==================== block 1
Block 1, metal 2:
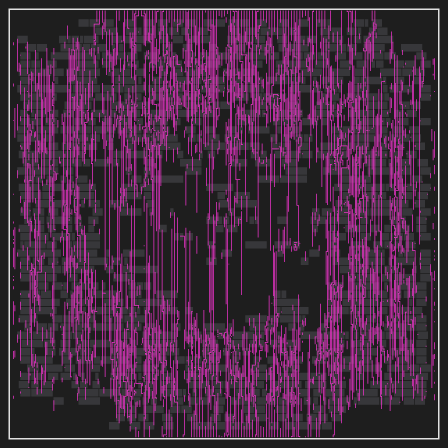
Block 1, sequential cells grouped by signal name:
Other sequential cells in the stronger gray, the rest of the logic in the fainter gray.
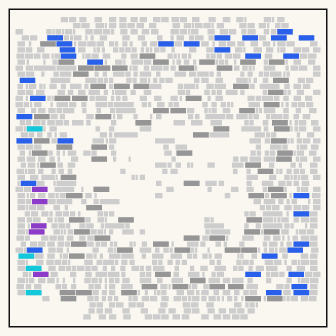
## config.mk

```make
export PLATFORM = sky130hd
export DESIGN_NAME = id_ex_stage
export DESIGN_NICKNAME = d
export VERILOG_FILES = /design/src/rtl/mips_pkg.sv /design/src/rtl/fwd_mux.sv /design/src/rtl/id_ex_stage.sv
export SDC_FILE = /design/constraint.sdc
export NUM_CORES = 1
export LEC_CHECK = 0
export CAP_MARGIN = 25
export CORE_MARGIN = 2
export CORE_UTILIZATION = 40
export DETAILED_ROUTE_END_ITERATION = 12
export PLACE_DENSITY = 0.76
export SLEW_MARGIN = 20
export SYNTH_ARGS = -nofsm -noshare
export SYNTH_HDL_FRONTEND = slang
export SYNTH_SLANG_ARGS = --single-unit
export TNS_END_PERCENT = 5
```

## constraint.sdc

```tcl
create_clock -name clk -period 10.55 [get_ports clk]
set_input_delay 2.6375 -clock clk [delete_from_list [all_inputs] [get_ports clk]]
set_output_delay 2.6375 -clock clk [all_outputs]
set_load 0.05 [all_outputs]
```

## src/rtl/mips_pkg.sv

```systemverilog
// Shared MIPS pipeline definitions: ALU control codes, register-zero address,
// the control bundle carried from ID through EX/MEM, and the forwarding select encoding.
package mips_pkg;

  localparam logic [3:0] ALUCTL_AND = 4'b0000;
  localparam logic [3:0] ALUCTL_OR  = 4'b0001;
  localparam logic [3:0] ALUCTL_ADD = 4'b0010;
  localparam logic [3:0] ALUCTL_SUB = 4'b0110;
  localparam logic [3:0] ALUCTL_SLT = 4'b0111;
  localparam logic [3:0] ALUCTL_NOR = 4'b1100;

  localparam logic [4:0] REG_ZERO = 5'd0;

  typedef struct packed {
    logic reg_write;
    logic mem_read;
    logic mem_write;
    logic mem_to_reg;
    logic branch;
  } ctrl_t;

  localparam int CTRL_W = $bits(ctrl_t);
  localparam ctrl_t CTRL_NOP = ctrl_t'(5'b00000);

  typedef enum logic [1:0] {
    FWD_CAP = 2'b00,
    FWD_MEM = 2'b01,
    FWD_WB  = 2'b10
  } fwd_sel_e;

endpackage

```

## src/rtl/fwd_mux.sv

```systemverilog
// One EX operand forwarding select: captured value, EX/MEM result or MEM/WB result.
// The youngest producer (EX/MEM) wins; register zero is never forwarded.
module fwd_mux
  import mips_pkg::*;
#(
  parameter int DW = 32,
  parameter int RW = 5
) (
  input  logic [RW-1:0] src,
  input  logic [DW-1:0] cap_data,
  input  logic          mem_reg_write,
  input  logic [RW-1:0] mem_dst,
  input  logic [DW-1:0] mem_result,
  input  logic          wb_reg_write,
  input  logic [RW-1:0] wb_dst,
  input  logic [DW-1:0] wb_result,
  output logic [DW-1:0] data
);

  fwd_sel_e sel;

  always_comb begin
    sel  = FWD_CAP;
    data = cap_data;
    if (src == {RW{1'b0}}) begin
      sel = FWD_CAP;
    end else if (mem_reg_write && (mem_dst == src)) begin
      sel = FWD_MEM;
    end else if (wb_reg_write && (wb_dst == src)) begin
      sel = FWD_WB;
    end else begin
      sel = FWD_CAP;
    end
    case (sel)
      FWD_MEM: data = mem_result;
      FWD_WB:  data = wb_result;
      default: data = cap_data;
    endcase
  end

endmodule

```

## src/rtl/id_ex_stage.sv

```systemverilog
// ID/EX pipeline register with EX operand forwarding and load-use stall detection.
// Optional macro ID_EX_PERF_EN adds stall/flush/forward performance counters.
module id_ex_stage
  import mips_pkg::*;
#(
  parameter int DW = 32,
  parameter int RW = 5,
  parameter int CW = 4
) (
  input  logic          clk,
  input  logic          reset,
  input  logic          id_valid,
  input  logic [RW-1:0] id_rs,
  input  logic [RW-1:0] id_rt,
  input  logic [RW-1:0] id_dst,
  input  logic [DW-1:0] id_rs_data,
  input  logic [DW-1:0] id_rt_data,
  input  logic [DW-1:0] id_imm,
  input  logic [CW-1:0] id_alu_ctl,
  input  logic          id_alu_src,
  input  logic          id_reg_write,
  input  logic          id_mem_read,
  input  logic          id_mem_write,
  input  logic          id_mem_to_reg,
  input  logic          id_branch,
  input  logic          flush,
  input  logic          mem_reg_write,
  input  logic [RW-1:0] mem_dst,
  input  logic [DW-1:0] mem_result,
  input  logic          wb_reg_write,
  input  logic [RW-1:0] wb_dst,
  input  logic [DW-1:0] wb_result,
  output logic          stall,
  output logic          ex_valid,
  output logic [DW-1:0] alu_a,
  output logic [DW-1:0] alu_b,
  output logic [CW-1:0] alu_ctl,
  output logic [DW-1:0] ex_store_data,
  output logic [RW-1:0] ex_dst,
  output logic          ex_reg_write,
  output logic          ex_mem_read,
  output logic          ex_mem_write,
  output logic          ex_mem_to_reg,
`ifdef ID_EX_PERF_EN
  output logic [31:0]   perf_stall_cnt,
  output logic [31:0]   perf_flush_cnt,
  output logic [31:0]   perf_fwd_cnt,
`endif
  output logic          ex_branch
);

  logic          valid_q, valid_d;
  logic [RW-1:0] rs_q, rs_d, rt_q, rt_d, dst_q, dst_d;
  logic [DW-1:0] rs_data_q, rs_data_d, rt_data_q, rt_data_d, imm_q, imm_d;
  logic [CW-1:0] alu_ctl_q, alu_ctl_d;
  logic          alu_src_q, alu_src_d;
  ctrl_t         ctrl_q, ctrl_d, id_ctrl;
  logic          load_use;
  logic [DW-1:0] fwd_rs, fwd_rt;

  function automatic logic wb_hit(input logic we, input logic [RW-1:0] dst,
                                  input logic [RW-1:0] src);
    return we && (dst != {RW{1'b0}}) && (dst == src);
  endfunction

  always_comb begin
    id_ctrl.reg_write  = id_reg_write;
    id_ctrl.mem_read   = id_mem_read;
    id_ctrl.mem_write  = id_mem_write;
    id_ctrl.mem_to_reg = id_mem_to_reg;
    id_ctrl.branch     = id_branch;
    // rt only matters when it feeds the ALU or supplies store data
    load_use = valid_q && ctrl_q.mem_read && (dst_q != {RW{1'b0}}) &&
               ((dst_q == id_rs) || ((dst_q == id_rt) && (!id_alu_src || id_mem_write)));
    stall = load_use && id_valid && !flush;
  end

  always_comb begin
    valid_d   = 1'b0;
    rs_d      = {RW{1'b0}};
    rt_d      = {RW{1'b0}};
    dst_d     = {RW{1'b0}};
    rs_data_d = {DW{1'b0}};
    rt_data_d = {DW{1'b0}};
    imm_d     = {DW{1'b0}};
    alu_ctl_d = CW'(ALUCTL_AND);
    alu_src_d = 1'b0;
    ctrl_d    = CTRL_NOP;
    if (flush || stall) begin
      valid_d = 1'b0;
      ctrl_d  = CTRL_NOP;
    end else begin
      valid_d   = id_valid;
      rs_d      = id_rs;
      rt_d      = id_rt;
      dst_d     = id_dst;
      rs_data_d = wb_hit(wb_reg_write, wb_dst, id_rs) ? wb_result : id_rs_data;
      rt_data_d = wb_hit(wb_reg_write, wb_dst, id_rt) ? wb_result : id_rt_data;
      imm_d     = id_imm;
      alu_ctl_d = id_alu_ctl;
      alu_src_d = id_alu_src;
      ctrl_d    = id_valid ? id_ctrl : CTRL_NOP;
    end
  end

  always_ff @(posedge clk) begin
    if (reset) begin
      valid_q   <= 1'b0;
      rs_q      <= {RW{1'b0}};
      rt_q      <= {RW{1'b0}};
      dst_q     <= {RW{1'b0}};
      rs_data_q <= {DW{1'b0}};
      rt_data_q <= {DW{1'b0}};
      imm_q     <= {DW{1'b0}};
      alu_ctl_q <= {CW{1'b0}};
      alu_src_q <= 1'b0;
      ctrl_q    <= CTRL_NOP;
    end else begin
      valid_q   <= valid_d;
      rs_q      <= rs_d;
      rt_q      <= rt_d;
      dst_q     <= dst_d;
      rs_data_q <= rs_data_d;
      rt_data_q <= rt_data_d;
      imm_q     <= imm_d;
      alu_ctl_q <= alu_ctl_d;
      alu_src_q <= alu_src_d;
      ctrl_q    <= ctrl_d;
    end
  end

  fwd_mux #(.DW(DW), .RW(RW)) u_fwd_rs (
    .src(rs_q), .cap_data(rs_data_q),
    .mem_reg_write(mem_reg_write), .mem_dst(mem_dst), .mem_result(mem_result),
    .wb_reg_write(wb_reg_write), .wb_dst(wb_dst), .wb_result(wb_result),
    .data(fwd_rs)
  );

  fwd_mux #(.DW(DW), .RW(RW)) u_fwd_rt (
    .src(rt_q), .cap_data(rt_data_q),
    .mem_reg_write(mem_reg_write), .mem_dst(mem_dst), .mem_result(mem_result),
    .wb_reg_write(wb_reg_write), .wb_dst(wb_dst), .wb_result(wb_result),
    .data(fwd_rt)
  );

  always_comb begin
    alu_a         = fwd_rs;
    alu_b         = alu_src_q ? imm_q : fwd_rt;
    ex_store_data = fwd_rt;
    alu_ctl       = alu_ctl_q;
    ex_valid      = valid_q;
    ex_dst        = dst_q;
    // a bubble must never write anything, even if control state were corrupted
    ex_reg_write  = ctrl_q.reg_write && valid_q;
    ex_mem_write  = ctrl_q.mem_write && valid_q;
    ex_mem_read   = ctrl_q.mem_read && valid_q;
    ex_mem_to_reg = ctrl_q.mem_to_reg && valid_q;
    ex_branch     = ctrl_q.branch && valid_q;
  end

`ifdef ID_EX_PERF_EN
  logic [31:0] stall_cnt_q, stall_cnt_d, flush_cnt_q, flush_cnt_d, fwd_cnt_q, fwd_cnt_d;
  logic        fwd_any;

  always_comb begin
    fwd_any = valid_q &&
              (wb_hit(mem_reg_write, mem_dst, rs_q) || wb_hit(wb_reg_write, wb_dst, rs_q) ||
               (!alu_src_q && (wb_hit(mem_reg_write, mem_dst, rt_q) ||
                               wb_hit(wb_reg_write, wb_dst, rt_q))));
    stall_cnt_d = stall ? stall_cnt_q + 32'd1 : stall_cnt_q;
    flush_cnt_d = flush ? flush_cnt_q + 32'd1 : flush_cnt_q;
    fwd_cnt_d   = fwd_any ? fwd_cnt_q + 32'd1 : fwd_cnt_q;
  end

  always_ff @(posedge clk) begin
    if (reset) begin
      stall_cnt_q <= 32'd0;
      flush_cnt_q <= 32'd0;
      fwd_cnt_q   <= 32'd0;
    end else begin
      stall_cnt_q <= stall_cnt_d;
      flush_cnt_q <= flush_cnt_d;
      fwd_cnt_q   <= fwd_cnt_d;
    end
  end

  assign perf_stall_cnt = stall_cnt_q;
  assign perf_flush_cnt = flush_cnt_q;
  assign perf_fwd_cnt   = fwd_cnt_q;
`endif

endmodule

```

==> highlights.md <==
* status: completed
* M1 GR Usage: 36.4%
* nonclk buf count: 325
* Crit Path Category: in2out
* most frequent cell after synthesis: dfxtp_1
* sequential cell count: 122
* DRC violations left: 0
* post-DR wirelength/cell: 22.3 um
* VDD IR-drop max: 0.105 mV
* cell depth of the worst min-delay path: 3
* routability congestion estimate from global placement: 0.854
* via count normalized by instance count: 6.08
* initial antenna violation count: 2
* total stage count of the critical path: 11
* CP Capture Point: alu_b[10]
* Resize count post-CTS: 0
* total half-perimeter wirelength after legalization and detailed placement: 19000 um
* proportion of power drawn by flip-flops and latches: 35.3%
* Clk network pwr share: 39.6%
* global routing's busiest layer: met2
* GRT met3 Usage: 6.92%
* proportion of cell area occupied by registers: 22.0%
* number of design-rule violations left by the first detailed-router iteration: 722
* chip height: 142 um
* I/O pin count: 313
* hold bufs inserted after CTS: 0
* layout cell share with drive strength beyond 1: 13.4%
* Max stage delay cell, worst path: ha_2
* pin slew with the least headroom to its limit: 979 ps
* final worst path period share: 86.8%
* setup repair after global routing missed its margin: no
* post-synthesis to final-layout area growth: 46.8%
* core region area: 0.0186 sq mm
* flops out of synthesis: 122
* number of warnings in the stage logs: 28
* Synthesis Warnings: 0
* multi-input combinational cell count: 569
* top logic cell by instance count in the layout: clkdlybuf4s50_1
* clock latency of the later-clocked register in the worst-skew pair: 420 ps
* commonest cells after routing, fill and taps aside: clkdlybuf4s50_1 (312), dfxtp_1 (121), nand2_1 (73)
* Register Area: 0.00244 sq mm
* kind of path behind the tightest hold check: reg2reg
* area share, top type: 32.2%
* number of buffers inserted during clock tree synthesis: 17
* launch instance of the worst register-to-register path: ex_dst[1]
* total power of the final layout: 1.39 mW
* kind of launch point of the worst setup path: primary input
* CTS root buf: clkbuf_16
* hold-critical path endpoint: alu_src_q
* top power group: the clock network
Notes on 'metal 2' of block 1 above:
The layer holds 48% of the routed length. The layer carries 14200 um of wire.

Notes on 'sequential cells grouped by signal name' of block 1 above:
`imm_q`: marked blue, flops 32, where all over the die. `ex_dst`: marked purple, flops 5. `alu_ctl`: marked cyan, flops 4, where south-west.
Another 81 sequential cells are not colored.

-- stage by stage --
stage	utilization, %	cells	setup WS (ps)
5_1_grt	59.7	1336	1180
2_1_floorplan	-	861	2030
4_1_cts	59.5	1332	1410
3_3_place_gp	56.6	1302	1540
6_report	59.7	1336	1400
3_5_place_dp	56.6	1302	1420
-- cell families (layout without fill, tap and decap cells) --
logic type	Yosys count	after routing	synth area share (%)
xor gates and xnor gates	39	39	4.51
and+or+nand+nor	171	171	11.7
other	0	3	0
muxes	32	32	4.75
adders and majority gates	4	4	0.660
DFF	122	122	32.2
AOI/OAI and AO/OA	323	323	35.9
buffers and inverters	170	408	10.3

==================== block 2
File: src/rtl/sd_sector_buf.sv
// sd_sector_buf: one-sector cache between the SD single-block reader and the disk controller.
// A tag hit completes from the buffer; a miss refills the buffer from the reader's byte stream.
module sd_sector_buf #(
  parameter int TIMEOUT_CYC  = 1048576,
  parameter int SECTOR_BYTES = 512
) (
  input  logic        SD_clk,
  input  logic        rst_n,
  input  logic        lba_req,
  input  logic [31:0] lba,
  output logic        ready,
  output logic        buf_valid,
  output logic [31:0] cur_lba,
  output logic        hit,
  output logic        done,
  output logic        err,
  input  logic [8:0]  rd_addr,
  output logic [7:0]  rd_data,
  output logic        read_req,
  output logic [31:0] sec,
  input  logic        rd_idle,
  input  logic        byte_valid,
  input  logic [7:0]  byte_data
);
  localparam int CW = $clog2(SECTOR_BYTES) + 1;
  localparam int AW = $clog2(SECTOR_BYTES);
  localparam int TW = $clog2(TIMEOUT_CYC) + 1;

  typedef enum logic [2:0] {IDLE, REQ, FILL, FINISH, ERR} state_t;

  state_t      state_q;
  logic [CW-1:0] cnt_q;
  logic [TW-1:0] tmr_q;
  logic        ready_q, buf_valid_q, hit_q, done_q, err_q, read_req_q;
  logic [31:0] cur_lba_q, sec_q;
  logic [7:0]  rd_data_q;
  logic [7:0]  mem [SECTOR_BYTES];
  logic        wr_en, tmo;

  // Bytes past a full sector are dropped rather than wrapping over the start.
  assign wr_en = state_q == FILL && byte_valid && cnt_q < CW'(SECTOR_BYTES);
  assign tmo   = tmr_q == TW'(TIMEOUT_CYC - 1);

  assign ready     = ready_q;
  assign buf_valid = buf_valid_q;
  assign cur_lba   = cur_lba_q;
  assign hit       = hit_q;
  assign done      = done_q;
  assign err       = err_q;
  assign read_req  = read_req_q;
  assign sec       = sec_q;
  assign rd_data   = rd_data_q;

  always_ff @(posedge SD_clk)
    if (wr_en) mem[cnt_q[AW-1:0]] <= byte_data;

  always_ff @(posedge SD_clk or negedge rst_n) begin
    if (!rst_n) begin
      state_q     <= IDLE;
      cnt_q       <= '0;
      tmr_q       <= '0;
      ready_q     <= 1'b1;
      buf_valid_q <= 1'b0;
      hit_q       <= 1'b0;
      done_q      <= 1'b0;
      err_q       <= 1'b0;
      read_req_q  <= 1'b0;
      cur_lba_q   <= '0;
      sec_q       <= '0;
      rd_data_q   <= '0;
    end else begin
      hit_q     <= 1'b0;
      done_q    <= 1'b0;
      rd_data_q <= mem[rd_addr];
      case (state_q)
        IDLE:
          if (lba_req && ready_q) begin
            err_q   <= 1'b0;
            ready_q <= 1'b0;
            if (buf_valid_q && lba == cur_lba_q) hit_q <= 1'b1;
            else begin
              buf_valid_q <= 1'b0;
              cur_lba_q   <= lba;
              sec_q       <= lba;
              read_req_q  <= 1'b1;
              cnt_q       <= '0;
              tmr_q       <= '0;
              state_q     <= REQ;
            end
          end else ready_q <= 1'b1;
        REQ, FILL: begin
          tmr_q <= byte_valid ? '0 : tmr_q + 1'b1;
          if (wr_en) cnt_q <= cnt_q + 1'b1;
          if (tmo) begin
            read_req_q  <= 1'b0;
            err_q       <= 1'b1;
            buf_valid_q <= 1'b0;
            state_q     <= ERR;
          end else if (state_q == REQ && !rd_idle) begin
            read_req_q <= 1'b0;
            state_q    <= FILL;
          end else if (state_q == FILL && rd_idle) state_q <= FINISH;
        end
        FINISH: begin
          if (cnt_q == CW'(SECTOR_BYTES)) begin
            buf_valid_q <= 1'b1;
            done_q      <= 1'b1;
          end else err_q <= 1'b1;
          ready_q <= 1'b1;
          state_q <= IDLE;
        end
        ERR:
          if (rd_idle) begin
            ready_q <= 1'b1;
            state_q <= IDLE;
          end
        default: state_q <= IDLE;
      endcase
    end
  end
endmodule

File: config.mk
export PLATFORM = sky130hd
export DESIGN_NAME = sd_sector_buf
export DESIGN_NICKNAME = d
export VERILOG_FILES = /design/src/rtl/sd_sector_buf.sv
export SDC_FILE = /design/constraint.sdc
export NUM_CORES = 2
export LEC_CHECK = 0
export CORE_MARGIN = 5
export CORE_UTILIZATION = 57
export DETAILED_ROUTE_END_ITERATION = 10
export HOLD_SLACK_MARGIN = 0.06
export PLACE_DENSITY = 0.76
export RECOVER_POWER = 50
export SYNTH_ARGS = -nofsm -noshare
export SYNTH_HDL_FRONTEND = slang
export SYNTH_SLANG_ARGS = --single-unit
File: constraint.sdc
create_clock -name SD_clk -period 2.45 [get_ports SD_clk]
set_input_delay 0.245 -clock SD_clk [delete_from_list [all_inputs] [get_ports SD_clk]]
set_output_delay 0.245 -clock SD_clk [all_outputs]
set_load 0.01 [all_outputs]
Block 2, sequential cells grouped by signal name:
Other sequential cells in the stronger gray, the rest of the logic in the fainter gray.
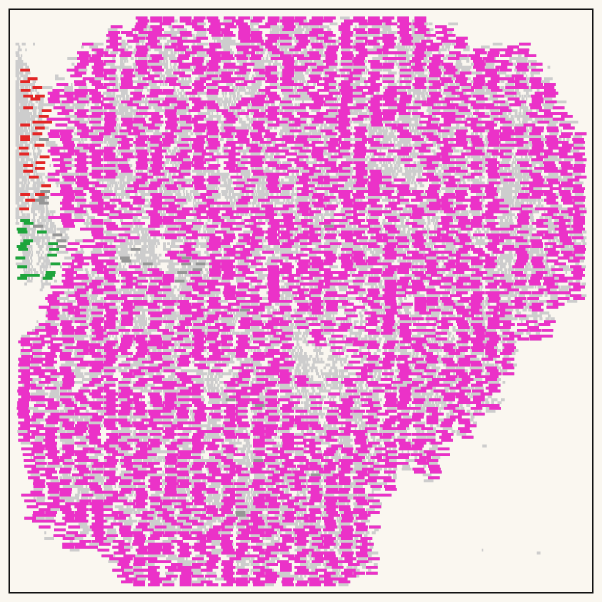
`mem`: marked magenta, flops 4096, where all over the die. `sec`: marked red, flops 32, where north-west. `tmr_q`: marked green, flops 21, where west.
Another 27 sequential cells are not colored.
Flop+latch power: 79.3 mW
Register Area: 0.125 sq mm
final core utilization: 68.4%
proportion of cell area occupied by registers: 63.4%

==> highlights.md <==
* status: finished, violations left
* violated checks: capacitance limit, slew limit, setup timing
* Slowest Stage Delay on Critical Path: 600 ps
* final worst slack: -189 ps
* layout net count: 10300
* M1 GR Usage: 41.8%
* Crit Path Category: reg2reg
* Switching Share: 22.5%
* setup repair after global routing missed its margin: yes
* routed length on met1: 160000 um
* final hold violations: 0
* final worst path period share: 108%
* sequential cell area fraction in the yosys report: 75.9%
* net count after synthesis: 8606
* Post-Synthesis Mean Instance Area: 19.3 sq um
* global routing met2 resource utilization: 47.3%
* routability congestion estimate from global placement: 0.974
* flops out of synthesis: 4176
* total half-perimeter wirelength after legalization and detailed placement: 292000 um
* Clk network pwr share: 40.7%
* final instance area: 0.197 sq mm
* final WL: 459000 um
* global routing's busiest layer: met2
* upper clock frequency limit: 379 MHz
* cell depth of the worst min-delay path: 3
* power drawn by the clock network: 62.3 mW
* reg-to-reg slack, setup: -190 ps
* max-capacitance violation count: 6
* Max stage delay cell, worst path: nor4_4
* most frequent cell after synthesis: edfxtp_1
* Final setup violation count: 658
* critical path, cell by cell: mux4_2 -> a2111oi_4 -> a31oi_1 -> o311ai_2 -> nor3_4 -> nor4_4 -> nor4bb_1
* dominant kind of combinational cell: multiplexers
* ranking of synthesized cells by area: edfxtp_1 (75%), mux4_2 (10%), mux2i_1 (3.7%)
* fraction of the mapped netlist area in compound gates: 3.58%
* kind of path behind the tightest hold check: in2reg
* count of clock tree sinks: 4176
* GRT met3 Usage: 7.22%
* proportion of power drawn by flip-flops and latches: 51.8%
* number of cells traversed by the worst register-to-register path: 7
* via count normalized by instance count: 6.61
* vias in the first global route: 96300
* number of buffers inserted during clock tree synthesis: 409
* fraction of power consumed by combinational cells: 7.5%
* CTS root buf: clkbuf_16
* total stage count of the critical path: 7
* met2 routed WL: 216000 um
* uppermost layer routed: met5
* post-placement cell area: 0.183 sq mm
* worst path bufs/invs: 0
* std cell rows: 197
* initial core utilization: 57.2%
* count of pins over their slew limit: 205
* internal power: 119 mW
* pin slew with the least headroom to its limit: 2070 ps
## sequential cells by signal, indices dropped and copies added (netlist names), 3 cells and up
name,cells
mem,4096
tmr_q,21
rd_data,8
state_q,3
cnt_q,10
sec,32
## final cells by class
class	instances	area, sq um	share of cell area [%]
multi-input cells	3791	37700	19.1
repair buffers	1860	16300	8.26
well taps	3781	4730	2.40
clock inverters	264	2570	1.30
clock buffers	492	10700	5.42
inverters	12	57.6	0.0292
diodes	11	27.5	0.0140
flip-flops and latches	4176	125000	63.4

==================== block 3
Block 3, cell placement:
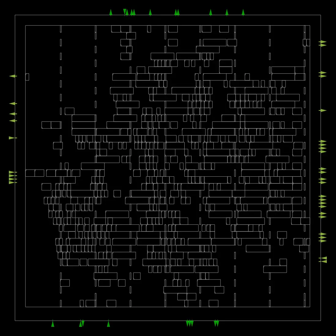
Block 3, sequential cells grouped by signal name:
Other sequential cells in the stronger gray, the rest of the logic in the fainter gray.
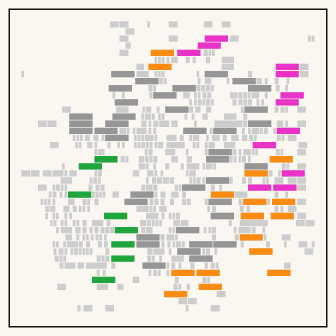
**config.mk**
```make
export PLATFORM = sky130hd
export DESIGN_NAME = yildiz_prog_loader
export DESIGN_NICKNAME = d
export VERILOG_FILES = /design/src/rtl/yildiz_pkg.sv /design/src/rtl/yildiz_prog_loader.sv
export SDC_FILE = /design/constraint.sdc
export NUM_CORES = 1
export LEC_CHECK = 0
export ABC_AREA = 1
export CORE_MARGIN = 4
export CORE_UTILIZATION = 30
export CTS_BUF_LIST = sky130_fd_sc_hd__clkbuf_8
export CTS_CLUSTER_SIZE = 40
export DETAILED_ROUTE_END_ITERATION = 7
export PLACE_DENSITY_LB_ADDON = 0.3
export SLEW_MARGIN = 25
export SYNTH_ARGS = -nofsm -noshare
export SYNTH_HDL_FRONTEND = slang
export SYNTH_SLANG_ARGS = --single-unit
```
**constraint.sdc**
```tcl
create_clock -name clk -period 2.3 [get_ports clk]
set_input_delay 0.345 -clock clk [delete_from_list [all_inputs] [get_ports clk]]
set_output_delay 0.345 -clock clk [all_outputs]
set_load 0.02 [all_outputs]
```
**src/rtl/yildiz_pkg.sv**
```systemverilog
// Shared definitions for the YildizCPU16 program loader: widths, frame constants
// and the loader FSM state encoding.
package yildiz_pkg;

  localparam int          ADDR_W   = 12;
  localparam int          DATA_W   = 16;
  localparam int          SEL_W    = 8;
  localparam logic [7:0]  SEL_PROG = 8'h01;
  localparam logic [7:0]  HEADER   = 8'hA5;

  typedef enum logic [3:0] {
    ST_IDLE,
    ST_ADR_HI,
    ST_ADR_LO,
    ST_CNT,
    ST_DATA_HI,
    ST_DATA_LO,
    ST_WRITE,
    ST_CSUM,
    ST_DONE,
    ST_ERR
  } state_e;

endpackage

```
**src/rtl/yildiz_prog_loader.sv**
```systemverilog
// Framed byte-stream loader: parses HEADER/address/count/words/checksum and writes
// big-endian words into CPU memory, holding the CPU halted until a good frame lands.
module yildiz_prog_loader #(
  parameter int         ADDR_W   = yildiz_pkg::ADDR_W,
  parameter int         DATA_W   = yildiz_pkg::DATA_W,
  parameter int         SEL_W    = yildiz_pkg::SEL_W,
  parameter logic [7:0] SEL_PROG = yildiz_pkg::SEL_PROG,
  parameter logic [7:0] HEADER   = yildiz_pkg::HEADER
) (
  input  logic              clk,
  input  logic              rst,
  input  logic              rx_valid,
  input  logic [7:0]        rx_data,
  output logic              rx_ready,
  output logic              mem_we,
  output logic [SEL_W-1:0]  mem_sel,
  output logic [ADDR_W-1:0] mem_adr,
  output logic [DATA_W-1:0] mem_data,
  output logic              cpu_hold,
  output logic              busy,
  output logic              load_done,
  output logic              load_err
);
  import yildiz_pkg::*;

  state_e              state_q, state_d;
  logic [7:0]          sum_q, sum_d;
  logic [7:0]          cnt_q, cnt_d;
  logic [7:0]          hi_q, hi_d;
  logic [ADDR_W-1:0]   addr_q, addr_d;
  logic [ADDR_W-1:0]   mem_adr_q, mem_adr_d;
  logic [DATA_W-1:0]   mem_data_q, mem_data_d;
  logic                mem_we_q, mem_we_d;
  logic [SEL_W-1:0]    mem_sel_q, mem_sel_d;
  logic                rx_ready_q, rx_ready_d;
  logic                busy_q, busy_d;
  logic                hold_q, hold_d;
  logic                done_q, done_d;
  logic                err_q, err_d;
  logic                acc;
  logic [7:0]          sum_next;

  assign acc      = rx_valid && rx_ready_q;
  assign sum_next = sum_q + rx_data;

  always_ff @(posedge clk or negedge rst) begin
    if (!rst) state_q <= ST_IDLE;
    else      state_q <= state_d;
  end

  always_comb begin
    state_d = state_q;
    case (state_q)
      ST_IDLE:    if (acc && rx_data == HEADER) state_d = ST_ADR_HI;
      ST_ADR_HI:  if (acc) state_d = ST_ADR_LO;
      ST_ADR_LO:  if (acc) state_d = ST_CNT;
      ST_CNT:     if (acc) state_d = (rx_data == 8'h00) ? ST_CSUM : ST_DATA_HI;
      ST_DATA_HI: if (acc) state_d = ST_DATA_LO;
      ST_DATA_LO: if (acc) state_d = ST_WRITE;
      // cnt_q was already decremented when the lo byte arrived
      ST_WRITE:   state_d = (cnt_q == 8'h00) ? ST_CSUM : ST_DATA_HI;
      ST_CSUM:    if (acc) state_d = (sum_next == 8'h00) ? ST_DONE : ST_ERR;
      ST_DONE:    state_d = ST_IDLE;
      ST_ERR:     state_d = ST_IDLE;
      default:    state_d = ST_IDLE;
    endcase
  end

  always_comb begin
    sum_d      = sum_q;
    cnt_d      = cnt_q;
    hi_d       = hi_q;
    addr_d     = addr_q;
    mem_adr_d  = mem_adr_q;
    mem_data_d = mem_data_q;
    hold_d     = hold_q;

    // Outputs are registered from the next state so they line up with it
    mem_we_d   = (state_d == ST_WRITE);
    mem_sel_d  = mem_we_d ? SEL_W'(SEL_PROG) : '0;
    busy_d     = (state_d != ST_IDLE);
    done_d     = (state_d == ST_DONE);
    err_d      = (state_d == ST_ERR);
    rx_ready_d = (state_d != ST_WRITE) && (state_d != ST_DONE) && (state_d != ST_ERR);

    if (state_q == ST_IDLE) sum_d = 8'h00;
    else if (acc)           sum_d = sum_next;

    case (state_q)
      ST_IDLE:    if (state_d == ST_ADR_HI) hold_d = 1'b1;
      ST_ADR_HI:  if (acc) addr_d[ADDR_W-1:8] = rx_data[ADDR_W-9:0];
      ST_ADR_LO:  if (acc) addr_d[7:0] = rx_data;
      ST_CNT:     if (acc) cnt_d = rx_data;
      ST_DATA_HI: if (acc) hi_d = rx_data;
      ST_DATA_LO: begin
        if (acc) begin
          mem_adr_d  = addr_q;
          mem_data_d = {hi_q, rx_data};
          cnt_d      = cnt_q - 8'd1;
        end
      end
      ST_WRITE:   addr_d = addr_q + 1'b1;
      default:    ;
    endcase

    if (state_d == ST_DONE) hold_d = 1'b0;
  end

  always_ff @(posedge clk or negedge rst) begin
    if (!rst) begin
      sum_q      <= '0;
      cnt_q      <= '0;
      hi_q       <= '0;
      addr_q     <= '0;
      mem_adr_q  <= '0;
      mem_data_q <= '0;
      mem_we_q   <= 1'b0;
      mem_sel_q  <= '0;
      rx_ready_q <= 1'b0;
      busy_q     <= 1'b0;
      hold_q     <= 1'b0;
      done_q     <= 1'b0;
      err_q      <= 1'b0;
    end else begin
      sum_q      <= sum_d;
      cnt_q      <= cnt_d;
      hi_q       <= hi_d;
      addr_q     <= addr_d;
      mem_adr_q  <= mem_adr_d;
      mem_data_q <= mem_data_d;
      mem_we_q   <= mem_we_d;
      mem_sel_q  <= mem_sel_d;
      rx_ready_q <= rx_ready_d;
      busy_q     <= busy_d;
      hold_q     <= hold_d;
      done_q     <= done_d;
      err_q      <= err_d;
    end
  end

  assign rx_ready  = rx_ready_q;
  assign mem_we    = mem_we_q;
  assign mem_sel   = mem_sel_q;
  assign mem_adr   = mem_adr_q;
  assign mem_data  = mem_data_q;
  assign cpu_hold  = hold_q;
  assign busy      = busy_q;
  assign load_done = done_q;
  assign load_err  = err_q;

endmodule

```
==> highlights.md <==
* top_reg_cell synth: dfrtp_1
* uppermost layer routed: met4
* routability congestion estimate from global placement: 0.870
* M1 GR Usage: 17.4%
* CP Data Required Time: 2550 ps
* total half-perimeter wirelength after legalization and detailed placement: 6840 um
* number of buffers inserted during clock tree synthesis: 9
* Switching Share: 39.5%
* pre-CTS setup slack: -179 ps
* time the final worst path needs with I/O delays and setup: 2060 ps
* Final setup violation count: 0
* Fin Hold WS: 477 ps
* kind of launch point of the worst setup path: primary input
* core region area: 0.0126 sq mm
* Cells after Synth: 477
* relative max-transition margin: 62.6%
* status: completed
* top power group: combinational logic
* proportion of power drawn by flip-flops and latches: 36.6%
* layout net count: 560
Notes on 'cell placement' of block 3 above:
final core utilization: 38.1%
tally of filler cells in the layout: 1284

Notes on 'sequential cells grouped by signal name' of block 3 above:
`mem_adr`: marked magenta, flops 12. `mem_data`: marked orange, flops 16. `sum_q`: marked green, flops 8.
Flop+latch power: 2.21 mW
Register Area: 0.00185 sq mm
proportion of cell area occupied by registers: 38.7%

worst max-delay path, stage by stage:
cell             delay [ps]
clkdlybuf4s50_1         500
ha_1                    210
fa_2                    440
inv_1                    70
nand2_1                  50
nor2_1                  100
nand3_1                  90
nor2_1                  100
nand2_1                  60
nand2_1                  90
nand4_1                 110
nand2_1                  90
inv_1                    40
timing repair:
action | in CTS | in global routing
hold endpoints to repair | 1 | 0
setup endpoints to repair | 0 | 2
hold buffers | 1 | 0
gates resized | 0 | 1

==================== block 4
`src/rtl/threshold_stream_loader.sv`:
```
// Streams C*(2**N-1) threshold words from AXI-Stream into an AXI-lite slave,
// one write at a time, addressed by channel (split into PE lane and fold) and index.
module threshold_stream_loader #(
  parameter int unsigned N  = 4,
  parameter int unsigned C  = 6,
  parameter int unsigned PE = 3,
  localparam int unsigned A = $clog2(C / PE) + $clog2(PE) + N + 2
) (
  input  logic         clk,
  input  logic         rst,
  input  logic         start,
  output logic         busy,
  output logic         done,
  output logic         err,
  input  logic         s_axis_tvalid,
  output logic         s_axis_tready,
  input  logic [31:0]  s_axis_tdata,
  output logic         m_axilite_AWVALID,
  input  logic         m_axilite_AWREADY,
  output logic [A-1:0] m_axilite_AWADDR,
  output logic         m_axilite_WVALID,
  input  logic         m_axilite_WREADY,
  output logic [31:0]  m_axilite_WDATA,
  output logic [3:0]   m_axilite_WSTRB,
  input  logic         m_axilite_BVALID,
  output logic         m_axilite_BREADY,
  input  logic [1:0]   m_axilite_BRESP
);

  localparam int unsigned PEW  = $clog2(PE);
  localparam int unsigned CW   = (C > 1) ? $clog2(C) : 1;
  localparam logic [N-1:0]  IMAX = N'(2 ** N - 2);
  localparam logic [CW-1:0] CMAX = CW'(C - 1);

  typedef enum logic [2:0] {
    IDLE  = 3'd0,
    FETCH = 3'd1,
    ISSUE = 3'd2,
    RESP  = 3'd3,
    DONE  = 3'd4
  } state_t;

  state_t        r_state, w_nxt_state;
  logic [CW-1:0] r_c, w_nxt_c;
  logic [N-1:0]  r_i, w_nxt_i;
  logic [31:0]   r_data, w_nxt_data;
  logic          r_err, w_nxt_err;
  logic          r_awvalid, w_nxt_awvalid;
  logic          r_wvalid, w_nxt_wvalid;
  logic [31:0]   w_c32;
  logic [A-1:0]  w_addr;

  // Address: {c / PE, c mod PE, i, 2'b00}; empty fields collapse to zero
  assign w_c32  = 32'(r_c);
  assign w_addr = (A'(r_i) << 2)
                | (A'(w_c32 % PE) << (N + 2))
                | (A'(w_c32 / PE) << (N + 2 + PEW));

  always_ff @(posedge clk) begin
    if (rst) begin
      r_state   <= IDLE;
      r_c       <= '0;
      r_i       <= '0;
      r_err     <= 1'b0;
      r_awvalid <= 1'b0;
      r_wvalid  <= 1'b0;
    end else begin
      r_state   <= w_nxt_state;
      r_c       <= w_nxt_c;
      r_i       <= w_nxt_i;
      r_err     <= w_nxt_err;
      r_awvalid <= w_nxt_awvalid;
      r_wvalid  <= w_nxt_wvalid;
    end
  end

  // Payload register is only meaningful while WVALID is high, so it carries no reset
  always_ff @(posedge clk) begin
    r_data <= w_nxt_data;
  end

  always_comb begin
    w_nxt_state   = r_state;
    w_nxt_c       = r_c;
    w_nxt_i       = r_i;
    w_nxt_data    = r_data;
    w_nxt_err     = r_err;
    w_nxt_awvalid = r_awvalid;
    w_nxt_wvalid  = r_wvalid;
    case (r_state)
      IDLE, DONE: begin
        if (start) begin
          w_nxt_state = FETCH;
          w_nxt_c     = '0;
          w_nxt_i     = '0;
          w_nxt_err   = 1'b0;
        end
      end
      FETCH: begin
        if (s_axis_tvalid) begin
          w_nxt_data    = s_axis_tdata;
          w_nxt_awvalid = 1'b1;
          w_nxt_wvalid  = 1'b1;
          w_nxt_state   = ISSUE;
        end
      end
      ISSUE: begin
        if (r_awvalid && m_axilite_AWREADY) w_nxt_awvalid = 1'b0;
        if (r_wvalid && m_axilite_WREADY)   w_nxt_wvalid  = 1'b0;
        if (!w_nxt_awvalid && !w_nxt_wvalid) w_nxt_state = RESP;
      end
      RESP: begin
        if (m_axilite_BVALID) begin
          if (m_axilite_BRESP != 2'b00) w_nxt_err = 1'b1;
          if (r_c == CMAX && r_i == IMAX) begin
            w_nxt_state = DONE;
          end else begin
            w_nxt_state = FETCH;
            if (r_i == IMAX) begin
              w_nxt_i = '0;
              w_nxt_c = r_c + CW'(1);
            end else begin
              w_nxt_i = r_i + N'(1);
            end
          end
        end
      end
      default: w_nxt_state = IDLE;
    endcase
  end

  assign busy              = (r_state == FETCH) || (r_state == ISSUE) || (r_state == RESP);
  assign done              = (r_state == DONE);
  assign err               = r_err;
  assign s_axis_tready     = (r_state == FETCH);
  assign m_axilite_AWVALID = r_awvalid;
  assign m_axilite_AWADDR  = w_addr;
  assign m_axilite_WVALID  = r_wvalid;
  assign m_axilite_WDATA   = r_data;
  assign m_axilite_WSTRB   = 4'hF;
  assign m_axilite_BREADY  = (r_state == RESP);

endmodule

```
`config.mk`:
```
export PLATFORM = sky130hd
export DESIGN_NAME = threshold_stream_loader
export DESIGN_NICKNAME = d
export VERILOG_FILES = /design/src/rtl/threshold_stream_loader.sv
export SDC_FILE = /design/constraint.sdc
export NUM_CORES = 1
export LEC_CHECK = 0
export CAP_MARGIN = 0
export CORE_AREA = 2 2 69 78
export CTS_CLUSTER_SIZE = 8
export DETAILED_ROUTE_END_ITERATION = 12
export DIE_AREA = 0 0 71 80
export HOLD_SLACK_MARGIN = 0.03
export PLACE_DENSITY = 0.76
export SLEW_MARGIN = 20
export SYNTH_ARGS = -nofsm -noshare
export SYNTH_HDL_FRONTEND = slang
export SYNTH_SLANG_ARGS = --single-unit
export TNS_END_PERCENT = 5
```
`constraint.sdc`:
```
create_clock -name clk -period 2.7 [get_ports clk]
set_input_delay 0.27 -clock clk [delete_from_list [all_inputs] [get_ports clk]]
set_output_delay 0.27 -clock clk [all_outputs]
set_load 0.01 [all_outputs]
```
==> highlights.md <==
* status: completed
* Cells after Synth: 149
* Antenna diodes: 0
* number of tap cells inserted: 58
* final WL: 4330 um
* dominant kind of combinational cell: simple AND/OR/NAND/NOR gates
* total stage count of the critical path: 8
* yosys xor share: 0.460%
* Fin Hold WS: 508 ps
* top_reg_cell synth: edfxtp_1
* kind of launch point of the worst setup path: register
* launch instance of the worst register-to-register path: r_state[1]
* pin slew with the least headroom to its limit: 540 ps
* total via count after detailed routing: 1484
* number of warnings in the stage logs: 29
* Post-Synthesis Mean Instance Area: 12.8 sq um
* cell depth of the worst min-delay path: 2
* number of non-clock inverters: 5
* Register Area: 0.00122 sq mm
* worst clock skew on the final layout: 4.97 ps
* Remaining Overflow, GRT: 0
* Synthesis Warnings: 0
* uppermost layer routed: met4
* pre-CTS setup slack: 560 ps
* most common library cells after synthesis: edfxtp_1 (32), dfxtp_1 (13), nor2_1 (10), a21oi_1 (9), nand2_1 (8)
* relative max-transition margin: 63.9%
* net switching power of the design: 489 uW
* multi-input combinational cell count: 94
* Clk network pwr share: 26.0%
* post-synthesis cell type count: 42
* final core utilization: 59.2%
* via count normalized by instance count: 5.01
* number of buffers added on ports: 86
* placed insts: 289
* Post-Route Setup TNS: 0 ps
* internal power: 1.35 mW
* tally of filler cells in the layout: 405
* critical path, cell by cell: inv_1 -> ha_1 -> nand2_1 -> nand2_1 -> ha_1 -> nor2_1 -> xnor2_1 -> clkdlybuf4s50_1
* critical path arrival: 2170 ps
* CP Data Required Time: 2430 ps
* max-capacitance violation count: 0
* leakage power: 1.06 nW
* global routing's busiest layer: met2
* synthesized cell area: 0.00191 sq mm
* kind of end point of the critical path: primary output
* CTS HTree Levels: 2
* first drt pass iteration count: 4
* I/O pin count: 93
* nonclk buf count: 87
* buffering overhead: 30.0%
* Clock Pin Slew Worst Setup and Hold Paths: 80 ps
* M1 GR Usage: 19.0%
* number of design-rule violations left by the first detailed-router iteration: 82
* final worst slack: 256 ps
* area of the multi-input gates: 613 sq um
* layout cell share with drive strength beyond 1: 7.56%
* post-synthesis to final-layout area growth: 52.1%
* largest net degree at the start of global routing: 35
* initial core utilization: 38.9%
* Largest register FFs: 32
* post-DR wirelength/cell: 14.6 um
* time the final worst path needs with I/O delays and setup: 2440 ps
* number of cells traversed by the worst register-to-register path: 4
* routed wl met3: 474 um
* area share of and/or/nand/nor cells after synthesis: 14.5%
* power drawn by the clock network: 477 uW
* reg-to-reg slack, setup: 960 ps
* GRT met3 Usage: 5.56%
* post-placement cell area: 0.00279 sq mm
==> layout by cell type (no fill, tap or decap), drive strengths merged <==
master,n
xnor2,1
and3,2
and2,2
clkdlybuf4s50,86
o2bb2ai,1
a21o,1
buf,1
nor3,3
nand3,1
mux2,1
or2,1
nand2,8
nand4b,1
ha,6
o31ai,3
a311oi,1
a31o,1
clkinv,1
o311a,1
o41ai,1
bufinv,1
dfxtp,13
inv,5
a31oi,2
o21ai,7
nand3b,1
edfxtp,32
nand4,4
nor2b,5
a2111oi,1
conb,6
nand2b,2
nor3b,4
o21a,1
a211oi,2
or3,2
a21oi,11
nor2,10
clkbuf,5
or4,1
Block 4, placement density heat map:
7 x 8 tiles, from white (low) to dark blue (high), 0 to 100% covered.
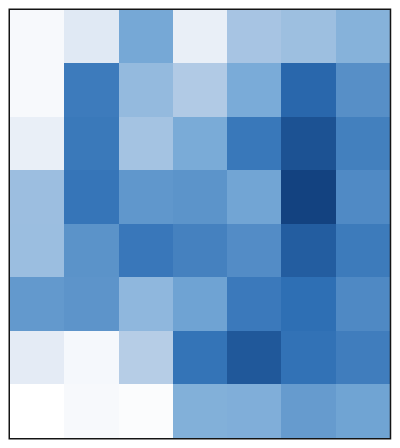
The emptiest ninth of the die: south-west. The fullest tile reaches 93%. The mean over all tiles is 50%. The densest ninth of the die: east. 3.6% of the tiles are nearly empty. 8.9% of the tiles are over 75% full.

Block 4, sequential cells grouped by signal name:
Other sequential cells in the stronger gray, the rest of the logic in the fainter gray.
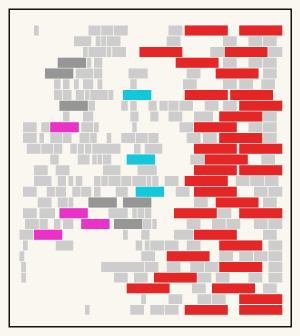
`r_state`: marked cyan, flops 3. `r_i`: marked magenta, flops 4. `m_axilite_WDATA`: marked red, flops 32.


==================== block 5
### src/rtl/dvfs_pkg.sv
// DVFS governor shared types, defaults and helpers.
// Level 0 is the lowest voltage/frequency operating point.
package dvfs_pkg;

  localparam int DEF_NUM_LEVELS  = 4;
  localparam int DEF_LVL_W       = 2;
  localparam int DEF_UP_THRESH   = 80;
  localparam int DEF_DOWN_THRESH = 30;
  localparam int DEF_UP_HYST     = 2;
  localparam int DEF_DOWN_HYST   = 4;
  localparam int DEF_TIMEOUT     = 255;
  localparam int DEF_RESET_LEVEL = 0;
  localparam int UTIL_MAX        = 100;

  typedef logic [DEF_LVL_W-1:0] level_t;

  typedef enum logic [2:0] {
    IDLE,
    VOLT_UP,
    FREQ_UP,
    FREQ_DOWN,
    VOLT_DOWN,
    FAULT
  } dvfs_state_e;

  function automatic logic [15:0] util_sat(
    input logic [15:0] u
  );
    return (u > 16'(UTIL_MAX)) ? 16'(UTIL_MAX) : u;
  endfunction

endpackage

### src/rtl/dvfs_hyst_filter.sv
// Classifies utilization samples and counts consecutive
// high/low runs, flagging when a step is warranted.
module dvfs_hyst_filter
  import dvfs_pkg::*;
#(
  parameter int UP_THRESH   = DEF_UP_THRESH,
  parameter int DOWN_THRESH = DEF_DOWN_THRESH,
  parameter int UP_HYST     = DEF_UP_HYST,
  parameter int DOWN_HYST   = DEF_DOWN_HYST
) (
  input  logic        clk,
  input  logic        rst_n,
  input  logic        sample_en,
  input  logic [15:0] util_percent,
  input  logic        clear,
  output logic        step_up_req,
  output logic        step_down_req
);

  localparam int UW = $clog2(UP_HYST + 1);
  localparam int DW = $clog2(DOWN_HYST + 1);
  localparam logic [UW-1:0] UP_SAT = UW'(UP_HYST);
  localparam logic [DW-1:0] DN_SAT = DW'(DOWN_HYST);

  logic [15:0]   util;
  logic          high;
  logic          low;
  logic [UW-1:0] up_cnt;
  logic [UW-1:0] up_nxt;
  logic [DW-1:0] dn_cnt;
  logic [DW-1:0] dn_nxt;

  assign util = util_sat(util_percent);
  assign high = (util >= 16'(UP_THRESH));
  assign low  = (util <= 16'(DOWN_THRESH));

  // Counters saturate so a blocked step retries on the next sample.
  always_comb begin
    up_nxt = up_cnt;
    dn_nxt = dn_cnt;
    if (sample_en) begin
      unique case (1'b1)
        high: begin
          up_nxt = (up_cnt == UP_SAT) ? up_cnt : up_cnt + 1'b1;
          dn_nxt = '0;
        end
        low: begin
          dn_nxt = (dn_cnt == DN_SAT) ? dn_cnt : dn_cnt + 1'b1;
          up_nxt = '0;
        end
        default: begin
          up_nxt = '0;
          dn_nxt = '0;
        end
      endcase
    end
  end

  assign step_up_req   = sample_en && high && (up_nxt == UP_SAT);
  assign step_down_req = sample_en && low && (dn_nxt == DN_SAT);

  always_ff @(posedge clk) begin
    if (!rst_n || clear) begin
      up_cnt <= '0;
      dn_cnt <= '0;
    end else begin
      up_cnt <= up_nxt;
      dn_cnt <= dn_nxt;
    end
  end

endmodule

### src/rtl/dvfs_governor.sv
// DVFS governor: hysteresis-filtered level decisions sequenced
// through regulator and clock-generator req/ack handshakes.
module dvfs_governor
  import dvfs_pkg::*;
#(
  parameter int NUM_LEVELS  = DEF_NUM_LEVELS,
  parameter int LVL_W       = DEF_LVL_W,
  parameter int UP_THRESH   = DEF_UP_THRESH,
  parameter int DOWN_THRESH = DEF_DOWN_THRESH,
  parameter int UP_HYST     = DEF_UP_HYST,
  parameter int DOWN_HYST   = DEF_DOWN_HYST,
  parameter int TIMEOUT     = DEF_TIMEOUT,
  parameter int RESET_LEVEL = DEF_RESET_LEVEL
) (
  input  logic             clk,
  input  logic             rst_n,
  input  logic [15:0]      util_percent,
  input  logic             util_valid,
  input  logic             enable,
  input  logic             err_clr,
  output logic             vr_req,
  output logic [LVL_W-1:0] vr_level,
  input  logic             vr_ack,
  output logic             clk_req,
  output logic [LVL_W-1:0] clk_level,
  input  logic             clk_ack,
  output logic [LVL_W-1:0] cur_level,
  output logic             busy,
  output logic             timeout_err
);

  localparam int TW = $clog2(TIMEOUT + 1);
  localparam logic [LVL_W-1:0] MAX_LVL = LVL_W'(NUM_LEVELS - 1);
  localparam logic [LVL_W-1:0] RST_LVL = LVL_W'(RESET_LEVEL);
  localparam logic [TW-1:0] TMO_LAST = TW'(TIMEOUT - 1);

  dvfs_state_e      state;
  dvfs_state_e      state_nxt;
  logic [LVL_W-1:0] target;
  logic [LVL_W-1:0] tgt_nxt;
  logic [TW-1:0]    timer;
  logic             tmo;
  logic             commit;
  logic             step_up_req;
  logic             step_down_req;
  logic             filt_clr;
  logic             enter_volt;
  logic             enter_freq;

  assign tmo      = (timer == TMO_LAST);
  assign filt_clr = (state_nxt != IDLE);

  dvfs_hyst_filter #(
    .UP_THRESH   (UP_THRESH),
    .DOWN_THRESH (DOWN_THRESH),
    .UP_HYST     (UP_HYST),
    .DOWN_HYST   (DOWN_HYST)
  ) u_filt (
    .clk           (clk),
    .rst_n         (rst_n),
    .sample_en     ((state == IDLE) && util_valid),
    .util_percent  (util_percent),
    .clear         (filt_clr),
    .step_up_req   (step_up_req),
    .step_down_req (step_down_req)
  );

  always_ff @(posedge clk) begin
    if (!rst_n) state <= IDLE;
    else        state <= state_nxt;
  end

  // Ack is checked before the timer so a last-cycle ack wins.
  always_comb begin
    state_nxt = state;
    tgt_nxt   = target;
    commit    = 1'b0;
    unique case (state)
      IDLE: begin
        if (enable && step_up_req && cur_level != MAX_LVL) begin
          state_nxt = VOLT_UP;
          tgt_nxt   = cur_level + 1'b1;
        end else if (enable && step_down_req && cur_level != '0) begin
          state_nxt = FREQ_DOWN;
          tgt_nxt   = cur_level - 1'b1;
        end
      end
      VOLT_UP: begin
        if (vr_ack)   state_nxt = FREQ_UP;
        else if (tmo) state_nxt = FAULT;
      end
      FREQ_UP: begin
        if (clk_ack) begin
          state_nxt = IDLE;
          commit    = 1'b1;
        end else if (tmo) begin
          state_nxt = FAULT;
        end
      end
      FREQ_DOWN: begin
        if (clk_ack)  state_nxt = VOLT_DOWN;
        else if (tmo) state_nxt = FAULT;
      end
      VOLT_DOWN: begin
        if (vr_ack) begin
          state_nxt = IDLE;
          commit    = 1'b1;
        end else if (tmo) begin
          state_nxt = FAULT;
        end
      end
      FAULT: begin
        if (err_clr) state_nxt = IDLE;
      end
      default: state_nxt = IDLE;
    endcase
  end

  always_comb begin
    vr_req  = (state == VOLT_UP) || (state == VOLT_DOWN);
    clk_req = (state == FREQ_UP) || (state == FREQ_DOWN);
    busy    = (state != IDLE) && (state != FAULT);
  end

  assign enter_volt = (state_nxt != state) &&
                      (state_nxt == VOLT_UP || state_nxt == VOLT_DOWN);
  assign enter_freq = (state_nxt != state) &&
                      (state_nxt == FREQ_UP || state_nxt == FREQ_DOWN);

  always_ff @(posedge clk) begin
    if (!rst_n) begin
      cur_level   <= RST_LVL;
      vr_level    <= RST_LVL;
      clk_level   <= RST_LVL;
      target      <= RST_LVL;
      timer       <= '0;
      timeout_err <= 1'b0;
    end else begin
      target <= tgt_nxt;
      if (state_nxt != state) timer <= '0;
      else if (busy)          timer <= timer + 1'b1;
      if (commit)     cur_level <= target;
      if (enter_volt) vr_level  <= tgt_nxt;
      if (enter_freq) clk_level <= tgt_nxt;
      if (state_nxt == FAULT && state != FAULT)
        timeout_err <= 1'b1;
      else if (state == FAULT && err_clr)
        timeout_err <= 1'b0;
    end
  end

endmodule

### config.mk
export PLATFORM = sky130hd
export DESIGN_NAME = dvfs_governor
export DESIGN_NICKNAME = d
export VERILOG_FILES = /design/src/rtl/dvfs_pkg.sv /design/src/rtl/dvfs_hyst_filter.sv /design/src/rtl/dvfs_governor.sv
export SDC_FILE = /design/constraint.sdc
export NUM_CORES = 1
export LEC_CHECK = 0
export CORE_MARGIN = 8
export CORE_UTILIZATION = 32
export CTS_CLUSTER_DIAMETER = 60
export DETAILED_ROUTE_END_ITERATION = 6
export PLACE_DENSITY = 0.61
export RECOVER_POWER = 25
export SYNTH_ARGS = -nofsm -noshare
export SYNTH_HDL_FRONTEND = slang
export SYNTH_SLANG_ARGS = --single-unit
### constraint.sdc
create_clock -name clk -period 3 [get_ports clk]
set_input_delay 0.6 -clock clk [delete_from_list [all_inputs] [get_ports clk]]
set_output_delay 0.6 -clock clk [all_outputs]
set_load 0.1 [all_outputs]
Block 5, signal wires on met1:
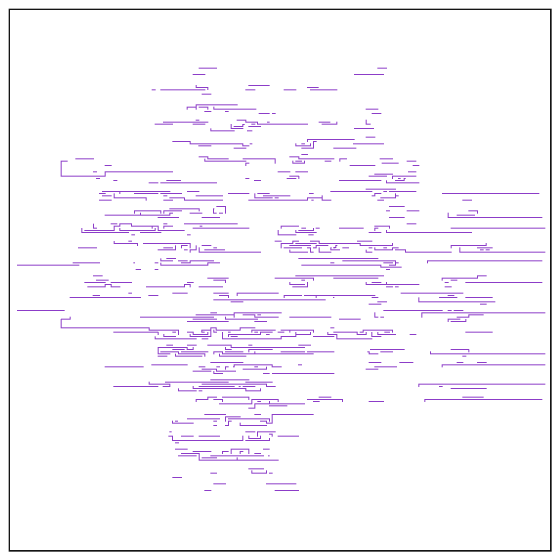
The longest straight run is 19.8 um. 235 nets have wire on it.

==> highlights.md <==
* status: completed
* buffering overhead: 15.9%
* layout cell share with drive strength beyond 1: 9.42%
* multi-input gate share of the layout cell area: 48.9%
* cell family with the largest share of critical-path delay: simple AND/OR/NAND/NOR gates
* number of cells in the finished layout apart from fillers: 277
* time the final worst path needs with I/O delays and setup: 2770 ps
* gr usage total: 9.32%
* clock network share of area: 2.56%
* synthesized cell area: 0.00151 sq mm
* Cells after Synth: 188
* top power group: registers
* share of async-settable or async-resettable flops after synthesis: 0%
* area of the multi-input gates: 933 sq um
* kind of launch point of the worst setup path: primary input
* first drt pass iteration count: 4
* Resize count post-CTS: 0
* count of clock tree sinks: 25
* met2 routed WL: 1670 um
* VDD IR-drop max: 0.213 mV
* worst clock skew on the final layout: 5.33 ps
* I/O pin count: 33
* final worst slack: 232 ps
* Fin Hold WS: 467 ps
* total half-perimeter wirelength after legalization and detailed placement: 2810 um
* Worst Hold Launch: vr_level[1]
* placed insts: 273
* relative max-transition margin: 22.2%
* nonclk buf count: 37
* antenna viol nets, final: 0
* uppermost layer routed: met3
* commonest cells after routing, fill and taps aside: dfxtp_1 (25), clkdlybuf4s50_1 (22), nor2_1 (21)
* power density cells: 322 mW/mm^2
* Clk network pwr share: 32.2%
* top_reg_cell synth: dfxtp_1
* fraction of the mapped netlist area in compound gates: 13.3%
* fraction of power consumed by combinational cells: 12.7%
* final instance area: 0.00191 sq mm
* Post-Synthesis Mean Instance Area: 8.05 sq um
* area share of and/or/nand/nor cells after synthesis: 31.9%
* layout net count: 254
* Post-Route Setup TNS: 0 ps
* GRT met3 Usage: 1.76%
* kind of path behind the tightest hold check: reg2reg
* CTS tree: yes
* net switching power of the design: 141 uW
* die extent in x: 84.8 um
* Remaining Overflow, GRT: 0
* routability congestion estimate from global placement: 0.842
* final hold violations: 0
* ranking of synthesized cells by area: dfxtp_1 (33%), ha_1 (5.8%), nor2_1 (5.2%)
* top logic cell by instance count in the layout: dfxtp_1
* DRC violations left: 0
* sequential cell count: 25
* std cell rows: 25
* reg-to-reg slack, setup: 680 ps
* max-capacitance violation count: 0
* count of pins over their slew limit: 0
* launch point of the worst path: util_percent[13]
* clock latency of the later-clocked register in the worst-skew pair: 260 ps
* dominant kind of combinational cell: simple AND/OR/NAND/NOR gates
* first-pass GRT wire length: 5650 um
* power drawn by the clock network: 198 uW
* area share, top type: 33.1%
* initial antenna violation count: 0
* number of flops mapped to enable cells by yosys: 0
* initial core utilization: 32.7%
* internal power: 473 uW
* core region area: 0.00463 sq mm
* Final setup violation count: 0
Block 5, sequential cells grouped by signal name:
Other sequential cells in the stronger gray, the rest of the logic in the fainter gray.
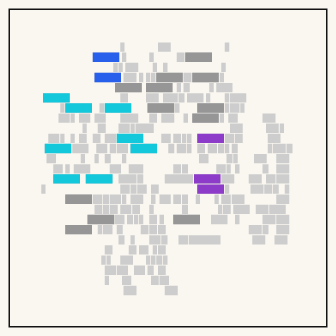
`vr_level`: marked blue, flops 2. `u_filt.dn_cnt`: marked purple, flops 3. `timer`: marked cyan, flops 8, where west.
Another 12 sequential cells are not colored.
Flop+latch power: 338 uW
final core utilization: 41.2%
Register Area: 500 sq um
proportion of cell area occupied by registers: 26.2%

## path summary, 6_finish.rpt
path                       end  depth (start not counted)
hold / removal     vr_level[1]                          2
setup / recovery  clk_level[0]                          8
setup reg to reg  clk_level[0]                          8
hold reg to reg    vr_level[1]                          2
## flip-flops by register name (all words and copies together) (netlist names)
| register | count |
|---|---|
| timer | 8 |
| state | 3 |
| u_filt.dn_cnt | 3 |
| clk_level | 2 |
| cur_level | 2 |
| target | 2 |
| u_filt.up_cnt | 2 |
| vr_level | 2 |
| timeout_err | 1 |

==================== block 6
==> config.mk <==
export PLATFORM = sky130hd
export DESIGN_NAME = axil_reg_bank
export DESIGN_NICKNAME = d
export VERILOG_FILES = /design/src/rtl/axil_reg_bank_pkg.sv /design/src/rtl/axil_reg_bank_decode.sv /design/src/rtl/axil_reg_bank.sv
export SDC_FILE = /design/constraint.sdc
export NUM_CORES = 1
export LEC_CHECK = 0
export ABC_CLOCK_PERIOD_IN_PS = 4200
export CELL_PAD_IN_SITES_DETAIL_PLACEMENT = 1
export CELL_PAD_IN_SITES_GLOBAL_PLACEMENT = 1
export CORE_ASPECT_RATIO = 1.5
export CORE_MARGIN = 5
export CORE_UTILIZATION = 35
export CTS_CLUSTER_DIAMETER = 50
export CTS_CLUSTER_SIZE = 20
export DETAILED_ROUTE_END_ITERATION = 16
export GPL_TIMING_DRIVEN = 0
export PLACE_DENSITY_LB_ADDON = 0.12
export SYNTH_ARGS = -nofsm -noshare
export SYNTH_HDL_FRONTEND = slang
export SYNTH_HIERARCHICAL = 1
export SYNTH_SLANG_ARGS = --single-unit
==> constraint.sdc <==
create_clock -name clk -period 4.2 [get_ports clk]
set_clock_uncertainty 0.05 [all_clocks]
set_input_delay 0.84 -clock clk [delete_from_list [all_inputs] [get_ports clk]]
set_output_delay 0.84 -clock clk [all_outputs]
set_load 0.1 [all_outputs]
==> src/rtl/axil_reg_bank_pkg.sv <==
// ---------------------------------------------------------------------------
// axil_reg_bank_pkg
// Shared types and constants for the AXI-Lite register bank:
//   resp_e      AXI response codes (OKAY / SLVERR)
//   wr_state_e  write-path FSM states
//   rd_state_e  read-path FSM states
//   apply_strb  byte-lane merge of new data into an old register value
// ---------------------------------------------------------------------------
package axil_reg_bank_pkg;

    localparam int DATA_WIDTH = 32;
    localparam int STRB_WIDTH = 4;

    typedef enum logic [1:0] {
        OKAY   = 2'b00,
        SLVERR = 2'b10
    } resp_e;

    typedef enum logic [1:0] {
        WR_IDLE    = 2'd0,
        WR_HAVE_AW = 2'd1,
        WR_HAVE_W  = 2'd2,
        WR_RESP    = 2'd3
    } wr_state_e;

    typedef enum logic {
        RD_IDLE = 1'b0,
        RD_RESP = 1'b1
    } rd_state_e;

    // Replace only the byte lanes whose strobe bit is set.
    function automatic logic [DATA_WIDTH-1:0] apply_strb(
        input logic [DATA_WIDTH-1:0] old_v,
        input logic [DATA_WIDTH-1:0] new_v,
        input logic [STRB_WIDTH-1:0] strb
    );
        logic [DATA_WIDTH-1:0] res;
        res = old_v;
        for (int k = 0; k < STRB_WIDTH; k++) begin
            if (strb[k]) begin
                res[8*k +: 8] = new_v[8*k +: 8];
            end
        end
        return res;
    endfunction

endpackage

==> src/rtl/axil_reg_bank_decode.sv <==
// ---------------------------------------------------------------------------
// axil_reg_bank_decode
// Combinational byte-address to register-index decode.
//   addr  in   ADDR_WIDTH  byte address
//   idx   out  IDX_WIDTH   register index ((addr - BASE_ADDR) >> 2)
//   err   out  1           address below base, unaligned, or past last reg
// ---------------------------------------------------------------------------
module axil_reg_bank_decode #(
    parameter int          NUM_REGS   = 8,
    parameter logic [31:0] BASE_ADDR  = 32'h0000_0000,
    parameter int          ADDR_WIDTH = 32,
    parameter int          IDX_WIDTH  = 3
) (
    input  logic [ADDR_WIDTH-1:0] addr,
    output logic [IDX_WIDTH-1:0]  idx,
    output logic                  err
);

    localparam logic [ADDR_WIDTH-1:0] BASE = ADDR_WIDTH'(BASE_ADDR);
    localparam logic [ADDR_WIDTH-1:0] NREG = ADDR_WIDTH'(NUM_REGS);

    logic [ADDR_WIDTH-1:0] offset;
    logic [ADDR_WIDTH-1:0] word;

    assign offset = addr - BASE;
    assign word   = offset >> 2;
    assign idx    = word[IDX_WIDTH-1:0];
    // The full word index is compared so that large offsets cannot alias
    // onto a valid register through the truncated idx.
    assign err    = (addr < BASE) || (addr[1:0] != 2'b00) || (word >= NREG);

endmodule

==> src/rtl/axil_reg_bank.sv <==
// ---------------------------------------------------------------------------
// axil_reg_bank
// AXI-Lite slave exposing NUM_REGS 32-bit read/write registers.
// Optional build macro: AXIL_REG_BANK_WSTRB_EN -- when defined, w_strb
// selects which byte lanes are written; otherwise all four lanes are written.
//
// Ports:
//   clk, rst_n                 clock, synchronous active-low reset
//   aw_addr/aw_valid/aw_ready  write address channel
//   w_data/w_strb/w_valid/w_ready  write data channel
//   b_resp/b_valid/b_ready     write response channel
//   ar_addr/ar_valid/ar_ready  read address channel
//   r_data/r_resp/r_valid/r_ready  read data channel
//   reg_o                      flat register contents, reg i at [32i+31:32i]
//   wr_pulse_o                 one-cycle pulse per register after an OKAY write
//
// Handshake rule: a transfer happens on a rising edge where valid and ready
// are both 1. Ready outputs are registered and depend only on FSM state.
// ---------------------------------------------------------------------------
module axil_reg_bank
    import axil_reg_bank_pkg::*;
#(
    parameter int          NUM_REGS   = 8,
    parameter logic [31:0] BASE_ADDR  = 32'h0000_0000,
    parameter int          ADDR_WIDTH = 32
) (
    input  logic                     clk,
    input  logic                     rst_n,
    input  logic [ADDR_WIDTH-1:0]    aw_addr,
    input  logic                     aw_valid,
    output logic                     aw_ready,
    input  logic [DATA_WIDTH-1:0]    w_data,
    input  logic [STRB_WIDTH-1:0]    w_strb,
    input  logic                     w_valid,
    output logic                     w_ready,
    output logic [1:0]               b_resp,
    output logic                     b_valid,
    input  logic                     b_ready,
    input  logic [ADDR_WIDTH-1:0]    ar_addr,
    input  logic                     ar_valid,
    output logic                     ar_ready,
    output logic [DATA_WIDTH-1:0]    r_data,
    output logic [1:0]               r_resp,
    output logic                     r_valid,
    input  logic                     r_ready,
    output logic [NUM_REGS*32-1:0]   reg_o,
    output logic [NUM_REGS-1:0]      wr_pulse_o
);

    localparam int IDX_WIDTH = (NUM_REGS > 1) ? $clog2(NUM_REGS) : 1;

    logic [DATA_WIDTH-1:0] regs [NUM_REGS];

    wr_state_e             wr_state;
    rd_state_e             rd_state;
    logic [ADDR_WIDTH-1:0] aw_addr_q;
    logic [DATA_WIDTH-1:0] w_data_q;

    logic                  aw_hs;
    logic                  w_hs;
    logic                  ar_hs;
    logic                  wr_commit;
    logic [ADDR_WIDTH-1:0] cmt_addr;
    logic [DATA_WIDTH-1:0] cmt_data;
    logic [STRB_WIDTH-1:0] cmt_strb;
    logic [IDX_WIDTH-1:0]  wr_idx;
    logic                  wr_err;
    logic [IDX_WIDTH-1:0]  rd_idx;
    logic                  rd_err;

    assign aw_hs = aw_valid && aw_ready;
    assign w_hs  = w_valid && w_ready;
    assign ar_hs = ar_valid && ar_ready;

    // Whichever half arrived earlier comes from its holding register; the
    // half completing on this edge comes straight from the bus.
    assign cmt_addr = (wr_state == WR_HAVE_AW) ? aw_addr_q : aw_addr;
    assign cmt_data = (wr_state == WR_HAVE_W) ? w_data_q : w_data;

`ifdef AXIL_REG_BANK_WSTRB_EN
    logic [STRB_WIDTH-1:0] w_strb_q;

    assign cmt_strb = (wr_state == WR_HAVE_W) ? w_strb_q : w_strb;

    always_ff @(posedge clk) begin
        if (!rst_n) begin
            w_strb_q <= '0;
        end else if (wr_state == WR_IDLE && w_hs && !aw_hs) begin
            w_strb_q <= w_strb;
        end
    end
`else
    logic unused_strb;

    assign unused_strb = ^w_strb;
    assign cmt_strb    = '1;
`endif

    always_comb begin
        wr_commit = 1'b0;
        case (wr_state)
            WR_IDLE:    wr_commit = aw_hs && w_hs;
            WR_HAVE_AW: wr_commit = w_hs;
            WR_HAVE_W:  wr_commit = aw_hs;
            default:    wr_commit = 1'b0;
        endcase
    end

    axil_reg_bank_decode #(
        .NUM_REGS   (NUM_REGS),
        .BASE_ADDR  (BASE_ADDR),
        .ADDR_WIDTH (ADDR_WIDTH),
        .IDX_WIDTH  (IDX_WIDTH)
    ) u_wr_decode (
        .addr (cmt_addr),
        .idx  (wr_idx),
        .err  (wr_err)
    );

    axil_reg_bank_decode #(
        .NUM_REGS   (NUM_REGS),
        .BASE_ADDR  (BASE_ADDR),
        .ADDR_WIDTH (ADDR_WIDTH),
        .IDX_WIDTH  (IDX_WIDTH)
    ) u_rd_decode (
        .addr (ar_addr),
        .idx  (rd_idx),
        .err  (rd_err)
    );

    // Write-path FSM. Readies are registered and set on the transition into
    // the state that allows them, so they read 0 during reset and 1 from the
    // first cycle after release.
    always_ff @(posedge clk) begin
        if (!rst_n) begin
            wr_state  <= WR_IDLE;
            aw_ready  <= 1'b0;
            w_ready   <= 1'b0;
            b_valid   <= 1'b0;
            b_resp    <= OKAY;
            aw_addr_q <= '0;
            w_data_q  <= '0;
        end else begin
            case (wr_state)
                WR_IDLE: begin
                    if (aw_hs && w_hs) begin
                        wr_state <= WR_RESP;
                        aw_ready <= 1'b0;
                        w_ready  <= 1'b0;
                        b_valid  <= 1'b1;
                        b_resp   <= wr_err ? SLVERR : OKAY;
                    end else if (aw_hs) begin
                        wr_state  <= WR_HAVE_AW;
                        aw_addr_q <= aw_addr;
                        aw_ready  <= 1'b0;
                        w_ready   <= 1'b1;
                    end else if (w_hs) begin
                        wr_state <= WR_HAVE_W;
                        w_data_q <= w_data;
                        aw_ready <= 1'b1;
                        w_ready  <= 1'b0;
                    end else begin
                        aw_ready <= 1'b1;
                        w_ready  <= 1'b1;
                    end
                end
                WR_HAVE_AW: begin
                    if (w_hs) begin
                        wr_state <= WR_RESP;
                        w_ready  <= 1'b0;
                        b_valid  <= 1'b1;
                        b_resp   <= wr_err ? SLVERR : OKAY;
                    end
                end
                WR_HAVE_W: begin
                    if (aw_hs) begin
                        wr_state <= WR_RESP;
                        aw_ready <= 1'b0;
                        b_valid  <= 1'b1;
                        b_resp   <= wr_err ? SLVERR : OKAY;
                    end
                end
                WR_RESP: begin
                    if (b_ready) begin
                        wr_state <= WR_IDLE;
                        b_valid  <= 1'b0;
                        aw_ready <= 1'b1;
                        w_ready  <= 1'b1;
                    end
                end
                default: begin
                    wr_state <= WR_IDLE;
                    aw_ready <= 1'b0;
                    w_ready  <= 1'b0;
                    b_valid  <= 1'b0;
                end
            endcase
        end
    end

    // Register storage and write pulses.
    always_ff @(posedge clk) begin
        if (!rst_n) begin
            for (int i = 0; i < NUM_REGS; i++) begin
                regs[i] <= '0;
            end
            wr_pulse_o <= '0;
        end else begin
            wr_pulse_o <= '0;
            if (wr_commit && !wr_err) begin
                regs[wr_idx]       <= apply_strb(regs[wr_idx], cmt_data, cmt_strb);
                wr_pulse_o[wr_idx] <= 1'b1;
            end
        end
    end

    // Read-path FSM. r_data samples regs before any same-edge write lands.
    always_ff @(posedge clk) begin
        if (!rst_n) begin
            rd_state <= RD_IDLE;
            ar_ready <= 1'b0;
            r_valid  <= 1'b0;
            r_data   <= '0;
            r_resp   <= OKAY;
        end else begin
            case (rd_state)
                RD_IDLE: begin
                    if (ar_hs) begin
                        rd_state <= RD_RESP;
                        ar_ready <= 1'b0;
                        r_valid  <= 1'b1;
                        r_data   <= rd_err ? '0 : regs[rd_idx];
                        r_resp   <= rd_err ? SLVERR : OKAY;
                    end else begin
                        ar_ready <= 1'b1;
                    end
                end
                RD_RESP: begin
                    if (r_ready) begin
                        rd_state <= RD_IDLE;
                        r_valid  <= 1'b0;
                        ar_ready <= 1'b1;
                    end
                end
                default: begin
                    rd_state <= RD_IDLE;
                    ar_ready <= 1'b0;
                    r_valid  <= 1'b0;
                end
            endcase
        end
    end

    for (genvar g = 0; g < NUM_REGS; g++) begin : g_reg_o
        assign reg_o[32*g +: 32] = regs[g];
    end

endmodule
Block 6, signal wires on met1:
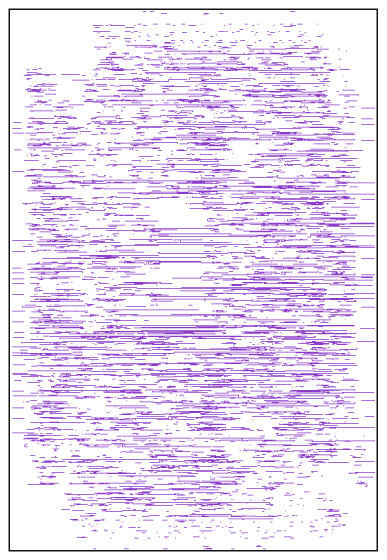
The longest straight run is 74.1 um. The layer carries 22.0 mm of wire. The wires run mostly horizontal.

==> highlights.md <==
* sequential cell count: 370
* hold bufs inserted after CTS: 0
* vias in the first global route: 14000
* yosys xor share: 0%
* Final setup violation count: 0
* number of cells traversed by the worst register-to-register path: 13
* gr usage total: 24.6%
* final worst path period share: 97.6%
* Clk network pwr share: 34.3%
* internal power: 6.70 mW
* status: completed
* commonest cells after routing, fill and taps aside: clkdlybuf4s50_1 (402), nor2_1 (257), edfxtp_1 (256)
* number of cells in Yosys stat: 1354
* Worst Hold Launch: r_valid
* final instance area: 0.0226 sq mm
* routed length on met1: 22000 um
* buffering overhead: 21.0%
* leakage power: 8.31 nW
* sequential cell area fraction in the yosys report: 61.6%
* fraction of the mapped netlist area in compound gates: 7.82%
* total stage count of the critical path: 13
* launch point of the worst path: wr_state[1]
* maximum number of buffers from clock root to sink: 3
* area of the die: 0.0507 sq mm
* multi-input gate share of the layout cell area: 26.0%
* number of flops mapped to enable cells by yosys: 256
* layout cell share with drive strength beyond 1: 14.4%
* cell family with the largest share of critical-path delay: simple AND/OR/NAND/NOR gates
* top logic cell by instance count in the layout: clkdlybuf4s50_1
* Crit Path Category: reg2reg
* CTS root buf: clkbuf_16
* share of async-settable or async-resettable flops after synthesis: 0%
* Cells after Synth: 1354
* total half-perimeter wirelength after legalization and detailed placement: 48000 um
* first drt pass iteration count: 5
* cell depth of the worst min-delay path: 2
* largest net degree at the start of global routing: 33
* final worst slack: 103 ps
* kind of end point of the critical path: register
* flops out of synthesis: 370
Block 6, cell placement:
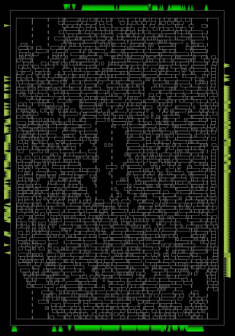
number of cells in the finished layout apart from fillers: 2425
std cell rows: 96
tally of filler cells in the layout: 4888

==> timing repair <==
action                     CTS  global route
setup buffers               12             0
gates cloned                 4             0
setup endpoints to repair  520           118
gates resized               34             4
pin swaps                    4             0
==> power groups by stage <==
stage	logic, mW	clock network [mW]	registers (mW)
after global placement	2.33	0	4.27
final	2.40	3.44	4.20
after detailed placement	2.36	0	4.28
after floorplan	0.863	0	5.03
after global routing	2.53	3.63	4.22
after CTS	2.42	3.50	4.20
==> state kept, by name, summed over array words and instances, names as in the netlist, 2 cells and up <==
register / count
wr_pulse_o: 8
aw_addr_q: 32
w_data_q: 32
wr_state: 2
regs: 256
r_data: 32

==================== block 7
`src/rtl/cacheline_adaptor.sv`:
```
// cacheline_adaptor: turns line-granular cache requests (pmem_*) into
// BEATS-beat bursts on a BURST_W-wide memory interface and returns one
// pmem_resp pulse per completed line.
// Build option: define CLA_TIMEOUT_EN to add a per-beat watchdog. When it
// expires, the adaptor raises a sticky burst_err and forces completion.
module cacheline_adaptor #(
  parameter int unsigned LINE_W         = 256,
  parameter int unsigned BURST_W        = 64,
  parameter int unsigned BEATS          = 4,
  parameter int unsigned TIMEOUT_CYCLES = 1024
) (
  input  logic               clk,
  input  logic               rst,
  input  logic [31:0]        pmem_address,
  input  logic               pmem_read,
  input  logic               pmem_write,
  input  logic [LINE_W-1:0]  pmem_wdata,
  output logic [LINE_W-1:0]  pmem_rdata,
  output logic               pmem_resp,
  output logic [31:0]        burst_address,
  output logic               burst_read,
  output logic               burst_write,
  output logic [BURST_W-1:0] burst_wdata,
  input  logic [BURST_W-1:0] burst_rdata,
  input  logic               burst_resp
`ifdef CLA_TIMEOUT_EN
  ,
  output logic               burst_err
`endif
);

  localparam int unsigned CNT_W  = $clog2(BEATS);
  localparam int unsigned OFF_W  = $clog2(LINE_W / 8);
  localparam int unsigned WBUF_W = LINE_W - BURST_W;
  localparam logic [CNT_W-1:0] LAST_BEAT = CNT_W'(BEATS - 1);

  // Reject configurations where the line does not split evenly into beats.
  if ((LINE_W != BEATS * BURST_W) || (BEATS < 2) || (TIMEOUT_CYCLES == 0)) begin : g_cfg_check
    $error("cacheline_adaptor: inconsistent LINE_W/BURST_W/BEATS/TIMEOUT_CYCLES");
  end

  typedef enum logic [1:0] {
    ST_IDLE = 2'd0,
    ST_RD   = 2'd1,
    ST_WR   = 2'd2,
    ST_DONE = 2'd3
  } state_e;

  state_e              state_q;
  logic [CNT_W-1:0]    count_q;
  logic [31:0]         addr_q;
  logic [WBUF_W-1:0]   wbuf_q;
  logic [BURST_W-1:0]  wdata_q;
  logic [LINE_W-1:0]   rdata_q;
  logic                pmem_resp_q;
  logic                burst_read_q;
  logic                burst_write_q;
  logic [CNT_W-1:0]    count_nxt_c;
  logic                last_beat_c;

  // Byte offset within the line never reaches the burst side.
  logic addr_offset_unused;
  assign addr_offset_unused = ^pmem_address[OFF_W-1:0];

  assign count_nxt_c = count_q + CNT_W'(1);
  assign last_beat_c = burst_resp && (count_q == LAST_BEAT);

`ifdef CLA_TIMEOUT_EN
  localparam int unsigned WD_W = $clog2(TIMEOUT_CYCLES + 1);
  logic [WD_W-1:0] wd_q;
  logic            err_q;
  logic            wd_expire_c;

  // Watchdog fires when the idle count is about to reach TIMEOUT_CYCLES.
  assign wd_expire_c = !burst_resp && (wd_q == WD_W'(TIMEOUT_CYCLES - 1));
  assign burst_err   = err_q;
`endif

  // Line FSM: accepts a request, runs the beats, pulses pmem_resp.
  always_ff @(posedge clk or negedge rst) begin
    if (!rst) begin
      state_q       <= ST_IDLE;
      count_q       <= '0;
      addr_q        <= '0;
      wbuf_q        <= '0;
      wdata_q       <= '0;
      rdata_q       <= '0;
      pmem_resp_q   <= 1'b0;
      burst_read_q  <= 1'b0;
      burst_write_q <= 1'b0;
`ifdef CLA_TIMEOUT_EN
      wd_q          <= '0;
      err_q         <= 1'b0;
`endif
    end else begin
      case (state_q)
        ST_IDLE: begin
          pmem_resp_q <= 1'b0;
          // Writeback wins when both requests are presented together.
          if (pmem_write) begin
            state_q       <= ST_WR;
            addr_q        <= {pmem_address[31:OFF_W], OFF_W'(0)};
            wbuf_q        <= pmem_wdata[LINE_W-1:BURST_W];
            wdata_q       <= pmem_wdata[BURST_W-1:0];
            count_q       <= '0;
            burst_write_q <= 1'b1;
`ifdef CLA_TIMEOUT_EN
            wd_q          <= '0;
`endif
          end else if (pmem_read) begin
            state_q      <= ST_RD;
            addr_q       <= {pmem_address[31:OFF_W], OFF_W'(0)};
            count_q      <= '0;
            burst_read_q <= 1'b1;
`ifdef CLA_TIMEOUT_EN
            wd_q         <= '0;
`endif
          end
        end

        ST_RD: begin
          if (burst_resp) begin
            for (int b = 0; b < int'(BEATS); b++) begin
              if (count_q == CNT_W'(b)) begin
                rdata_q[b*BURST_W +: BURST_W] <= burst_rdata;
              end
            end
`ifdef CLA_TIMEOUT_EN
            wd_q <= '0;
`endif
            if (last_beat_c) begin
              state_q      <= ST_DONE;
              count_q      <= '0;
              burst_read_q <= 1'b0;
              pmem_resp_q  <= 1'b1;
            end else begin
              count_q <= count_nxt_c;
            end
          end
`ifdef CLA_TIMEOUT_EN
          else if (wd_expire_c) begin
            err_q        <= 1'b1;
            state_q      <= ST_DONE;
            count_q      <= '0;
            burst_read_q <= 1'b0;
            pmem_resp_q  <= 1'b1;
          end else begin
            wd_q <= wd_q + WD_W'(1);
          end
`endif
        end

        ST_WR: begin
          if (burst_resp) begin
            // Present the following beat; beat 0 was loaded on acceptance.
            for (int b = 1; b < int'(BEATS); b++) begin
              if (count_nxt_c == CNT_W'(b)) begin
                wdata_q <= wbuf_q[(b-1)*BURST_W +: BURST_W];
              end
            end
`ifdef CLA_TIMEOUT_EN
            wd_q <= '0;
`endif
            if (last_beat_c) begin
              state_q       <= ST_DONE;
              count_q       <= '0;
              burst_write_q <= 1'b0;
              pmem_resp_q   <= 1'b1;
            end else begin
              count_q <= count_nxt_c;
            end
          end
`ifdef CLA_TIMEOUT_EN
          else if (wd_expire_c) begin
            err_q         <= 1'b1;
            state_q       <= ST_DONE;
            count_q       <= '0;
            burst_write_q <= 1'b0;
            pmem_resp_q   <= 1'b1;
          end else begin
            wd_q <= wd_q + WD_W'(1);
          end
`endif
        end

        ST_DONE: begin
          // Single-cycle response; the cache drops its request meanwhile.
          pmem_resp_q <= 1'b0;
          state_q     <= ST_IDLE;
        end

        default: begin
          state_q       <= ST_IDLE;
          pmem_resp_q   <= 1'b0;
          burst_read_q  <= 1'b0;
          burst_write_q <= 1'b0;
        end
      endcase
    end
  end

  assign pmem_rdata    = rdata_q;
  assign pmem_resp     = pmem_resp_q;
  assign burst_address = addr_q;
  assign burst_read    = burst_read_q;
  assign burst_write   = burst_write_q;
  assign burst_wdata   = wdata_q;

endmodule

```
`config.mk`:
```
export PLATFORM = sky130hd
export DESIGN_NAME = cacheline_adaptor
export DESIGN_NICKNAME = d
export VERILOG_FILES = /design/src/rtl/cacheline_adaptor.sv
export SDC_FILE = /design/constraint.sdc
export NUM_CORES = 1
export LEC_CHECK = 0
export CELL_PAD_IN_SITES_DETAIL_PLACEMENT = 1
export CELL_PAD_IN_SITES_GLOBAL_PLACEMENT = 1
export CORE_ASPECT_RATIO = 0.7
export CORE_UTILIZATION = 34
export CTS_CLUSTER_DIAMETER = 30
export CTS_CLUSTER_SIZE = 24
export DETAILED_ROUTE_END_ITERATION = 16
export PLACE_DENSITY_LB_ADDON = 0.25
export SYNTH_ARGS = -nofsm -noshare
export SYNTH_HDL_FRONTEND = slang
export SYNTH_SLANG_ARGS = --single-unit
```
`constraint.sdc`:
```
create_clock -name clk -period 2.25 [get_ports clk]
set_clock_uncertainty 0.1 [all_clocks]
set_input_delay 0.3375 -clock clk [delete_from_list [all_inputs] [get_ports clk]]
set_output_delay 0.3375 -clock clk [all_outputs]
set_load 0.1 [all_outputs]
```
==> highlights.md <==
* maximum fanout along the worst path: 10
* final worst slack: 116 ps
* tally of filler cells in the layout: 6376
* std cell rows: 78
* worst path bufs/invs: 3
* CP Data Required Time: 2660 ps
* met2 routed WL: 40700 um
* initial antenna violation count: 16
* number of non-clock inverters: 70
* synthesized-area fraction occupied by adder cells: 0.715%
* final hold violations: 0
* status: completed
* launch point of the worst path: state_q[0]
* commonest cells after routing, fill and taps aside: dfrtp_1 (545), mux2_2 (475), buf_4 (385)
* nonclk buf count: 778
* launch instance of the worst register-to-register path: state_q[0]
* Slowest Stage Delay on Critical Path: 420 ps
* area share of and/or/nand/nor cells after synthesis: 2.21%
* top_reg_cell synth: dfrtp_1
* yosys xor share: 0%
* Synthesis Warnings: 0
* number of warnings in the stage logs: 43
* area share, top type: 60.1%
* total stage count of the critical path: 7
* global routing met2 resource utilization: 40.1%
* CTS root buf: clkbuf_16
* post-synthesis to final-layout area growth: 52.9%
* total via count after detailed routing: 16100
* first drt pass iteration count: 4
* vias in the first global route: 18400
* number of buffers inserted during clock tree synthesis: 110
* number of clock buffer instances in the layout: 139
* pin slew with the least headroom to its limit: 528 ps
* kind of launch point of the worst setup path: register
* pre-CTS setup slack: -104 ps
* sequential cell count: 546
* setup repair after global routing missed its margin: no
* number of design-rule violations left by the first detailed-router iteration: 637
* multi-input combinational cell count: 790
* buffering overhead: 20.8%
* routed wl met3: 5610 um
* total half-perimeter wirelength after legalization and detailed placement: 57700 um
* relative max-transition margin: 64.8%
* final instance area: 0.0348 sq mm
* Final setup violation count: 0
* CTS tree: yes
* layout net count: 2666
* via count normalized by instance count: 4.91
* kind of path behind the tightest hold check: in2async
* share of async-settable or async-resettable flops after synthesis: 100%
* critical path, cell by cell: inv_2 -> ha_2 -> nor2b_4 -> nor4_4 -> buf_12 -> buf_4 -> mux2_4
* flops out of synthesis: 546
* number of buffers added on ports: 701
* Clock Pin Slew Worst Setup and Hold Paths: 50 ps
* M1 GR Usage: 28.1%
* CP Capture Point: burst_wdata[48]
* placed insts: 3060
* fraction of the mapped netlist area in compound gates: 2.72%
* I/O pin count: 712
* number of flops mapped to enable cells by yosys: 0
* gr usage total: 23.6%
==> timing repair <==
| action | 4_1_cts | 5_1_grt |
|---|---|---|
| gates cloned | 0 | 2 |
| endpoints found under the setup margin | 53 | 53 |
| setup buffers | 0 | 1 |
| hold endpoints to repair | 84 | 0 |
| pin swaps | 0 | 1 |
| hold buffers | 1 | 0 |
| gates resized | 2 | 6 |
Block 7, sequential cells grouped by signal name:
Other sequential cells in the stronger gray, the rest of the logic in the fainter gray.
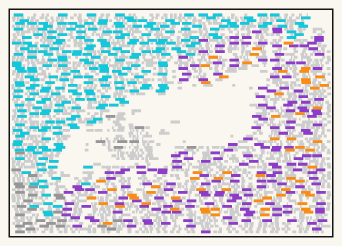
`pmem_rdata`: marked cyan, flops 256. `burst_wdata`: marked orange, flops 64. `wbuf_q`: marked purple, flops 192.
Another 34 sequential cells are not colored.
Register Area: 0.0137 sq mm
final core utilization: 53.1%
proportion of cell area occupied by registers: 39.3%

Block 7, placement density heat map:
31 x 22 tiles, from white (low) to dark blue (high), 0 to 100% covered.
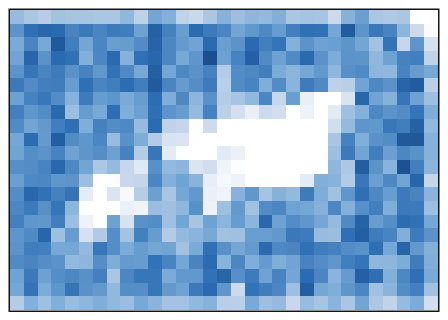
7.2% of the tiles are over 75% full. 7.6% of the tiles are nearly empty. The mean over all tiles is 50%. The fullest tile reaches 88%. The emptiest ninth of the die: center.
core region area: 0.0655 sq mm
initial core utilization: 34.7%


==================== block 8
Block 8, signal wires on met1:
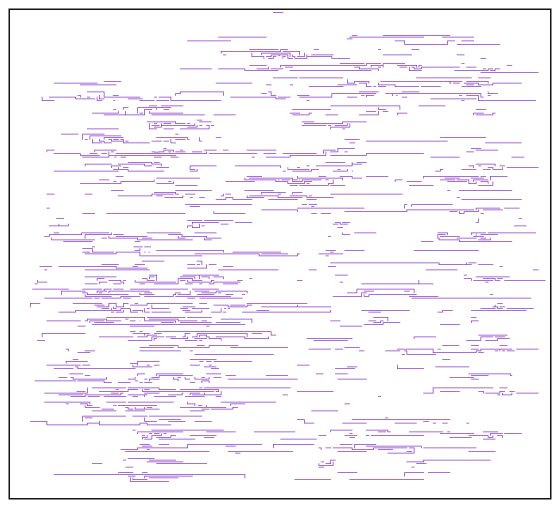
Block 8, cell placement:
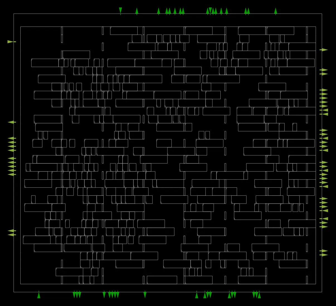
Block 8, metal 2:
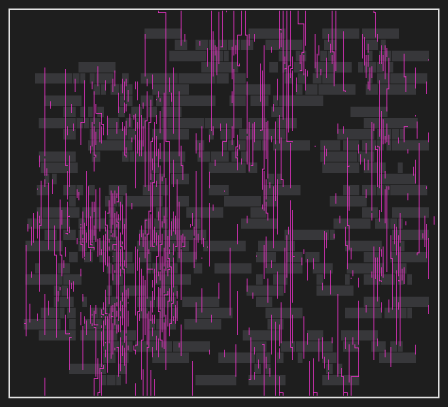
==> src/rtl/hdmi_stream_scheduler.sv <==
// Raster-order pixel fetch scheduler feeding an AXI4-Stream video master.
// Requests are credit-limited so a 2-beat output buffer can never overflow.
module hdmi_stream_scheduler #(
    parameter int H_RES     = 640,
    parameter int V_RES     = 480,
    parameter int LINE_GAP  = 16,
    parameter int FRAME_GAP = 64
) (
    input  logic        pixel_clk,
    input  logic        reset_n,
    input  logic        enable,
    output logic        pix_req,
    output logic [9:0]  pix_x,
    output logic [9:0]  pix_y,
    input  logic [11:0] pix_rgb,
    output logic [23:0] tdata,
    output logic        tvalid,
    output logic        tuser,
    output logic        tlast,
    input  logic        tready,
    output logic        busy,
    output logic        frame_done,
    output logic [15:0] frame_count
);

    localparam int GAP_MAX = (LINE_GAP > FRAME_GAP) ? LINE_GAP : FRAME_GAP;
    localparam int GAP_W   = $clog2(GAP_MAX) + 1;
    localparam int BEAT_W  = 27;

    localparam logic [9:0]       X_LAST    = 10'(H_RES - 1);
    localparam logic [9:0]       Y_LAST    = 10'(V_RES - 1);
    localparam logic [GAP_W-1:0] LGAP_LAST = GAP_W'(LINE_GAP - 1);
    localparam logic [GAP_W-1:0] FGAP_LAST = GAP_W'(FRAME_GAP - 1);
    localparam logic [GAP_W-1:0] GAP_ONE   = GAP_W'(1);

    typedef enum logic [1:0] {IDLE, ACTIVE, LGAP, FGAP} state_t;

    state_t            state_reg;
    logic [9:0]        x_reg;
    logic [9:0]        y_reg;
    logic [GAP_W-1:0]  gap_reg;

    logic              inflight_reg;
    logic              inflight_user_reg;
    logic              inflight_last_reg;
    logic              inflight_eof_reg;

    // Beat word layout: {end_of_frame, tlast, tuser, tdata}
    logic              out_valid_reg;
    logic [BEAT_W-1:0] out_beat_reg;
    logic              skid_valid_reg;
    logic [BEAT_W-1:0] skid_beat_reg;

    logic              frame_done_reg;
    logic [15:0]       frame_count_reg;

    logic [23:0]       rgb_expanded;
    logic [BEAT_W-1:0] captured_beat;
    logic [1:0]        occupancy;
    logic              credit;
    logic              pop;

    for (genvar gi = 0; gi < 3; gi++) begin : g_chan
        assign rgb_expanded[gi*8 +: 8] = {2{pix_rgb[gi*4 +: 4]}};
    end

    assign captured_beat = {inflight_eof_reg, inflight_last_reg, inflight_user_reg, rgb_expanded};

    // In-flight requests count against credit so the buffer always has room when data lands.
    assign occupancy = 2'(out_valid_reg) + 2'(skid_valid_reg) + 2'(inflight_reg);
    assign credit    = (occupancy < 2'd2);
    assign pop       = out_valid_reg & tready;

    assign pix_req     = (state_reg == ACTIVE) && credit;
    assign pix_x       = x_reg;
    assign pix_y       = y_reg;
    assign tvalid      = out_valid_reg;
    assign tdata       = out_beat_reg[23:0];
    assign tuser       = out_beat_reg[24];
    assign tlast       = out_beat_reg[25];
    assign busy        = (state_reg != IDLE) | inflight_reg | out_valid_reg | skid_valid_reg;
    assign frame_done  = frame_done_reg;
    assign frame_count = frame_count_reg;

    always_ff @(posedge pixel_clk or negedge reset_n) begin
        if (!reset_n) begin
            state_reg <= IDLE;
            x_reg     <= '0;
            y_reg     <= '0;
            gap_reg   <= '0;
        end else begin
            unique case (state_reg)
                IDLE: begin
                    if (enable) begin
                        state_reg <= ACTIVE;
                        x_reg     <= '0;
                        y_reg     <= '0;
                    end
                end
                ACTIVE: begin
                    if (pix_req) begin
                        if (x_reg == X_LAST) begin
                            x_reg   <= '0;
                            gap_reg <= '0;
                            if (y_reg == Y_LAST) begin
                                y_reg     <= '0;
                                state_reg <= FGAP;
                            end else begin
                                y_reg     <= y_reg + 10'd1;
                                state_reg <= LGAP;
                            end
                        end else begin
                            x_reg <= x_reg + 10'd1;
                        end
                    end
                end
                LGAP: begin
                    if (gap_reg == LGAP_LAST) begin
                        gap_reg   <= '0;
                        state_reg <= ACTIVE;
                    end else begin
                        gap_reg <= gap_reg + GAP_ONE;
                    end
                end
                FGAP: begin
                    if (gap_reg == FGAP_LAST) begin
                        gap_reg   <= '0;
                        state_reg <= enable ? ACTIVE : IDLE;
                    end else begin
                        gap_reg <= gap_reg + GAP_ONE;
                    end
                end
                default: state_reg <= IDLE;
            endcase
        end
    end

    always_ff @(posedge pixel_clk or negedge reset_n) begin
        if (!reset_n) begin
            inflight_reg      <= 1'b0;
            inflight_user_reg <= 1'b0;
            inflight_last_reg <= 1'b0;
            inflight_eof_reg  <= 1'b0;
            out_valid_reg     <= 1'b0;
            out_beat_reg      <= '0;
            skid_valid_reg    <= 1'b0;
            skid_beat_reg     <= '0;
            frame_done_reg    <= 1'b0;
            frame_count_reg   <= '0;
        end else begin
            inflight_reg      <= pix_req;
            inflight_user_reg <= (x_reg == 10'd0) && (y_reg == 10'd0);
            inflight_last_reg <= (x_reg == X_LAST);
            inflight_eof_reg  <= (x_reg == X_LAST) && (y_reg == Y_LAST);

            // Output register is the head of the 2-beat queue; skid holds the second beat.
            if (pop) begin
                if (skid_valid_reg) begin
                    out_beat_reg   <= skid_beat_reg;
                    skid_valid_reg <= inflight_reg;
                    if (inflight_reg) begin
                        skid_beat_reg <= captured_beat;
                    end
                end else begin
                    out_valid_reg <= inflight_reg;
                    if (inflight_reg) begin
                        out_beat_reg <= captured_beat;
                    end
                end
            end else if (inflight_reg) begin
                if (!out_valid_reg) begin
                    out_valid_reg <= 1'b1;
                    out_beat_reg  <= captured_beat;
                end else begin
                    skid_valid_reg <= 1'b1;
                    skid_beat_reg  <= captured_beat;
                end
            end

            frame_done_reg <= pop & out_beat_reg[26];
            if (pop && out_beat_reg[26]) begin
                frame_count_reg <= frame_count_reg + 16'd1;
            end
        end
    end

endmodule

==> config.mk <==
export PLATFORM = sky130hd
export DESIGN_NAME = hdmi_stream_scheduler
export DESIGN_NICKNAME = d
export VERILOG_FILES = /design/src/rtl/hdmi_stream_scheduler.sv
export SDC_FILE = /design/constraint.sdc
export NUM_CORES = 1
export LEC_CHECK = 0
export CORE_ASPECT_RATIO = 0.9
export CORE_MARGIN = 2
export CORE_UTILIZATION = 45
export CTS_BUF_LIST = sky130_fd_sc_hd__clkbuf_4 sky130_fd_sc_hd__clkbuf_8 sky130_fd_sc_hd__clkbuf_16
export CTS_CLUSTER_DIAMETER = 200
export DETAILED_ROUTE_END_ITERATION = 8
export DONT_BUFFER_PORTS = 1
export PLACE_DENSITY_LB_ADDON = 0.1
export SYNTH_ARGS = -nofsm -noshare
export SYNTH_HDL_FRONTEND = slang
export SYNTH_SLANG_ARGS = --single-unit
==> constraint.sdc <==
create_clock -name pixel_clk -period 4.2 [get_ports pixel_clk]
set_clock_uncertainty 0.15 [all_clocks]
set_input_delay 0.63 -clock pixel_clk [delete_from_list [all_inputs] [get_ports pixel_clk]]
set_output_delay 0.63 -clock pixel_clk [all_outputs]
set_load 0.01 [all_outputs]
==> highlights.md <==
* status: completed
* number of cells in Yosys stat: 393
* std cell rows: 32
* M1 GR Usage: 23.1%
* met2 routed WL: 3580 um
* worst path bufs/invs: 0
* sequential cell area fraction in the yosys report: 50.5%
* launch point of the worst path: tvalid
* fraction of the mapped netlist area in compound gates: 8.68%
* post-synthesis cell type count: 41
* Final setup violation count: 0
* routed length on met1: 3760 um
* ranking of synthesized cells by area: dfrtp_1 (50%), buf_4 (4.8%), mux2_2 (4.7%)
* Slowest Stage Delay on Critical Path: 500 ps
* CTS HTree Levels: 3
* fraction of power consumed by combinational cells: 24.5%
* global routing's busiest layer: met2
* number of buffers added on ports: 0
* first-pass GRT wire length: 13600 um
* pin slew with the least headroom to its limit: 1030 ps
* critical path, cell by cell: ha_1 -> a21oi_2 -> nor2b_1
* maximum fanout along the worst path: 8
* area share of and/or/nand/nor cells after synthesis: 17.3%
* internal power: 1.55 mW
* kind of path behind the tightest hold check: in2async
* upper clock frequency limit: 387 MHz
* Cells after Synth: 393
* VDD IR-drop max: 0.250 mV
* share of async-settable or async-resettable flops after synthesis: 100%
* most frequent cell after synthesis: dfrtp_1
* Post-Synthesis Mean Instance Area: 10.3 sq um
* layout cell share with drive strength beyond 1: 11.6%
* net switching power of the design: 885 uW
* number of cells traversed by the worst register-to-register path: 6
* area of the multi-input gates: 0.00173 sq mm
* area of the die: 0.00981 sq mm
* post-synthesis to final-layout area growth: 3.63%
* biggest area consumer among synthesized cells: dfrtp_1
* area share, top type: 50.5%
* CP Data Required Time: 3420 ps
* post-CTS repair timing setup buffer count: 0
* yosys-reported design area after synthesis: 0.00407 sq mm
* Largest register FFs: 16
* power density cells: 579 mW/mm^2
About 'signal wires on met1' of block 8:
The layer carries 3760 um of wire. 368 nets have wire on it.

About 'cell placement' of block 8:
proportion of cell area occupied by registers: 48.7%
final core utilization: 48.5%
core region area: 0.00869 sq mm
tally of filler cells in the layout: 842

About 'metal 2' of block 8:
The wires run mostly vertical. 305 nets have wire on it. The longest straight run is 35.7 um.
final WL: 8090 um
total via count after detailed routing: 2707
global routing met2 resource utilization: 26.8%

-- cell type report --
class / count / area share, %
Sequential cell: 82 / 48.7
Inverter: 9 / 0.802
Clock inverter: 6 / 2.14
Multi-Input combinational cell: 262 / 41.0
Tap cell: 119 / 3.53
Clock buffer: 9 / 2.94
Timing Repair Buffer: 2 / 0.832
-- cell usage in the layout (no fill, tap or decap), types with 8 or more instances in the layout --
cell,instances
mux2i_1,17
nor3_1,9
xnor2_1,18
nand2_1,43
mux2_2,17
nand4_1,11
dfrtp_1,82
o21ai_0,36
nand3_1,18
clkbuf_8,9
nor2_1,20
inv_1,8

==================== block 9
Block 9, metal 2:
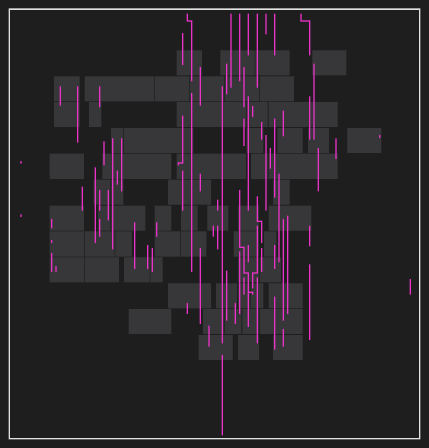
Block 9, placement density heat map:
9 x 9 tiles, from white (low) to dark blue (high), 0 to 100% covered.
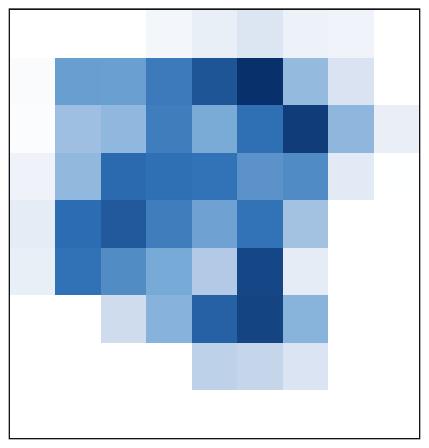
Block 9, logic cells by family:
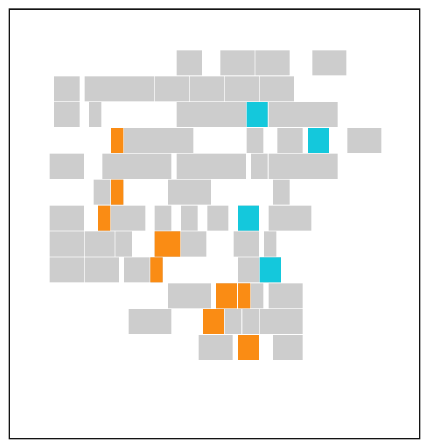
File: config.mk
export PLATFORM = sky130hd
export DESIGN_NAME = sync_updown_counter
export DESIGN_NICKNAME = d
export VERILOG_FILES = /design/src/rtl/counter_pkg.sv /design/src/rtl/sync_updown_counter_next.sv /design/src/rtl/sync_updown_counter.sv
export SDC_FILE = /design/constraint.sdc
export NUM_CORES = 1
export LEC_CHECK = 0
export CAP_MARGIN = 20
export CORE_AREA = 3 3 40 42
export CTS_BUF_LIST = sky130_fd_sc_hd__clkbuf_4 sky130_fd_sc_hd__clkbuf_8
export DETAILED_ROUTE_END_ITERATION = 7
export DIE_AREA = 0 0 43 45
export PLACE_DENSITY = 0.7
export SLEW_MARGIN = 30
export SYNTH_ARGS = -nofsm -noshare
export SYNTH_HDL_FRONTEND = slang
export SYNTH_SLANG_ARGS = --single-unit
File: constraint.sdc
create_clock -name clk -period 3.1 [get_ports clk]
set_input_delay 0.31 -clock clk [delete_from_list [all_inputs] [get_ports clk]]
set_output_delay 0.31 -clock clk [all_outputs]
set_load 0.02 [all_outputs]
File: src/rtl/counter_pkg.sv
// counter_pkg
//   Shared constants for the synchronous up/down counter.
//   DIR_UP / DIR_DN   : encoding of the mode input (count direction)
//   POL_WRAP / POL_SAT: encoding of the SATURATE parameter (range-end policy)
package counter_pkg;

    localparam logic DIR_UP = 1'b0;
    localparam logic DIR_DN = 1'b1;

    localparam int POL_WRAP = 0;
    localparam int POL_SAT  = 1;

endpackage

File: src/rtl/sync_updown_counter_next.sv
// updown_next
//   Purely combinational next-state logic for sync_updown_counter.
//   Ports:
//     count     in  WIDTH  current registered count
//     mode      in  1      direction (DIR_UP / DIR_DN)
//     en        in  1      count enable
//     load      in  1      parallel load strobe (wins over en)
//     load_val  in  WIDTH  value to load
//     count_nxt out WIDTH  value for the count register
//     at_max    out 1      count == MODULUS-1
//     at_min    out 1      count == 0
//     wrap_ev   out 1      this edge wraps the count at a range end
//     ovf_ev    out 1      this edge attempts an up-step past MODULUS-1
//     unf_ev    out 1      this edge attempts a down-step below 0
//     load_oor  out 1      this edge loads an out-of-range value
module updown_next
    import counter_pkg::*;
#(
    parameter int WIDTH    = 3,
    parameter int MODULUS  = 8,
    parameter int SATURATE = POL_WRAP
) (
    input  logic [WIDTH-1:0] count,
    input  logic             mode,
    input  logic             en,
    input  logic             load,
    input  logic [WIDTH-1:0] load_val,
    output logic [WIDTH-1:0] count_nxt,
    output logic             at_max,
    output logic             at_min,
    output logic             wrap_ev,
    output logic             ovf_ev,
    output logic             unf_ev,
    output logic             load_oor
);

    localparam logic [WIDTH-1:0] MAX_VAL = WIDTH'(MODULUS - 1);
    localparam logic [WIDTH:0]   MOD_EXT = (WIDTH+1)'(MODULUS);

    logic [WIDTH:0] count_ext;
    logic [WIDTH:0] inc_ext;
    logic [WIDTH:0] dec_ext;

    // One extra bit keeps the increment from folding back to 0 when
    // MODULUS == 2**WIDTH, and turns the decrement borrow into a plain MSB test.
    assign count_ext = {1'b0, count};
    assign inc_ext   = count_ext + 1'b1;
    assign dec_ext   = count_ext - 1'b1;

    assign at_max = (count == MAX_VAL);
    assign at_min = (count == '0);

    always_comb begin
        count_nxt = count;
        wrap_ev   = 1'b0;
        ovf_ev    = 1'b0;
        unf_ev    = 1'b0;
        load_oor  = 1'b0;
        if (load) begin
            if (load_val > MAX_VAL) begin
                count_nxt = MAX_VAL;
                load_oor  = 1'b1;
            end else begin
                count_nxt = load_val;
            end
        end else if (en) begin
            if (mode == DIR_UP) begin
                if (inc_ext == MOD_EXT) begin
                    ovf_ev = 1'b1;
                    if (SATURATE == POL_WRAP) begin
                        count_nxt = '0;
                        wrap_ev   = 1'b1;
                    end
                end else begin
                    count_nxt = inc_ext[WIDTH-1:0];
                end
            end else begin
                if (dec_ext[WIDTH]) begin
                    unf_ev = 1'b1;
                    if (SATURATE == POL_WRAP) begin
                        count_nxt = MAX_VAL;
                        wrap_ev   = 1'b1;
                    end
                end else begin
                    count_nxt = dec_ext[WIDTH-1:0];
                end
            end
        end
    end

endmodule

File: src/rtl/sync_updown_counter.sv
// sync_updown_counter
//   Synchronous up/down counter with programmable modulus, parallel load,
//   count enable and wrap/saturate policy. All bits update on the same edge.
//   Ports:
//     clk        in   1      clock, all state on posedge
//     reset      in   1      synchronous, active-high reset
//     en         in   1      count enable
//     mode       in   1      direction: 0 = up, 1 = down
//     load       in   1      parallel load strobe (priority over en)
//     load_val   in   WIDTH  value to load
//     clr_flags  in   1      clears sticky ovf/unf (a same-edge set wins)
//     count      out  WIDTH  registered count
//     tc         out  1      terminal count, combinational
//     wrap       out  1      registered pulse after a wrap edge
//     ovf        out  1      sticky up-overflow attempt
//     unf        out  1      sticky down-underflow attempt
//     load_err   out  1      registered pulse after an out-of-range load
module sync_updown_counter
    import counter_pkg::*;
#(
    parameter int WIDTH    = 3,
    parameter int MODULUS  = 8,
    parameter int SATURATE = POL_WRAP
) (
    input  logic             clk,
    input  logic             reset,
    input  logic             en,
    input  logic             mode,
    input  logic             load,
    input  logic [WIDTH-1:0] load_val,
    input  logic             clr_flags,
    output logic [WIDTH-1:0] count,
    output logic             tc,
    output logic             wrap,
    output logic             ovf,
    output logic             unf,
    output logic             load_err
);

    logic [WIDTH-1:0] count_q, count_d;
    logic             wrap_q, wrap_d;
    logic             ovf_q, ovf_d;
    logic             unf_q, unf_d;
    logic             load_err_q, load_err_d;

    logic [WIDTH-1:0] count_nxt;
    logic             at_max, at_min;
    logic             wrap_ev, ovf_ev, unf_ev, load_oor;

    updown_next #(
        .WIDTH    (WIDTH),
        .MODULUS  (MODULUS),
        .SATURATE (SATURATE)
    ) u_next (
        .count     (count_q),
        .mode      (mode),
        .en        (en),
        .load      (load),
        .load_val  (load_val),
        .count_nxt (count_nxt),
        .at_max    (at_max),
        .at_min    (at_min),
        .wrap_ev   (wrap_ev),
        .ovf_ev    (ovf_ev),
        .unf_ev    (unf_ev),
        .load_oor  (load_oor)
    );

    always_comb begin
        count_d    = count_nxt;
        wrap_d     = wrap_ev;
        load_err_d = load_oor;
        // Event is OR-ed in after the clear so a coincident set survives.
        ovf_d      = ovf_ev | (ovf_q & ~clr_flags);
        unf_d      = unf_ev | (unf_q & ~clr_flags);
    end

    always_ff @(posedge clk) begin
        if (reset) begin
            count_q    <= '0;
            wrap_q     <= 1'b0;
            ovf_q      <= 1'b0;
            unf_q      <= 1'b0;
            load_err_q <= 1'b0;
        end else begin
            count_q    <= count_d;
            wrap_q     <= wrap_d;
            ovf_q      <= ovf_d;
            unf_q      <= unf_d;
            load_err_q <= load_err_d;
        end
    end

    assign count    = count_q;
    assign wrap     = wrap_q;
    assign ovf      = ovf_q;
    assign unf      = unf_q;
    assign load_err = load_err_q;
    assign tc       = en & (((mode == DIR_UP) & at_max) | ((mode == DIR_DN) & at_min));

endmodule

==> highlights.md <==
* status: completed
* max-capacitance violation count: 0
* Worst Hold Launch: ovf
* post-placement cell area: 561 sq um
* Comb group: 54.3 uW
* clock latency of the later-clocked register in the worst-skew pair: 250 ps
* share of async-settable or async-resettable flops after synthesis: 0%
* Post-Synthesis Mean Instance Area: 8.67 sq um
* first drt pass iteration count: 2
* top power group: registers
* total stage count of the critical path: 6
* fraction of the mapped netlist area in compound gates: 17.4%
* via count normalized by instance count: 4.62
* GRT met3 Usage: 5.98%
* Remaining Overflow, GRT: 0
* kind of end point of the critical path: primary output
* worst path bufs/invs: 1
* maximum fanout along the worst path: 7
* number of non-clock inverters: 2
* cell depth of the worst min-delay path: 2
* final worst path period share: 71.8%
* most common library cells after synthesis: a21oi_1 (8), dfxtp_1 (7), ha_1 (5), nor2_1 (5), nor2b_1 (3)
* Fin Hold WS: 480 ps
* net switching power of the design: 62.5 uW
* critical path, cell by cell: ha_1 -> ha_1 -> nor2b_1 -> a21oi_1 -> nor2b_1 -> clkdlybuf4s50_1
* biggest area consumer among synthesized cells: dfxtp_1
* vias in the first global route: 345
* biggest cell category by area in the final layout: logic gates
* upper clock frequency limit: 449 MHz
* Clk network pwr share: 36.5%
* Max stage delay cell, worst path: clkdlybuf4s50_1
* launch instance of the worst register-to-register path: count[0]
* largest net degree at the start of global routing: 8
* initial antenna violation count: 0
* Clock Pin Slew Worst Setup and Hold Paths: 50 ps
* net count after synthesis: 58
* met2 routed WL: 364 um
* multi-input combinational cell count: 35
* yosys-reported design area after synthesis: 382 sq um
* count of clock tree sinks: 7
* destination of the worst register-to-register timing path: count[1]
* std cell rows: 13
* placed insts: 75
* count of pins over their slew limit: 0
* worst clock skew on the final layout: 5.80 ps
* tally of filler cells in the layout: 126
* dominant kind of combinational cell: simple AND/OR/NAND/NOR gates
* VDD IR-drop max: 0.303 mV
* most frequent cell after synthesis: a21oi_1
* gr usage total: 9.51%
* synthesized-area fraction occupied by adder cells: 16.4%
Notes on 'metal 2' of block 9 above:
The layer holds 45% of the routed length. The layer carries 364 um of wire. The wires run mostly vertical. The longest straight run is 26.9 um. 61 nets have wire on it.
final WL: 807 um
total via count after detailed routing: 365
global routing met2 resource utilization: 14.7%

Notes on 'placement density heat map' of block 9 above:
11% of the tiles are over 75% full. The mean over all tiles is 30%. The emptiest ninth of the die: south-west. 37% of the tiles are nearly empty.
initial core utilization: 29.7%
final core utilization: 46.0%
core region area: 0.00128 sq mm

Notes on 'logic cells by family' of block 9 above:
NOR gates: marked orange, cells 9. NAND gates: marked cyan, cells 4.
number of cells in the finished layout apart from fillers: 79
top logic cell by instance count in the layout: clkdlybuf4s50_1
multi-input gate share of the layout cell area: 39.6%

## cells in the final DEF (no fill, tap or decap), drive strengths merged
| master | n |
|---|---|
| clkdlybuf4s50 | 16 |
| a21oi | 8 |
| dfxtp | 7 |
| nor2b | 3 |
| nand2b | 2 |
| a31oi | 1 |
| xnor2 | 2 |
| o21ai | 1 |
| nor2 | 5 |
| a211oi | 1 |
| nor3b | 1 |
| clkbuf | 4 |
| o211ai | 1 |
| inv | 2 |
| and2b | 1 |
| conb | 1 |
| ha | 5 |
| and3 | 1 |
| nand4 | 2 |

==================== block 10
Block 10, metal 2:
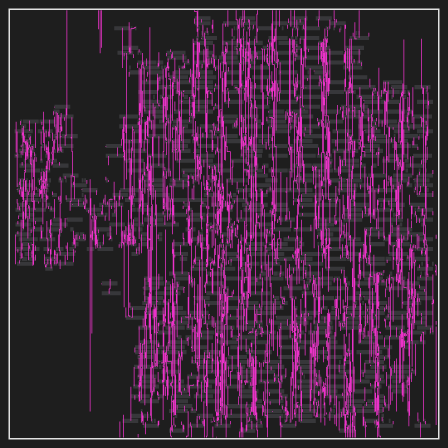
`config.mk`:
```
export PLATFORM = sky130hd
export DESIGN_NAME = ts_capture
export DESIGN_NICKNAME = d
export VERILOG_FILES = /design/src/rtl/ts_pkg.sv /design/src/rtl/ts_fifo.sv /design/src/rtl/ts_capture.sv
export SDC_FILE = /design/constraint.sdc
export NUM_CORES = 1
export LEC_CHECK = 0
export CAP_MARGIN = 0
export CORE_MARGIN = 2
export CORE_UTILIZATION = 35
export CTS_CLUSTER_DIAMETER = 60
export CTS_CLUSTER_SIZE = 8
export DETAILED_ROUTE_END_ITERATION = 12
export DONT_BUFFER_PORTS = 1
export GPL_ROUTABILITY_DRIVEN = 0
export PLACE_DENSITY = 0.51
export REMOVE_ABC_BUFFERS = 1
export SYNTH_ARGS = -nofsm -noshare
export SYNTH_HDL_FRONTEND = slang
export SYNTH_HIERARCHICAL = 1
export SYNTH_SLANG_ARGS = --single-unit
```
`constraint.sdc`:
```
create_clock -name clk -period 6.15 [get_ports clk]
set_input_delay 1.23 -clock clk [delete_from_list [all_inputs] [get_ports clk]]
set_output_delay 1.23 -clock clk [all_outputs]
set_load 0.05 [all_outputs]
```
`src/rtl/ts_pkg.sv`:
```
// Shared constants, stamp type and latency-compensation helper for the
// timestamp capture unit.
package ts_pkg;

  localparam int COUNT_W     = 32;
  localparam int EPOCH_W_DEF = 16;

  typedef struct packed {
    logic [EPOCH_W_DEF-1:0] epoch;
    logic [COUNT_W-1:0]     count;
  } ts_t;

  // Cycles between evt_in first being sampled and the push-request cycle.
  function automatic int lat_offset(input int sync_stages);
    return sync_stages + 1;
  endfunction

endpackage

```
`src/rtl/ts_fifo.sv`:
```
// Synchronous first-word-fall-through FIFO; dout shows the head entry and
// keeps the last shown value while empty.
module ts_fifo
  import ts_pkg::*;
#(
  parameter int DEPTH = 8,
  parameter int WIDTH = 48
) (
  input  logic                   clk,
  input  logic                   rst,
  input  logic                   flush,
  input  logic                   push,
  input  logic                   pop,
  input  logic [WIDTH-1:0]       din,
  output logic [WIDTH-1:0]       dout,
  output logic                   empty,
  output logic                   full,
  output logic [$clog2(DEPTH):0] level
);

  localparam int AW = $clog2(DEPTH);

  logic [WIDTH-1:0] mem [DEPTH];
  logic [AW-1:0]    wr_ptr;
  logic [AW-1:0]    rd_ptr;
  logic [AW:0]      count;
  logic [WIDTH-1:0] hold_q;
  logic             do_push;
  logic             do_pop;

  assign empty   = (count == '0);
  assign full    = (count == (AW+1)'(DEPTH));
  assign do_pop  = pop && !empty;
  // A pop in the same cycle frees the slot the push is about to use.
  assign do_push = push && (!full || do_pop);
  assign level   = count;
  assign dout    = empty ? hold_q : mem[rd_ptr];

  always_ff @(posedge clk or negedge rst) begin
    if (!rst) begin
      wr_ptr <= '0;
      rd_ptr <= '0;
      count  <= '0;
    end else if (flush) begin
      wr_ptr <= '0;
      rd_ptr <= '0;
      count  <= '0;
    end else begin
      if (do_push) wr_ptr <= wr_ptr + 1'b1;
      if (do_pop)  rd_ptr <= rd_ptr + 1'b1;
      count <= count + (AW+1)'(do_push) - (AW+1)'(do_pop);
    end
  end

  always_ff @(posedge clk) begin
    if (do_push && !flush) mem[wr_ptr] <= din;
  end

  // Tracks the currently displayed head so dout holds steady once empty.
  always_ff @(posedge clk or negedge rst) begin
    if (!rst) begin
      hold_q <= '0;
    end else if (!empty) begin
      hold_q <= mem[rd_ptr];
    end
  end

endmodule

```
`src/rtl/ts_capture.sv`:
```
// Timestamp capture: 48-bit time base from timer + epoch, synchronised event
// edges stamped into a FWFT FIFO. Option macro: TS_CAPTURE_LAT_COMP_EN.
module ts_capture
  import ts_pkg::*;
#(
  parameter int DEPTH       = 8,
  parameter int EPOCH_W     = EPOCH_W_DEF,
  parameter int SYNC_STAGES = 2
) (
  input  logic                       clk,
  input  logic                       rst,
  input  logic                       tmr_clr,
  input  logic                       tmr_ena,
  input  logic [COUNT_W-1:0]         tmr_count,
  input  logic                       evt_in,
  input  logic                       rd_en,
  output logic [COUNT_W+EPOCH_W-1:0] ts_data,
  output logic                       ts_valid,
  output logic [$clog2(DEPTH):0]     fifo_level,
  output logic                       overflow,
  output logic [15:0]                drop_cnt
);

  localparam int TS_W = COUNT_W + EPOCH_W;

  logic [EPOCH_W-1:0]     epoch_q;
  logic [SYNC_STAGES-1:0] sync_q;
  logic                   hist_q;
  logic                   push_q;
  logic [TS_W-1:0]        raw_stamp;
  logic [TS_W-1:0]        stamp;
  logic                   fifo_push;
  logic                   fifo_empty;
  logic                   fifo_full;
  logic                   drop;

  // Epoch advances on exactly the condition that wraps the external timer.
  always_ff @(posedge clk or negedge rst) begin
    if (!rst) begin
      epoch_q <= '0;
    end else if (tmr_clr) begin
      epoch_q <= '0;
    end else if (tmr_ena && (tmr_count == '1)) begin
      epoch_q <= epoch_q + 1'b1;
    end
  end

  // History always follows the last stage, so a level held across a clear
  // never looks like a fresh edge; a clear also kills an edge in flight.
  always_ff @(posedge clk or negedge rst) begin
    if (!rst) begin
      sync_q <= '0;
      hist_q <= 1'b0;
      push_q <= 1'b0;
    end else begin
      sync_q <= {sync_q[SYNC_STAGES-2:0], evt_in};
      hist_q <= sync_q[SYNC_STAGES-1];
      push_q <= !tmr_clr && sync_q[SYNC_STAGES-1] && !hist_q;
    end
  end

  assign raw_stamp = {epoch_q, tmr_count};

`ifdef TS_CAPTURE_LAT_COMP_EN
  localparam logic [TS_W-1:0] LAT_OFFSET = TS_W'(lat_offset(SYNC_STAGES));
  assign stamp = raw_stamp - LAT_OFFSET;
`else
  assign stamp = raw_stamp;
`endif

  assign fifo_push = push_q && !tmr_clr;
  assign drop      = fifo_push && fifo_full && !rd_en;
  assign ts_valid  = !fifo_empty;

  ts_fifo #(
    .DEPTH (DEPTH),
    .WIDTH (TS_W)
  ) u_fifo (
    .clk   (clk),
    .rst   (rst),
    .flush (tmr_clr),
    .push  (fifo_push),
    .pop   (rd_en),
    .din   (stamp),
    .dout  (ts_data),
    .empty (fifo_empty),
    .full  (fifo_full),
    .level (fifo_level)
  );

  always_ff @(posedge clk or negedge rst) begin
    if (!rst) begin
      overflow <= 1'b0;
      drop_cnt <= '0;
    end else if (tmr_clr) begin
      overflow <= 1'b0;
      drop_cnt <= '0;
    end else if (drop) begin
      overflow <= 1'b1;
      if (drop_cnt != 16'hFFFF) drop_cnt <= drop_cnt + 1'b1;
    end
  end

endmodule

```
==> highlights.md <==
* status: completed
* clock network share of area: 9.85%
* power density cells: 468 mW/mm^2
* Cells after Synth: 1195
* first-pass GRT wire length: 66000 um
* initial antenna violation count: 0
* VDD IR-drop max: 0.349 mV
* CP Data Required Time: 4920 ps
* number of buffers inserted during clock tree synthesis: 71
* Remaining Overflow, GRT: 0
* number of design-rule violations left by the first detailed-router iteration: 596
* proportion of cell area occupied by registers: 63.5%
* pin slew with the least headroom to its limit: 1070 ps
* Antenna diodes: 0
* number of clock buffer instances in the layout: 120
* met2 routed WL: 20500 um
* final worst path period share: 71.6%
* setup repair after global routing missed its margin: no
* internal power: 6.56 mW
* M1 GR Usage: 20.8%
* power drawn by the clock network: 3.69 mW
* Register Area: 0.0139 sq mm
* Switching Share: 36.0%
* post-DR wirelength/cell: 21.7 um
* number of tap cells inserted: 696
* most frequent cell after synthesis: edfxtp_1
* Synthesis Warnings: 6
* biggest area consumer among synthesized cells: edfxtp_1
* Largest register FFs: 384
* CTS HTree Levels: 3
* total via count after detailed routing: 10100
* area of the die: 0.0563 sq mm
* routed length on met1: 19800 um
* count of clock tree sinks: 479
* top power group: registers
* post-synthesis to final-layout area growth: 15.0%
* DRC violations left: 0
* kind of path behind the tightest hold check: in2async
* Post-Route Setup TNS: 0 ps
* Post-Synthesis Mean Instance Area: 15.9 sq um
* number of cells in the finished layout apart from fillers: 1987
* sequential cell area fraction in the yosys report: 73.1%
* worst clock skew on the final layout: 31.9 ps
* largest net degree at the start of global routing: 96
* biggest cell category by area in the final layout: flip-flops and latches
* Resize count post-CTS: 0
* area of the multi-input gates: 0.00470 sq mm
* placed insts: 1857
* CTS root buf: clkbuf_16
* vias in the first global route: 10500
* launch instance of the worst register-to-register path: u_fifo/level[2]
* CTS tree: yes
* multi-input combinational cell count: 647
Notes on 'metal 2' of block 10 above:
The layer holds 47% of the routed length. 998 nets have wire on it.

-- kinds of logic after synthesis --
logic type	synth area share [%]
simple gates	7.46
flops	73.1
mux	10.4
xor+xnor	0.966
buf+inv	2.61
compound gates	4.84
fa+ha+maj	0.697
-- final timing paths --
kind                                          end  slack, ps  cells after the start
worst max-delay path                  ts_data[23]       1740                      5
worst min-delay path            u_fifo/hold_q[30]        330                      0
worst max register to register   u_fifo/mem[5][4]       2760                      7
worst min register to register          sync_q[1]        340                      0
max in group asynchronous               sync_q[1]       5590                      0
min in group clk                        sync_q[1]        340                      0

==================== block 11
**config.mk**
```make
export PLATFORM = sky130hd
export DESIGN_NAME = mem_access_ctrl_flat
export DESIGN_NICKNAME = d
export VERILOG_FILES = /design/src/rtl/mem_ctrl_pkg.sv /design/src/rtl/mem_access_ctrl_if.sv /design/src/rtl/mem_ctrl_watchdog.sv /design/src/rtl/mem_access_ctrl.sv /design/src/flat_wrapper.sv
export SDC_FILE = /design/constraint.sdc
export NUM_CORES = 1
export LEC_CHECK = 0
export CORE_MARGIN = 2
export CORE_UTILIZATION = 35
export DETAILED_ROUTE_END_ITERATION = 6
export MAX_ROUTING_LAYER = met4
export PLACE_DENSITY = 0.91
export SYNTH_ARGS = -nofsm -noshare
export SYNTH_HDL_FRONTEND = slang
export SYNTH_SLANG_ARGS = --single-unit
```
**constraint.sdc**
```tcl
create_clock -name clk -period 3.45 [get_ports clk]
set_input_delay 1.035 -clock clk [delete_from_list [all_inputs] [get_ports clk]]
set_output_delay 1.035 -clock clk [all_outputs]
set_load 0.02 [all_outputs]
```
**src/rtl/mem_ctrl_pkg.sv**
```systemverilog
// mem_ctrl_pkg
// Shared types and defaults for the MEM-stage access controller.
//   state_t          : access sequencer state (IDLE / ADDR / DATA)
//   *_DEF localparams: default widths and watchdog limit
package mem_ctrl_pkg;

  localparam int DATA_W_DEF      = 32;
  localparam int ADDR_W_DEF      = 32;
  localparam int REG_W_DEF       = 5;
  localparam int TIMEOUT_CYC_DEF = 16;

  typedef enum logic [1:0] {
    IDLE = 2'd0,
    ADDR = 2'd1,
    DATA = 2'd2
  } state_t;

endpackage

```
**src/rtl/mem_access_ctrl_if.sv**
```systemverilog
// mem_access_ctrl_if
// Data-memory port bundle between the MEM-stage controller and memory.
//   mem_req/mem_we/mem_addr/mem_wdata : controller -> memory
//   mem_gnt/mem_rvalid/mem_rdata      : memory -> controller
// Modports: master (controller side), slave (memory side).
interface mem_access_ctrl_if #(
  parameter int ADDR_W = 32,
  parameter int DATA_W = 32
);
  logic              mem_req;
  logic              mem_we;
  logic [ADDR_W-1:0] mem_addr;
  logic [DATA_W-1:0] mem_wdata;
  logic              mem_gnt;
  logic              mem_rvalid;
  logic [DATA_W-1:0] mem_rdata;

  modport master (
    output mem_req, mem_we, mem_addr, mem_wdata,
    input  mem_gnt, mem_rvalid, mem_rdata
  );

  modport slave (
    input  mem_req, mem_we, mem_addr, mem_wdata,
    output mem_gnt, mem_rvalid, mem_rdata
  );
endinterface

```
**src/rtl/mem_ctrl_watchdog.sv**
```systemverilog
// mem_ctrl_watchdog
// Outstanding-access watchdog, used only when MEM_ACCESS_CTRL_TIMEOUT_EN is set.
//   clk, rst     : clock, async active-high reset
//   busy         : sequencer is outside IDLE
//   complete     : access finished normally this cycle
//   timeout      : force completion this cycle (combinational)
//   timeout_err  : sticky flag, cleared only by rst
// Down-counter reloaded while idle; it fires on the TIMEOUT_CYC-th busy
// cycle, so with the request cycle in IDLE the stall lasts TIMEOUT_CYC cycles.
import mem_ctrl_pkg::*;

module mem_ctrl_watchdog #(
  parameter int TIMEOUT_CYC = TIMEOUT_CYC_DEF
) (
  input  logic clk,
  input  logic rst,
  input  logic busy,
  input  logic complete,
  output logic timeout,
  output logic timeout_err
);
  localparam int              CNT_W = (TIMEOUT_CYC > 1) ? $clog2(TIMEOUT_CYC) : 1;
  localparam logic [CNT_W-1:0] LOAD = CNT_W'(TIMEOUT_CYC - 1);

  logic [CNT_W-1:0] cnt;

  assign timeout = busy & ~complete & (cnt == '0);

  always_ff @(posedge clk or posedge rst) begin
    if (rst) begin
      cnt         <= LOAD;
      timeout_err <= 1'b0;
    end else begin
      if (!busy || complete) cnt <= LOAD;
      else if (cnt != '0)    cnt <= cnt - CNT_W'(1);
      if (timeout) timeout_err <= 1'b1;
    end
  end
endmodule

```
**src/rtl/mem_access_ctrl.sv**
```systemverilog
// mem_access_ctrl
// MEM-stage sequencer: drives the data-memory req/gnt/rvalid handshake,
// stalls upstream pipeline registers while an access is outstanding and
// owns the MEM/WB register (bubble inserted while stalled).
// Ports:
//   clk, rst              : clock, async active-high reset
//   ex_*                  : EX/MEM register contents
//   mem                   : memory port (mem_access_ctrl_if.master)
//   stall                 : hold PC, IF/ID, ID/EX, EX/MEM
//   wb_*                  : MEM/WB register outputs
//   timeout_err           : sticky watchdog flag
// Optional feature: define MEM_ACCESS_CTRL_TIMEOUT_EN to enable the watchdog.
//
// state | meaning
// IDLE  | no access outstanding; request issued combinationally
// ADDR  | request pending, waiting for gnt
// DATA  | load granted, waiting for rvalid
import mem_ctrl_pkg::*;

module mem_access_ctrl #(
  parameter int DATA_W      = DATA_W_DEF,
  parameter int ADDR_W      = ADDR_W_DEF,
  parameter int REG_W       = REG_W_DEF,
  parameter int TIMEOUT_CYC = TIMEOUT_CYC_DEF
) (
  input  logic              clk,
  input  logic              rst,
  input  logic              ex_valid,
  input  logic              ex_mem_read,
  input  logic              ex_mem_write,
  input  logic              ex_reg_write,
  input  logic              ex_memto_reg,
  input  logic [DATA_W-1:0] ex_result,
  input  logic [DATA_W-1:0] ex_wdata,
  input  logic [REG_W-1:0]  ex_dst,
  mem_access_ctrl_if.master mem,
  output logic              stall,
  output logic              wb_reg_write,
  output logic              wb_memto_reg,
  output logic [DATA_W-1:0] wb_result,
  output logic [DATA_W-1:0] wb_rdata,
  output logic [REG_W-1:0]  wb_dst,
  output logic              timeout_err
);
  if (TIMEOUT_CYC < 1) begin : g_param_check
    $error("TIMEOUT_CYC must be at least 1");
  end

  state_t state, state_nxt;
  logic   mem_op, store_done, load_done, complete, timeout, advance;

  assign mem_op        = ex_valid & (ex_mem_read | ex_mem_write);
  // Request is forced low during reset so a dropped access is not re-issued.
  assign mem.mem_req   = mem_op & (state != DATA) & ~rst;
  assign mem.mem_we    = ex_mem_write;
  assign mem.mem_addr  = ADDR_W'(ex_result);
  assign mem.mem_wdata = ex_wdata;

  assign store_done = mem.mem_req & mem.mem_gnt & ex_mem_write;
  assign load_done  = (state == DATA) & mem.mem_rvalid;
  assign complete   = store_done | load_done;
  assign stall      = mem_op & ~complete & ~timeout & ~rst;
  // A timed-out access releases the pipeline but writes back nothing.
  assign advance    = ~stall & ~timeout;

`ifdef MEM_ACCESS_CTRL_TIMEOUT_EN
  mem_ctrl_watchdog #(.TIMEOUT_CYC(TIMEOUT_CYC)) u_watchdog (
    .clk         (clk),
    .rst         (rst),
    .busy        (state != IDLE),
    .complete    (complete),
    .timeout     (timeout),
    .timeout_err (timeout_err)
  );
`else
  assign timeout     = 1'b0;
  assign timeout_err = 1'b0;
`endif

  always_ff @(posedge clk or posedge rst) begin
    if (rst) state <= IDLE;
    else     state <= state_nxt;
  end

  always_comb begin
    state_nxt = state;
    case (state)
      IDLE, ADDR: begin
        if (mem.mem_req && mem.mem_gnt)
          state_nxt = ex_mem_read ? DATA : IDLE;
        else if (mem.mem_req)
          state_nxt = ADDR;
      end
      DATA:    if (mem.mem_rvalid) state_nxt = IDLE;
      default: state_nxt = IDLE;
    endcase
    if (timeout) state_nxt = IDLE;
  end

  always_ff @(posedge clk or posedge rst) begin
    if (rst) begin
      wb_reg_write <= 1'b0;
      wb_memto_reg <= 1'b0;
      wb_result    <= '0;
      wb_rdata     <= '0;
      wb_dst       <= '0;
    end else if (advance) begin
      wb_reg_write <= ex_valid & ex_reg_write;
      wb_memto_reg <= ex_memto_reg;
      wb_result    <= ex_result;
      wb_dst       <= ex_dst;
      if (load_done) wb_rdata <= mem.mem_rdata;
    end else begin
      wb_reg_write <= 1'b0;
    end
  end
endmodule

```
**src/flat_wrapper.sv**
```systemverilog
// flat-port wrapper written by rule: the top's interface ports become plain ports
module mem_access_ctrl_flat 
#(
  parameter int DATA_W      = DATA_W_DEF,
  parameter int ADDR_W      = ADDR_W_DEF,
  parameter int REG_W       = REG_W_DEF,
  parameter int TIMEOUT_CYC = TIMEOUT_CYC_DEF
)
  (clk, rst, ex_valid, ex_mem_read, ex_mem_write, ex_reg_write, ex_memto_reg, ex_result, ex_wdata, ex_dst, stall, wb_reg_write, wb_memto_reg, wb_result, wb_rdata, wb_dst, timeout_err, mem_mem_req, mem_mem_we, mem_mem_addr, mem_mem_wdata, mem_mem_gnt, mem_mem_rvalid, mem_mem_rdata);
  mem_access_ctrl_if #(.ADDR_W(ADDR_W), .DATA_W(DATA_W)) mem_i ();
  input  logic clk;
  input  logic rst;
  input  logic ex_valid;
  input  logic ex_mem_read;
  input  logic ex_mem_write;
  input  logic ex_reg_write;
  input  logic ex_memto_reg;
  input  logic [DATA_W-1:0] ex_result;
  input  logic [DATA_W-1:0] ex_wdata;
  input  logic [REG_W-1:0] ex_dst;
  output logic stall;
  output logic wb_reg_write;
  output logic wb_memto_reg;
  output logic [DATA_W-1:0] wb_result;
  output logic [DATA_W-1:0] wb_rdata;
  output logic [REG_W-1:0] wb_dst;
  output logic timeout_err;
  output wire logic [$bits(mem_i.mem_req)-1:0] mem_mem_req;
  output wire logic [$bits(mem_i.mem_we)-1:0] mem_mem_we;
  output wire logic [$bits(mem_i.mem_addr)-1:0] mem_mem_addr;
  output wire logic [$bits(mem_i.mem_wdata)-1:0] mem_mem_wdata;
  input wire logic [$bits(mem_i.mem_gnt)-1:0] mem_mem_gnt;
  input wire logic [$bits(mem_i.mem_rvalid)-1:0] mem_mem_rvalid;
  input wire logic [$bits(mem_i.mem_rdata)-1:0] mem_mem_rdata;
  assign mem_mem_req = mem_i.mem_req;
  assign mem_mem_we = mem_i.mem_we;
  assign mem_mem_addr = mem_i.mem_addr;
  assign mem_mem_wdata = mem_i.mem_wdata;
  assign mem_i.mem_gnt = mem_mem_gnt;
  assign mem_i.mem_rvalid = mem_mem_rvalid;
  assign mem_i.mem_rdata = mem_mem_rdata;
  mem_access_ctrl #(.DATA_W(DATA_W), .ADDR_W(ADDR_W), .REG_W(REG_W), .TIMEOUT_CYC(TIMEOUT_CYC)) u_core (.clk(clk), .rst(rst), .ex_valid(ex_valid), .ex_mem_read(ex_mem_read), .ex_mem_write(ex_mem_write), .ex_reg_write(ex_reg_write), .ex_memto_reg(ex_memto_reg), .ex_result(ex_result), .ex_wdata(ex_wdata), .ex_dst(ex_dst), .mem(mem_i), .stall(stall), .wb_reg_write(wb_reg_write), .wb_memto_reg(wb_memto_reg), .wb_result(wb_result), .wb_rdata(wb_rdata), .wb_dst(wb_dst), .timeout_err(timeout_err));
endmodule
```
==> highlights.md <==
* biggest cell category by area in the final layout: non-clock buffers
* I/O pin count: 249
* post-DR wirelength/cell: 15.4 um
* most common library cells after synthesis: dfrtp_1 (73), buf_4 (66), mux2_4 (38), mux2_2 (32), buf_6 (4)
* number of non-clock inverters: 2
* setup repair after global routing missed its margin: no
* number of cells in the finished layout apart from fillers: 498
* count of clock tree sinks: 73
* worst clock skew on the final layout: 9.87 ps
* kind of path behind the tightest hold check: reg2reg
* routed length on met1: 2960 um
* final hold violations: 0
* time the final worst path needs with I/O delays and setup: 3380 ps
* max-capacitance violation count: 0
* critical path arrival: 2340 ps
* number of cells in Yosys stat: 233
* hold-critical path endpoint: u_core.wb_rdata[18]
* std cell rows: 36
* power density cells: 546 mW/mm^2
* reg-to-reg slack, setup: 1470 ps
* post-synthesis cell type count: 19
* ranking of synthesized cells by area: dfrtp_1 (53%), mux2_4 (17%), buf_4 (15%)
* area of the die: 0.0106 sq mm
* routed wl met3: 645 um
* number of cells traversed by the worst register-to-register path: 4
* final worst path period share: 98.0%
* number of buffers inserted during clock tree synthesis: 9
* Synthesis Warnings: 0
* share of async-settable or async-resettable flops after synthesis: 100%
* number of design-rule violations left by the first detailed-router iteration: 19
* CTS root buf: clkbuf_8
* layout cell share with drive strength beyond 1: 26.0%
* met2 routed WL: 3930 um
* power drawn by the clock network: 659 uW
* CTS tree: yes
* CTS HTree Levels: 3
* leakage power: 2.20 nW
* proportion of cell area occupied by registers: 35.8%
* fraction of power consumed by combinational cells: 36.0%
* multi-input combinational cell count: 85
* top power group: registers
* cell depth of the worst min-delay path: 1
* launch point of the worst path: ex_mem_write
* DRC violations left: 0
* status: completed
* Slowest Stage Delay on Critical Path: 460 ps
* total stage count of the critical path: 4
* number of warnings in the stage logs: 26
* Max stage delay cell, worst path: clkdlybuf4s50_1
* fraction of the mapped netlist area in compound gates: 1.03%
* buffering overhead: 37.0%
* largest net degree at the start of global routing: 43
* VDD IR-drop max: 0.233 mV
stage by stage:
stage / cell area (sq um) / utilization (%) / worst slack [ps] / hold WS [ps] / TNS, ps
after CTS: 5110 / 53.0 / 56.6 / 511 / 0
final: 5110 / 53.0 / 70.2 / 508 / 0
after global routing: 5110 / 53.0 / 23.8 / 523 / 0
after floorplan: 3410 / - / 562 / 449 / 0
after global placement: 4910 / 51.0 / -153 / 471 / -288
after detailed placement: 4910 / 51.0 / -182 / 492 / -357
Block 11, sequential cells grouped by signal name:
Other sequential cells in the stronger gray, the rest of the logic in the fainter gray.
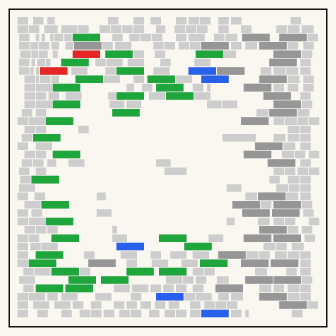
`u_core.state`: marked red, flops 2. `u_core.wb_result`: marked green, flops 32. `u_core.wb_dst`: marked blue, flops 5.
Flop+latch power: 1.12 mW
final core utilization: 53.0%

Block 11, placement density heat map:
10 x 10 tiles, from white (low) to dark blue (high), 0 to 100% covered.
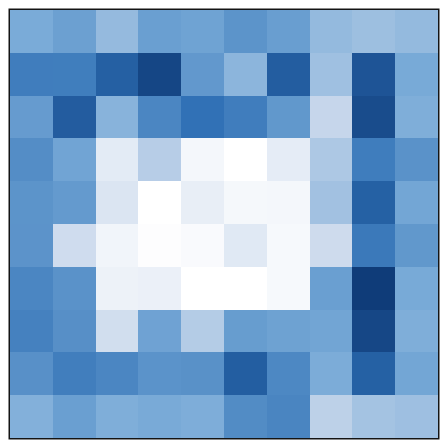
11% of the tiles are over 75% full. The fullest tile reaches 95%. The mean over all tiles is 47%. The emptiest ninth of the die: center. 5.0% of the tiles are nearly empty.
core region area: 0.00964 sq mm
initial core utilization: 35.4%


==================== block 12
$ cat src/rtl/prng_pool_if.sv
// rtl/prng_pool_if.sv - seed feed and per-channel random word handshake bundle
interface prng_pool_if #(
    parameter int SIZE_FEED = 32,
    parameter int SIZE_RND  = 128,
    parameter int N_CH      = 2
);
    logic                     feed;
    logic [SIZE_FEED-1:0]     feed_data;
    logic [N_CH-1:0]          rnd_ready;
    logic [N_CH-1:0]          rnd_valid;
    logic [N_CH*SIZE_RND-1:0] rnd_out;
    logic                     seeded;

    modport master (
        output feed, feed_data, rnd_ready,
        input  rnd_valid, rnd_out, seeded
    );

    modport slave (
        input  feed, feed_data, rnd_ready,
        output rnd_valid, rnd_out, seeded
    );
endinterface

$ cat src/rtl/prng_pool_unit.sv
// rtl/prng_pool_unit.sv - 128-bit LFSR filling N_CH round-robin random word buffers
module stage_ML_lfsr128 (
    input  logic [127:0] state_i,
    output logic [127:0] state_o
);
    // Right-shifting Fibonacci form of x^128 + x^126 + x^101 + x^99 + 1
    assign state_o = {state_i[0] ^ state_i[2] ^ state_i[27] ^ state_i[29], state_i[127:1]};
endmodule

module prng_pool_unit #(
    parameter int SIZE_RND  = 128,
    parameter int SIZE_GEN  = 4,
    parameter int SIZE_FEED = 32,
    parameter int N_CH      = 2
) (
    input  logic        clk,
    input  logic        rst,
    prng_pool_if.slave  bus
);
    localparam int RND_LAT    = SIZE_RND / SIZE_GEN;
    localparam int SEED_BEATS = 128 / SIZE_FEED;
    localparam int CW         = $clog2(RND_LAT + 1);
    localparam int SW         = $clog2(SEED_BEATS + 1);
    localparam int PW         = (N_CH > 1) ? $clog2(N_CH) : 1;

    logic [127:0]        state_q, state_d;
    logic [SIZE_RND-1:0] word_q [N_CH];
    logic [SIZE_RND-1:0] word_d [N_CH];
    logic [CW-1:0]       cnt_q  [N_CH];
    logic [CW-1:0]       cnt_d  [N_CH];
    logic [PW-1:0]       ptr_q, ptr_d;
    logic [SW-1:0]       seed_cnt_q, seed_cnt_d;

    logic [SIZE_GEN-1:0] q_bits;
    logic [127:0]        gen_state;
    logic [127:0]        fed_state;
    logic [SIZE_RND-1:0] fill_word;
    logic [N_CH-1:0]     full;
    logic [N_CH-1:0]     consume;
    logic                seeded;
    logic                gen;
    logic                complete;

    for (genvar i = 0; i < SIZE_GEN; i++) begin : g_stage
        logic [127:0] s_i;
        logic [127:0] s_o;
        if (i == 0) begin : g_first
            assign s_i = state_q;
        end else begin : g_next
            assign s_i = g_stage[i-1].s_o;
        end
        stage_ML_lfsr128 u_stage (.state_i(s_i), .state_o(s_o));
        assign q_bits[i] = s_o[0];
    end
    assign gen_state = g_stage[SIZE_GEN-1].s_o;

    if (SIZE_FEED == 128) begin : g_feed_all
        assign fed_state = bus.feed_data;
    end else begin : g_feed_part
        assign fed_state = {bus.feed_data, state_q[127:SIZE_FEED]};
    end

    // Fresh bits enter at the top so the oldest bits settle at the LSB
    if (SIZE_GEN == SIZE_RND) begin : g_fill_all
        assign fill_word = q_bits;
    end else begin : g_fill_part
        assign fill_word = {q_bits, word_q[ptr_q][SIZE_RND-1:SIZE_GEN]};
    end

    for (genvar c = 0; c < N_CH; c++) begin : g_ch
        assign full[c] = (cnt_q[c] == CW'(RND_LAT));
        assign bus.rnd_out[c*SIZE_RND +: SIZE_RND] = word_q[c];
    end

    assign consume       = full & bus.rnd_ready;
    assign seeded        = (seed_cnt_q == SW'(SEED_BEATS));
    assign gen           = seeded & ~bus.feed & ~full[ptr_q];
    assign complete      = gen & (cnt_q[ptr_q] == CW'(RND_LAT - 1));
    assign bus.rnd_valid = full;
    assign bus.seeded    = seeded;

    always_comb begin
        logic found;
        int   idx;
        state_d    = state_q;
        word_d     = word_q;
        cnt_d      = cnt_q;
        ptr_d      = ptr_q;
        seed_cnt_d = seed_cnt_q;
        found      = 1'b0;
        idx        = 0;

        for (int c = 0; c < N_CH; c++) begin
            if (consume[c]) cnt_d[c] = '0;
        end

        if (bus.feed) begin
            state_d = fed_state;
            for (int c = 0; c < N_CH; c++) cnt_d[c] = '0;
            ptr_d = '0;
            if (!seeded) seed_cnt_d = seed_cnt_q + SW'(1);
        end else if (gen) begin
            state_d        = gen_state;
            word_d[ptr_q]  = fill_word;
            cnt_d[ptr_q]   = cnt_q[ptr_q] + CW'(1);
            if (complete) begin
                // A channel consumed this cycle is already eligible for the next fill
                for (int k = 1; k < N_CH; k++) begin
                    idx = (int'(ptr_q) + k) % N_CH;
                    if (!found && (!full[idx] || consume[idx])) begin
                        ptr_d = PW'(idx);
                        found = 1'b1;
                    end
                end
                if (!found) ptr_d = PW'((int'(ptr_q) + 1) % N_CH);
            end
        end else if (full[ptr_q] && (|consume)) begin
            // Parked on a full channel: jump to the first channel freed this cycle
            for (int k = 0; k < N_CH; k++) begin
                idx = (int'(ptr_q) + k) % N_CH;
                if (!found && consume[idx]) begin
                    ptr_d = PW'(idx);
                    found = 1'b1;
                end
            end
        end
    end

    always_ff @(posedge clk or posedge rst) begin
        if (rst) begin
            state_q    <= '0;
            ptr_q      <= '0;
            seed_cnt_q <= '0;
            for (int c = 0; c < N_CH; c++) begin
                word_q[c] <= '0;
                cnt_q[c]  <= '0;
            end
        end else begin
            state_q    <= state_d;
            ptr_q      <= ptr_d;
            seed_cnt_q <= seed_cnt_d;
            for (int c = 0; c < N_CH; c++) begin
                word_q[c] <= word_d[c];
                cnt_q[c]  <= cnt_d[c];
            end
        end
    end
endmodule

$ cat src/flat_wrapper.sv
// flat-port wrapper written by rule: the top's interface ports become plain ports
module prng_pool_unit_flat 
#(
    parameter int SIZE_RND  = 128,
    parameter int SIZE_GEN  = 4,
    parameter int SIZE_FEED = 32,
    parameter int N_CH      = 2
)
  (clk, rst, bus_feed, bus_feed_data, bus_rnd_ready, bus_rnd_valid, bus_rnd_out, bus_seeded);
  prng_pool_if #(.SIZE_FEED(SIZE_FEED), .SIZE_RND(SIZE_RND), .N_CH(N_CH)) bus_i ();
  input  logic clk;
  input  logic rst;
  input wire logic [$bits(bus_i.feed)-1:0] bus_feed;
  input wire logic [$bits(bus_i.feed_data)-1:0] bus_feed_data;
  input wire logic [$bits(bus_i.rnd_ready)-1:0] bus_rnd_ready;
  output wire logic [$bits(bus_i.rnd_valid)-1:0] bus_rnd_valid;
  output wire logic [$bits(bus_i.rnd_out)-1:0] bus_rnd_out;
  output wire logic [$bits(bus_i.seeded)-1:0] bus_seeded;
  assign bus_i.feed = bus_feed;
  assign bus_i.feed_data = bus_feed_data;
  assign bus_i.rnd_ready = bus_rnd_ready;
  assign bus_rnd_valid = bus_i.rnd_valid;
  assign bus_rnd_out = bus_i.rnd_out;
  assign bus_seeded = bus_i.seeded;
  prng_pool_unit #(.SIZE_RND(SIZE_RND), .SIZE_GEN(SIZE_GEN), .SIZE_FEED(SIZE_FEED), .N_CH(N_CH)) u_core (.clk(clk), .rst(rst), .bus(bus_i));
endmodule
$ cat config.mk
export PLATFORM = sky130hd
export DESIGN_NAME = prng_pool_unit_flat
export DESIGN_NICKNAME = d
export VERILOG_FILES = /design/src/rtl/prng_pool_if.sv /design/src/rtl/prng_pool_unit.sv /design/src/flat_wrapper.sv
export SDC_FILE = /design/constraint.sdc
export NUM_CORES = 1
export LEC_CHECK = 0
export ABC_AREA = 1
export CAP_MARGIN = 0
export CELL_PAD_IN_SITES_DETAIL_PLACEMENT = 0
export CELL_PAD_IN_SITES_GLOBAL_PLACEMENT = 1
export CORE_AREA = 4 4 229 231
export DETAILED_ROUTE_END_ITERATION = 16
export DIE_AREA = 0 0 233 235
export PLACE_DENSITY_LB_ADDON = 0.1
export REMOVE_ABC_BUFFERS = 1
export SYNTH_ARGS = -nofsm -noshare
export SYNTH_HDL_FRONTEND = slang
export SYNTH_HIERARCHICAL = 1
export SYNTH_SLANG_ARGS = --single-unit
$ cat constraint.sdc
create_clock -name clk -period 17.07 [get_ports clk]
set_clock_uncertainty 0.05 [all_clocks]
set_input_delay 1.707 -clock clk [delete_from_list [all_inputs] [get_ports clk]]
set_output_delay 1.707 -clock clk [all_outputs]
set_load 0.05 [all_outputs]
Block 12, cell placement:
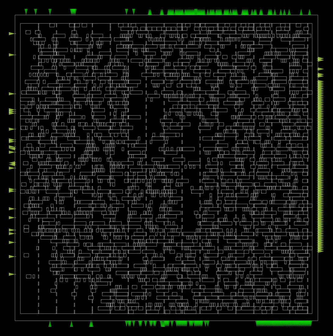
tally of filler cells in the layout: 5136
number of tap cells inserted: 672
proportion of cell area occupied by registers: 46.6%

Block 12, signal wires on met1:
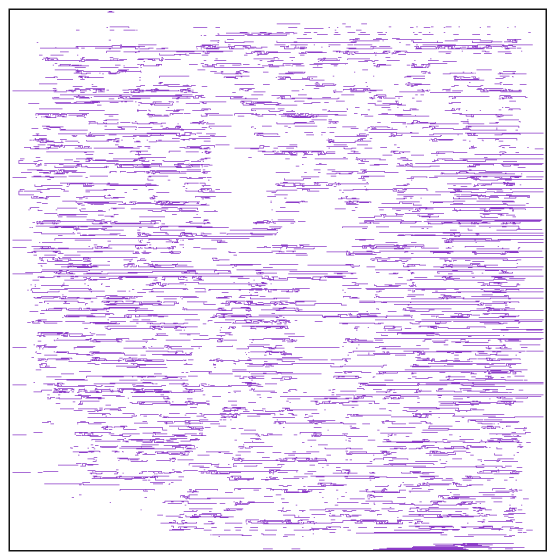
The layer holds 48% of the routed length. The longest straight run is 84.6 um. The layer carries 22.1 mm of wire. The wires run mostly horizontal.

Block 12, metal 2:
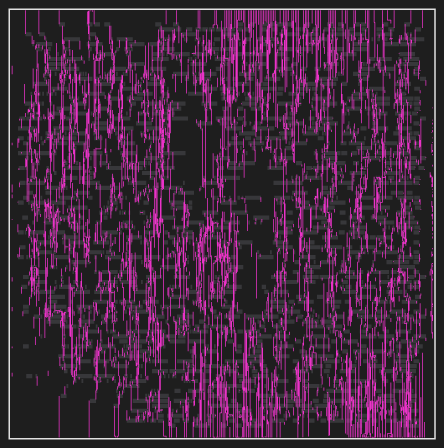
1670 nets have wire on it. The layer carries 20.8 mm of wire.

==> highlights.md <==
* number of clock buffer instances in the layout: 68
* top power group: registers
* Register Area: 0.0100 sq mm
* setup repair after global routing missed its margin: no
* count of clock tree sinks: 400
* leakage power: 10.3 nW
* internal power: 1.90 mW
* total via count after detailed routing: 13400
* area of the multi-input gates: 0.00594 sq mm
* core region area: 0.0501 sq mm
* final instance area: 0.0215 sq mm
* CTS tree: yes
* CP Capture Point: u_core/g_stage[0].s_i[113]
* clock network share of area: 6.73%
* top logic cell by instance count in the layout: nand2_1
* std cell rows: 82
* hold bufs inserted after CTS: 0
* status: completed
* Worst Hold Launch: u_core/bus.rnd_out[3]
* synthesized-area fraction occupied by adder cells: 0.183%
* relative max-transition margin: 24.9%
* number of buffers inserted during clock tree synthesis: 46
* Final setup violation count: 0
* number of buffers added on ports: 295
* post-DR wirelength/cell: 15.8 um
-- cell usage after synthesis (4+ instances only) --
library cell    n  area [sq um]
a21oi_1         8          40.0
o21ai_0        28           140
buf_1           5          18.8
buf_4         520          3900
buf_2          62           310
clkbuf_1       36           135
dfrtp_1       400         10000
nand3_1        11          55.1
xnor2_1         7          61.3
nand2_1       874          3280
nor2_1        246           923
nor3_1        168           841
a31oi_1        33           206
inv_1          42           158
nor2_2          4          25.0
nor3_2         24           240
-- critical path, cell delays in order --
cell and delay (ps):
buf_4 160, nor2_4 90, nand2_4 70, buf_4 790, nand2_4 700, buf_4 630
nor2_1 210, a31oi_1 60

==================== block 13
`src/rtl/serial_subtractor_pkg.sv`:
```
// Shared definitions for the bit-serial subtractor: FSM state encodings.
// Encoding 2'd3 is unused and steers the FSM back to idle.
package serial_subtractor_pkg;

    typedef enum logic [1:0] {
        ST_IDLE  = 2'd0,
        ST_SHIFT = 2'd1,
        ST_DONE  = 2'd2
    } state_t;

endpackage

```
`src/rtl/serial_subtractor_fs.sv`:
```
// Single-bit full subtractor: d = a - b - bin, with borrow-out.
// Purely combinational.
module full_subtractor (
    input  logic i_a,
    input  logic i_b,
    input  logic i_bin,
    output logic o_d,
    output logic o_bout
);

    logic w_axb;

    assign w_axb  = i_a ^ i_b;
    assign o_d    = w_axb ^ i_bin;
    assign o_bout = (~i_a & i_b) | (~w_axb & i_bin);

endmodule

```
`src/rtl/serial_subtractor.sv`:
```
// Bit-serial W-bit subtractor, D = A - B - Bin, one bit per clock, LSB first.
// One full-subtractor cell plus a borrow flip-flop; start/busy/done handshake.
//
//   state    | meaning
//   ST_IDLE  | waiting for start; D/Bout hold the last result
//   ST_SHIFT | one operand bit processed per edge, W edges in total
//   ST_DONE  | one-cycle result-valid pulse; start here is accepted back-to-back
module serial_subtractor
    import serial_subtractor_pkg::*;
#(
    parameter int W     = 4,
    parameter int CNT_W = 3
) (
    input  logic         i_clk,
    input  logic         i_rst,
    input  logic         i_start,
    input  logic [W-1:0] i_a,
    input  logic [W-1:0] i_b,
    input  logic         i_bin,
    output logic [W-1:0] o_d,
    output logic         o_bout,
    output logic         o_busy,
    output logic         o_done
);

    localparam logic [CNT_W-1:0] CNT_LAST = CNT_W'(W - 1);

    state_t             r_state;
    state_t             w_next;
    logic [W-1:0]       r_a_sr;
    logic [W-1:0]       r_b_sr;
    logic [W-1:0]       r_res_sr;
    logic [W-1:0]       r_d;
    logic               r_bout;
    logic               r_br;
    logic [CNT_W-1:0]   r_cnt;
    logic               w_accept;
    logic               w_last;
    logic               w_d;
    logic               w_bout;
    logic [W-1:0]       w_res_next;

    full_subtractor u_fs (
        .i_a    (r_a_sr[0]),
        .i_b    (r_b_sr[0]),
        .i_bin  (r_br),
        .o_d    (w_d),
        .o_bout (w_bout)
    );

    assign w_accept   = i_start && ((r_state == ST_IDLE) || (r_state == ST_DONE));
    assign w_last     = (r_cnt == CNT_LAST);
    assign w_res_next = {w_d, r_res_sr[W-1:1]};

    always_ff @(posedge i_clk or posedge i_rst) begin
        if (i_rst) begin
            r_state <= ST_IDLE;
        end else begin
            r_state <= w_next;
        end
    end

    always_comb begin
        w_next = r_state;
        case (r_state)
            ST_IDLE:  if (i_start) w_next = ST_SHIFT;
            ST_SHIFT: if (w_last) w_next = ST_DONE;
            ST_DONE:  w_next = i_start ? ST_SHIFT : ST_IDLE;
            default:  w_next = ST_IDLE;
        endcase
    end

    // D and Bout are only written on the final shift edge, so they survive a new accept.
    always_ff @(posedge i_clk or posedge i_rst) begin
        if (i_rst) begin
            r_a_sr   <= '0;
            r_b_sr   <= '0;
            r_res_sr <= '0;
            r_br     <= 1'b0;
            r_cnt    <= '0;
            r_d      <= '0;
            r_bout   <= 1'b0;
        end else if (w_accept) begin
            r_a_sr <= i_a;
            r_b_sr <= i_b;
            r_br   <= i_bin;
            r_cnt  <= '0;
        end else if (r_state == ST_SHIFT) begin
            r_a_sr   <= r_a_sr >> 1;
            r_b_sr   <= r_b_sr >> 1;
            r_br     <= w_bout;
            r_res_sr <= w_res_next;
            r_cnt    <= r_cnt + 1'b1;
            if (w_last) begin
                r_d    <= w_res_next;
                r_bout <= w_bout;
            end
        end
    end

    assign o_d    = r_d;
    assign o_bout = r_bout;
    assign o_busy = (r_state == ST_SHIFT);
    assign o_done = (r_state == ST_DONE);

endmodule
```
`config.mk`:
```
export PLATFORM = sky130hd
export DESIGN_NAME = serial_subtractor
export DESIGN_NICKNAME = d
export VERILOG_FILES = /design/src/rtl/serial_subtractor_pkg.sv /design/src/rtl/serial_subtractor_fs.sv /design/src/rtl/serial_subtractor.sv
export SDC_FILE = /design/constraint.sdc
export NUM_CORES = 1
export LEC_CHECK = 0
export CAP_MARGIN = 20
export CORE_MARGIN = 1.5
export CORE_UTILIZATION = 35
export CTS_BUF_LIST = sky130_fd_sc_hd__clkbuf_2
export DETAILED_ROUTE_END_ITERATION = 7
export GPL_ROUTABILITY_DRIVEN = 1
export MAX_ROUTING_LAYER = met4
export PLACE_DENSITY = 0.58
export SYNTH_ARGS = -nofsm -noshare
export SYNTH_HDL_FRONTEND = slang
export SYNTH_HIERARCHICAL = 1
export SYNTH_SLANG_ARGS = --single-unit
export TNS_END_PERCENT = 5
```
`constraint.sdc`:
```
create_clock -name i_clk -period 1.7 [get_ports i_clk]
set_clock_uncertainty 0.15 [all_clocks]
set_input_delay 0.34 -clock i_clk [delete_from_list [all_inputs] [get_ports i_clk]]
set_output_delay 0.34 -clock i_clk [all_outputs]
set_load 0.05 [all_outputs]
```
Block 13, cell placement:
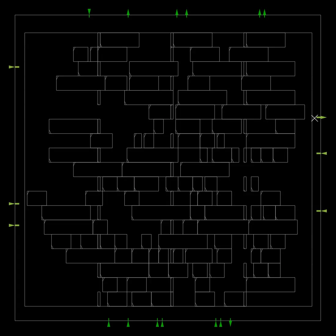
core region area: 0.00281 sq mm
std cell rows: 19
final core utilization: 51.1%
sequential cell count: 22
number of tap cells inserted: 31

Block 13, sequential cells grouped by signal name:
Other sequential cells in the stronger gray, the rest of the logic in the fainter gray.
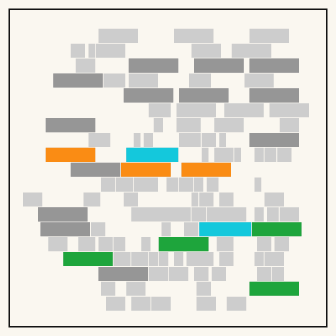
`r_state`: marked cyan, flops 2. `r_cnt`: marked orange, flops 3. `r_b_sr`: marked green, flops 4.
proportion of cell area occupied by registers: 38.6%
Flop+latch power: 974 uW
Register Area: 553 sq um

==> highlights.md <==
* count of clock tree sinks: 22
* relative max-transition margin: 81.3%
* fraction of the mapped netlist area in compound gates: 13.0%
* first-pass GRT wire length: 3330 um
* critical path, cell by cell: nor2b_2 -> buf_12
* placed insts: 132
* maximum fanout along the worst path: 3
* CTS HTree Levels: 1
* number of cells in the finished layout apart from fillers: 141
* reg-to-reg slack, setup: 130 ps
* status: finished, violations left
* share of async-settable or async-resettable flops after synthesis: 100%
* ranking of synthesized cells by area: dfrtp_1 (52%), mux2_4 (7.2%), mux2i_1 (4.8%)
* synthesized-area fraction occupied by adder cells: 4.29%
* post-synthesis to final-layout area growth: 36.6%
* number of flops mapped to enable cells by yosys: 0
* via count normalized by instance count: 4.89
* most common library cells after synthesis: dfrtp_1 (22), inv_1 (6)
* violated checks: DRC
* final worst path period share: 96.1%
* layout cell share with drive strength beyond 1: 30.9%
* CTS tree: yes
* kind of path behind the tightest hold check: in2async
* kind of launch point of the worst setup path: register
* post-DR wirelength/cell: 14.2 um
* synthesized cell area: 0.00105 sq mm
* Post-Synthesis Mean Instance Area: 12.8 sq um
* Resize count post-CTS: 3
* Clk network pwr share: 12.4%
* pre-CTS setup slack: -36.4 ps
* net switching power of the design: 1.11 mW
* kind of end point of the critical path: primary output
* Cells after Synth: 82
* Comb group: 1.63 mW
* initial antenna violation count: 0
* final worst slack: 66.2 ps
* area of the die: 0.00334 sq mm
* time the final worst path needs with I/O delays and setup: 1630 ps
* most frequent cell after synthesis: dfrtp_1
* Slowest Stage Delay on Critical Path: 490 ps
* top power group: combinational logic
* Switching Share: 37.5%
* Antenna diodes: 0
* DRC violations left: 2
* internal power: 1.86 mW
* CP Data Required Time: 1210 ps
==> per-layer routing <==
metal	wire [um]	global-route usage (%)	up-vias
li1	-	-	340
met1	939	18.0	336
met5	0	-	-
met2	980	20.9	12
met3	61	2.01	2
met4	15	4.98	0
==> final cells by class <==
type	count	area (sq um)	share of cell area, %
Sequential cell	22	553	38.6
Multi-Input combinational cell	49	445	31.1
Timing Repair Buffer	28	325	22.7
Tap cell	31	38.8	2.71
Clock inverter	1	30.0	2.09
Inverter	7	26.3	1.83
Clock buffer	3	15.0	1.05

==================== block 14
Block 14, placement density heat map:
7 x 7 tiles, from white (low) to dark blue (high), 0 to 100% covered.
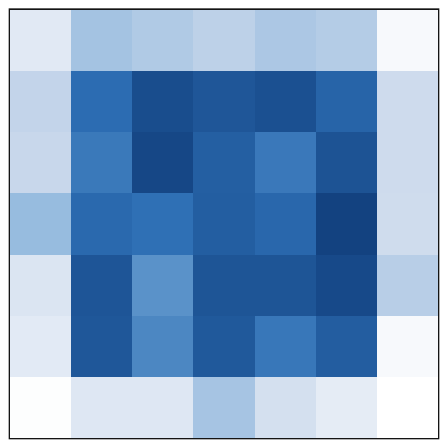
Block 14, signal wires on met1:
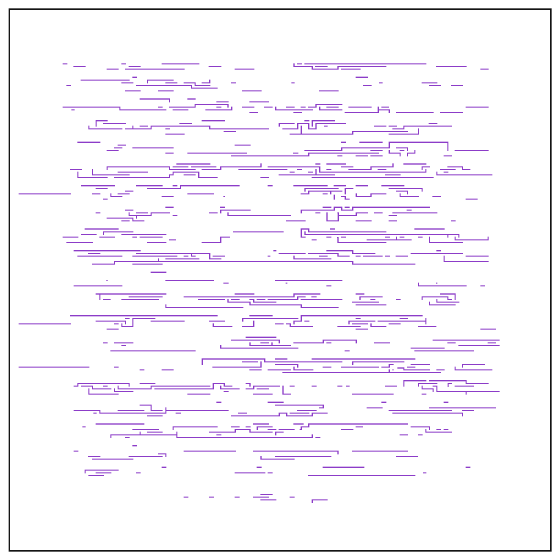
**config.mk**
```make
export PLATFORM = sky130hd
export DESIGN_NAME = serial_sub_flat
export DESIGN_NICKNAME = d
export VERILOG_FILES = /design/src/rtl/serial_sub_if.sv /design/src/rtl/serial_sub.sv /design/src/flat_wrapper.sv
export SDC_FILE = /design/constraint.sdc
export NUM_CORES = 1
export LEC_CHECK = 0
export CAP_MARGIN = 15
export CORE_MARGIN = 4
export CORE_UTILIZATION = 46
export CTS_CLUSTER_SIZE = 12
export DETAILED_ROUTE_END_ITERATION = 8
export GPL_TIMING_DRIVEN = 0
export HOLD_SLACK_MARGIN = 0.05
export PLACE_DENSITY_LB_ADDON = 0.2
export SLEW_MARGIN = 20
export SYNTH_ARGS = -nofsm -noshare
export SYNTH_HDL_FRONTEND = slang
export SYNTH_SLANG_ARGS = --single-unit
```
**constraint.sdc**
```tcl
create_clock -name clk -period 1.46 [get_ports clk]
set_clock_uncertainty 0.2 [all_clocks]
set_input_delay 0.219 -clock clk [delete_from_list [all_inputs] [get_ports clk]]
set_output_delay 0.219 -clock clk [all_outputs]
set_load 0.02 [all_outputs]
```
**src/rtl/serial_sub_if.sv**
```systemverilog
// Operand/result bundle for the bit-serial subtractor.
// master drives the request side; slave is the subtractor.
interface serial_sub_if #(parameter int WIDTH = 8);
  logic             start;
  logic [WIDTH-1:0] a;
  logic [WIDTH-1:0] b;
  logic             bin;
  logic             busy;
  logic             done;
  logic [WIDTH-1:0] diff;
  logic             bout;

  modport master (output start, a, b, bin, input  busy, done, diff, bout);
  modport slave  (input  start, a, b, bin, output busy, done, diff, bout);
endinterface

```
**src/rtl/serial_sub.sv**
```systemverilog
// Bit-serial subtractor: one full-subtractor cell plus borrow register, LSB first,
// WIDTH clocks per operation. diff/bout update only when the last bit is processed.
module serial_sub #(
  parameter int WIDTH = 8
) (
  input logic         clk,
  input logic         rst,
  serial_sub_if.slave bus
);
  localparam int CW = $clog2(WIDTH);

  typedef enum logic [1:0] {IDLE, RUN, DONE} state_t;

  state_t           state_q, state_d;
  logic [CW-1:0]    cnt_q, cnt_d;
  logic [WIDTH-1:0] a_q, a_d, b_q, b_d;
  logic [WIDTH-1:0] sr_q, sr_d;
  logic [WIDTH-1:0] diff_q, diff_d;
  logic             br_q, br_d;
  logic             bout_q, bout_d;
  logic             x, y, d_bit, br_nx;

  // Full-subtractor cell on the current LSBs of the shifting operands
  assign x     = a_q[0];
  assign y     = b_q[0];
  assign d_bit = x ^ y ^ br_q;
  assign br_nx = (~x & y) | (~(x ^ y) & br_q);

  always_comb begin
    state_d = state_q;
    cnt_d   = cnt_q;
    a_d     = a_q;
    b_d     = b_q;
    sr_d    = sr_q;
    br_d    = br_q;
    diff_d  = diff_q;
    bout_d  = bout_q;
    case (state_q)
      IDLE: begin
        if (bus.start) begin
          state_d = RUN;
          a_d     = bus.a;
          b_d     = bus.b;
          br_d    = bus.bin;
          cnt_d   = '0;
        end
      end
      RUN: begin
        a_d   = a_q >> 1;
        b_d   = b_q >> 1;
        br_d  = br_nx;
        sr_d  = {d_bit, sr_q[WIDTH-1:1]};
        cnt_d = cnt_q + CW'(1);
        // Last bit: publish the completed word straight from the shift path
        if (cnt_q == CW'(WIDTH-1)) begin
          state_d = DONE;
          diff_d  = {d_bit, sr_q[WIDTH-1:1]};
          bout_d  = br_nx;
          cnt_d   = '0;
        end
      end
      DONE:    state_d = IDLE;
      default: state_d = IDLE;
    endcase
  end

  always_ff @(posedge clk) begin
    if (rst) begin
      state_q <= IDLE;
      cnt_q   <= '0;
      a_q     <= '0;
      b_q     <= '0;
      sr_q    <= '0;
      br_q    <= 1'b0;
      diff_q  <= '0;
      bout_q  <= 1'b0;
    end else begin
      state_q <= state_d;
      cnt_q   <= cnt_d;
      a_q     <= a_d;
      b_q     <= b_d;
      sr_q    <= sr_d;
      br_q    <= br_d;
      diff_q  <= diff_d;
      bout_q  <= bout_d;
    end
  end

  assign bus.busy = (state_q == RUN);
  assign bus.done = (state_q == DONE);
  assign bus.diff = diff_q;
  assign bus.bout = bout_q;
endmodule

```
**src/flat_wrapper.sv**
```systemverilog
// flat-port wrapper written by rule: the top's interface ports become plain ports
module serial_sub_flat 
#(
  parameter int WIDTH = 8
)
  (clk, rst, bus_start, bus_a, bus_b, bus_bin, bus_busy, bus_done, bus_diff, bus_bout);
  serial_sub_if #(.WIDTH(WIDTH)) bus_i ();
  input logic clk;
  input logic rst;
  input wire logic [$bits(bus_i.start)-1:0] bus_start;
  input wire logic [$bits(bus_i.a)-1:0] bus_a;
  input wire logic [$bits(bus_i.b)-1:0] bus_b;
  input wire logic [$bits(bus_i.bin)-1:0] bus_bin;
  output wire logic [$bits(bus_i.busy)-1:0] bus_busy;
  output wire logic [$bits(bus_i.done)-1:0] bus_done;
  output wire logic [$bits(bus_i.diff)-1:0] bus_diff;
  output wire logic [$bits(bus_i.bout)-1:0] bus_bout;
  assign bus_i.start = bus_start;
  assign bus_i.a = bus_a;
  assign bus_i.b = bus_b;
  assign bus_i.bin = bus_bin;
  assign bus_busy = bus_i.busy;
  assign bus_done = bus_i.done;
  assign bus_diff = bus_i.diff;
  assign bus_bout = bus_i.bout;
  serial_sub #(.WIDTH(WIDTH)) u_core (.clk(clk), .rst(rst), .bus(bus_i));
endmodule
```
==> highlights.md <==
* status: finished, violations left
* violated checks: setup timing
* post-placement cell area: 0.00200 sq mm
* Final setup violation count: 20
* critical path arrival: 1130 ps
* final worst slack: -84.4 ps
* Post-Route Setup TNS: -524 ps
* area share of and/or/nand/nor cells after synthesis: 15.8%
* number of buffers inserted during clock tree synthesis: 5
* routability congestion estimate from global placement: 0.821
* I/O pin count: 31
* biggest cell category by area in the final layout: logic gates
* sequential cell area fraction in the yosys report: 46.3%
* post-CTS repair timing setup buffer count: 5
* max-capacitance violation count: 0
* number of non-clock inverters: 4
* post-synthesis to final-layout area growth: 46.5%
## Picture notes: 'placement density heat map' of block 14
The mean over all tiles is 51%. 39% of the tiles are over 75% full. 4.1% of the tiles are nearly empty. The fullest tile reaches 93%. The densest ninth of the die: center.
final core utilization: 71.1%
core region area: 0.00339 sq mm

## Picture notes: 'signal wires on met1' of block 14
228 nets have wire on it. The layer carries 1660 um of wire. The longest straight run is 29.9 um. The layer holds 41% of the routed length. The wires run mostly horizontal.
M1 GR Usage: 18.5%
final WL: 4040 um
total via count after detailed routing: 1427

==> layer usage <==
metal / up-vias / GRT usage (%) / share of wire, %
met5: - / 0 / 0
met4: 0 / 8.44 / 2.0
met3: 8 / 4.16 / 4.4
met2: 33 / 30.5 / 53
met1: 682 / 18.5 / 41
li1: 704 / - / -
==> power by group through the flow <==
stage	Combinational [mW]	Sequential [mW]	Clock [mW]
floorplan	0.199	1.13	0
global placement	0.281	1.13	0
detailed placement	0.291	1.13	0
CTS	0.317	1.11	0.586
global route	0.396	1.12	0.624
finish	0.365	1.12	0.574

==================== block 15
[config.mk]
export PLATFORM = sky130hd
export DESIGN_NAME = ti_roic_cfg_sequencer
export DESIGN_NICKNAME = d
export VERILOG_FILES = /design/src/rtl/ti_roic_cfg_sequencer.sv
export SDC_FILE = /design/constraint.sdc
export NUM_CORES = 1
export LEC_CHECK = 0
export CORE_ASPECT_RATIO = 0.7
export CORE_MARGIN = 4
export CORE_UTILIZATION = 40
export CTS_BUF_LIST = sky130_fd_sc_hd__clkbuf_16
export CTS_CLUSTER_SIZE = 30
export DETAILED_ROUTE_END_ITERATION = 16
export PLACE_DENSITY = 0.72
export RECOVER_POWER = 25
export SETUP_SLACK_MARGIN = 0.02
export SLEW_MARGIN = 20
export SYNTH_ARGS = -nofsm -noshare
export SYNTH_HDL_FRONTEND = slang
export SYNTH_SLANG_ARGS = --single-unit
[constraint.sdc]
create_clock -name clk_5mhz -period 4.1 [get_ports clk_5mhz]
set_input_delay 0.615 -clock clk_5mhz [delete_from_list [all_inputs] [get_ports clk_5mhz]]
set_output_delay 0.615 -clock clk_5mhz [all_outputs]
set_load 0.03 [all_outputs]
[src/rtl/ti_roic_cfg_sequencer.sv]
// Arbitrated register-write sequencer for the TI ROIC configuration port.
// Runs init-table bursts and single host writes with fixed set-up, strobe and gap timing.
module ti_roic_cfg_sequencer #(
   parameter int NUM_INIT     = 16,
   parameter int SPI_HOLD_CYC = 64,
   parameter int SPI_GAP_CYC  = 8
) (
   input  logic                        clk_5mhz,
   input  logic                        deser_reset_n,
   input  logic                        init_start,
   output logic [$clog2(NUM_INIT)-1:0] init_rd_idx,
   input  logic [23:0]                 init_rd_entry,
   input  logic                        host_req,
   input  logic [7:0]                  host_addr,
   input  logic [15:0]                 host_data,
   output logic                        host_ack,
   output logic [15:0]                 ti_roic_reg_addr,
   output logic [15:0]                 ti_roic_reg_data,
   output logic                        busy,
   output logic                        init_done,
   output logic [$clog2(NUM_INIT):0]   init_cnt
);

   localparam int IDX_W   = $clog2(NUM_INIT);
   localparam int TMR_MAX = (SPI_HOLD_CYC > SPI_GAP_CYC) ? SPI_HOLD_CYC : SPI_GAP_CYC;
   localparam int TMR_W   = $clog2(TMR_MAX + 1);

   localparam logic [IDX_W-1:0] LAST_IDX  = IDX_W'(NUM_INIT - 1);
   localparam logic [TMR_W-1:0] HOLD_LOAD = TMR_W'(SPI_HOLD_CYC - 1);
   localparam logic [TMR_W-1:0] GAP_LOAD  = TMR_W'(SPI_GAP_CYC - 1);

   typedef enum logic [1:0] {IDLE, LOAD, STROBE, GAP} state_t;

   state_t            state_reg;
   logic [TMR_W-1:0]  tmr_reg;
   logic              is_init_reg;
   logic              last_reg;
   logic              init_pend_reg;
   logic              entry_is_end;

   assign entry_is_end = (init_rd_entry[23:16] == 8'hFF);

   always_ff @(posedge clk_5mhz or negedge deser_reset_n) begin
      if (!deser_reset_n) begin
         state_reg        <= IDLE;
         tmr_reg          <= '0;
         is_init_reg      <= 1'b0;
         last_reg         <= 1'b0;
         init_pend_reg    <= 1'b0;
         init_rd_idx      <= '0;
         host_ack         <= 1'b0;
         ti_roic_reg_addr <= 16'h0000;
         ti_roic_reg_data <= 16'h0000;
         busy             <= 1'b0;
         init_done        <= 1'b0;
         init_cnt         <= '0;
      end else begin
         host_ack <= 1'b0;

         // A re-init request during a host write is remembered; during a burst it is dropped.
         if (init_start && state_reg != IDLE && !is_init_reg)
            init_pend_reg <= 1'b1;

         case (state_reg)
            IDLE: begin
               // init_rd_idx is parked at 0 in IDLE so entry 0 is already on init_rd_entry.
               if (init_start || init_pend_reg) begin
                  init_pend_reg <= 1'b0;
                  init_cnt      <= '0;
                  is_init_reg   <= 1'b1;
                  if (entry_is_end) begin
                     init_done <= 1'b1;
                  end else begin
                     init_done        <= 1'b0;
                     ti_roic_reg_addr <= {8'h00, init_rd_entry[23:16]};
                     ti_roic_reg_data <= init_rd_entry[15:0];
                     state_reg        <= LOAD;
                     busy             <= 1'b1;
                  end
               end else if (host_req) begin
                  is_init_reg      <= 1'b0;
                  ti_roic_reg_addr <= {8'h00, host_addr};
                  ti_roic_reg_data <= host_data;
                  host_ack         <= 1'b1;
                  state_reg        <= LOAD;
                  busy             <= 1'b1;
               end
            end

            LOAD: begin
               ti_roic_reg_addr[15] <= 1'b1;
               tmr_reg              <= HOLD_LOAD;
               state_reg            <= STROBE;
            end

            STROBE: begin
               if (tmr_reg == '0) begin
                  ti_roic_reg_addr[15] <= 1'b0;
                  tmr_reg              <= GAP_LOAD;
                  state_reg            <= GAP;
                  // Step the table index now so the next entry is settled by the end of GAP.
                  if (is_init_reg) begin
                     if (init_rd_idx == LAST_IDX) begin
                        last_reg <= 1'b1;
                     end else begin
                        last_reg    <= 1'b0;
                        init_rd_idx <= init_rd_idx + 1'b1;
                     end
                  end
               end else begin
                  tmr_reg <= tmr_reg - 1'b1;
               end
            end

            GAP: begin
               if (tmr_reg == '0) begin
                  if (is_init_reg) begin
                     init_cnt <= init_cnt + 1'b1;
                     if (last_reg || entry_is_end) begin
                        init_done   <= 1'b1;
                        init_rd_idx <= '0;
                        last_reg    <= 1'b0;
                        state_reg   <= IDLE;
                        busy        <= 1'b0;
                     end else begin
                        ti_roic_reg_addr <= {8'h00, init_rd_entry[23:16]};
                        ti_roic_reg_data <= init_rd_entry[15:0];
                        state_reg        <= LOAD;
                     end
                  end else begin
                     state_reg <= IDLE;
                     busy      <= 1'b0;
                  end
               end else begin
                  tmr_reg <= tmr_reg - 1'b1;
               end
            end

            default: begin
               state_reg <= IDLE;
               busy      <= 1'b0;
            end
         endcase
      end
   end

endmodule

Block 15, sequential cells grouped by signal name:
Other sequential cells in the stronger gray, the rest of the logic in the fainter gray.
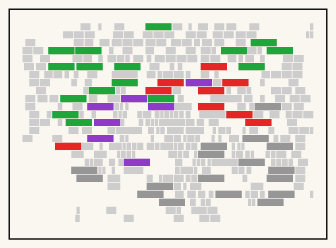
`ti_roic_reg_addr`: marked red, flops 9. `tmr_reg`: marked purple, flops 7, where center. `ti_roic_reg_data`: marked green, flops 16.

Block 15, signal wires on met1:
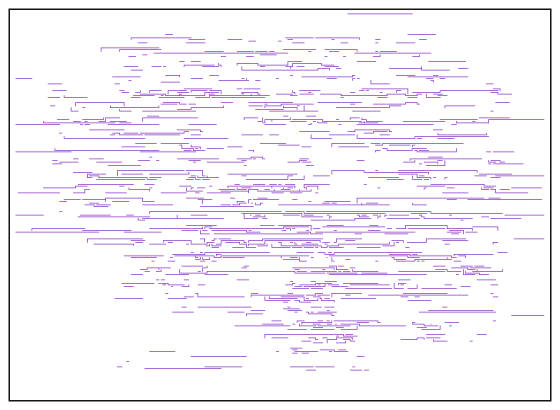
The layer carries 3290 um of wire. 362 nets have wire on it.
final WL: 7080 um
M1 GR Usage: 24.3%
total via count after detailed routing: 2362

Block 15, placement density heat map:
11 x 8 tiles, from white (low) to dark blue (high), 0 to 100% covered.
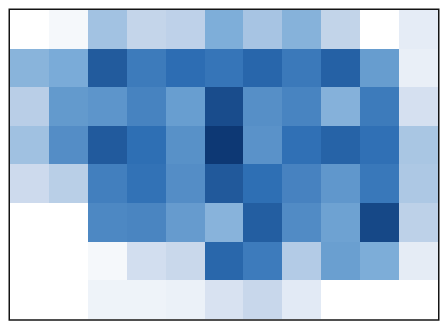
13% of the tiles are nearly empty. The emptiest ninth of the die: south-west. The mean over all tiles is 45%. 14% of the tiles are over 75% full. The densest ninth of the die: center. The fullest tile reaches 97%.

==> highlights.md <==
* cell depth of the worst min-delay path: 1
* Resize count post-CTS: 0
* power drawn by the clock network: 459 uW
* final core utilization: 57.0%
* max-capacitance violation count: 1
* Cells after Synth: 277
* yosys xor share: 0%
* flops out of synthesis: 49
* uppermost layer routed: met4
* status: finished, violations left
* power density cells: 270 mW/mm^2
* total stage count of the critical path: 9
* number of flops mapped to enable cells by yosys: 0
* die extent in x: 108 um
* VDD IR-drop max: 0.171 mV
* count of pins over their slew limit: 50
* tally of filler cells in the layout: 594
* violated checks: capacitance limit, slew limit
* ranking of synthesized cells by area: dfrtp_1 (44%), mux2i_1 (9.0%), a21oi_1 (7.7%)
* initial core utilization: 41.2%
* Post-Route Setup TNS: 0 ps
* kind of launch point of the worst setup path: register
* area of the die: 0.00838 sq mm
* CTS HTree Levels: 2
* Max stage delay cell, worst path: ha_1
* total power of the final layout: 1.04 mW
==> area by class of cell <==
type | count | share of cell area, %
repair buffers | 93 | 23.6
flip-flops and latches | 49 | 31.9
multi-input cells | 202 | 36.2
inverters | 10 | 0.975
clock buffers | 5 | 3.25
well taps | 94 | 3.06
clock inverters | 3 | 1.07
==> Yosys cell counts (4+ instances only) <==
library cell	instances
buf_4	10
nor3_1	4
a21oi_2	21
nor2_1	17
a31oi_1	5
dfrtp_1	49
buf_6	4
o21ai_0	18
ha_1	8
nand2_1	11
buf_2	5
mux2i_1	25
a21oi_1	43
inv_1	10

==================== block 16
Block 16, signal wires on met1:
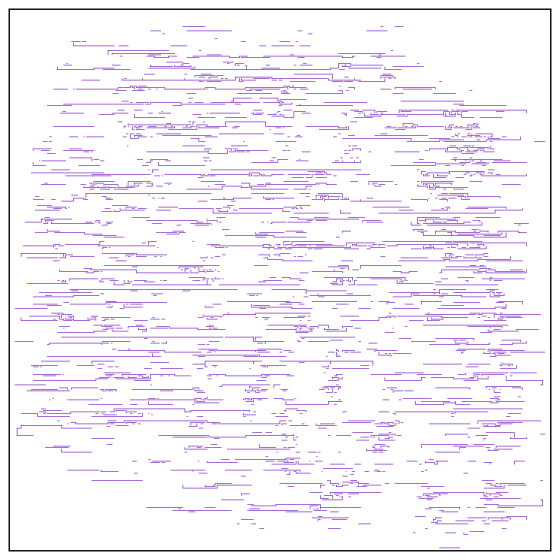
## config.mk

```make
export PLATFORM = sky130hd
export DESIGN_NAME = mem_req_initiator
export DESIGN_NICKNAME = d
export VERILOG_FILES = /design/src/rtl/mem_if_pkg.sv /design/src/rtl/cmd_fifo.sv /design/src/rtl/mem_req_initiator.sv
export SDC_FILE = /design/constraint.sdc
export NUM_CORES = 1
export LEC_CHECK = 0
export ABC_AREA = 1
export CORE_MARGIN = 1.5
export CORE_UTILIZATION = 45
export DETAILED_ROUTE_END_ITERATION = 8
export GPL_ROUTABILITY_DRIVEN = 0
export PLACE_DENSITY = 0.67
export SLEW_MARGIN = 30
export SYNTH_ARGS = -nofsm -noshare
export SYNTH_HDL_FRONTEND = slang
export SYNTH_SLANG_ARGS = --single-unit
```

## constraint.sdc

```tcl
create_clock -name clk -period 5.2 [get_ports clk]
set_input_delay 1.56 -clock clk [delete_from_list [all_inputs] [get_ports clk]]
set_output_delay 1.56 -clock clk [all_outputs]
set_load 0.05 [all_outputs]
```

## src/rtl/mem_if_pkg.sv

```systemverilog
// Shared types and encodings for the RAM request initiator.
package mem_if_pkg;

    localparam int unsigned CMD_AW = 6;
    localparam int unsigned CMD_DW = 16;

    localparam logic [1:0] OP_NONE    = 2'd0;
    localparam logic [1:0] OP_RD_DONE = 2'd1;
    localparam logic [1:0] OP_WR_DONE = 2'd2;
    localparam logic       RW_READ    = 1'b1;
    localparam logic       RW_WRITE   = 1'b0;

    typedef enum logic [2:0] {
        IDLE,
        SETUP,
        ISSUE,
        CAPTURE,
        RESP
    } state_t;

    typedef struct packed {
        logic              rw;
        logic [CMD_AW-1:0] addr;
        logic [CMD_DW-1:0] wdata;
    } cmd_t;

endpackage

```

## src/rtl/cmd_fifo.sv

```systemverilog
// Synchronous command FIFO with registered occupancy count.
module cmd_fifo
    import mem_if_pkg::*;
#(
    parameter int unsigned DEPTH = 4
) (
    input  logic                     clk,
    input  logic                     rst,
    input  logic                     push,
    input  cmd_t                     wr_data,
    input  logic                     pop,
    output cmd_t                     rd_data,
    output logic                     full,
    output logic                     empty,
    output logic [$clog2(DEPTH):0]   count
);

    localparam int unsigned PW   = $clog2(DEPTH);
    localparam int unsigned CNTW = PW + 1;

    cmd_t            mem_q [DEPTH];
    logic [PW-1:0]   wr_ptr_q, wr_ptr_d;
    logic [PW-1:0]   rd_ptr_q, rd_ptr_d;
    logic [CNTW-1:0] count_q, count_d;
    logic            do_push, do_pop;

    assign full    = (count_q == CNTW'(DEPTH));
    assign empty   = (count_q == '0);
    assign count   = count_q;
    assign rd_data = mem_q[rd_ptr_q];

    // Pointers wrap naturally because DEPTH is a power of two.
    always_comb begin
        do_push  = push && !full;
        do_pop   = pop && !empty;
        wr_ptr_d = wr_ptr_q;
        rd_ptr_d = rd_ptr_q;
        if (do_push) wr_ptr_d = wr_ptr_q + PW'(1);
        if (do_pop)  rd_ptr_d = rd_ptr_q + PW'(1);
        count_d = count_q + CNTW'(do_push) - CNTW'(do_pop);
    end

    always_ff @(posedge clk or negedge rst) begin
        if (!rst) begin
            wr_ptr_q <= '0;
            rd_ptr_q <= '0;
            count_q  <= '0;
        end else begin
            wr_ptr_q <= wr_ptr_d;
            rd_ptr_q <= rd_ptr_d;
            count_q  <= count_d;
        end
    end

    always_ff @(posedge clk) begin
        if (do_push) mem_q[wr_ptr_q] <= wr_data;
    end

endmodule

```

## src/rtl/mem_req_initiator.sv

```systemverilog
// Host-command initiator for the single-port RAM: FIFO-buffered commands,
// setup/issue/capture sequencing and one response per command.
module mem_req_initiator
    import mem_if_pkg::*;
#(
    parameter int unsigned FIFO_DEPTH = 4,
    parameter int unsigned AW         = CMD_AW,
    parameter int unsigned DW         = CMD_DW,
    parameter int unsigned CW         = 8
) (
    input  logic          clk,
    input  logic          rst,
    input  logic          cmd_valid,
    output logic          cmd_ready,
    input  logic          cmd_rw,
    input  logic [AW-1:0] cmd_addr,
    input  logic [DW-1:0] cmd_wdata,
    output logic          rsp_valid,
    input  logic          rsp_ready,
    output logic          rsp_rw,
    output logic [AW-1:0] rsp_addr,
    output logic [DW-1:0] rsp_rdata,
    output logic          rsp_err,
    output logic          ram_req,
    output logic          ram_rw,
    output logic [AW-1:0] ram_addr,
    output logic [DW-1:0] ram_qi,
    input  logic [DW-1:0] ram_qa,
    input  logic [1:0]    ram_op,
    output logic          busy,
    output logic [CW-1:0] err_cnt
);

    localparam int unsigned CNTW = $clog2(FIFO_DEPTH) + 1;

    cmd_t            fifo_wdata, fifo_head;
    logic            fifo_full, fifo_empty, fifo_pop_c;
    logic [CNTW-1:0] fifo_count;
    logic            op_mismatch_c;

    state_t          state_q, state_d;
    logic            ram_req_q, ram_req_d;
    logic            ram_rw_q, ram_rw_d;
    logic [AW-1:0]   ram_addr_q, ram_addr_d;
    logic [DW-1:0]   ram_qi_q, ram_qi_d;
    logic            rsp_valid_q, rsp_valid_d;
    logic            rsp_rw_q, rsp_rw_d;
    logic [AW-1:0]   rsp_addr_q, rsp_addr_d;
    logic [DW-1:0]   rsp_rdata_q, rsp_rdata_d;
    logic            rsp_err_q, rsp_err_d;
    logic [CW-1:0]   err_cnt_q, err_cnt_d;

    assign fifo_wdata = '{rw: cmd_rw, addr: cmd_addr, wdata: cmd_wdata};

    cmd_fifo #(
        .DEPTH (FIFO_DEPTH)
    ) u_cmd_fifo (
        .clk     (clk),
        .rst     (rst),
        .push    (cmd_valid),
        .wr_data (fifo_wdata),
        .pop     (fifo_pop_c),
        .rd_data (fifo_head),
        .full    (fifo_full),
        .empty   (fifo_empty),
        .count   (fifo_count)
    );

    // The ram_* registers double as the current-command holding registers.
    assign op_mismatch_c = (ram_rw_q == RW_READ) ? (ram_op != OP_RD_DONE)
                                                 : (ram_op != OP_WR_DONE);

    always_comb begin
        state_d     = state_q;
        fifo_pop_c  = 1'b0;
        ram_req_d   = 1'b0;
        ram_rw_d    = ram_rw_q;
        ram_addr_d  = ram_addr_q;
        ram_qi_d    = ram_qi_q;
        rsp_valid_d = rsp_valid_q;
        rsp_rw_d    = rsp_rw_q;
        rsp_addr_d  = rsp_addr_q;
        rsp_rdata_d = rsp_rdata_q;
        rsp_err_d   = rsp_err_q;
        err_cnt_d   = err_cnt_q;
        unique case (state_q)
            IDLE: begin
                if (!fifo_empty) begin
                    fifo_pop_c = 1'b1;
                    ram_rw_d   = fifo_head.rw;
                    ram_addr_d = fifo_head.addr;
                    ram_qi_d   = fifo_head.wdata;
                    state_d    = SETUP;
                end
            end
            SETUP: begin
                ram_req_d = 1'b1;
                state_d   = ISSUE;
            end
            ISSUE: begin
                state_d = CAPTURE;
            end
            CAPTURE: begin
                rsp_valid_d = 1'b1;
                rsp_rw_d    = ram_rw_q;
                rsp_addr_d  = ram_addr_q;
                rsp_rdata_d = (ram_rw_q == RW_WRITE) ? '0 : ram_qa;
                rsp_err_d   = op_mismatch_c;
                if (op_mismatch_c && (err_cnt_q != '1)) err_cnt_d = err_cnt_q + CW'(1);
                state_d = RESP;
            end
            RESP: begin
                if (rsp_ready) begin
                    rsp_valid_d = 1'b0;
                    state_d     = IDLE;
                end
            end
            default: state_d = IDLE;
        endcase
    end

    always_ff @(posedge clk or negedge rst) begin
        if (!rst) begin
            state_q     <= IDLE;
            ram_req_q   <= 1'b0;
            ram_rw_q    <= 1'b0;
            ram_addr_q  <= '0;
            ram_qi_q    <= '0;
            rsp_valid_q <= 1'b0;
            rsp_rw_q    <= 1'b0;
            rsp_addr_q  <= '0;
            rsp_rdata_q <= '0;
            rsp_err_q   <= 1'b0;
            err_cnt_q   <= '0;
        end else begin
            state_q     <= state_d;
            ram_req_q   <= ram_req_d;
            ram_rw_q    <= ram_rw_d;
            ram_addr_q  <= ram_addr_d;
            ram_qi_q    <= ram_qi_d;
            rsp_valid_q <= rsp_valid_d;
            rsp_rw_q    <= rsp_rw_d;
            rsp_addr_q  <= rsp_addr_d;
            rsp_rdata_q <= rsp_rdata_d;
            rsp_err_q   <= rsp_err_d;
            err_cnt_q   <= err_cnt_d;
        end
    end

    assign cmd_ready = !fifo_full;
    assign busy      = (state_q != IDLE) || (fifo_count != '0);
    assign ram_req   = ram_req_q;
    assign ram_rw    = ram_rw_q;
    assign ram_addr  = ram_addr_q;
    assign ram_qi    = ram_qi_q;
    assign rsp_valid = rsp_valid_q;
    assign rsp_rw    = rsp_rw_q;
    assign rsp_addr  = rsp_addr_q;
    assign rsp_rdata = rsp_rdata_q;
    assign rsp_err   = rsp_err_q;
    assign err_cnt   = err_cnt_q;

endmodule

```

==> highlights.md <==
* Crit Path Category: reg2out
* commonest cells after routing, fill and taps aside: nand2_1 (196), nor2_1 (104), clkdlybuf4s50_1 (102)
* area of the die: 0.0151 sq mm
* kind of end point of the critical path: primary output
* post-synthesis to final-layout area growth: 27.4%
* routed wl met3: 865 um
* multi-input gate share of the layout cell area: 21.8%
* final instance area: 0.00824 sq mm
* post-placement cell area: 0.00763 sq mm
* Clock Pin Slew Worst Setup and Hold Paths: 60 ps
* status: completed
* kind of launch point of the worst setup path: register
* destination of the worst register-to-register timing path: u_cmd_fifo.count[2]
* max-capacitance violation count: 0
* total half-perimeter wirelength after legalization and detailed placement: 8150 um
* I/O pin count: 104
* top_reg_cell synth: edfxtp_1
* first drt pass iteration count: 5
* post-synthesis cell type count: 27
* sequential cell count: 159
* pin slew with the least headroom to its limit: 861 ps
* global routing's busiest layer: met2
* VDD IR-drop max: 0.283 mV
* CTS tree: yes
* proportion of cell area occupied by registers: 53.9%
* vias in the first global route: 4480
* dominant kind of combinational cell: simple AND/OR/NAND/NOR gates
* std cell rows: 43
## Picture notes: 'signal wires on met1' of block 16
The wires run mostly horizontal. The longest straight run is 38.2 um. The layer carries 5830 um of wire. The layer holds 44% of the routed length. 672 nets have wire on it.
total via count after detailed routing: 4522
final WL: 13400 um
M1 GR Usage: 24.2%

registers in the layout (all words and copies together) (netlist names):
register and cells:
err_cnt 8, rsp_valid 1, u_cmd_fifo.wr_ptr_q 2, u_cmd_fifo.mem_q 92, u_cmd_fifo.count 3, rsp_rdata 16, rsp_err 1, ram_rw 1
ram_req 1, ram_addr 6, u_cmd_fifo.rd_ptr_q 2, rsp_rw 1, state_q 3, rsp_addr 6, ram_qi 16
worst max-delay path, stage by stage (launching register included):
cell and delay [ps]:
dfrtp_1 440, nor2_2 200, nand2_2 90, or2_2 300, clkdlybuf4s50_1 700

==================== block 17
Block 17, signal wires on met1:
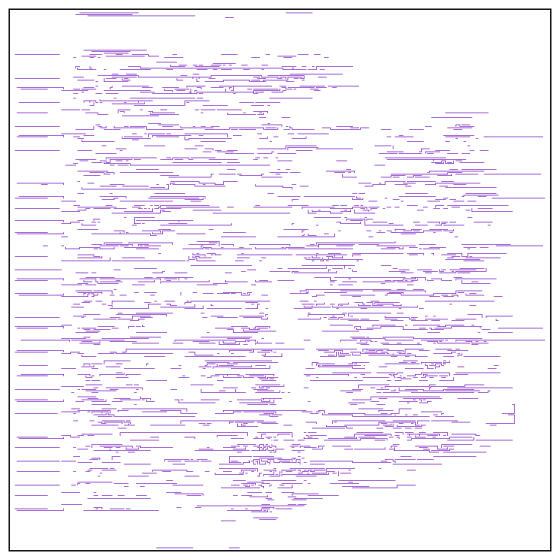
Block 17, cell placement:
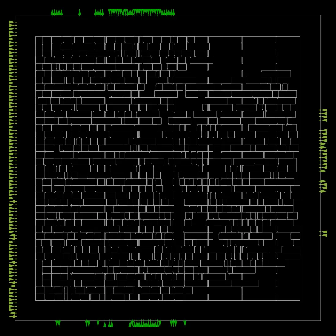
`config.mk`:
```
export PLATFORM = sky130hd
export DESIGN_NAME = rf_wb_sched_flat
export DESIGN_NICKNAME = d
export VERILOG_FILES = /design/src/rtl/rf_wb_sched_if.sv /design/src/rtl/rf_wb_sched.sv /design/src/flat_wrapper.sv
export SDC_FILE = /design/constraint.sdc
export NUM_CORES = 1
export LEC_CHECK = 0
export CORE_MARGIN = 8
export CORE_UTILIZATION = 41
export CTS_BUF_LIST = sky130_fd_sc_hd__clkbuf_2 sky130_fd_sc_hd__clkbuf_4 sky130_fd_sc_hd__clkbuf_8
export DETAILED_ROUTE_END_ITERATION = 16
export HOLD_SLACK_MARGIN = 0.1
export PLACE_DENSITY = 0.74
export SLEW_MARGIN = 5
export SYNTH_ARGS = -nofsm -noshare
export SYNTH_HDL_FRONTEND = slang
export SYNTH_SLANG_ARGS = --single-unit
```
`constraint.sdc`:
```
create_clock -name clk -period 2.4 [get_ports clk]
set_input_delay 0.36 -clock clk [delete_from_list [all_inputs] [get_ports clk]]
set_output_delay 0.36 -clock clk [all_outputs]
set_load 0.02 [all_outputs]
```
`src/rtl/rf_wb_sched_if.sv`:
```
// Write-back scheduler bus bundle.
// Groups the IDU scoreboard query/alloc signals, the three write-back
// requester handshakes (EXU, LSU, MDU) and the registered RF write port.
//   master : the surrounding pipeline (IDU, requesters, RF observer)
//   slave  : the scheduler itself
interface rf_wb_sched_if #(parameter int DATA_W = 32);
  logic              idu_sb_alloc_vld;
  logic [4:0]        idu_sb_alloc_addr;
  logic [4:0]        idu_sb_src1_addr;
  logic [4:0]        idu_sb_src2_addr;
  logic              sb_idu_src1_busy;
  logic              sb_idu_src2_busy;
  logic              sb_idu_rd_busy;

  logic              exu_wb_vld, lsu_wb_vld, mdu_wb_vld;
  logic [4:0]        exu_wb_addr, lsu_wb_addr, mdu_wb_addr;
  logic [DATA_W-1:0] exu_wb_data, lsu_wb_data, mdu_wb_data;
  logic              wb_exu_rdy, wb_lsu_rdy, wb_mdu_rdy;

  logic              sched_rf_wb_vld;
  logic [4:0]        sched_rf_wb_addr;
  logic [DATA_W-1:0] sched_rf_wb_data;

  modport slave (
    input  idu_sb_alloc_vld, idu_sb_alloc_addr, idu_sb_src1_addr, idu_sb_src2_addr,
    input  exu_wb_vld, lsu_wb_vld, mdu_wb_vld,
    input  exu_wb_addr, lsu_wb_addr, mdu_wb_addr,
    input  exu_wb_data, lsu_wb_data, mdu_wb_data,
    output sb_idu_src1_busy, sb_idu_src2_busy, sb_idu_rd_busy,
    output wb_exu_rdy, wb_lsu_rdy, wb_mdu_rdy,
    output sched_rf_wb_vld, sched_rf_wb_addr, sched_rf_wb_data
  );

  modport master (
    output idu_sb_alloc_vld, idu_sb_alloc_addr, idu_sb_src1_addr, idu_sb_src2_addr,
    output exu_wb_vld, lsu_wb_vld, mdu_wb_vld,
    output exu_wb_addr, lsu_wb_addr, mdu_wb_addr,
    output exu_wb_data, lsu_wb_data, mdu_wb_data,
    input  sb_idu_src1_busy, sb_idu_src2_busy, sb_idu_rd_busy,
    input  wb_exu_rdy, wb_lsu_rdy, wb_mdu_rdy,
    input  sched_rf_wb_vld, sched_rf_wb_addr, sched_rf_wb_data
  );
endinterface

```
`src/rtl/rf_wb_sched.sv`:
```
// Write-back scheduler + scoreboard in front of the single-write-port RF.
// Ports:
//   clk, rst_n : clock, async active-low reset
//   bus        : rf_wb_sched_if.slave -- IDU alloc/query, EXU/LSU/MDU
//                write-back vld/rdy, registered RF write port
// Arbitration is combinational; the output register is always free, so a
// grant every cycle is sustainable. Requester index 0=EXU, 1=LSU, 2=MDU.
module rf_wb_sched #(
  parameter int DATA_W = 32,
  parameter bit RR_EN  = 1'b1
) (
  input  logic            clk,
  input  logic            rst_n,
  rf_wb_sched_if.slave    bus
);

  localparam int NREQ = 3;

  logic [NREQ-1:0]              req_vld, gnt;
  logic [NREQ-1:0][4:0]         req_addr;
  logic [NREQ-1:0][DATA_W-1:0]  req_data;
  logic [1:0]                   rr_ptr;
  logic [4:0]                   sel_addr;
  logic [DATA_W-1:0]            sel_data;
  logic [1:0]                   sel_idx;
  logic                         hs;

  logic                         wb_vld_q;
  logic [4:0]                   wb_addr_q;
  logic [DATA_W-1:0]            wb_data_q;
  logic [31:0]                  busy;

  assign req_vld  = {bus.mdu_wb_vld,  bus.lsu_wb_vld,  bus.exu_wb_vld};
  assign req_addr = {bus.mdu_wb_addr, bus.lsu_wb_addr, bus.exu_wb_addr};
  assign req_data = {bus.mdu_wb_data, bus.lsu_wb_data, bus.exu_wb_data};

  // First valid requester in the search order starting at 'first'.
  function automatic logic [NREQ-1:0] pick(input logic [NREQ-1:0] v, input logic [1:0] first);
    logic [NREQ-1:0] g;
    logic [1:0]      idx;
    g = '0;
    for (int i = NREQ-1; i >= 0; i--) begin
      idx = 2'((32'(first) + i) % NREQ);
      if (v[idx]) g = '0;
      if (v[idx]) g[idx] = 1'b1;
    end
    return g;
  endfunction

  always_comb begin
    if (RR_EN) gnt = pick(req_vld, rr_ptr);
    else       gnt = pick(req_vld, 2'd1);   // LSU > MDU > EXU
  end

  assign hs = |gnt;
  assign {bus.wb_mdu_rdy, bus.wb_lsu_rdy, bus.wb_exu_rdy} = gnt;

  always_comb begin
    sel_idx  = 2'd0;
    sel_addr = req_addr[0];
    sel_data = req_data[0];
    for (int i = 0; i < NREQ; i++) begin
      if (gnt[i]) begin
        sel_idx  = 2'(i);
        sel_addr = req_addr[i];
        sel_data = req_data[i];
      end
    end
  end

  always_ff @(posedge clk or negedge rst_n) begin
    if (!rst_n) rr_ptr <= 2'd0;
    else if (RR_EN && hs) rr_ptr <= (sel_idx == 2'd2) ? 2'd0 : sel_idx + 2'd1;
  end

  // Registered RF write; x0 writes are accepted but never reach the RF.
  always_ff @(posedge clk or negedge rst_n) begin
    if (!rst_n) begin
      wb_vld_q  <= 1'b0;
      wb_addr_q <= '0;
      wb_data_q <= '0;
    end else begin
      wb_vld_q <= hs && (sel_addr != 5'd0);
      if (hs) begin
        wb_addr_q <= sel_addr;
        wb_data_q <= sel_data;
      end
    end
  end

  assign bus.sched_rf_wb_vld  = wb_vld_q;
  assign bus.sched_rf_wb_addr = wb_addr_q;
  assign bus.sched_rf_wb_data = wb_data_q;

  // Scoreboard: clear when the RF write is on the port, set on alloc;
  // set wins so a new writer of the same rd stays pending.
  assign busy[0] = 1'b0;
  for (genvar r = 1; r < 32; r++) begin : g_busy
    logic set_r, clr_r;
    assign set_r = bus.idu_sb_alloc_vld && (bus.idu_sb_alloc_addr == 5'(r));
    assign clr_r = wb_vld_q && (wb_addr_q == 5'(r));
    always_ff @(posedge clk or negedge rst_n) begin
      if (!rst_n) busy[r] <= 1'b0;
      else        busy[r] <= set_r | (busy[r] & ~clr_r);
    end
  end

  assign bus.sb_idu_src1_busy = busy[bus.idu_sb_src1_addr];
  assign bus.sb_idu_src2_busy = busy[bus.idu_sb_src2_addr];
  assign bus.sb_idu_rd_busy   = busy[bus.idu_sb_alloc_addr];

  // Double allocation of a pending rd collapses to one bit; IDU must stall.
  a_no_waw_alloc: assert property (@(posedge clk) disable iff (!rst_n)
    !(bus.idu_sb_alloc_vld && bus.idu_sb_alloc_addr != 5'd0 && bus.sb_idu_rd_busy));

endmodule
```
`src/flat_wrapper.sv`:
```
// flat-port wrapper written by rule: the top's interface ports become plain ports
module rf_wb_sched_flat 
#(
  parameter int DATA_W = 32,
  parameter bit RR_EN  = 1'b1
)
  (clk, rst_n, bus_idu_sb_alloc_vld, bus_idu_sb_alloc_addr, bus_idu_sb_src1_addr, bus_idu_sb_src2_addr, bus_exu_wb_vld, bus_lsu_wb_vld, bus_mdu_wb_vld, bus_exu_wb_addr, bus_lsu_wb_addr, bus_mdu_wb_addr, bus_exu_wb_data, bus_lsu_wb_data, bus_mdu_wb_data, bus_sb_idu_src1_busy, bus_sb_idu_src2_busy, bus_sb_idu_rd_busy, bus_wb_exu_rdy, bus_wb_lsu_rdy, bus_wb_mdu_rdy, bus_sched_rf_wb_vld, bus_sched_rf_wb_addr, bus_sched_rf_wb_data);
  rf_wb_sched_if #(.DATA_W(DATA_W)) bus_i ();
  input  logic clk;
  input  logic rst_n;
  input wire logic [$bits(bus_i.idu_sb_alloc_vld)-1:0] bus_idu_sb_alloc_vld;
  input wire logic [$bits(bus_i.idu_sb_alloc_addr)-1:0] bus_idu_sb_alloc_addr;
  input wire logic [$bits(bus_i.idu_sb_src1_addr)-1:0] bus_idu_sb_src1_addr;
  input wire logic [$bits(bus_i.idu_sb_src2_addr)-1:0] bus_idu_sb_src2_addr;
  input wire logic [$bits(bus_i.exu_wb_vld)-1:0] bus_exu_wb_vld;
  input wire logic [$bits(bus_i.lsu_wb_vld)-1:0] bus_lsu_wb_vld;
  input wire logic [$bits(bus_i.mdu_wb_vld)-1:0] bus_mdu_wb_vld;
  input wire logic [$bits(bus_i.exu_wb_addr)-1:0] bus_exu_wb_addr;
  input wire logic [$bits(bus_i.lsu_wb_addr)-1:0] bus_lsu_wb_addr;
  input wire logic [$bits(bus_i.mdu_wb_addr)-1:0] bus_mdu_wb_addr;
  input wire logic [$bits(bus_i.exu_wb_data)-1:0] bus_exu_wb_data;
  input wire logic [$bits(bus_i.lsu_wb_data)-1:0] bus_lsu_wb_data;
  input wire logic [$bits(bus_i.mdu_wb_data)-1:0] bus_mdu_wb_data;
  output wire logic [$bits(bus_i.sb_idu_src1_busy)-1:0] bus_sb_idu_src1_busy;
  output wire logic [$bits(bus_i.sb_idu_src2_busy)-1:0] bus_sb_idu_src2_busy;
  output wire logic [$bits(bus_i.sb_idu_rd_busy)-1:0] bus_sb_idu_rd_busy;
  output wire logic [$bits(bus_i.wb_exu_rdy)-1:0] bus_wb_exu_rdy;
  output wire logic [$bits(bus_i.wb_lsu_rdy)-1:0] bus_wb_lsu_rdy;
  output wire logic [$bits(bus_i.wb_mdu_rdy)-1:0] bus_wb_mdu_rdy;
  output wire logic [$bits(bus_i.sched_rf_wb_vld)-1:0] bus_sched_rf_wb_vld;
  output wire logic [$bits(bus_i.sched_rf_wb_addr)-1:0] bus_sched_rf_wb_addr;
  output wire logic [$bits(bus_i.sched_rf_wb_data)-1:0] bus_sched_rf_wb_data;
  assign bus_i.idu_sb_alloc_vld = bus_idu_sb_alloc_vld;
  assign bus_i.idu_sb_alloc_addr = bus_idu_sb_alloc_addr;
  assign bus_i.idu_sb_src1_addr = bus_idu_sb_src1_addr;
  assign bus_i.idu_sb_src2_addr = bus_idu_sb_src2_addr;
  assign bus_i.exu_wb_vld = bus_exu_wb_vld;
  assign bus_i.lsu_wb_vld = bus_lsu_wb_vld;
  assign bus_i.mdu_wb_vld = bus_mdu_wb_vld;
  assign bus_i.exu_wb_addr = bus_exu_wb_addr;
  assign bus_i.lsu_wb_addr = bus_lsu_wb_addr;
  assign bus_i.mdu_wb_addr = bus_mdu_wb_addr;
  assign bus_i.exu_wb_data = bus_exu_wb_data;
  assign bus_i.lsu_wb_data = bus_lsu_wb_data;
  assign bus_i.mdu_wb_data = bus_mdu_wb_data;
  assign bus_sb_idu_src1_busy = bus_i.sb_idu_src1_busy;
  assign bus_sb_idu_src2_busy = bus_i.sb_idu_src2_busy;
  assign bus_sb_idu_rd_busy = bus_i.sb_idu_rd_busy;
  assign bus_wb_exu_rdy = bus_i.wb_exu_rdy;
  assign bus_wb_lsu_rdy = bus_i.wb_lsu_rdy;
  assign bus_wb_mdu_rdy = bus_i.wb_mdu_rdy;
  assign bus_sched_rf_wb_vld = bus_i.sched_rf_wb_vld;
  assign bus_sched_rf_wb_addr = bus_i.sched_rf_wb_addr;
  assign bus_sched_rf_wb_data = bus_i.sched_rf_wb_data;
  rf_wb_sched #(.DATA_W(DATA_W), .RR_EN(RR_EN)) u_core (.clk(clk), .rst_n(rst_n), .bus(bus_i));
endmodule
```
==> highlights.md <==
* ranking of synthesized cells by area: dfrtp_1 (38%), mux4_2 (13%), o21ai_0 (7.8%)
* destination of the worst register-to-register timing path: u_core.bus.sched_rf_wb_data[23]
* std cell rows: 39
* pin slew with the least headroom to its limit: 384 ps
* time the final worst path needs with I/O delays and setup: 2640 ps
* first-pass GRT wire length: 27000 um
* dominant kind of combinational cell: multiplexers
* worst path bufs/invs: 5
* most frequent cell after synthesis: o21ai_0
* Antenna diodes: 0
* I/O pin count: 176
* multi-input gate share of the layout cell area: 36.7%
* flops out of synthesis: 71
* commonest cells after routing, fill and taps aside: clkdlybuf4s50_1 (162), o21ai_0 (70), dfrtp_1 (69)
* Most common cell on crit path: mux2i_4
* number of flops mapped to enable cells by yosys: 0
* Max stage delay cell, worst path: dfrtp_2
* uppermost layer routed: met4
* total via count after detailed routing: 4851
* post-DR wirelength/cell: 21.6 um
* yosys-reported design area after synthesis: 0.00468 sq mm
* number of cells in Yosys stat: 453
* number of warnings in the stage logs: 32
* Cells after Synth: 453
* Post-Route Setup TNS: -7820 ps
* final WL: 18100 um
* leakage power: 3.31 nW
* proportion of cell area occupied by registers: 22.5%
* met2 routed WL: 9410 um
* kind of end point of the critical path: register
* cell depth of the worst min-delay path: 1
* area share, top type: 37.9%
* CP Data Required Time: 2660 ps
* initial antenna violation count: 0
* largest net degree at the start of global routing: 72
* most common library cells after synthesis: o21ai_0 (73), dfrtp_1 (71), nor2_1 (41), mux2i_1 (35), a211oi_1 (33)
* CTS root buf: clkbuf_8
* Remaining Overflow, GRT: 0
* status: finished, violations left
* number of design-rule violations left by the first detailed-router iteration: 322
* clock network share of area: 3.21%
* number of clock buffer instances in the layout: 10
* post-synthesis to final-layout area growth: 68.8%
* number of cells traversed by the worst register-to-register path: 13
* antenna viol nets, final: 0
* initial core utilization: 41.5%
* placed insts: 792
* routability congestion estimate from global placement: 0.917
* multi-input combinational cell count: 348
* fraction of the mapped netlist area in compound gates: 21.9%
* Final setup violation count: 43
* number of non-clock inverters: 5
* final hold violations: 0
* Crit Path Category: reg2reg
* via count normalized by instance count: 5.78
* M1 GR Usage: 24.1%
* synthesized-area fraction occupied by adder cells: 1.07%
* Slowest Stage Delay on Critical Path: 450 ps
* final worst slack: -239 ps
* gr usage total: 23.1%
* post-synthesis cell type count: 46
* total stage count of the critical path: 13
* violated checks: setup timing
* relative max-transition margin: 74.4%
* maximum number of buffers from clock root to sink: 2
* chip height: 123 um
* clock latency of the later-clocked register in the worst-skew pair: 360 ps
## Picture notes: 'signal wires on met1' of block 17
The layer carries 6470 um of wire. The wires run mostly horizontal. 738 nets have wire on it. The longest straight run is 40.5 um. The layer holds 36% of the routed length.

## Picture notes: 'cell placement' of block 17
tally of filler cells in the layout: 814
core region area: 0.0113 sq mm

sequential cells by signal (all words and copies together), names as in the netlist:
| signal | cells |
|---|---|
| u_core.busy | 31 |
| u_core.bus.sched_rf_wb_data | 32 |
| u_core.bus.sched_rf_wb_vld | 1 |
| u_core.bus.sched_rf_wb_addr | 5 |
| u_core.rr_ptr | 2 |
power groups by stage:
stage                     combinational, mW  clock (mW)  sequential, mW
after floorplan                        3.91           0            2.68
after global placement                 6.42           0            2.51
after detailed placement               6.59           0            2.54
after CTS                              7.57        1.24            2.52
after global routing                   8.97        1.29            2.61
final                                  8.44        1.23            2.56

==================== block 18
Block 18, placement density heat map:
10 x 12 tiles, from white (low) to dark blue (high), 0 to 100% covered.
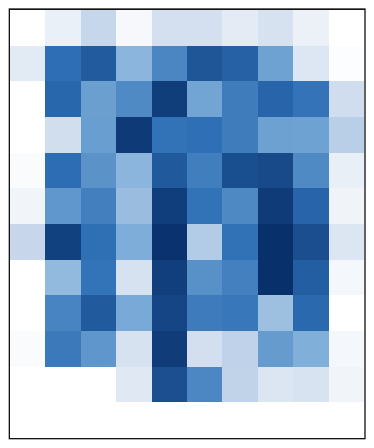
Block 18, metal 2:
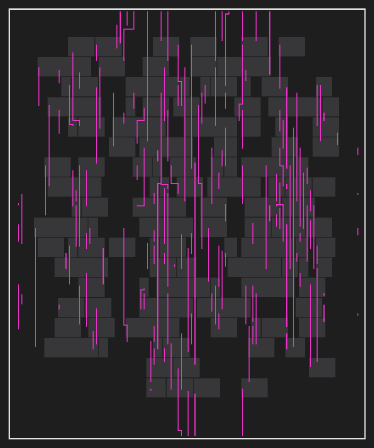
Block 18, signal wires on met1:
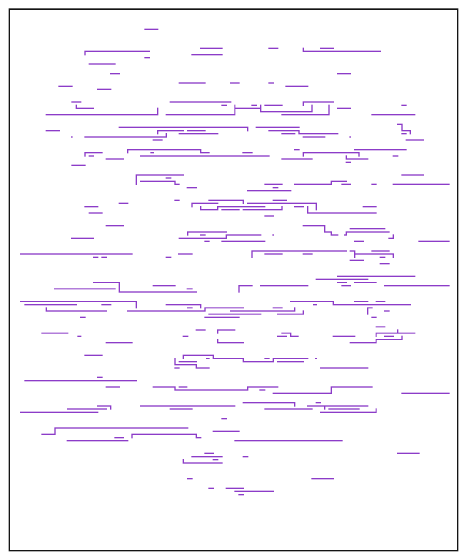
$ cat src/rtl/demux_pkg.sv
`default_nettype none
// ============================================================================
//  Module      : demux_pkg
//  Description : Shared types and constants for the demux1_2 stream
//                demultiplexer.
//  Revision    : 1.0 - initial release
// ============================================================================
package demux_pkg;

    // Packet-tracking FSM: IDLE waits for a first beat, BUSY is mid-packet.
    typedef enum logic [0:0] {
        IDLE = 1'b0,
        BUSY = 1'b1
    } state_t;

    localparam int DEMUX_WIDTH = 8;
    localparam int PKT_CNT_W   = 16;

endpackage : demux_pkg
`default_nettype wire

$ cat src/rtl/demux1_2_stream_reg.sv
`default_nettype none
// ============================================================================
//  Module      : demux1_2_stream_reg
//  Description : One-entry valid/ready pipeline register. Loads a beat when
//                told to, and empties when the consumer takes the held beat
//                with no new beat arriving in the same cycle.
//  Revision    : 1.0 - initial release
// ============================================================================
module demux1_2_stream_reg
    import demux_pkg::*;
#(
    parameter int WIDTH = DEMUX_WIDTH
) (
    input  logic             clk,
    input  logic             rst,
    input  logic             i_load,
    input  logic [WIDTH-1:0] i_data,
    input  logic             i_last,
    input  logic             i_ready,
    output logic             o_valid,
    output logic [WIDTH-1:0] o_data,
    output logic             o_last,
    output logic             o_can_load
);

    logic             r_valid;
    logic [WIDTH-1:0] r_data;
    logic             r_last;

    // Load has priority over drain, so a same-cycle drain+load keeps valid high.
    always_ff @(posedge clk) begin
        if (rst) begin
            r_valid <= 1'b0;
            r_data  <= '0;
            r_last  <= 1'b0;
        end else if (i_load) begin
            r_valid <= 1'b1;
            r_data  <= i_data;
            r_last  <= i_last;
        end else if (r_valid && i_ready) begin
            r_valid <= 1'b0;
        end
    end

    assign o_valid    = r_valid;
    assign o_data     = r_data;
    assign o_last     = r_last;
    // Space exists if empty, or if the held beat leaves this cycle.
    assign o_can_load = ~r_valid | i_ready;

endmodule : demux1_2_stream_reg
`default_nettype wire

$ cat src/rtl/demux1_2.sv
`default_nettype none
// ============================================================================
//  Module      : demux1_2
//  Description : Packet-aware 1-to-2 valid/ready stream demultiplexer. The
//                destination is taken from select on a packet's first beat
//                and held for the rest of the packet. Each output has a
//                one-entry register (one cycle latency).
//                Optional macro DEMUX1_2_CNT_EN adds per-output completed
//                packet counters pkt_cnt0/pkt_cnt1.
//  Revision    : 1.0 - initial release
// ============================================================================
module demux1_2
    import demux_pkg::*;
#(
    parameter int WIDTH = DEMUX_WIDTH
) (
    input  logic                 clk,
    input  logic                 rst,
    input  logic [WIDTH-1:0]     in_data,
    input  logic                 in_valid,
    input  logic                 in_last,
    output logic                 in_ready,
    input  logic                 select,
    output logic [WIDTH-1:0]     out0_data,
    output logic                 out0_valid,
    output logic                 out0_last,
    input  logic                 out0_ready,
    output logic [WIDTH-1:0]     out1_data,
    output logic                 out1_valid,
    output logic                 out1_last,
    input  logic                 out1_ready
`ifdef DEMUX1_2_CNT_EN
    ,
    output logic [PKT_CNT_W-1:0] pkt_cnt0,
    output logic [PKT_CNT_W-1:0] pkt_cnt1
`endif
);

    state_t r_state;
    state_t w_state_nxt;
    logic   r_route_sel;
    logic   w_dest;
    logic   w_accept;
    logic   w_can_load0;
    logic   w_can_load1;
    logic   w_load0;
    logic   w_load1;

    // First beat follows select directly; later beats follow the latched route.
    assign w_dest   = (r_state == IDLE) ? select : r_route_sel;
    // Only the destination register can back-pressure the input.
    assign in_ready = w_dest ? w_can_load1 : w_can_load0;
    assign w_accept = in_valid & in_ready;
    assign w_load0  = w_accept & ~w_dest;
    assign w_load1  = w_accept &  w_dest;

    // State register.
    always_ff @(posedge clk) begin
        if (rst) begin
            r_state <= IDLE;
        end else begin
            r_state <= w_state_nxt;
        end
    end

    // Next-state: enter BUSY on a multi-beat first beat, leave on the last beat.
    always_comb begin
        w_state_nxt = r_state;
        case (r_state)
            IDLE: begin
                if (w_accept && !in_last) begin
                    w_state_nxt = BUSY;
                end
            end
            BUSY: begin
                if (w_accept && in_last) begin
                    w_state_nxt = IDLE;
                end
            end
            default: w_state_nxt = IDLE;
        endcase
    end

    // Capture the destination on every accepted first beat.
    always_ff @(posedge clk) begin
        if (rst) begin
            r_route_sel <= 1'b0;
        end else if (r_state == IDLE && w_accept) begin
            r_route_sel <= select;
        end
    end

    demux1_2_stream_reg #(.WIDTH(WIDTH)) u_reg0 (
        .clk        (clk),
        .rst        (rst),
        .i_load     (w_load0),
        .i_data     (in_data),
        .i_last     (in_last),
        .i_ready    (out0_ready),
        .o_valid    (out0_valid),
        .o_data     (out0_data),
        .o_last     (out0_last),
        .o_can_load (w_can_load0)
    );

    demux1_2_stream_reg #(.WIDTH(WIDTH)) u_reg1 (
        .clk        (clk),
        .rst        (rst),
        .i_load     (w_load1),
        .i_data     (in_data),
        .i_last     (in_last),
        .i_ready    (out1_ready),
        .o_valid    (out1_valid),
        .o_data     (out1_data),
        .o_last     (out1_last),
        .o_can_load (w_can_load1)
    );

`ifdef DEMUX1_2_CNT_EN
    logic [PKT_CNT_W-1:0] r_pkt_cnt0;
    logic [PKT_CNT_W-1:0] r_pkt_cnt1;

    // Count packets as their last beat leaves each output; wraps naturally.
    always_ff @(posedge clk) begin
        if (rst) begin
            r_pkt_cnt0 <= '0;
            r_pkt_cnt1 <= '0;
        end else begin
            if (out0_valid && out0_ready && out0_last) begin
                r_pkt_cnt0 <= r_pkt_cnt0 + 1'b1;
            end
            if (out1_valid && out1_ready && out1_last) begin
                r_pkt_cnt1 <= r_pkt_cnt1 + 1'b1;
            end
        end
    end

    assign pkt_cnt0 = r_pkt_cnt0;
    assign pkt_cnt1 = r_pkt_cnt1;
`endif

endmodule : demux1_2
`default_nettype wire

$ cat config.mk
export PLATFORM = sky130hd
export DESIGN_NAME = demux1_2
export DESIGN_NICKNAME = d
export VERILOG_FILES = /design/src/rtl/demux_pkg.sv /design/src/rtl/demux1_2_stream_reg.sv /design/src/rtl/demux1_2.sv
export SDC_FILE = /design/constraint.sdc
export NUM_CORES = 1
export LEC_CHECK = 0
export CAP_MARGIN = 20
export CORE_AREA = 3 3 45 55
export CTS_CLUSTER_SIZE = 25
export DETAILED_ROUTE_END_ITERATION = 7
export DIE_AREA = 0 0 48 58
export HOLD_SLACK_MARGIN = 0.12
export PLACE_DENSITY = 0.75
export SYNTH_ARGS = -nofsm -noshare
export SYNTH_HDL_FRONTEND = slang
export SYNTH_SLANG_ARGS = --single-unit
export TNS_END_PERCENT = 5
$ cat constraint.sdc
create_clock -name clk -period 2.3 [get_ports clk]
set_clock_uncertainty 0.15 [all_clocks]
set_input_delay 0.46 -clock clk [delete_from_list [all_inputs] [get_ports clk]]
set_output_delay 0.46 -clock clk [all_outputs]
set_load 0.005 [all_outputs]
==> highlights.md <==
* power drawn by the clock network: 169 uW
* tally of filler cells in the layout: 181
* max-capacitance violation count: 0
* biggest cell category by area in the final layout: flip-flops and latches
* pin slew with the least headroom to its limit: 209 ps
* total power of the final layout: 737 uW
* Register Area: 440 sq um
* synthesized cell area: 855 sq um
* net switching power of the design: 176 uW
* maximum number of buffers from clock root to sink: 2
* CTS root buf: clkbuf_4
* upper clock frequency limit: 464 MHz
* kind of end point of the critical path: primary output
* die extent in x: 48 um
* relative max-transition margin: 85.8%
* Flop+latch power: 417 uW
* Final setup violation count: 0
* placed insts: 135
* area of the multi-input gates: 375 sq um
* CTS tree: yes
* critical path, cell by cell: clkdlybuf4s50_1 -> mux2i_2 -> nor2_1 -> a21oi_1 -> dlygate4sd2_1
* top power group: registers
* CP Data Required Time: 1690 ps
* status: completed
* chip height: 58 um
* post-DR wirelength/cell: 12.9 um
* nonclk buf count: 40
* cell family with the largest share of critical-path delay: buffers and inverters
About 'placement density heat map' of block 18:
22% of the tiles are over 75% full. The fullest tile reaches 100%. The mean over all tiles is 44%. 18% of the tiles are nearly empty.
initial core utilization: 42.2%
final core utilization: 61.7%
core region area: 0.00203 sq mm

About 'metal 2' of block 18:
The longest straight run is 29.6 um. The wires run mostly vertical.
total via count after detailed routing: 705
global routing met2 resource utilization: 23.4%
final WL: 1800 um

About 'signal wires on met1' of block 18:
The layer carries 730 um of wire. The longest straight run is 14.3 um.

## synthesized netlist by cell type, drive strengths merged
cell,number,share of area (%)
nand3,2,1.8
nand2b,3,2.2
a21o,1,1.0
clkbuf,2,0.88
a21oi,5,2.9
buf,2,3.7
o21ai,2,1.2
dfxtp,22,52
nor2b,2,1.5
mux2i,19,23
nor2,19,8.3
nand3b,1,2.3
## cell families after synthesis
| family | Yosys count | synth area share, % |
|---|---|---|
| AND-OR/OR-AND | 8 | 5.12 |
| AND/OR/NAND/NOR | 27 | 16.1 |
| flip-flops | 22 | 51.5 |
| buffers and inverters | 4 | 4.54 |
| multiplexers | 19 | 22.7 |

==================== block 19
Block 19, metal 2:
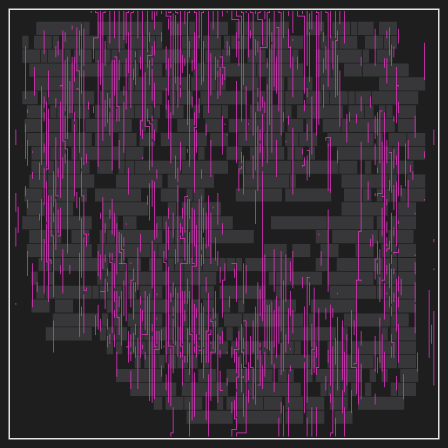
Block 19, placement density heat map:
8 x 8 tiles, from white (low) to dark blue (high), 0 to 100% covered.
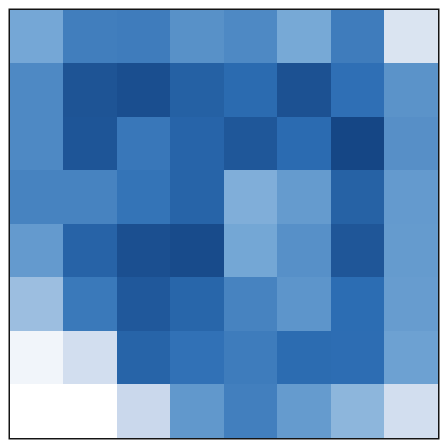
Block 19, signal wires on met1:
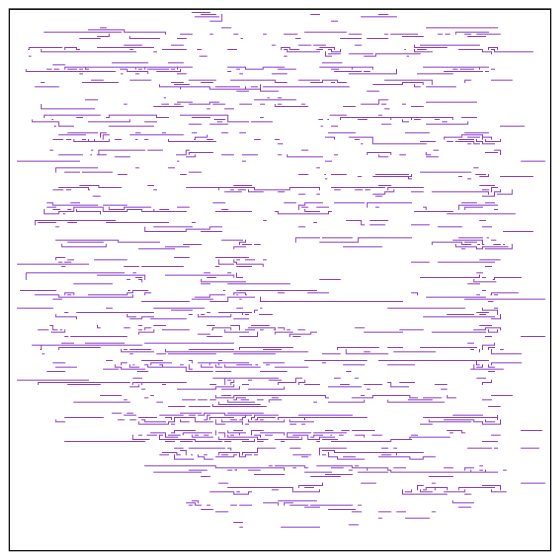
`src/rtl/idct_frame_ctrl.sv`:
```
// Frame sequencer for the 8-point 1D-IDCT datapath: load 8 coefficients, run the pipeline, drain 8 results.
// Build option IDCT_SIGNMAG_EN: results leave in sign-magnitude form instead of two's complement.
module idct_frame_ctrl #(
    parameter int IN_W       = 8,
    parameter int OUT_W      = 39,
    parameter int PIPE_DEPTH = 8
) (
    input  logic             clk,
    input  logic             rst_n,
    input  logic             abort,
    input  logic             in_valid,
    input  logic [IN_W-1:0]  in_data,
    output logic             in_ready,
    output logic             coef_we,
    output logic [2:0]       coef_idx,
    output logic [IN_W-1:0]  coef_data,
    output logic             dp_run,
    output logic             dp_clr,
    output logic [2:0]       res_sel,
    input  logic [OUT_W-1:0] res_data,
    output logic             out_valid,
    output logic [OUT_W-1:0] out_data,
    output logic [2:0]       out_idx,
    input  logic             out_ready,
    output logic             busy,
    output logic             done
);
    localparam int RUN_W = $clog2(PIPE_DEPTH + 1);

    typedef enum logic [2:0] {IDLE, LOAD, RUN, DRAIN, CLEAR} state_t;

    state_t           state_reg;
    logic [2:0]       cnt_reg;
    logic [RUN_W-1:0] run_cnt_reg;
    logic [OUT_W-1:0] res_conv;
    logic             accept;

    assign in_ready = ((state_reg == IDLE) || (state_reg == LOAD)) && !abort;
    assign accept   = in_valid && in_ready;

`ifdef IDCT_SIGNMAG_EN
    logic [OUT_W-1:0] res_neg;
    assign res_neg = -res_data;

    // The most negative value has no positive twin, so it saturates to full-scale magnitude.
    always_comb begin
        res_conv = res_data;
        if (res_data[OUT_W-1]) begin
            if (res_data[OUT_W-2:0] == '0)
                res_conv = {1'b1, {(OUT_W-1){1'b1}}};
            else
                res_conv = {1'b1, res_neg[OUT_W-2:0]};
        end
    end
`else
    assign res_conv = res_data;
`endif

    always_ff @(posedge clk or negedge rst_n) begin
        if (!rst_n) begin
            state_reg   <= IDLE;
            cnt_reg     <= '0;
            run_cnt_reg <= '0;
            coef_we     <= 1'b0;
            coef_idx    <= '0;
            coef_data   <= '0;
            dp_run      <= 1'b0;
            dp_clr      <= 1'b0;
            res_sel     <= '0;
            out_valid   <= 1'b0;
            out_data    <= '0;
            out_idx     <= '0;
            busy        <= 1'b0;
            done        <= 1'b0;
        end else begin
            coef_we <= 1'b0;
            dp_clr  <= 1'b0;
            done    <= 1'b0;
            if (abort) begin
                state_reg   <= CLEAR;
                busy        <= 1'b1;
                dp_clr      <= 1'b1;
                dp_run      <= 1'b0;
                out_valid   <= 1'b0;
                cnt_reg     <= '0;
                run_cnt_reg <= '0;
                res_sel     <= '0;
            end else begin
                case (state_reg)
                    IDLE: begin
                        if (accept) begin
                            coef_we   <= 1'b1;
                            coef_idx  <= 3'd0;
                            coef_data <= in_data;
                            cnt_reg   <= 3'd1;
                            state_reg <= LOAD;
                            busy      <= 1'b1;
                        end
                    end
                    LOAD: begin
                        if (accept) begin
                            coef_we   <= 1'b1;
                            coef_idx  <= cnt_reg;
                            coef_data <= in_data;
                            if (cnt_reg == 3'd7) begin
                                cnt_reg     <= '0;
                                run_cnt_reg <= '0;
                                state_reg   <= RUN;
                            end else begin
                                cnt_reg <= cnt_reg + 3'd1;
                            end
                        end
                    end
                    // First RUN cycle lets the beat-7 write land before the pipeline is enabled.
                    RUN: begin
                        if (run_cnt_reg == RUN_W'(PIPE_DEPTH)) begin
                            dp_run      <= 1'b0;
                            run_cnt_reg <= '0;
                            res_sel     <= 3'd0;
                            state_reg   <= DRAIN;
                        end else begin
                            dp_run      <= 1'b1;
                            run_cnt_reg <= run_cnt_reg + 1'b1;
                        end
                    end
                    DRAIN: begin
                        if (!out_valid) begin
                            out_valid <= 1'b1;
                            out_data  <= res_conv;
                            out_idx   <= res_sel;
                        end else if (out_ready) begin
                            out_valid <= 1'b0;
                            if (out_idx == 3'd7) begin
                                done      <= 1'b1;
                                res_sel   <= 3'd0;
                                state_reg <= IDLE;
                                busy      <= 1'b0;
                            end else begin
                                res_sel <= res_sel + 3'd1;
                            end
                        end
                    end
                    CLEAR: begin
                        state_reg <= IDLE;
                        busy      <= 1'b0;
                    end
                    default: begin
                        state_reg <= IDLE;
                        busy      <= 1'b0;
                    end
                endcase
            end
        end
    end
endmodule

```
`config.mk`:
```
export PLATFORM = sky130hd
export DESIGN_NAME = idct_frame_ctrl
export DESIGN_NICKNAME = d
export VERILOG_FILES = /design/src/rtl/idct_frame_ctrl.sv
export SDC_FILE = /design/constraint.sdc
export NUM_CORES = 1
export LEC_CHECK = 0
export ABC_AREA = 1
export CORE_MARGIN = 2
export CORE_UTILIZATION = 50
export CTS_BUF_LIST = sky130_fd_sc_hd__clkbuf_4
export DETAILED_ROUTE_END_ITERATION = 7
export PLACE_DENSITY = 0.95
export SYNTH_ARGS = -nofsm -noshare
export SYNTH_HDL_FRONTEND = slang
export SYNTH_SLANG_ARGS = --single-unit
```
`constraint.sdc`:
```
create_clock -name clk -period 4 [get_ports clk]
set_input_delay 0.8 -clock clk [delete_from_list [all_inputs] [get_ports clk]]
set_output_delay 0.8 -clock clk [all_outputs]
set_load 0.02 [all_outputs]
```
==> highlights.md <==
* status: completed
* Slowest Stage Delay on Critical Path: 680 ps
* number of cells in the finished layout apart from fillers: 544
* kind of launch point of the worst setup path: primary input
* time the final worst path needs with I/O delays and setup: 3130 ps
* maximum number of buffers from clock root to sink: 2
* global routing's busiest layer: met2
* total half-perimeter wirelength after legalization and detailed placement: 5490 um
* total power of the final layout: 1.88 mW
* kind of path behind the tightest hold check: in2async
* number of warnings in the stage logs: 27
* total stage count of the critical path: 3
* leakage power: 2.24 nW
* dominant kind of combinational cell: simple AND/OR/NAND/NOR gates
* top logic cell by instance count in the layout: clkdlybuf4s50_1
* number of cells in Yosys stat: 349
* final worst path period share: 78.2%
* worst path bufs/invs: 2
* launch point of the worst path: abort
* GRT met3 Usage: 4.25%
* setup repair after global routing missed its margin: no
* post-synthesis cell type count: 24
* post-placement cell area: 0.00433 sq mm
* Crit Path Category: in2out
* post-CTS repair timing setup buffer count: 0
* first drt pass iteration count: 4
* area share of and/or/nand/nor cells after synthesis: 18.0%
* pre-CTS setup slack: 881 ps
* largest net degree at the start of global routing: 85
* number of cells traversed by the worst register-to-register path: 4
* placed insts: 528
* number of design-rule violations left by the first detailed-router iteration: 138
* top_reg_cell synth: dfrtp_1
* maximum fanout along the worst path: 8
Notes on 'metal 2' of block 19 above:
444 nets have wire on it. The layer carries 3980 um of wire. The wires run mostly vertical.
total via count after detailed routing: 2698
global routing met2 resource utilization: 39.4%

Notes on 'placement density heat map' of block 19 above:
34% of the tiles are over 75% full. The fullest tile reaches 91%. The mean over all tiles is 63%. 3.1% of the tiles are nearly empty. The emptiest ninth of the die: south-west.
core region area: 0.00624 sq mm
initial core utilization: 51.1%

Notes on 'signal wires on met1' of block 19 above:
The layer carries 2930 um of wire. The longest straight run is 22.1 um. The layer holds 39% of the routed length. The wires run mostly horizontal.

-- report_power, final --
group / leakage (nW) / internal (mW) / switching (mW) / total [mW]
clock: 0.0980 / 0.322 / 0.259 / 0.581
combinational: 1.17 / 0.221 / 0.229 / 0.450
sequential: 0.972 / 0.806 / 0.0473 / 0.853
total: 2.24 / 1.35 / 0.535 / 1.88
-- cell type report --
type	count	area share [%]
Sequential cell	72	40.0
Multi-Input combinational cell	200	23.1
Timing Repair Buffer	115	25.4
Inverter	64	5.33
Clock inverter	6	2.39
Clock buffer	10	1.67
Tap cell	77	2.14

==================== block 20
Block 20, sequential cells grouped by signal name:
Other sequential cells in the stronger gray, the rest of the logic in the fainter gray.
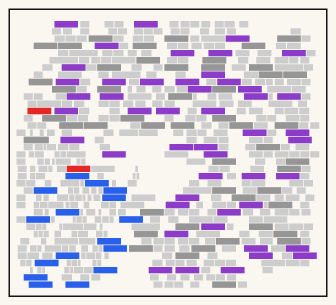
[config.mk]
export PLATFORM = sky130hd
export DESIGN_NAME = pipe_stage_latch
export DESIGN_NICKNAME = d
export VERILOG_FILES = /design/src/rtl/pipe_pkg.sv /design/src/rtl/pipe_stage_latch_reg.sv /design/src/rtl/pipe_stage_latch.sv
export SDC_FILE = /design/constraint.sdc
export NUM_CORES = 1
export LEC_CHECK = 0
export ABC_CLOCK_PERIOD_IN_PS = 3460
export CAP_MARGIN = 10
export CORE_ASPECT_RATIO = 0.9
export CORE_MARGIN = 2
export CORE_UTILIZATION = 46
export CTS_CLUSTER_DIAMETER = 80
export CTS_CLUSTER_SIZE = 24
export DETAILED_ROUTE_END_ITERATION = 12
export PLACE_DENSITY_LB_ADDON = 0.3
export SLEW_MARGIN = 10
export SYNTH_ARGS = -nofsm -noshare
export SYNTH_HDL_FRONTEND = slang
export SYNTH_HIERARCHICAL = 1
export SYNTH_SLANG_ARGS = --single-unit
export TNS_END_PERCENT = 20
[constraint.sdc]
create_clock -name clk -period 3.46 [get_ports clk]
set_input_delay 1.038 -clock clk [delete_from_list [all_inputs] [get_ports clk]]
set_output_delay 1.038 -clock clk [all_outputs]
set_load 0.005 [all_outputs]
[src/rtl/pipe_pkg.sv]
// rtl/pipe_pkg.sv - shared state encoding and default sizes for the pipeline stage latch
package pipe_pkg;

    localparam int DEF_DW  = 16;
    localparam int DEF_NCH = 3;

    // Encoding equals the number of held entries, so occ is the state itself.
    typedef enum logic [1:0] {
        ST_EMPTY = 2'd0,
        ST_ONE   = 2'd1,
        ST_TWO   = 2'd2
    } state_t;

    localparam logic [15:0] STALL_MAX = 16'hFFFF;

endpackage

[src/rtl/pipe_stage_latch_reg.sv]
// rtl/pipe_stage_latch_reg.sv - write-enabled register with asynchronous reset value
module pipe_stage_latch_reg #(
    parameter int           W    = 48,
    parameter logic [W-1:0] RSTV = '0
) (
    input  logic         clk,
    input  logic         rst,
    input  logic         we,
    input  logic [W-1:0] d,
    output logic [W-1:0] q
);

    always_ff @(posedge clk or posedge rst) begin
        if (rst) begin
            q <= RSTV;
        end else if (we) begin
            q <= d;
        end
    end

endmodule

[src/rtl/pipe_stage_latch.sv]
// rtl/pipe_stage_latch.sv - two-entry skid latch between pipeline stages with flush and stall counter
module pipe_stage_latch
    import pipe_pkg::*;
#(
    parameter int            DW     = DEF_DW,
    parameter int            NCH    = DEF_NCH,
    parameter logic [DW-1:0] RSTVAL = 16'h0000
) (
    input  logic              clk,
    input  logic              rst,
    input  logic              in_valid,
    output logic              in_ready,
    input  logic [NCH*DW-1:0] in_data,
    input  logic              flush,
    output logic              out_valid,
    input  logic              out_ready,
    output logic [NCH*DW-1:0] out_data,
    output logic [1:0]        occ,
    output logic [15:0]       stall_cnt
);

    localparam int                W      = NCH * DW;
    localparam logic [W-1:0]      RSTREP = {NCH{RSTVAL}};

    state_t         state;
    state_t         state_nx;
    logic           in_ready_q;
    logic           accept;
    logic           pop;
    logic           main_we;
    logic           skid_we;
    logic [W-1:0]   main_d;
    logic [W-1:0]   main_q;
    logic [W-1:0]   skid_q;
    logic [15:0]    stall_q;

    assign in_ready  = in_ready_q;
    assign out_valid = (state != ST_EMPTY);
    assign out_data  = main_q;
    assign occ       = state;
    assign stall_cnt = stall_q;

    assign accept = in_valid & in_ready_q;
    assign pop    = out_valid & out_ready;

    always_ff @(posedge clk or posedge rst) begin
        if (rst) begin
            state <= ST_EMPTY;
        end else begin
            state <= state_nx;
        end
    end

    always_comb begin
        state_nx = state;
        main_we  = 1'b0;
        skid_we  = 1'b0;
        main_d   = in_data;
        case (state)
            ST_EMPTY: begin
                if (accept) begin
                    state_nx = ST_ONE;
                    main_we  = 1'b1;
                end
            end
            ST_ONE: begin
                if (accept && pop) begin
                    main_we = 1'b1;
                end else if (accept) begin
                    state_nx = ST_TWO;
                    skid_we  = 1'b1;
                end else if (pop) begin
                    state_nx = ST_EMPTY;
                end
            end
            ST_TWO: begin
                if (pop) begin
                    state_nx = ST_ONE;
                    main_we  = 1'b1;
                    main_d   = skid_q;
                end
            end
            default: state_nx = ST_EMPTY;
        endcase
        // Squash wins over everything; held data is left in place, only validity drops.
        if (flush) begin
            state_nx = ST_EMPTY;
            main_we  = 1'b0;
            skid_we  = 1'b0;
        end
    end

    // Registered ready keeps out_ready off the upstream timing path.
    always_ff @(posedge clk or posedge rst) begin
        if (rst) begin
            in_ready_q <= 1'b1;
        end else begin
            in_ready_q <= (state_nx != ST_TWO);
        end
    end

    always_ff @(posedge clk or posedge rst) begin
        if (rst) begin
            stall_q <= 16'h0000;
        end else if (flush) begin
            stall_q <= 16'h0000;
        end else if (out_valid && !out_ready && (stall_q != STALL_MAX)) begin
            stall_q <= stall_q + 16'd1;
        end
    end

    pipe_stage_latch_reg #(
        .W    (W),
        .RSTV (RSTREP)
    ) u_main (
        .clk (clk),
        .rst (rst),
        .we  (main_we),
        .d   (main_d),
        .q   (main_q)
    );

    pipe_stage_latch_reg #(
        .W    (W),
        .RSTV (RSTREP)
    ) u_skid (
        .clk (clk),
        .rst (rst),
        .we  (skid_we),
        .d   (in_data),
        .q   (skid_q)
    );

endmodule

==> highlights.md <==
* status: completed
* most common library cells after synthesis: dfrtp_1 (114), mux2_2 (105), mux2_4 (40), a21oi_1 (15), buf_2 (8)
* area of the multi-input gates: 0.00244 sq mm
* final worst slack: 726 ps
* number of buffers inserted during clock tree synthesis: 17
* DRC violations left: 0
* pre-CTS setup slack: 318 ps
* Post-Synthesis Mean Instance Area: 14.5 sq um
* power density cells: 615 mW/mm^2
* top logic cell by instance count in the layout: clkdlybuf4s50_1
* sequential cell area fraction in the yosys report: 52.8%
* area share, top type: 52.3%
* Cells after Synth: 377
* number of buffers added on ports: 120
* post-placement cell area: 0.00685 sq mm
* synthesized-area fraction occupied by adder cells: 0.229%
* CP Capture Point: u_main/q[19]
* clock latency of the later-clocked register in the worst-skew pair: 410 ps
* Post-Route Setup TNS: 0 ps
* maximum fanout along the worst path: 48
* core region area: 0.0115 sq mm
* antenna viol nets, final: 0
* Fin Hold WS: 500 ps
* count of pins over their slew limit: 0
* number of flops mapped to enable cells by yosys: 0
* final instance area: 0.00752 sq mm
* number of cells in the finished layout apart from fillers: 674
* top_reg_cell synth: dfrtp_1
* pin slew with the least headroom to its limit: 751 ps
* total via count after detailed routing: 3575
* initial core utilization: 47.5%
* max-capacitance violation count: 0
* final WL: 12100 um
* layout net count: 559
* placed insts: 642
* reg-to-reg slack, setup: 1410 ps
* kind of end point of the critical path: register
* Final setup violation count: 0
* sequential cell count: 115
* post-synthesis to final-layout area growth: 37.9%
* final hold violations: 0
* number of cells traversed by the worst register-to-register path: 5
* total power of the final layout: 4.63 mW
* CTS root buf: clkbuf_16
* multi-input combinational cell count: 238
* Max stage delay cell, worst path: clkdlybuf4s50_1
* I/O pin count: 121
* critical path arrival: 3030 ps
* number of warnings in the stage logs: 26
* number of design-rule violations left by the first detailed-router iteration: 146
* tally of filler cells in the layout: 863
* post-DR wirelength/cell: 17.9 um
* Crit Path Category: in2reg
* Antenna diodes: 0
* kind of path behind the tightest hold check: reg2reg
* number of clock buffer instances in the layout: 18
* leakage power: 3.18 nW
* share of async-settable or async-resettable flops after synthesis: 100%
* die extent in x: 119 um
* initial antenna violation count: 0
* Synthesis Warnings: 6
* number of cells in Yosys stat: 377
* hold bufs inserted after CTS: 0
* dominant kind of combinational cell: multiplexers
* number of non-clock inverters: 5
* biggest cell category by area in the final layout: flip-flops and latches
* upper clock frequency limit: 366 MHz
* multi-input gate share of the layout cell area: 32.4%
* Clock Pin Slew Worst Setup and Hold Paths: 60 ps
## Picture notes: 'sequential cells grouped by signal name' of block 20
`u_skid/q`: marked purple, flops 48, where all over the die. `occ`: marked red, flops 2. `stall_cnt`: marked blue, flops 16, where south-west.
Another 49 sequential cells are not colored.
Flop+latch power: 1.81 mW
Register Area: 0.00288 sq mm
proportion of cell area occupied by registers: 38.3%

==> power by group <==
group / internal, mW / leakage (nW) / switching, mW
clock network: 1.37 / 0.326 / 0.613
registers: 1.65 / 1.41 / 0.162
logic: 0.600 / 1.44 / 0.243
total: 3.61 / 3.18 / 1.02
==> per-layer routing <==
metal	part of all wire (%)	GRT usage (%)
met5	0	0
met2	50	32.6
met1	45	26.1
met3	4.7	6.51
met4	1.1	7.23
==> registers in the layout, summed over array words and instances (netlist names) <==
register   count
in_ready       1
occ            2
stall_cnt     16
u_main/q      48
u_skid/q      48

==================== block 21
`config.mk`:
```
export PLATFORM = sky130hd
export DESIGN_NAME = rf_write_arbiter
export DESIGN_NICKNAME = d
export VERILOG_FILES = /design/src/rtl/rf_write_arbiter.sv
export SDC_FILE = /design/constraint.sdc
export NUM_CORES = 1
export LEC_CHECK = 0
export CAP_MARGIN = 25
export CORE_MARGIN = 2
export CORE_UTILIZATION = 41
export CTS_CLUSTER_DIAMETER = 120
export DETAILED_ROUTE_END_ITERATION = 12
export PLACE_DENSITY = 0.82
export SLEW_MARGIN = 20
export SYNTH_ARGS = -nofsm -noshare
export SYNTH_HDL_FRONTEND = slang
export SYNTH_SLANG_ARGS = --single-unit
```
`constraint.sdc`:
```
create_clock -name clk -period 1.5 [get_ports clk]
set_clock_uncertainty 0.05 [all_clocks]
set_input_delay 0.3 -clock clk [delete_from_list [all_inputs] [get_ports clk]]
set_output_delay 0.3 -clock clk [all_outputs]
set_load 0.02 [all_outputs]
```
`src/rtl/rf_write_arbiter.sv`:
```
// rf_write_arbiter: shares the register_file write port between NREQ requesters
// using a req/gnt handshake, and runs a clear sweep that writes zero to every
// register. All outputs are registered.
// Build option: RF_ARB_FIXED_PRIO_EN selects fixed priority (lowest index wins)
// instead of the default round-robin arbitration.
module rf_write_arbiter #(
    parameter int NREQ = 2,
    parameter int N    = 4,
    parameter int W    = 8
) (
    input  logic              clk,
    input  logic              rst_n,
    input  logic              clr_req,
    input  logic [NREQ-1:0]   req,
    input  logic [NREQ*N-1:0] addr_i,
    input  logic [NREQ*W-1:0] data_i,
    output logic [NREQ-1:0]   gnt,
    output logic              rf_we,
    output logic [N-1:0]      rf_addr,
    output logic [W-1:0]      rf_data,
    output logic              busy
);

    localparam int PTR_W = (NREQ > 1) ? $clog2(NREQ) : 1;
    localparam logic [N-1:0]    ADDR_LAST = {N{1'b1}};
    localparam logic [NREQ-1:0] GNT_ONE   = {{(NREQ-1){1'b0}}, 1'b1};

    typedef enum logic [0:0] {
        ST_IDLE  = 1'b0,
        ST_CLEAR = 1'b1
    } state_t;

    state_t           state_r;
    logic [N-1:0]     cur_addr_r;
    logic [NREQ-1:0]  eligible_s;
    logic [PTR_W-1:0] winner_s;
    logic             found_s;

    // A requester whose grant is showing this cycle already had its write;
    // masking it prevents a second write from the same request sample.
    assign eligible_s = req & ~gnt;

`ifdef RF_ARB_FIXED_PRIO_EN

    // Fixed priority: scan from the top down so the lowest eligible index is the last one kept.
    always_comb begin
        found_s  = 1'b0;
        winner_s = {PTR_W{1'b0}};
        for (int i = NREQ - 1; i >= 0; i--) begin
            winner_s = eligible_s[i] ? PTR_W'(i) : winner_s;
            found_s  = found_s | eligible_s[i];
        end
    end

`else

    logic [PTR_W-1:0] ptr_r;
    logic [PTR_W-1:0] idx_s;

    // Round-robin: scan offsets NREQ..1 past the pointer so the nearest one after the pointer is kept.
    always_comb begin
        found_s  = 1'b0;
        winner_s = {PTR_W{1'b0}};
        idx_s    = {PTR_W{1'b0}};
        for (int i = NREQ; i >= 1; i--) begin
            idx_s    = PTR_W'((int'(ptr_r) + i) % NREQ);
            winner_s = eligible_s[idx_s] ? idx_s : winner_s;
            found_s  = found_s | eligible_s[idx_s];
        end
    end

`endif

    // Control FSM: arbitration in IDLE, zero sweep in CLEAR; drives all registered outputs.
    always_ff @(posedge clk or negedge rst_n) begin
        if (!rst_n) begin
            state_r    <= ST_IDLE;
            cur_addr_r <= {N{1'b0}};
            gnt        <= {NREQ{1'b0}};
            rf_we      <= 1'b0;
            rf_addr    <= {N{1'b0}};
            rf_data    <= {W{1'b0}};
            busy       <= 1'b0;
`ifndef RF_ARB_FIXED_PRIO_EN
            ptr_r      <= PTR_W'(NREQ - 1);
`endif
        end else begin
            case (state_r)
                ST_IDLE: begin
                    if (clr_req) begin
                        // Clear wins over any pending request; requests wait for the sweep.
                        state_r    <= ST_CLEAR;
                        cur_addr_r <= {N{1'b0}};
                        gnt        <= {NREQ{1'b0}};
                        rf_we      <= 1'b0;
                        busy       <= 1'b1;
                    end else if (found_s) begin
                        gnt     <= GNT_ONE << winner_s;
                        rf_we   <= 1'b1;
                        rf_addr <= addr_i[winner_s*N +: N];
                        rf_data <= data_i[winner_s*W +: W];
                        busy    <= 1'b0;
`ifndef RF_ARB_FIXED_PRIO_EN
                        ptr_r   <= winner_s;
`endif
                    end else begin
                        gnt   <= {NREQ{1'b0}};
                        rf_we <= 1'b0;
                        busy  <= 1'b0;
                    end
                end
                ST_CLEAR: begin
                    // One zero write per cycle; clr_req is ignored so the sweep never restarts.
                    gnt        <= {NREQ{1'b0}};
                    rf_we      <= 1'b1;
                    rf_addr    <= cur_addr_r;
                    rf_data    <= {W{1'b0}};
                    busy       <= 1'b1;
                    cur_addr_r <= cur_addr_r + {{(N-1){1'b0}}, 1'b1};
                    if (cur_addr_r == ADDR_LAST) begin
                        state_r <= ST_IDLE;
                    end else begin
                        state_r <= ST_CLEAR;
                    end
                end
                default: begin
                    state_r <= ST_IDLE;
                    gnt     <= {NREQ{1'b0}};
                    rf_we   <= 1'b0;
                    busy    <= 1'b0;
                end
            endcase
        end
    end

endmodule

```
Block 21, signal wires on met1:
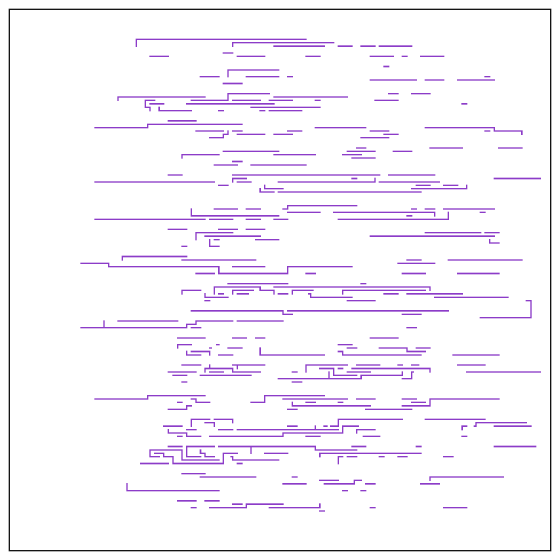
142 nets have wire on it. The layer holds 42% of the routed length. The longest straight run is 17.0 um. The layer carries 1010 um of wire.
final WL: 2410 um
M1 GR Usage: 21.5%
total via count after detailed routing: 825

==> highlights.md <==
* status: completed
* vias in the first global route: 762
* I/O pin count: 45
* Post-Synthesis Mean Instance Area: 12.6 sq um
* chip height: 54.1 um
* pin slew with the least headroom to its limit: 399 ps
* post-synthesis cell type count: 29
* Remaining Overflow, GRT: 0
* number of buffers added on ports: 44
* synthesized cell area: 0.00103 sq mm
* most common library cells after synthesis: dfrtp_1 (21), mux2i_1 (13), o2bb2ai_1 (8), inv_1 (5), nand2_1 (5)
* routability congestion estimate from global placement: 0.733
* launch point of the worst path: req[0]
* number of cells traversed by the worst register-to-register path: 5
* pre-CTS setup slack: -275 ps
* CP Data Required Time: 1620 ps
* layout cell share with drive strength beyond 1: 15.0%
* kind of path behind the tightest hold check: in2async
* post-DR wirelength/cell: 14.8 um
* Clock Pin Slew Worst Setup and Hold Paths: 120 ps
* Cells after Synth: 82
* setup repair after global routing missed its margin: yes
==> power breakdown <==
group          switching, mW  internal [mW]  total (mW)  leakage, nW
clock network          0.165          0.148       0.313       0.0210
registers              0.145          0.771       0.916        0.272
logic                  0.455          0.461       0.916        0.454
==> sequential cells by signal, indices dropped and copies added, names as in the netlist <==
register and flops:
busy 1, ptr_r 1, cur_addr_r 4, rf_we 1
rf_addr 4, rf_data 8, state_r 1, gnt 2
==> cell type report <==
type | instances | area share (%)
clock buffer | 4 | 2.31
inverter | 6 | 1.44
multi-input combinational | 51 | 28.2
sequential | 22 | 35.2
tap | 30 | 2.39
timing repair buffer | 50 | 30.5

==================== block 22
**config.mk**
```make
export PLATFORM = sky130hd
export DESIGN_NAME = pipe_hazard_ctrl
export DESIGN_NICKNAME = d
export VERILOG_FILES = /design/src/rtl/pipe_hazard_ctrl.sv
export SDC_FILE = /design/constraint.sdc
export NUM_CORES = 1
export LEC_CHECK = 0
export ABC_AREA = 1
export ABC_CLOCK_PERIOD_IN_PS = 2500
export CORE_AREA = 2 2 108 110
export DETAILED_ROUTE_END_ITERATION = 8
export DIE_AREA = 0 0 110 112
export HOLD_SLACK_MARGIN = 0.08
export PLACE_DENSITY = 0.54
export SLEW_MARGIN = 20
export SYNTH_ARGS = -nofsm -noshare
export SYNTH_HDL_FRONTEND = slang
export SYNTH_SLANG_ARGS = --single-unit
```
**constraint.sdc**
```tcl
create_clock -name clk -period 2.5 [get_ports clk]
set_clock_uncertainty 0.1 [all_clocks]
set_input_delay 0.5 -clock clk [delete_from_list [all_inputs] [get_ports clk]]
set_output_delay 0.5 -clock clk [all_outputs]
set_load 0.01 [all_outputs]
```
**src/rtl/pipe_hazard_ctrl.sv**
```systemverilog
// pipe_hazard_ctrl: stall/flush/redirect controller for a 5-stage RV32 pipeline.
// Stall, flush and redirect outputs are combinational, so they act on the next edge.
// The FSM tracks a stale in-flight fetch after a redirect (SQUASH).
// Inside each pipeline register, flush dominates stall.
module pipe_hazard_ctrl #(
  parameter int CNT_W   = 32,
  parameter int TIMEOUT = 256
) (
  input  logic             clk,
  input  logic             rst,
  input  logic [4:0]       id_rs1_addr,
  input  logic [4:0]       id_rs2_addr,
  input  logic             id_rs1_used,
  input  logic             id_rs2_used,
  input  logic             ex_mem_r,
  input  logic [4:0]       ex_wr_addr,
  input  logic             ex_branch_taken,
  input  logic             if_fetch_valid,
  input  logic             if_fetch_pending,
  input  logic             mem_dmem_req,
  input  logic             dmem_ready,
  output logic             pc_stall,
  output logic             pc_redirect,
  output logic             if_id_stall,
  output logic             if_id_flush,
  output logic             id_ex_stall,
  output logic             id_ex_flush,
  output logic             ex_mem_stall,
  output logic             ex_mem_flush,
  output logic             mem_wb_stall,
  output logic             mem_wb_flush,
  output logic             squash_active,
  output logic [CNT_W-1:0] stall_cycles,
  output logic             dmem_timeout
);

  typedef enum logic {ST_RUN, ST_SQUASH} state_t;

  localparam logic [15:0] TO_LIM = 16'(TIMEOUT);

  state_t             state_q, state_d;
  logic               squash_q;
  logic [CNT_W-1:0]   stall_cnt_q;
  logic [15:0]        to_cnt_q;
  logic               timeout_q;

  logic dwait, load_use;
  logic if_id_stall_raw, id_ex_stall_raw, ex_mem_stall_raw, mem_wb_stall_raw;

  assign dwait    = mem_dmem_req & ~dmem_ready;
  assign load_use = ex_mem_r & (ex_wr_addr != 5'd0) &
                    ((id_rs1_used & (id_rs1_addr == ex_wr_addr)) |
                     (id_rs2_used & (id_rs2_addr == ex_wr_addr)));

  // Hazard resolution and next-state selection; all outputs forced low during reset.
  always_comb begin
    state_d          = state_q;
    pc_stall         = 1'b0;
    pc_redirect      = 1'b0;
    if_id_stall_raw  = 1'b0;
    if_id_flush      = 1'b0;
    id_ex_stall_raw  = 1'b0;
    id_ex_flush      = 1'b0;
    ex_mem_stall_raw = 1'b0;
    ex_mem_flush     = 1'b0;
    mem_wb_stall_raw = 1'b0;
    mem_wb_flush     = 1'b0;
    if (!rst) begin
      if (state_q == ST_RUN) begin
        if (dwait) begin
          pc_stall         = 1'b1;
          if_id_stall_raw  = 1'b1;
          id_ex_stall_raw  = 1'b1;
          ex_mem_stall_raw = 1'b1;
          mem_wb_stall_raw = 1'b1;
        end else if (ex_branch_taken) begin
          pc_redirect = 1'b1;
          if_id_flush = 1'b1;
          id_ex_flush = 1'b1;
          // A fetch still in flight would return a wrong-path word.
          if (if_fetch_pending && !if_fetch_valid) state_d = ST_SQUASH;
        end else if (load_use) begin
          pc_stall        = 1'b1;
          if_id_stall_raw = 1'b1;
          id_ex_flush     = 1'b1;
        end else if (!if_fetch_valid) begin
          pc_stall    = 1'b1;
          if_id_flush = 1'b1;
        end
      end else begin
        // Keep the stale fetch out of ID until it returns.
        pc_stall    = 1'b1;
        if_id_flush = 1'b1;
        if (dwait) begin
          if_id_stall_raw  = 1'b1;
          id_ex_stall_raw  = 1'b1;
          ex_mem_stall_raw = 1'b1;
          mem_wb_stall_raw = 1'b1;
        end
        if (ex_branch_taken) begin
          pc_redirect = 1'b1;
          id_ex_flush = 1'b1;
        end else if (if_fetch_valid) begin
          state_d = ST_RUN;
        end
      end
    end
    if_id_stall  = if_id_stall_raw  & ~if_id_flush;
    id_ex_stall  = id_ex_stall_raw  & ~id_ex_flush;
    ex_mem_stall = ex_mem_stall_raw & ~ex_mem_flush;
    mem_wb_stall = mem_wb_stall_raw & ~mem_wb_flush;
  end

  // FSM state register with registered squash indicator.
  always_ff @(posedge clk) begin
    if (rst) begin
      state_q  <= ST_RUN;
      squash_q <= 1'b0;
    end else begin
      state_q  <= state_d;
      squash_q <= (state_d == ST_SQUASH);
    end
  end

  // Saturating count of cycles in which the PC is held.
  always_ff @(posedge clk) begin
    if (rst) begin
      stall_cnt_q <= '0;
    end else if (pc_stall && !(&stall_cnt_q)) begin
      stall_cnt_q <= stall_cnt_q + CNT_W'(1);
    end
  end

  // Consecutive dmem-wait counter (saturates at the limit) and sticky timeout flag.
  always_ff @(posedge clk) begin
    if (rst) begin
      to_cnt_q  <= 16'd0;
      timeout_q <= 1'b0;
    end else if (dwait) begin
      if (to_cnt_q != TO_LIM) to_cnt_q <= to_cnt_q + 16'd1;
      if (to_cnt_q >= TO_LIM - 16'd1) timeout_q <= 1'b1;
    end else begin
      to_cnt_q <= 16'd0;
    end
  end

  assign squash_active = squash_q;
  assign stall_cycles  = stall_cnt_q;
  assign dmem_timeout  = timeout_q;

endmodule
```
Block 22, signal wires on met1:
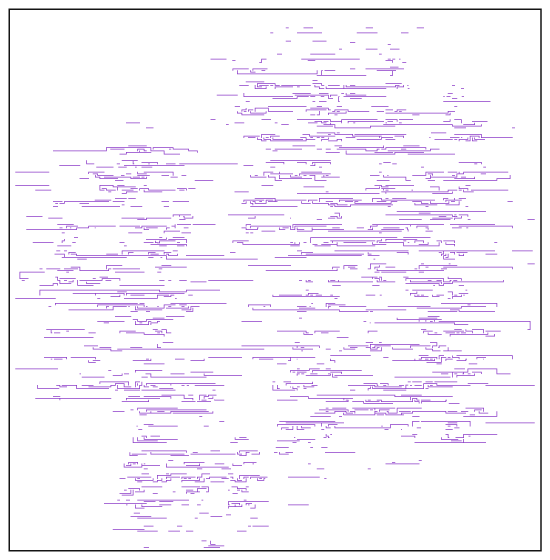
The longest straight run is 30.4 um. 596 nets have wire on it. The wires run mostly horizontal.
M1 GR Usage: 19.3%
total via count after detailed routing: 3575
final WL: 8820 um

==> highlights.md <==
* CP Capture Point: if_id_stall
* launch point of the worst path: mem_dmem_req
* number of cells traversed by the worst register-to-register path: 12
* status: completed
* area of the multi-input gates: 0.00188 sq mm
* share of async-settable or async-resettable flops after synthesis: 0%
* vias in the first global route: 3285
* sequential cell count: 50
* final hold violations: 0
* via count normalized by instance count: 4.60
* total stage count of the critical path: 8
* fraction of power consumed by combinational cells: 13.5%
* final instance area: 0.00440 sq mm
* ranking of synthesized cells by area: dfxtp_1 (30%), nand2_1 (17%), inv_1 (10%)
* yosys-reported design area after synthesis: 0.00330 sq mm
* upper clock frequency limit: 403 MHz
* total half-perimeter wirelength after legalization and detailed placement: 6890 um
* initial core utilization: 29.5%
* top_reg_cell synth: dfxtp_1
* max-capacitance violation count: 0
* routability congestion estimate from global placement: 0.854
* power density cells: 399 mW/mm^2
* chip height: 112 um
* most common library cells after synthesis: nand2_1 (146), inv_1 (90), nor2_1 (77), dfxtp_1 (50), nand3_1 (48)
* area of the die: 0.0123 sq mm
* Switching Share: 25.3%
* first drt pass iteration count: 4
* flops out of synthesis: 50
* pin slew with the least headroom to its limit: 539 ps
* setup repair after global routing missed its margin: yes
* placed insts: 768
* Most common cell on crit path: inv_1
* Register Area: 0.00100 sq mm
* count of pins over their slew limit: 0
* routed length on met1: 4070 um
* net switching power of the design: 444 uW
* post-DR wirelength/cell: 11.4 um
* dominant kind of combinational cell: simple AND/OR/NAND/NOR gates
* proportion of cell area occupied by registers: 22.8%
* buffering overhead: 18.6%
* total power of the final layout: 1.75 mW
* final worst slack: 21.5 ps
* critical path, cell by cell: clkdlybuf4s50_1 -> inv_1 -> nor2_2 -> inv_1 -> or2_4 -> buf_4 -> a21oi_1 -> buf_2
* Clk network pwr share: 40.0%
* kind of end point of the critical path: primary output
* leakage power: 1.91 nW
* number of design-rule violations left by the first detailed-router iteration: 159
* Final setup violation count: 0
* hold bufs inserted after CTS: 0
* synthesized-area fraction occupied by adder cells: 1.14%
* number of cells in Yosys stat: 551
* DRC violations left: 0
* sequential cell area fraction in the yosys report: 30.3%
* critical path arrival: 1880 ps
* gr usage total: 14.8%
* die extent in x: 110 um
* GRT met3 Usage: 2.87%
* antenna viol nets, final: 0
* Worst Hold Launch: to_cnt_q[15]
* layout cell share with drive strength beyond 1: 12.3%
* internal power: 1.31 mW
* core region area: 0.0112 sq mm
* cell family with the largest share of critical-path delay: buffers and inverters
* clock network share of area: 3.44%
* Antenna diodes: 0
* final core utilization: 39.4%
* CTS root buf: clkbuf_16
* nonclk buf count: 91
* Remaining Overflow, GRT: 0
-- power by group through the flow --
| stage | Clock, mW | Combinational, mW | Sequential [mW] |
|---|---|---|---|
| after CTS | 0.733 | 0.234 | 0.814 |
| after global routing | 0.755 | 0.265 | 0.816 |
| after global placement | 0 | 0.240 | 0.833 |
| final | 0.702 | 0.237 | 0.815 |
| after detailed placement | 0 | 0.244 | 0.833 |
| after floorplan | 0 | 0.116 | 0.835 |
-- repair_timing --
action                     4_1_cts  5_1_grt
buffers inserted                 1        1
gates resized                   47       12
pin swaps                       12        3
setup endpoints to repair        8        7

==================== block 23
===== config.mk =====
export PLATFORM = sky130hd
export DESIGN_NAME = mc_ctrl_fsm_hs
export DESIGN_NICKNAME = d
export VERILOG_FILES = /design/src/rtl/mc_ctrl_fsm_hs_pkg.sv /design/src/rtl/mc_ctrl_fsm_hs_wait_timer.sv /design/src/rtl/mc_ctrl_fsm_hs.sv
export SDC_FILE = /design/constraint.sdc
export NUM_CORES = 1
export LEC_CHECK = 0
export CAP_MARGIN = 20
export CORE_MARGIN = 1
export CORE_UTILIZATION = 35
export CTS_BUF_LIST = sky130_fd_sc_hd__clkbuf_8 sky130_fd_sc_hd__clkbuf_16
export DETAILED_ROUTE_END_ITERATION = 10
export PLACE_DENSITY_LB_ADDON = 0.25
export SYNTH_ARGS = -nofsm -noshare
export SYNTH_HDL_FRONTEND = slang
export SYNTH_SLANG_ARGS = --single-unit

===== constraint.sdc =====
create_clock -name clk -period 1.8 [get_ports clk]
set_input_delay 0.45 -clock clk [delete_from_list [all_inputs] [get_ports clk]]
set_output_delay 0.45 -clock clk [all_outputs]
set_load 0.01 [all_outputs]

===== src/rtl/mc_ctrl_fsm_hs_pkg.sv =====
// mc_pkg: state encoding, opcodes and datapath select codes shared by the mc_ctrl_fsm_hs slice
package mc_pkg;
  typedef enum logic [3:0] {
    FETCH, DECODE, MEMADR, MEMRD, MEMWB, MEMWR, EXEC, RWB,
    BRANCH, JUMP, ADDI_EX, ADDI_WB, FAULT
  } state_t;
  localparam logic [5:0] OP_R = 6'b000000, OP_LW = 6'b100011, OP_SW = 6'b101011;
  localparam logic [5:0] OP_BEQ = 6'b000100, OP_J = 6'b000010, OP_ADDI = 6'b001000;
  localparam logic [1:0] ALU_ADD = 2'b00, ALU_SUB = 2'b01, ALU_FUNCT = 2'b10;
  localparam logic [1:0] PC_ALU = 2'b00, PC_ALUOUT = 2'b01, PC_JUMP = 2'b10;
  localparam logic [1:0] SRCB_REG = 2'b00, SRCB_FOUR = 2'b01, SRCB_IMM = 2'b10, SRCB_IMM_SH = 2'b11;
  function automatic logic is_mem_state(state_t s);
    return s == FETCH || s == MEMRD || s == MEMWR;
  endfunction
endpackage


===== src/rtl/mc_ctrl_fsm_hs_wait_timer.sv =====
// mc_wait_timer: counts memory wait cycles and flags the wait that hits the timeout limit
// ports: clk, reset (sync, active-high), clr (restart count), inc (one wait cycle),
//        expired (this wait cycle is the MEM_TIMEOUT-th one)
module mc_wait_timer #(
  parameter int MEM_TIMEOUT = 16,
  parameter int TMR_W = 5
) (
  input  logic clk,
  input  logic reset,
  input  logic clr,
  input  logic inc,
  output logic expired
);
  logic [TMR_W-1:0] cnt;
  always_ff @(posedge clk)
    cnt <= (reset || clr) ? '0 : inc ? cnt + 1'b1 : cnt;
  assign expired = inc && cnt == TMR_W'(MEM_TIMEOUT - 1);
endmodule


===== src/rtl/mc_ctrl_fsm_hs.sv =====
// mc_ctrl_fsm_hs: multicycle MIPS-subset control FSM with mem_ready handshake, watchdog and fault state
// ports: clk, reset (sync, active-high), opcode (IR[31:26]), zero (ALU flag), mem_ready (access done),
//        datapath controls IorD..PCWrite_F, fault (sticky), state_o (current state),
//        cyc_cnt/instr_cnt perf counters present only when MC_PERF_CNT_EN is defined
module mc_ctrl_fsm_hs
  import mc_pkg::*;
#(
  parameter int MEM_TIMEOUT = 16,
  parameter int TMR_W = 5
`ifdef MC_PERF_CNT_EN
  , parameter int CNT_W = 32
`endif
) (
  input  logic             clk,
  input  logic             reset,
  input  logic [5:0]       opcode,
  input  logic             zero,
  input  logic             mem_ready,
  output logic             IorD,
  output logic             MemRead,
  output logic             MemWrite,
  output logic             MemtoReg,
  output logic             IRWrite,
  output logic             RegDst,
  output logic             RegWrite,
  output logic             ALUSrcA,
  output logic [1:0]       ALUSrcB,
  output logic [1:0]       ALUOp,
  output logic [1:0]       PCSource,
  output logic             PCWrite_F,
  output logic             fault,
  output logic [3:0]       state_o
`ifdef MC_PERF_CNT_EN
  , output logic [CNT_W-1:0] cyc_cnt,
  output logic [CNT_W-1:0] instr_cnt
`endif
);
  state_t state, next;
  logic wait_cyc, expired;
  // the timer is held clear whenever no access is stalling, so every access starts from zero
  assign wait_cyc = is_mem_state(state) && !mem_ready;
  mc_wait_timer #(.MEM_TIMEOUT(MEM_TIMEOUT), .TMR_W(TMR_W)) u_timer (
    .clk(clk), .reset(reset), .clr(!wait_cyc), .inc(wait_cyc), .expired(expired)
  );
  always_comb begin
    next = FAULT;
    case (state)
      FETCH:   next = mem_ready ? DECODE : expired ? FAULT : FETCH;
      DECODE:  next = (opcode == OP_LW || opcode == OP_SW) ? MEMADR :
                      opcode == OP_R ? EXEC : opcode == OP_BEQ ? BRANCH :
                      opcode == OP_J ? JUMP : opcode == OP_ADDI ? ADDI_EX : FAULT;
      MEMADR:  next = opcode == OP_LW ? MEMRD : MEMWR;
      MEMRD:   next = mem_ready ? MEMWB : expired ? FAULT : MEMRD;
      MEMWR:   next = mem_ready ? FETCH : expired ? FAULT : MEMWR;
      EXEC:    next = RWB;
      ADDI_EX: next = ADDI_WB;
      MEMWB, RWB, BRANCH, JUMP, ADDI_WB: next = FETCH;
      default: next = FAULT;
    endcase
  end
  always_ff @(posedge clk)
    if (reset) begin
      state <= FETCH;
`ifdef MC_PERF_CNT_EN
      cyc_cnt <= '0;
      instr_cnt <= '0;
`endif
    end else begin
      state <= next;
`ifdef MC_PERF_CNT_EN
      if (state != FAULT) cyc_cnt <= cyc_cnt + 1'b1;
      if (next == FETCH && state != FETCH) instr_cnt <= instr_cnt + 1'b1;
`endif
    end
  always_comb begin
    {IorD, MemRead, MemWrite, MemtoReg, IRWrite, RegDst, RegWrite, ALUSrcA, PCWrite_F} = '0;
    ALUSrcB = SRCB_REG;
    ALUOp = ALU_ADD;
    PCSource = PC_ALU;
    case (state)
      FETCH:   begin MemRead = 1'b1; ALUSrcB = SRCB_FOUR; IRWrite = mem_ready; PCWrite_F = mem_ready; end
      DECODE:  ALUSrcB = SRCB_IMM_SH;
      MEMADR:  begin ALUSrcA = 1'b1; ALUSrcB = SRCB_IMM; end
      MEMRD:   begin MemRead = 1'b1; IorD = 1'b1; end
      MEMWB:   begin MemtoReg = 1'b1; RegWrite = 1'b1; end
      MEMWR:   begin MemWrite = 1'b1; IorD = 1'b1; end
      EXEC:    begin ALUSrcA = 1'b1; ALUOp = ALU_FUNCT; end
      RWB:     begin RegDst = 1'b1; RegWrite = 1'b1; end
      BRANCH:  begin ALUSrcA = 1'b1; ALUOp = ALU_SUB; PCSource = PC_ALUOUT; PCWrite_F = zero; end
      JUMP:    begin PCSource = PC_JUMP; PCWrite_F = 1'b1; end
      ADDI_EX: begin ALUSrcA = 1'b1; ALUSrcB = SRCB_IMM; end
      ADDI_WB: RegWrite = 1'b1;
      default: ;
    endcase
  end
  assign fault = state == FAULT;
  assign state_o = state;
endmodule


==> highlights.md <==
* synthesized cell area: 800 sq um
* final worst path period share: 97.7%
* launch instance of the worst register-to-register path: u_timer.cnt[0]
* layout net count: 176
* post-CTS repair timing setup buffer count: 0
* worst clock skew on the final layout: 0.948 ps
* buffering overhead: 38.2%
* biggest area consumer among synthesized cells: dfxtp_1
* launch point of the worst path: state_o[2]
* Resize count post-CTS: 28
* Synthesis Warnings: 0
* relative max-transition margin: 75.3%
* routed wl met3: 96 um
* Worst Hold Launch: u_timer.cnt[0]
* status: completed
* critical path, cell by cell: nand2b_1 -> a21oi_1 -> or2_1 -> clkdlybuf4s15_1
* Final setup violation count: 0
* reg-to-reg slack, setup: 100 ps
* area share, top type: 22.5%
* initial antenna violation count: 0
* top logic cell by instance count in the layout: buf_4
* hold bufs inserted after CTS: 0
* chip height: 49.8 um
* area of the die: 0.00248 sq mm
* most frequent cell after synthesis: nor2_1
* sequential cell count: 9
* sequential cell area fraction in the yosys report: 22.5%
* dominant kind of combinational cell: simple AND/OR/NAND/NOR gates
* met2 routed WL: 1180 um
* placed insts: 185
* setup repair after global routing missed its margin: yes
* net count after synthesis: 114
* flops out of synthesis: 9
* Antenna diodes: 0
* most common library cells after synthesis: nor2_1 (17), dfxtp_1 (9), nand2_1 (6), inv_1 (4), o211ai_1 (4)
* initial core utilization: 38.8%
* top_reg_cell synth: dfxtp_1
* number of design-rule violations left by the first detailed-router iteration: 8
* number of warnings in the stage logs: 28
* ranking of synthesized cells by area: dfxtp_1 (23%), nor2_1 (8.0%), o211ai_1 (3.8%)
* number of buffers added on ports: 29
* biggest cell category by area in the final layout: logic gates
* final hold violations: 0
* max-capacitance violation count: 0
* nonclk buf count: 63
* maximum number of buffers from clock root to sink: 2
* Remaining Overflow, GRT: 0
* first-pass GRT wire length: 4110 um
* time the final worst path needs with I/O delays and setup: 1760 ps
* I/O pin count: 30
* CP Data Required Time: 1350 ps
* number of clock buffer instances in the layout: 3
* layout cell share with drive strength beyond 1: 38.0%
* critical path arrival: 1310 ps
* pre-CTS setup slack: -511 ps
* final instance area: 0.00138 sq mm
* gr usage total: 21.9%
* yosys-reported design area after synthesis: 800 sq um
* GRT met3 Usage: 1.85%
* CTS root buf: clkbuf_8
* number of buffers inserted during clock tree synthesis: 3
* yosys xor share: 4.38%
* number of cells in the finished layout apart from fillers: 190
* M1 GR Usage: 25.2%
* core region area: 0.00206 sq mm
* kind of launch point of the worst setup path: register
* total half-perimeter wirelength after legalization and detailed placement: 1950 um
* Slowest Stage Delay on Critical Path: 390 ps
* Register Area: 190 sq um
==> power by group <==
part	switching, mW	internal [mW]
combinational	0.140	0.170
clock	0.0889	0.152
sequential	0.0133	0.209
total	0.242	0.531
==> worst paths after layout <==
| check | to | depth (start not counted) |
|---|---|---|
| setup / recovery | RegWrite | 4 |
| hold / removal | u_timer.cnt[0] | 1 |
| setup reg to reg | state_o[2] | 7 |
| hold reg to reg | u_timer.cnt[0] | 1 |
==> state kept, by name, summed over array words and instances (netlist names) <==
| name | flops |
|---|---|
| state_o | 4 |
| u_timer.cnt | 5 |
Block 23, signal wires on met1:
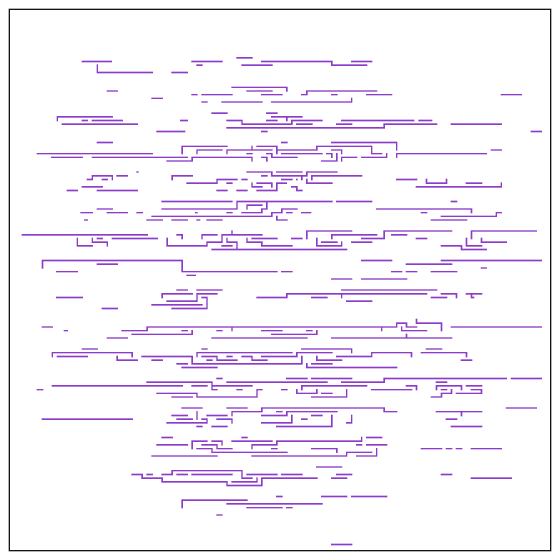
The longest straight run is 23.0 um. The layer carries 1070 um of wire. The layer holds 45% of the routed length. The wires run mostly horizontal. 152 nets have wire on it.

Block 23, metal 2:
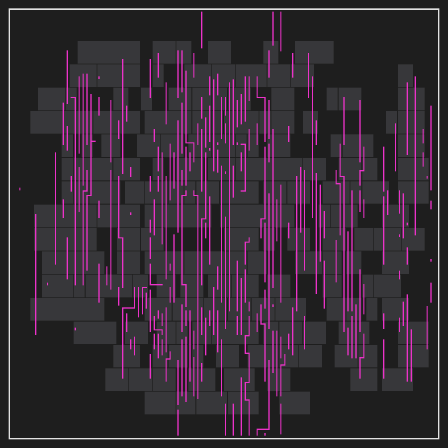
The layer carries 1180 um of wire. The layer holds 49% of the routed length. The wires run mostly vertical. The longest straight run is 26.5 um. 158 nets have wire on it.



==> layout pictures side by side <==
Metal 2.
image #1
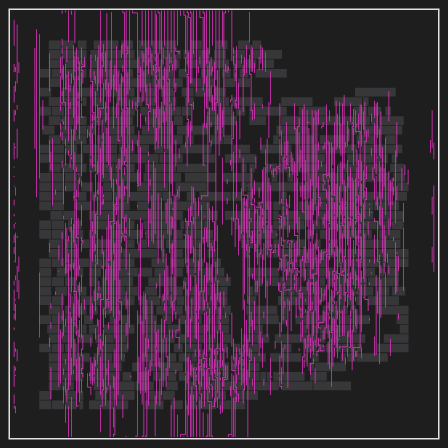
image #2
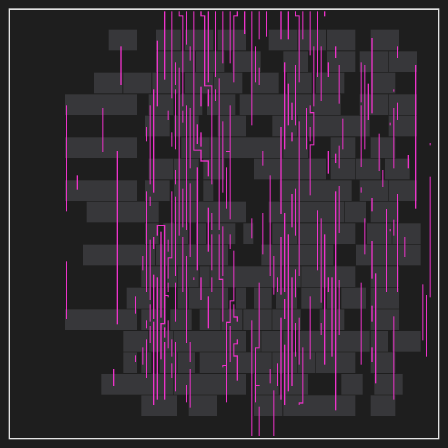
image #3
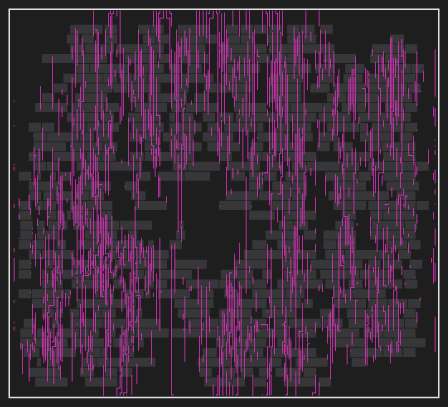
image #4
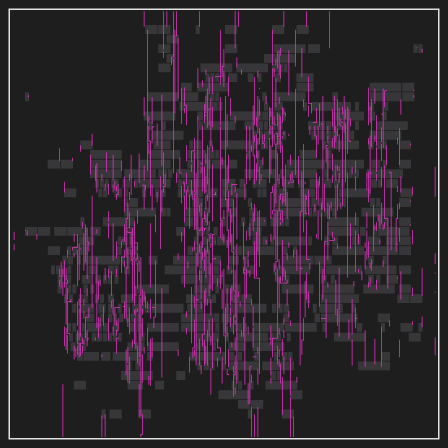
image #5
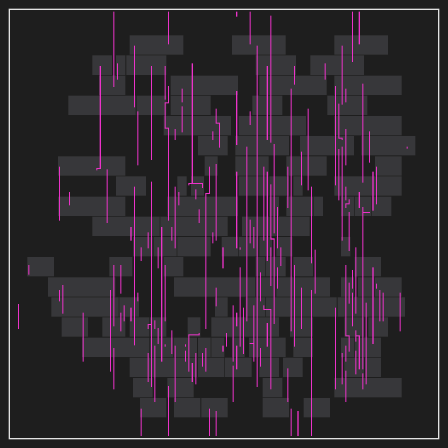
image #6
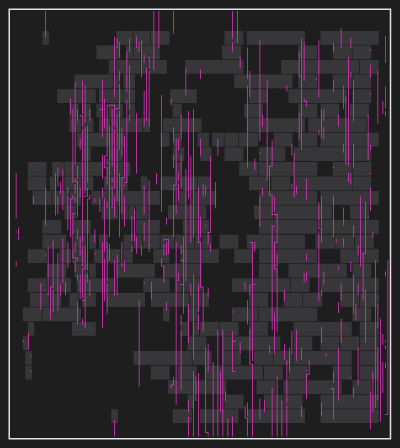
Block 4 is image #6.
Block 20 is image #3.
Block 13 is image #5.
Block 3 is image #4.
Block 21 is image #2.
Block 17 is image #1.


==> notes/layouts.md <==
Pictures saved along the way, in no particular order.

Cell placement.
shot_01.png
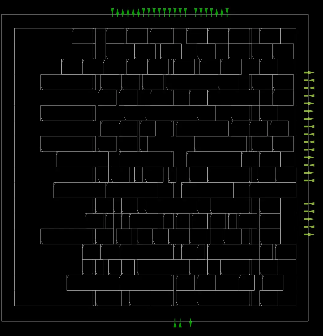
shot_02.png
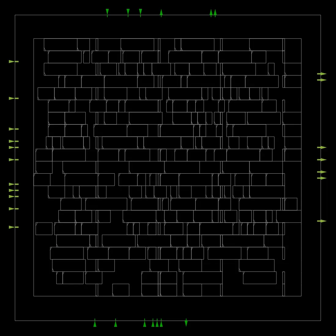
shot_03.png
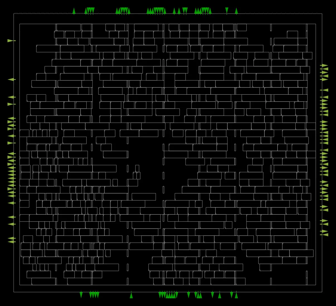
shot_04.png
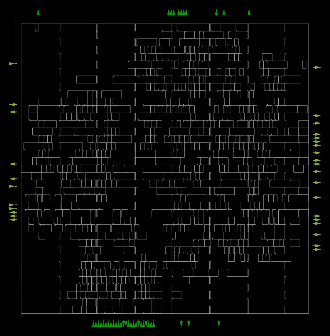
shot_05.png
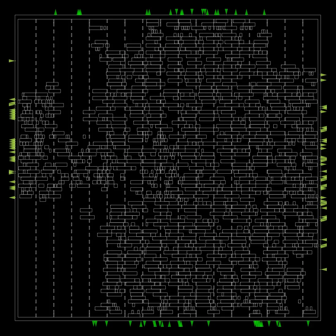
shot_06.png
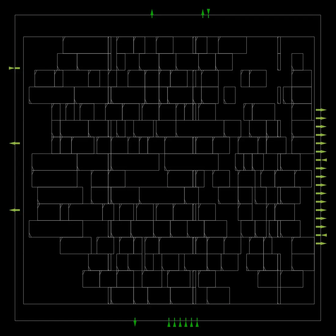
shot_02.png comes from block 14.
shot_04.png comes from block 22.
shot_03.png comes from block 20.
shot_05.png comes from block 10.
shot_01.png comes from block 21.
shot_06.png comes from block 23.
Of these, fewest cells: shot_01.png
Of these, most cells: shot_05.png

Power is estimated from default activity; no workload was simulated.
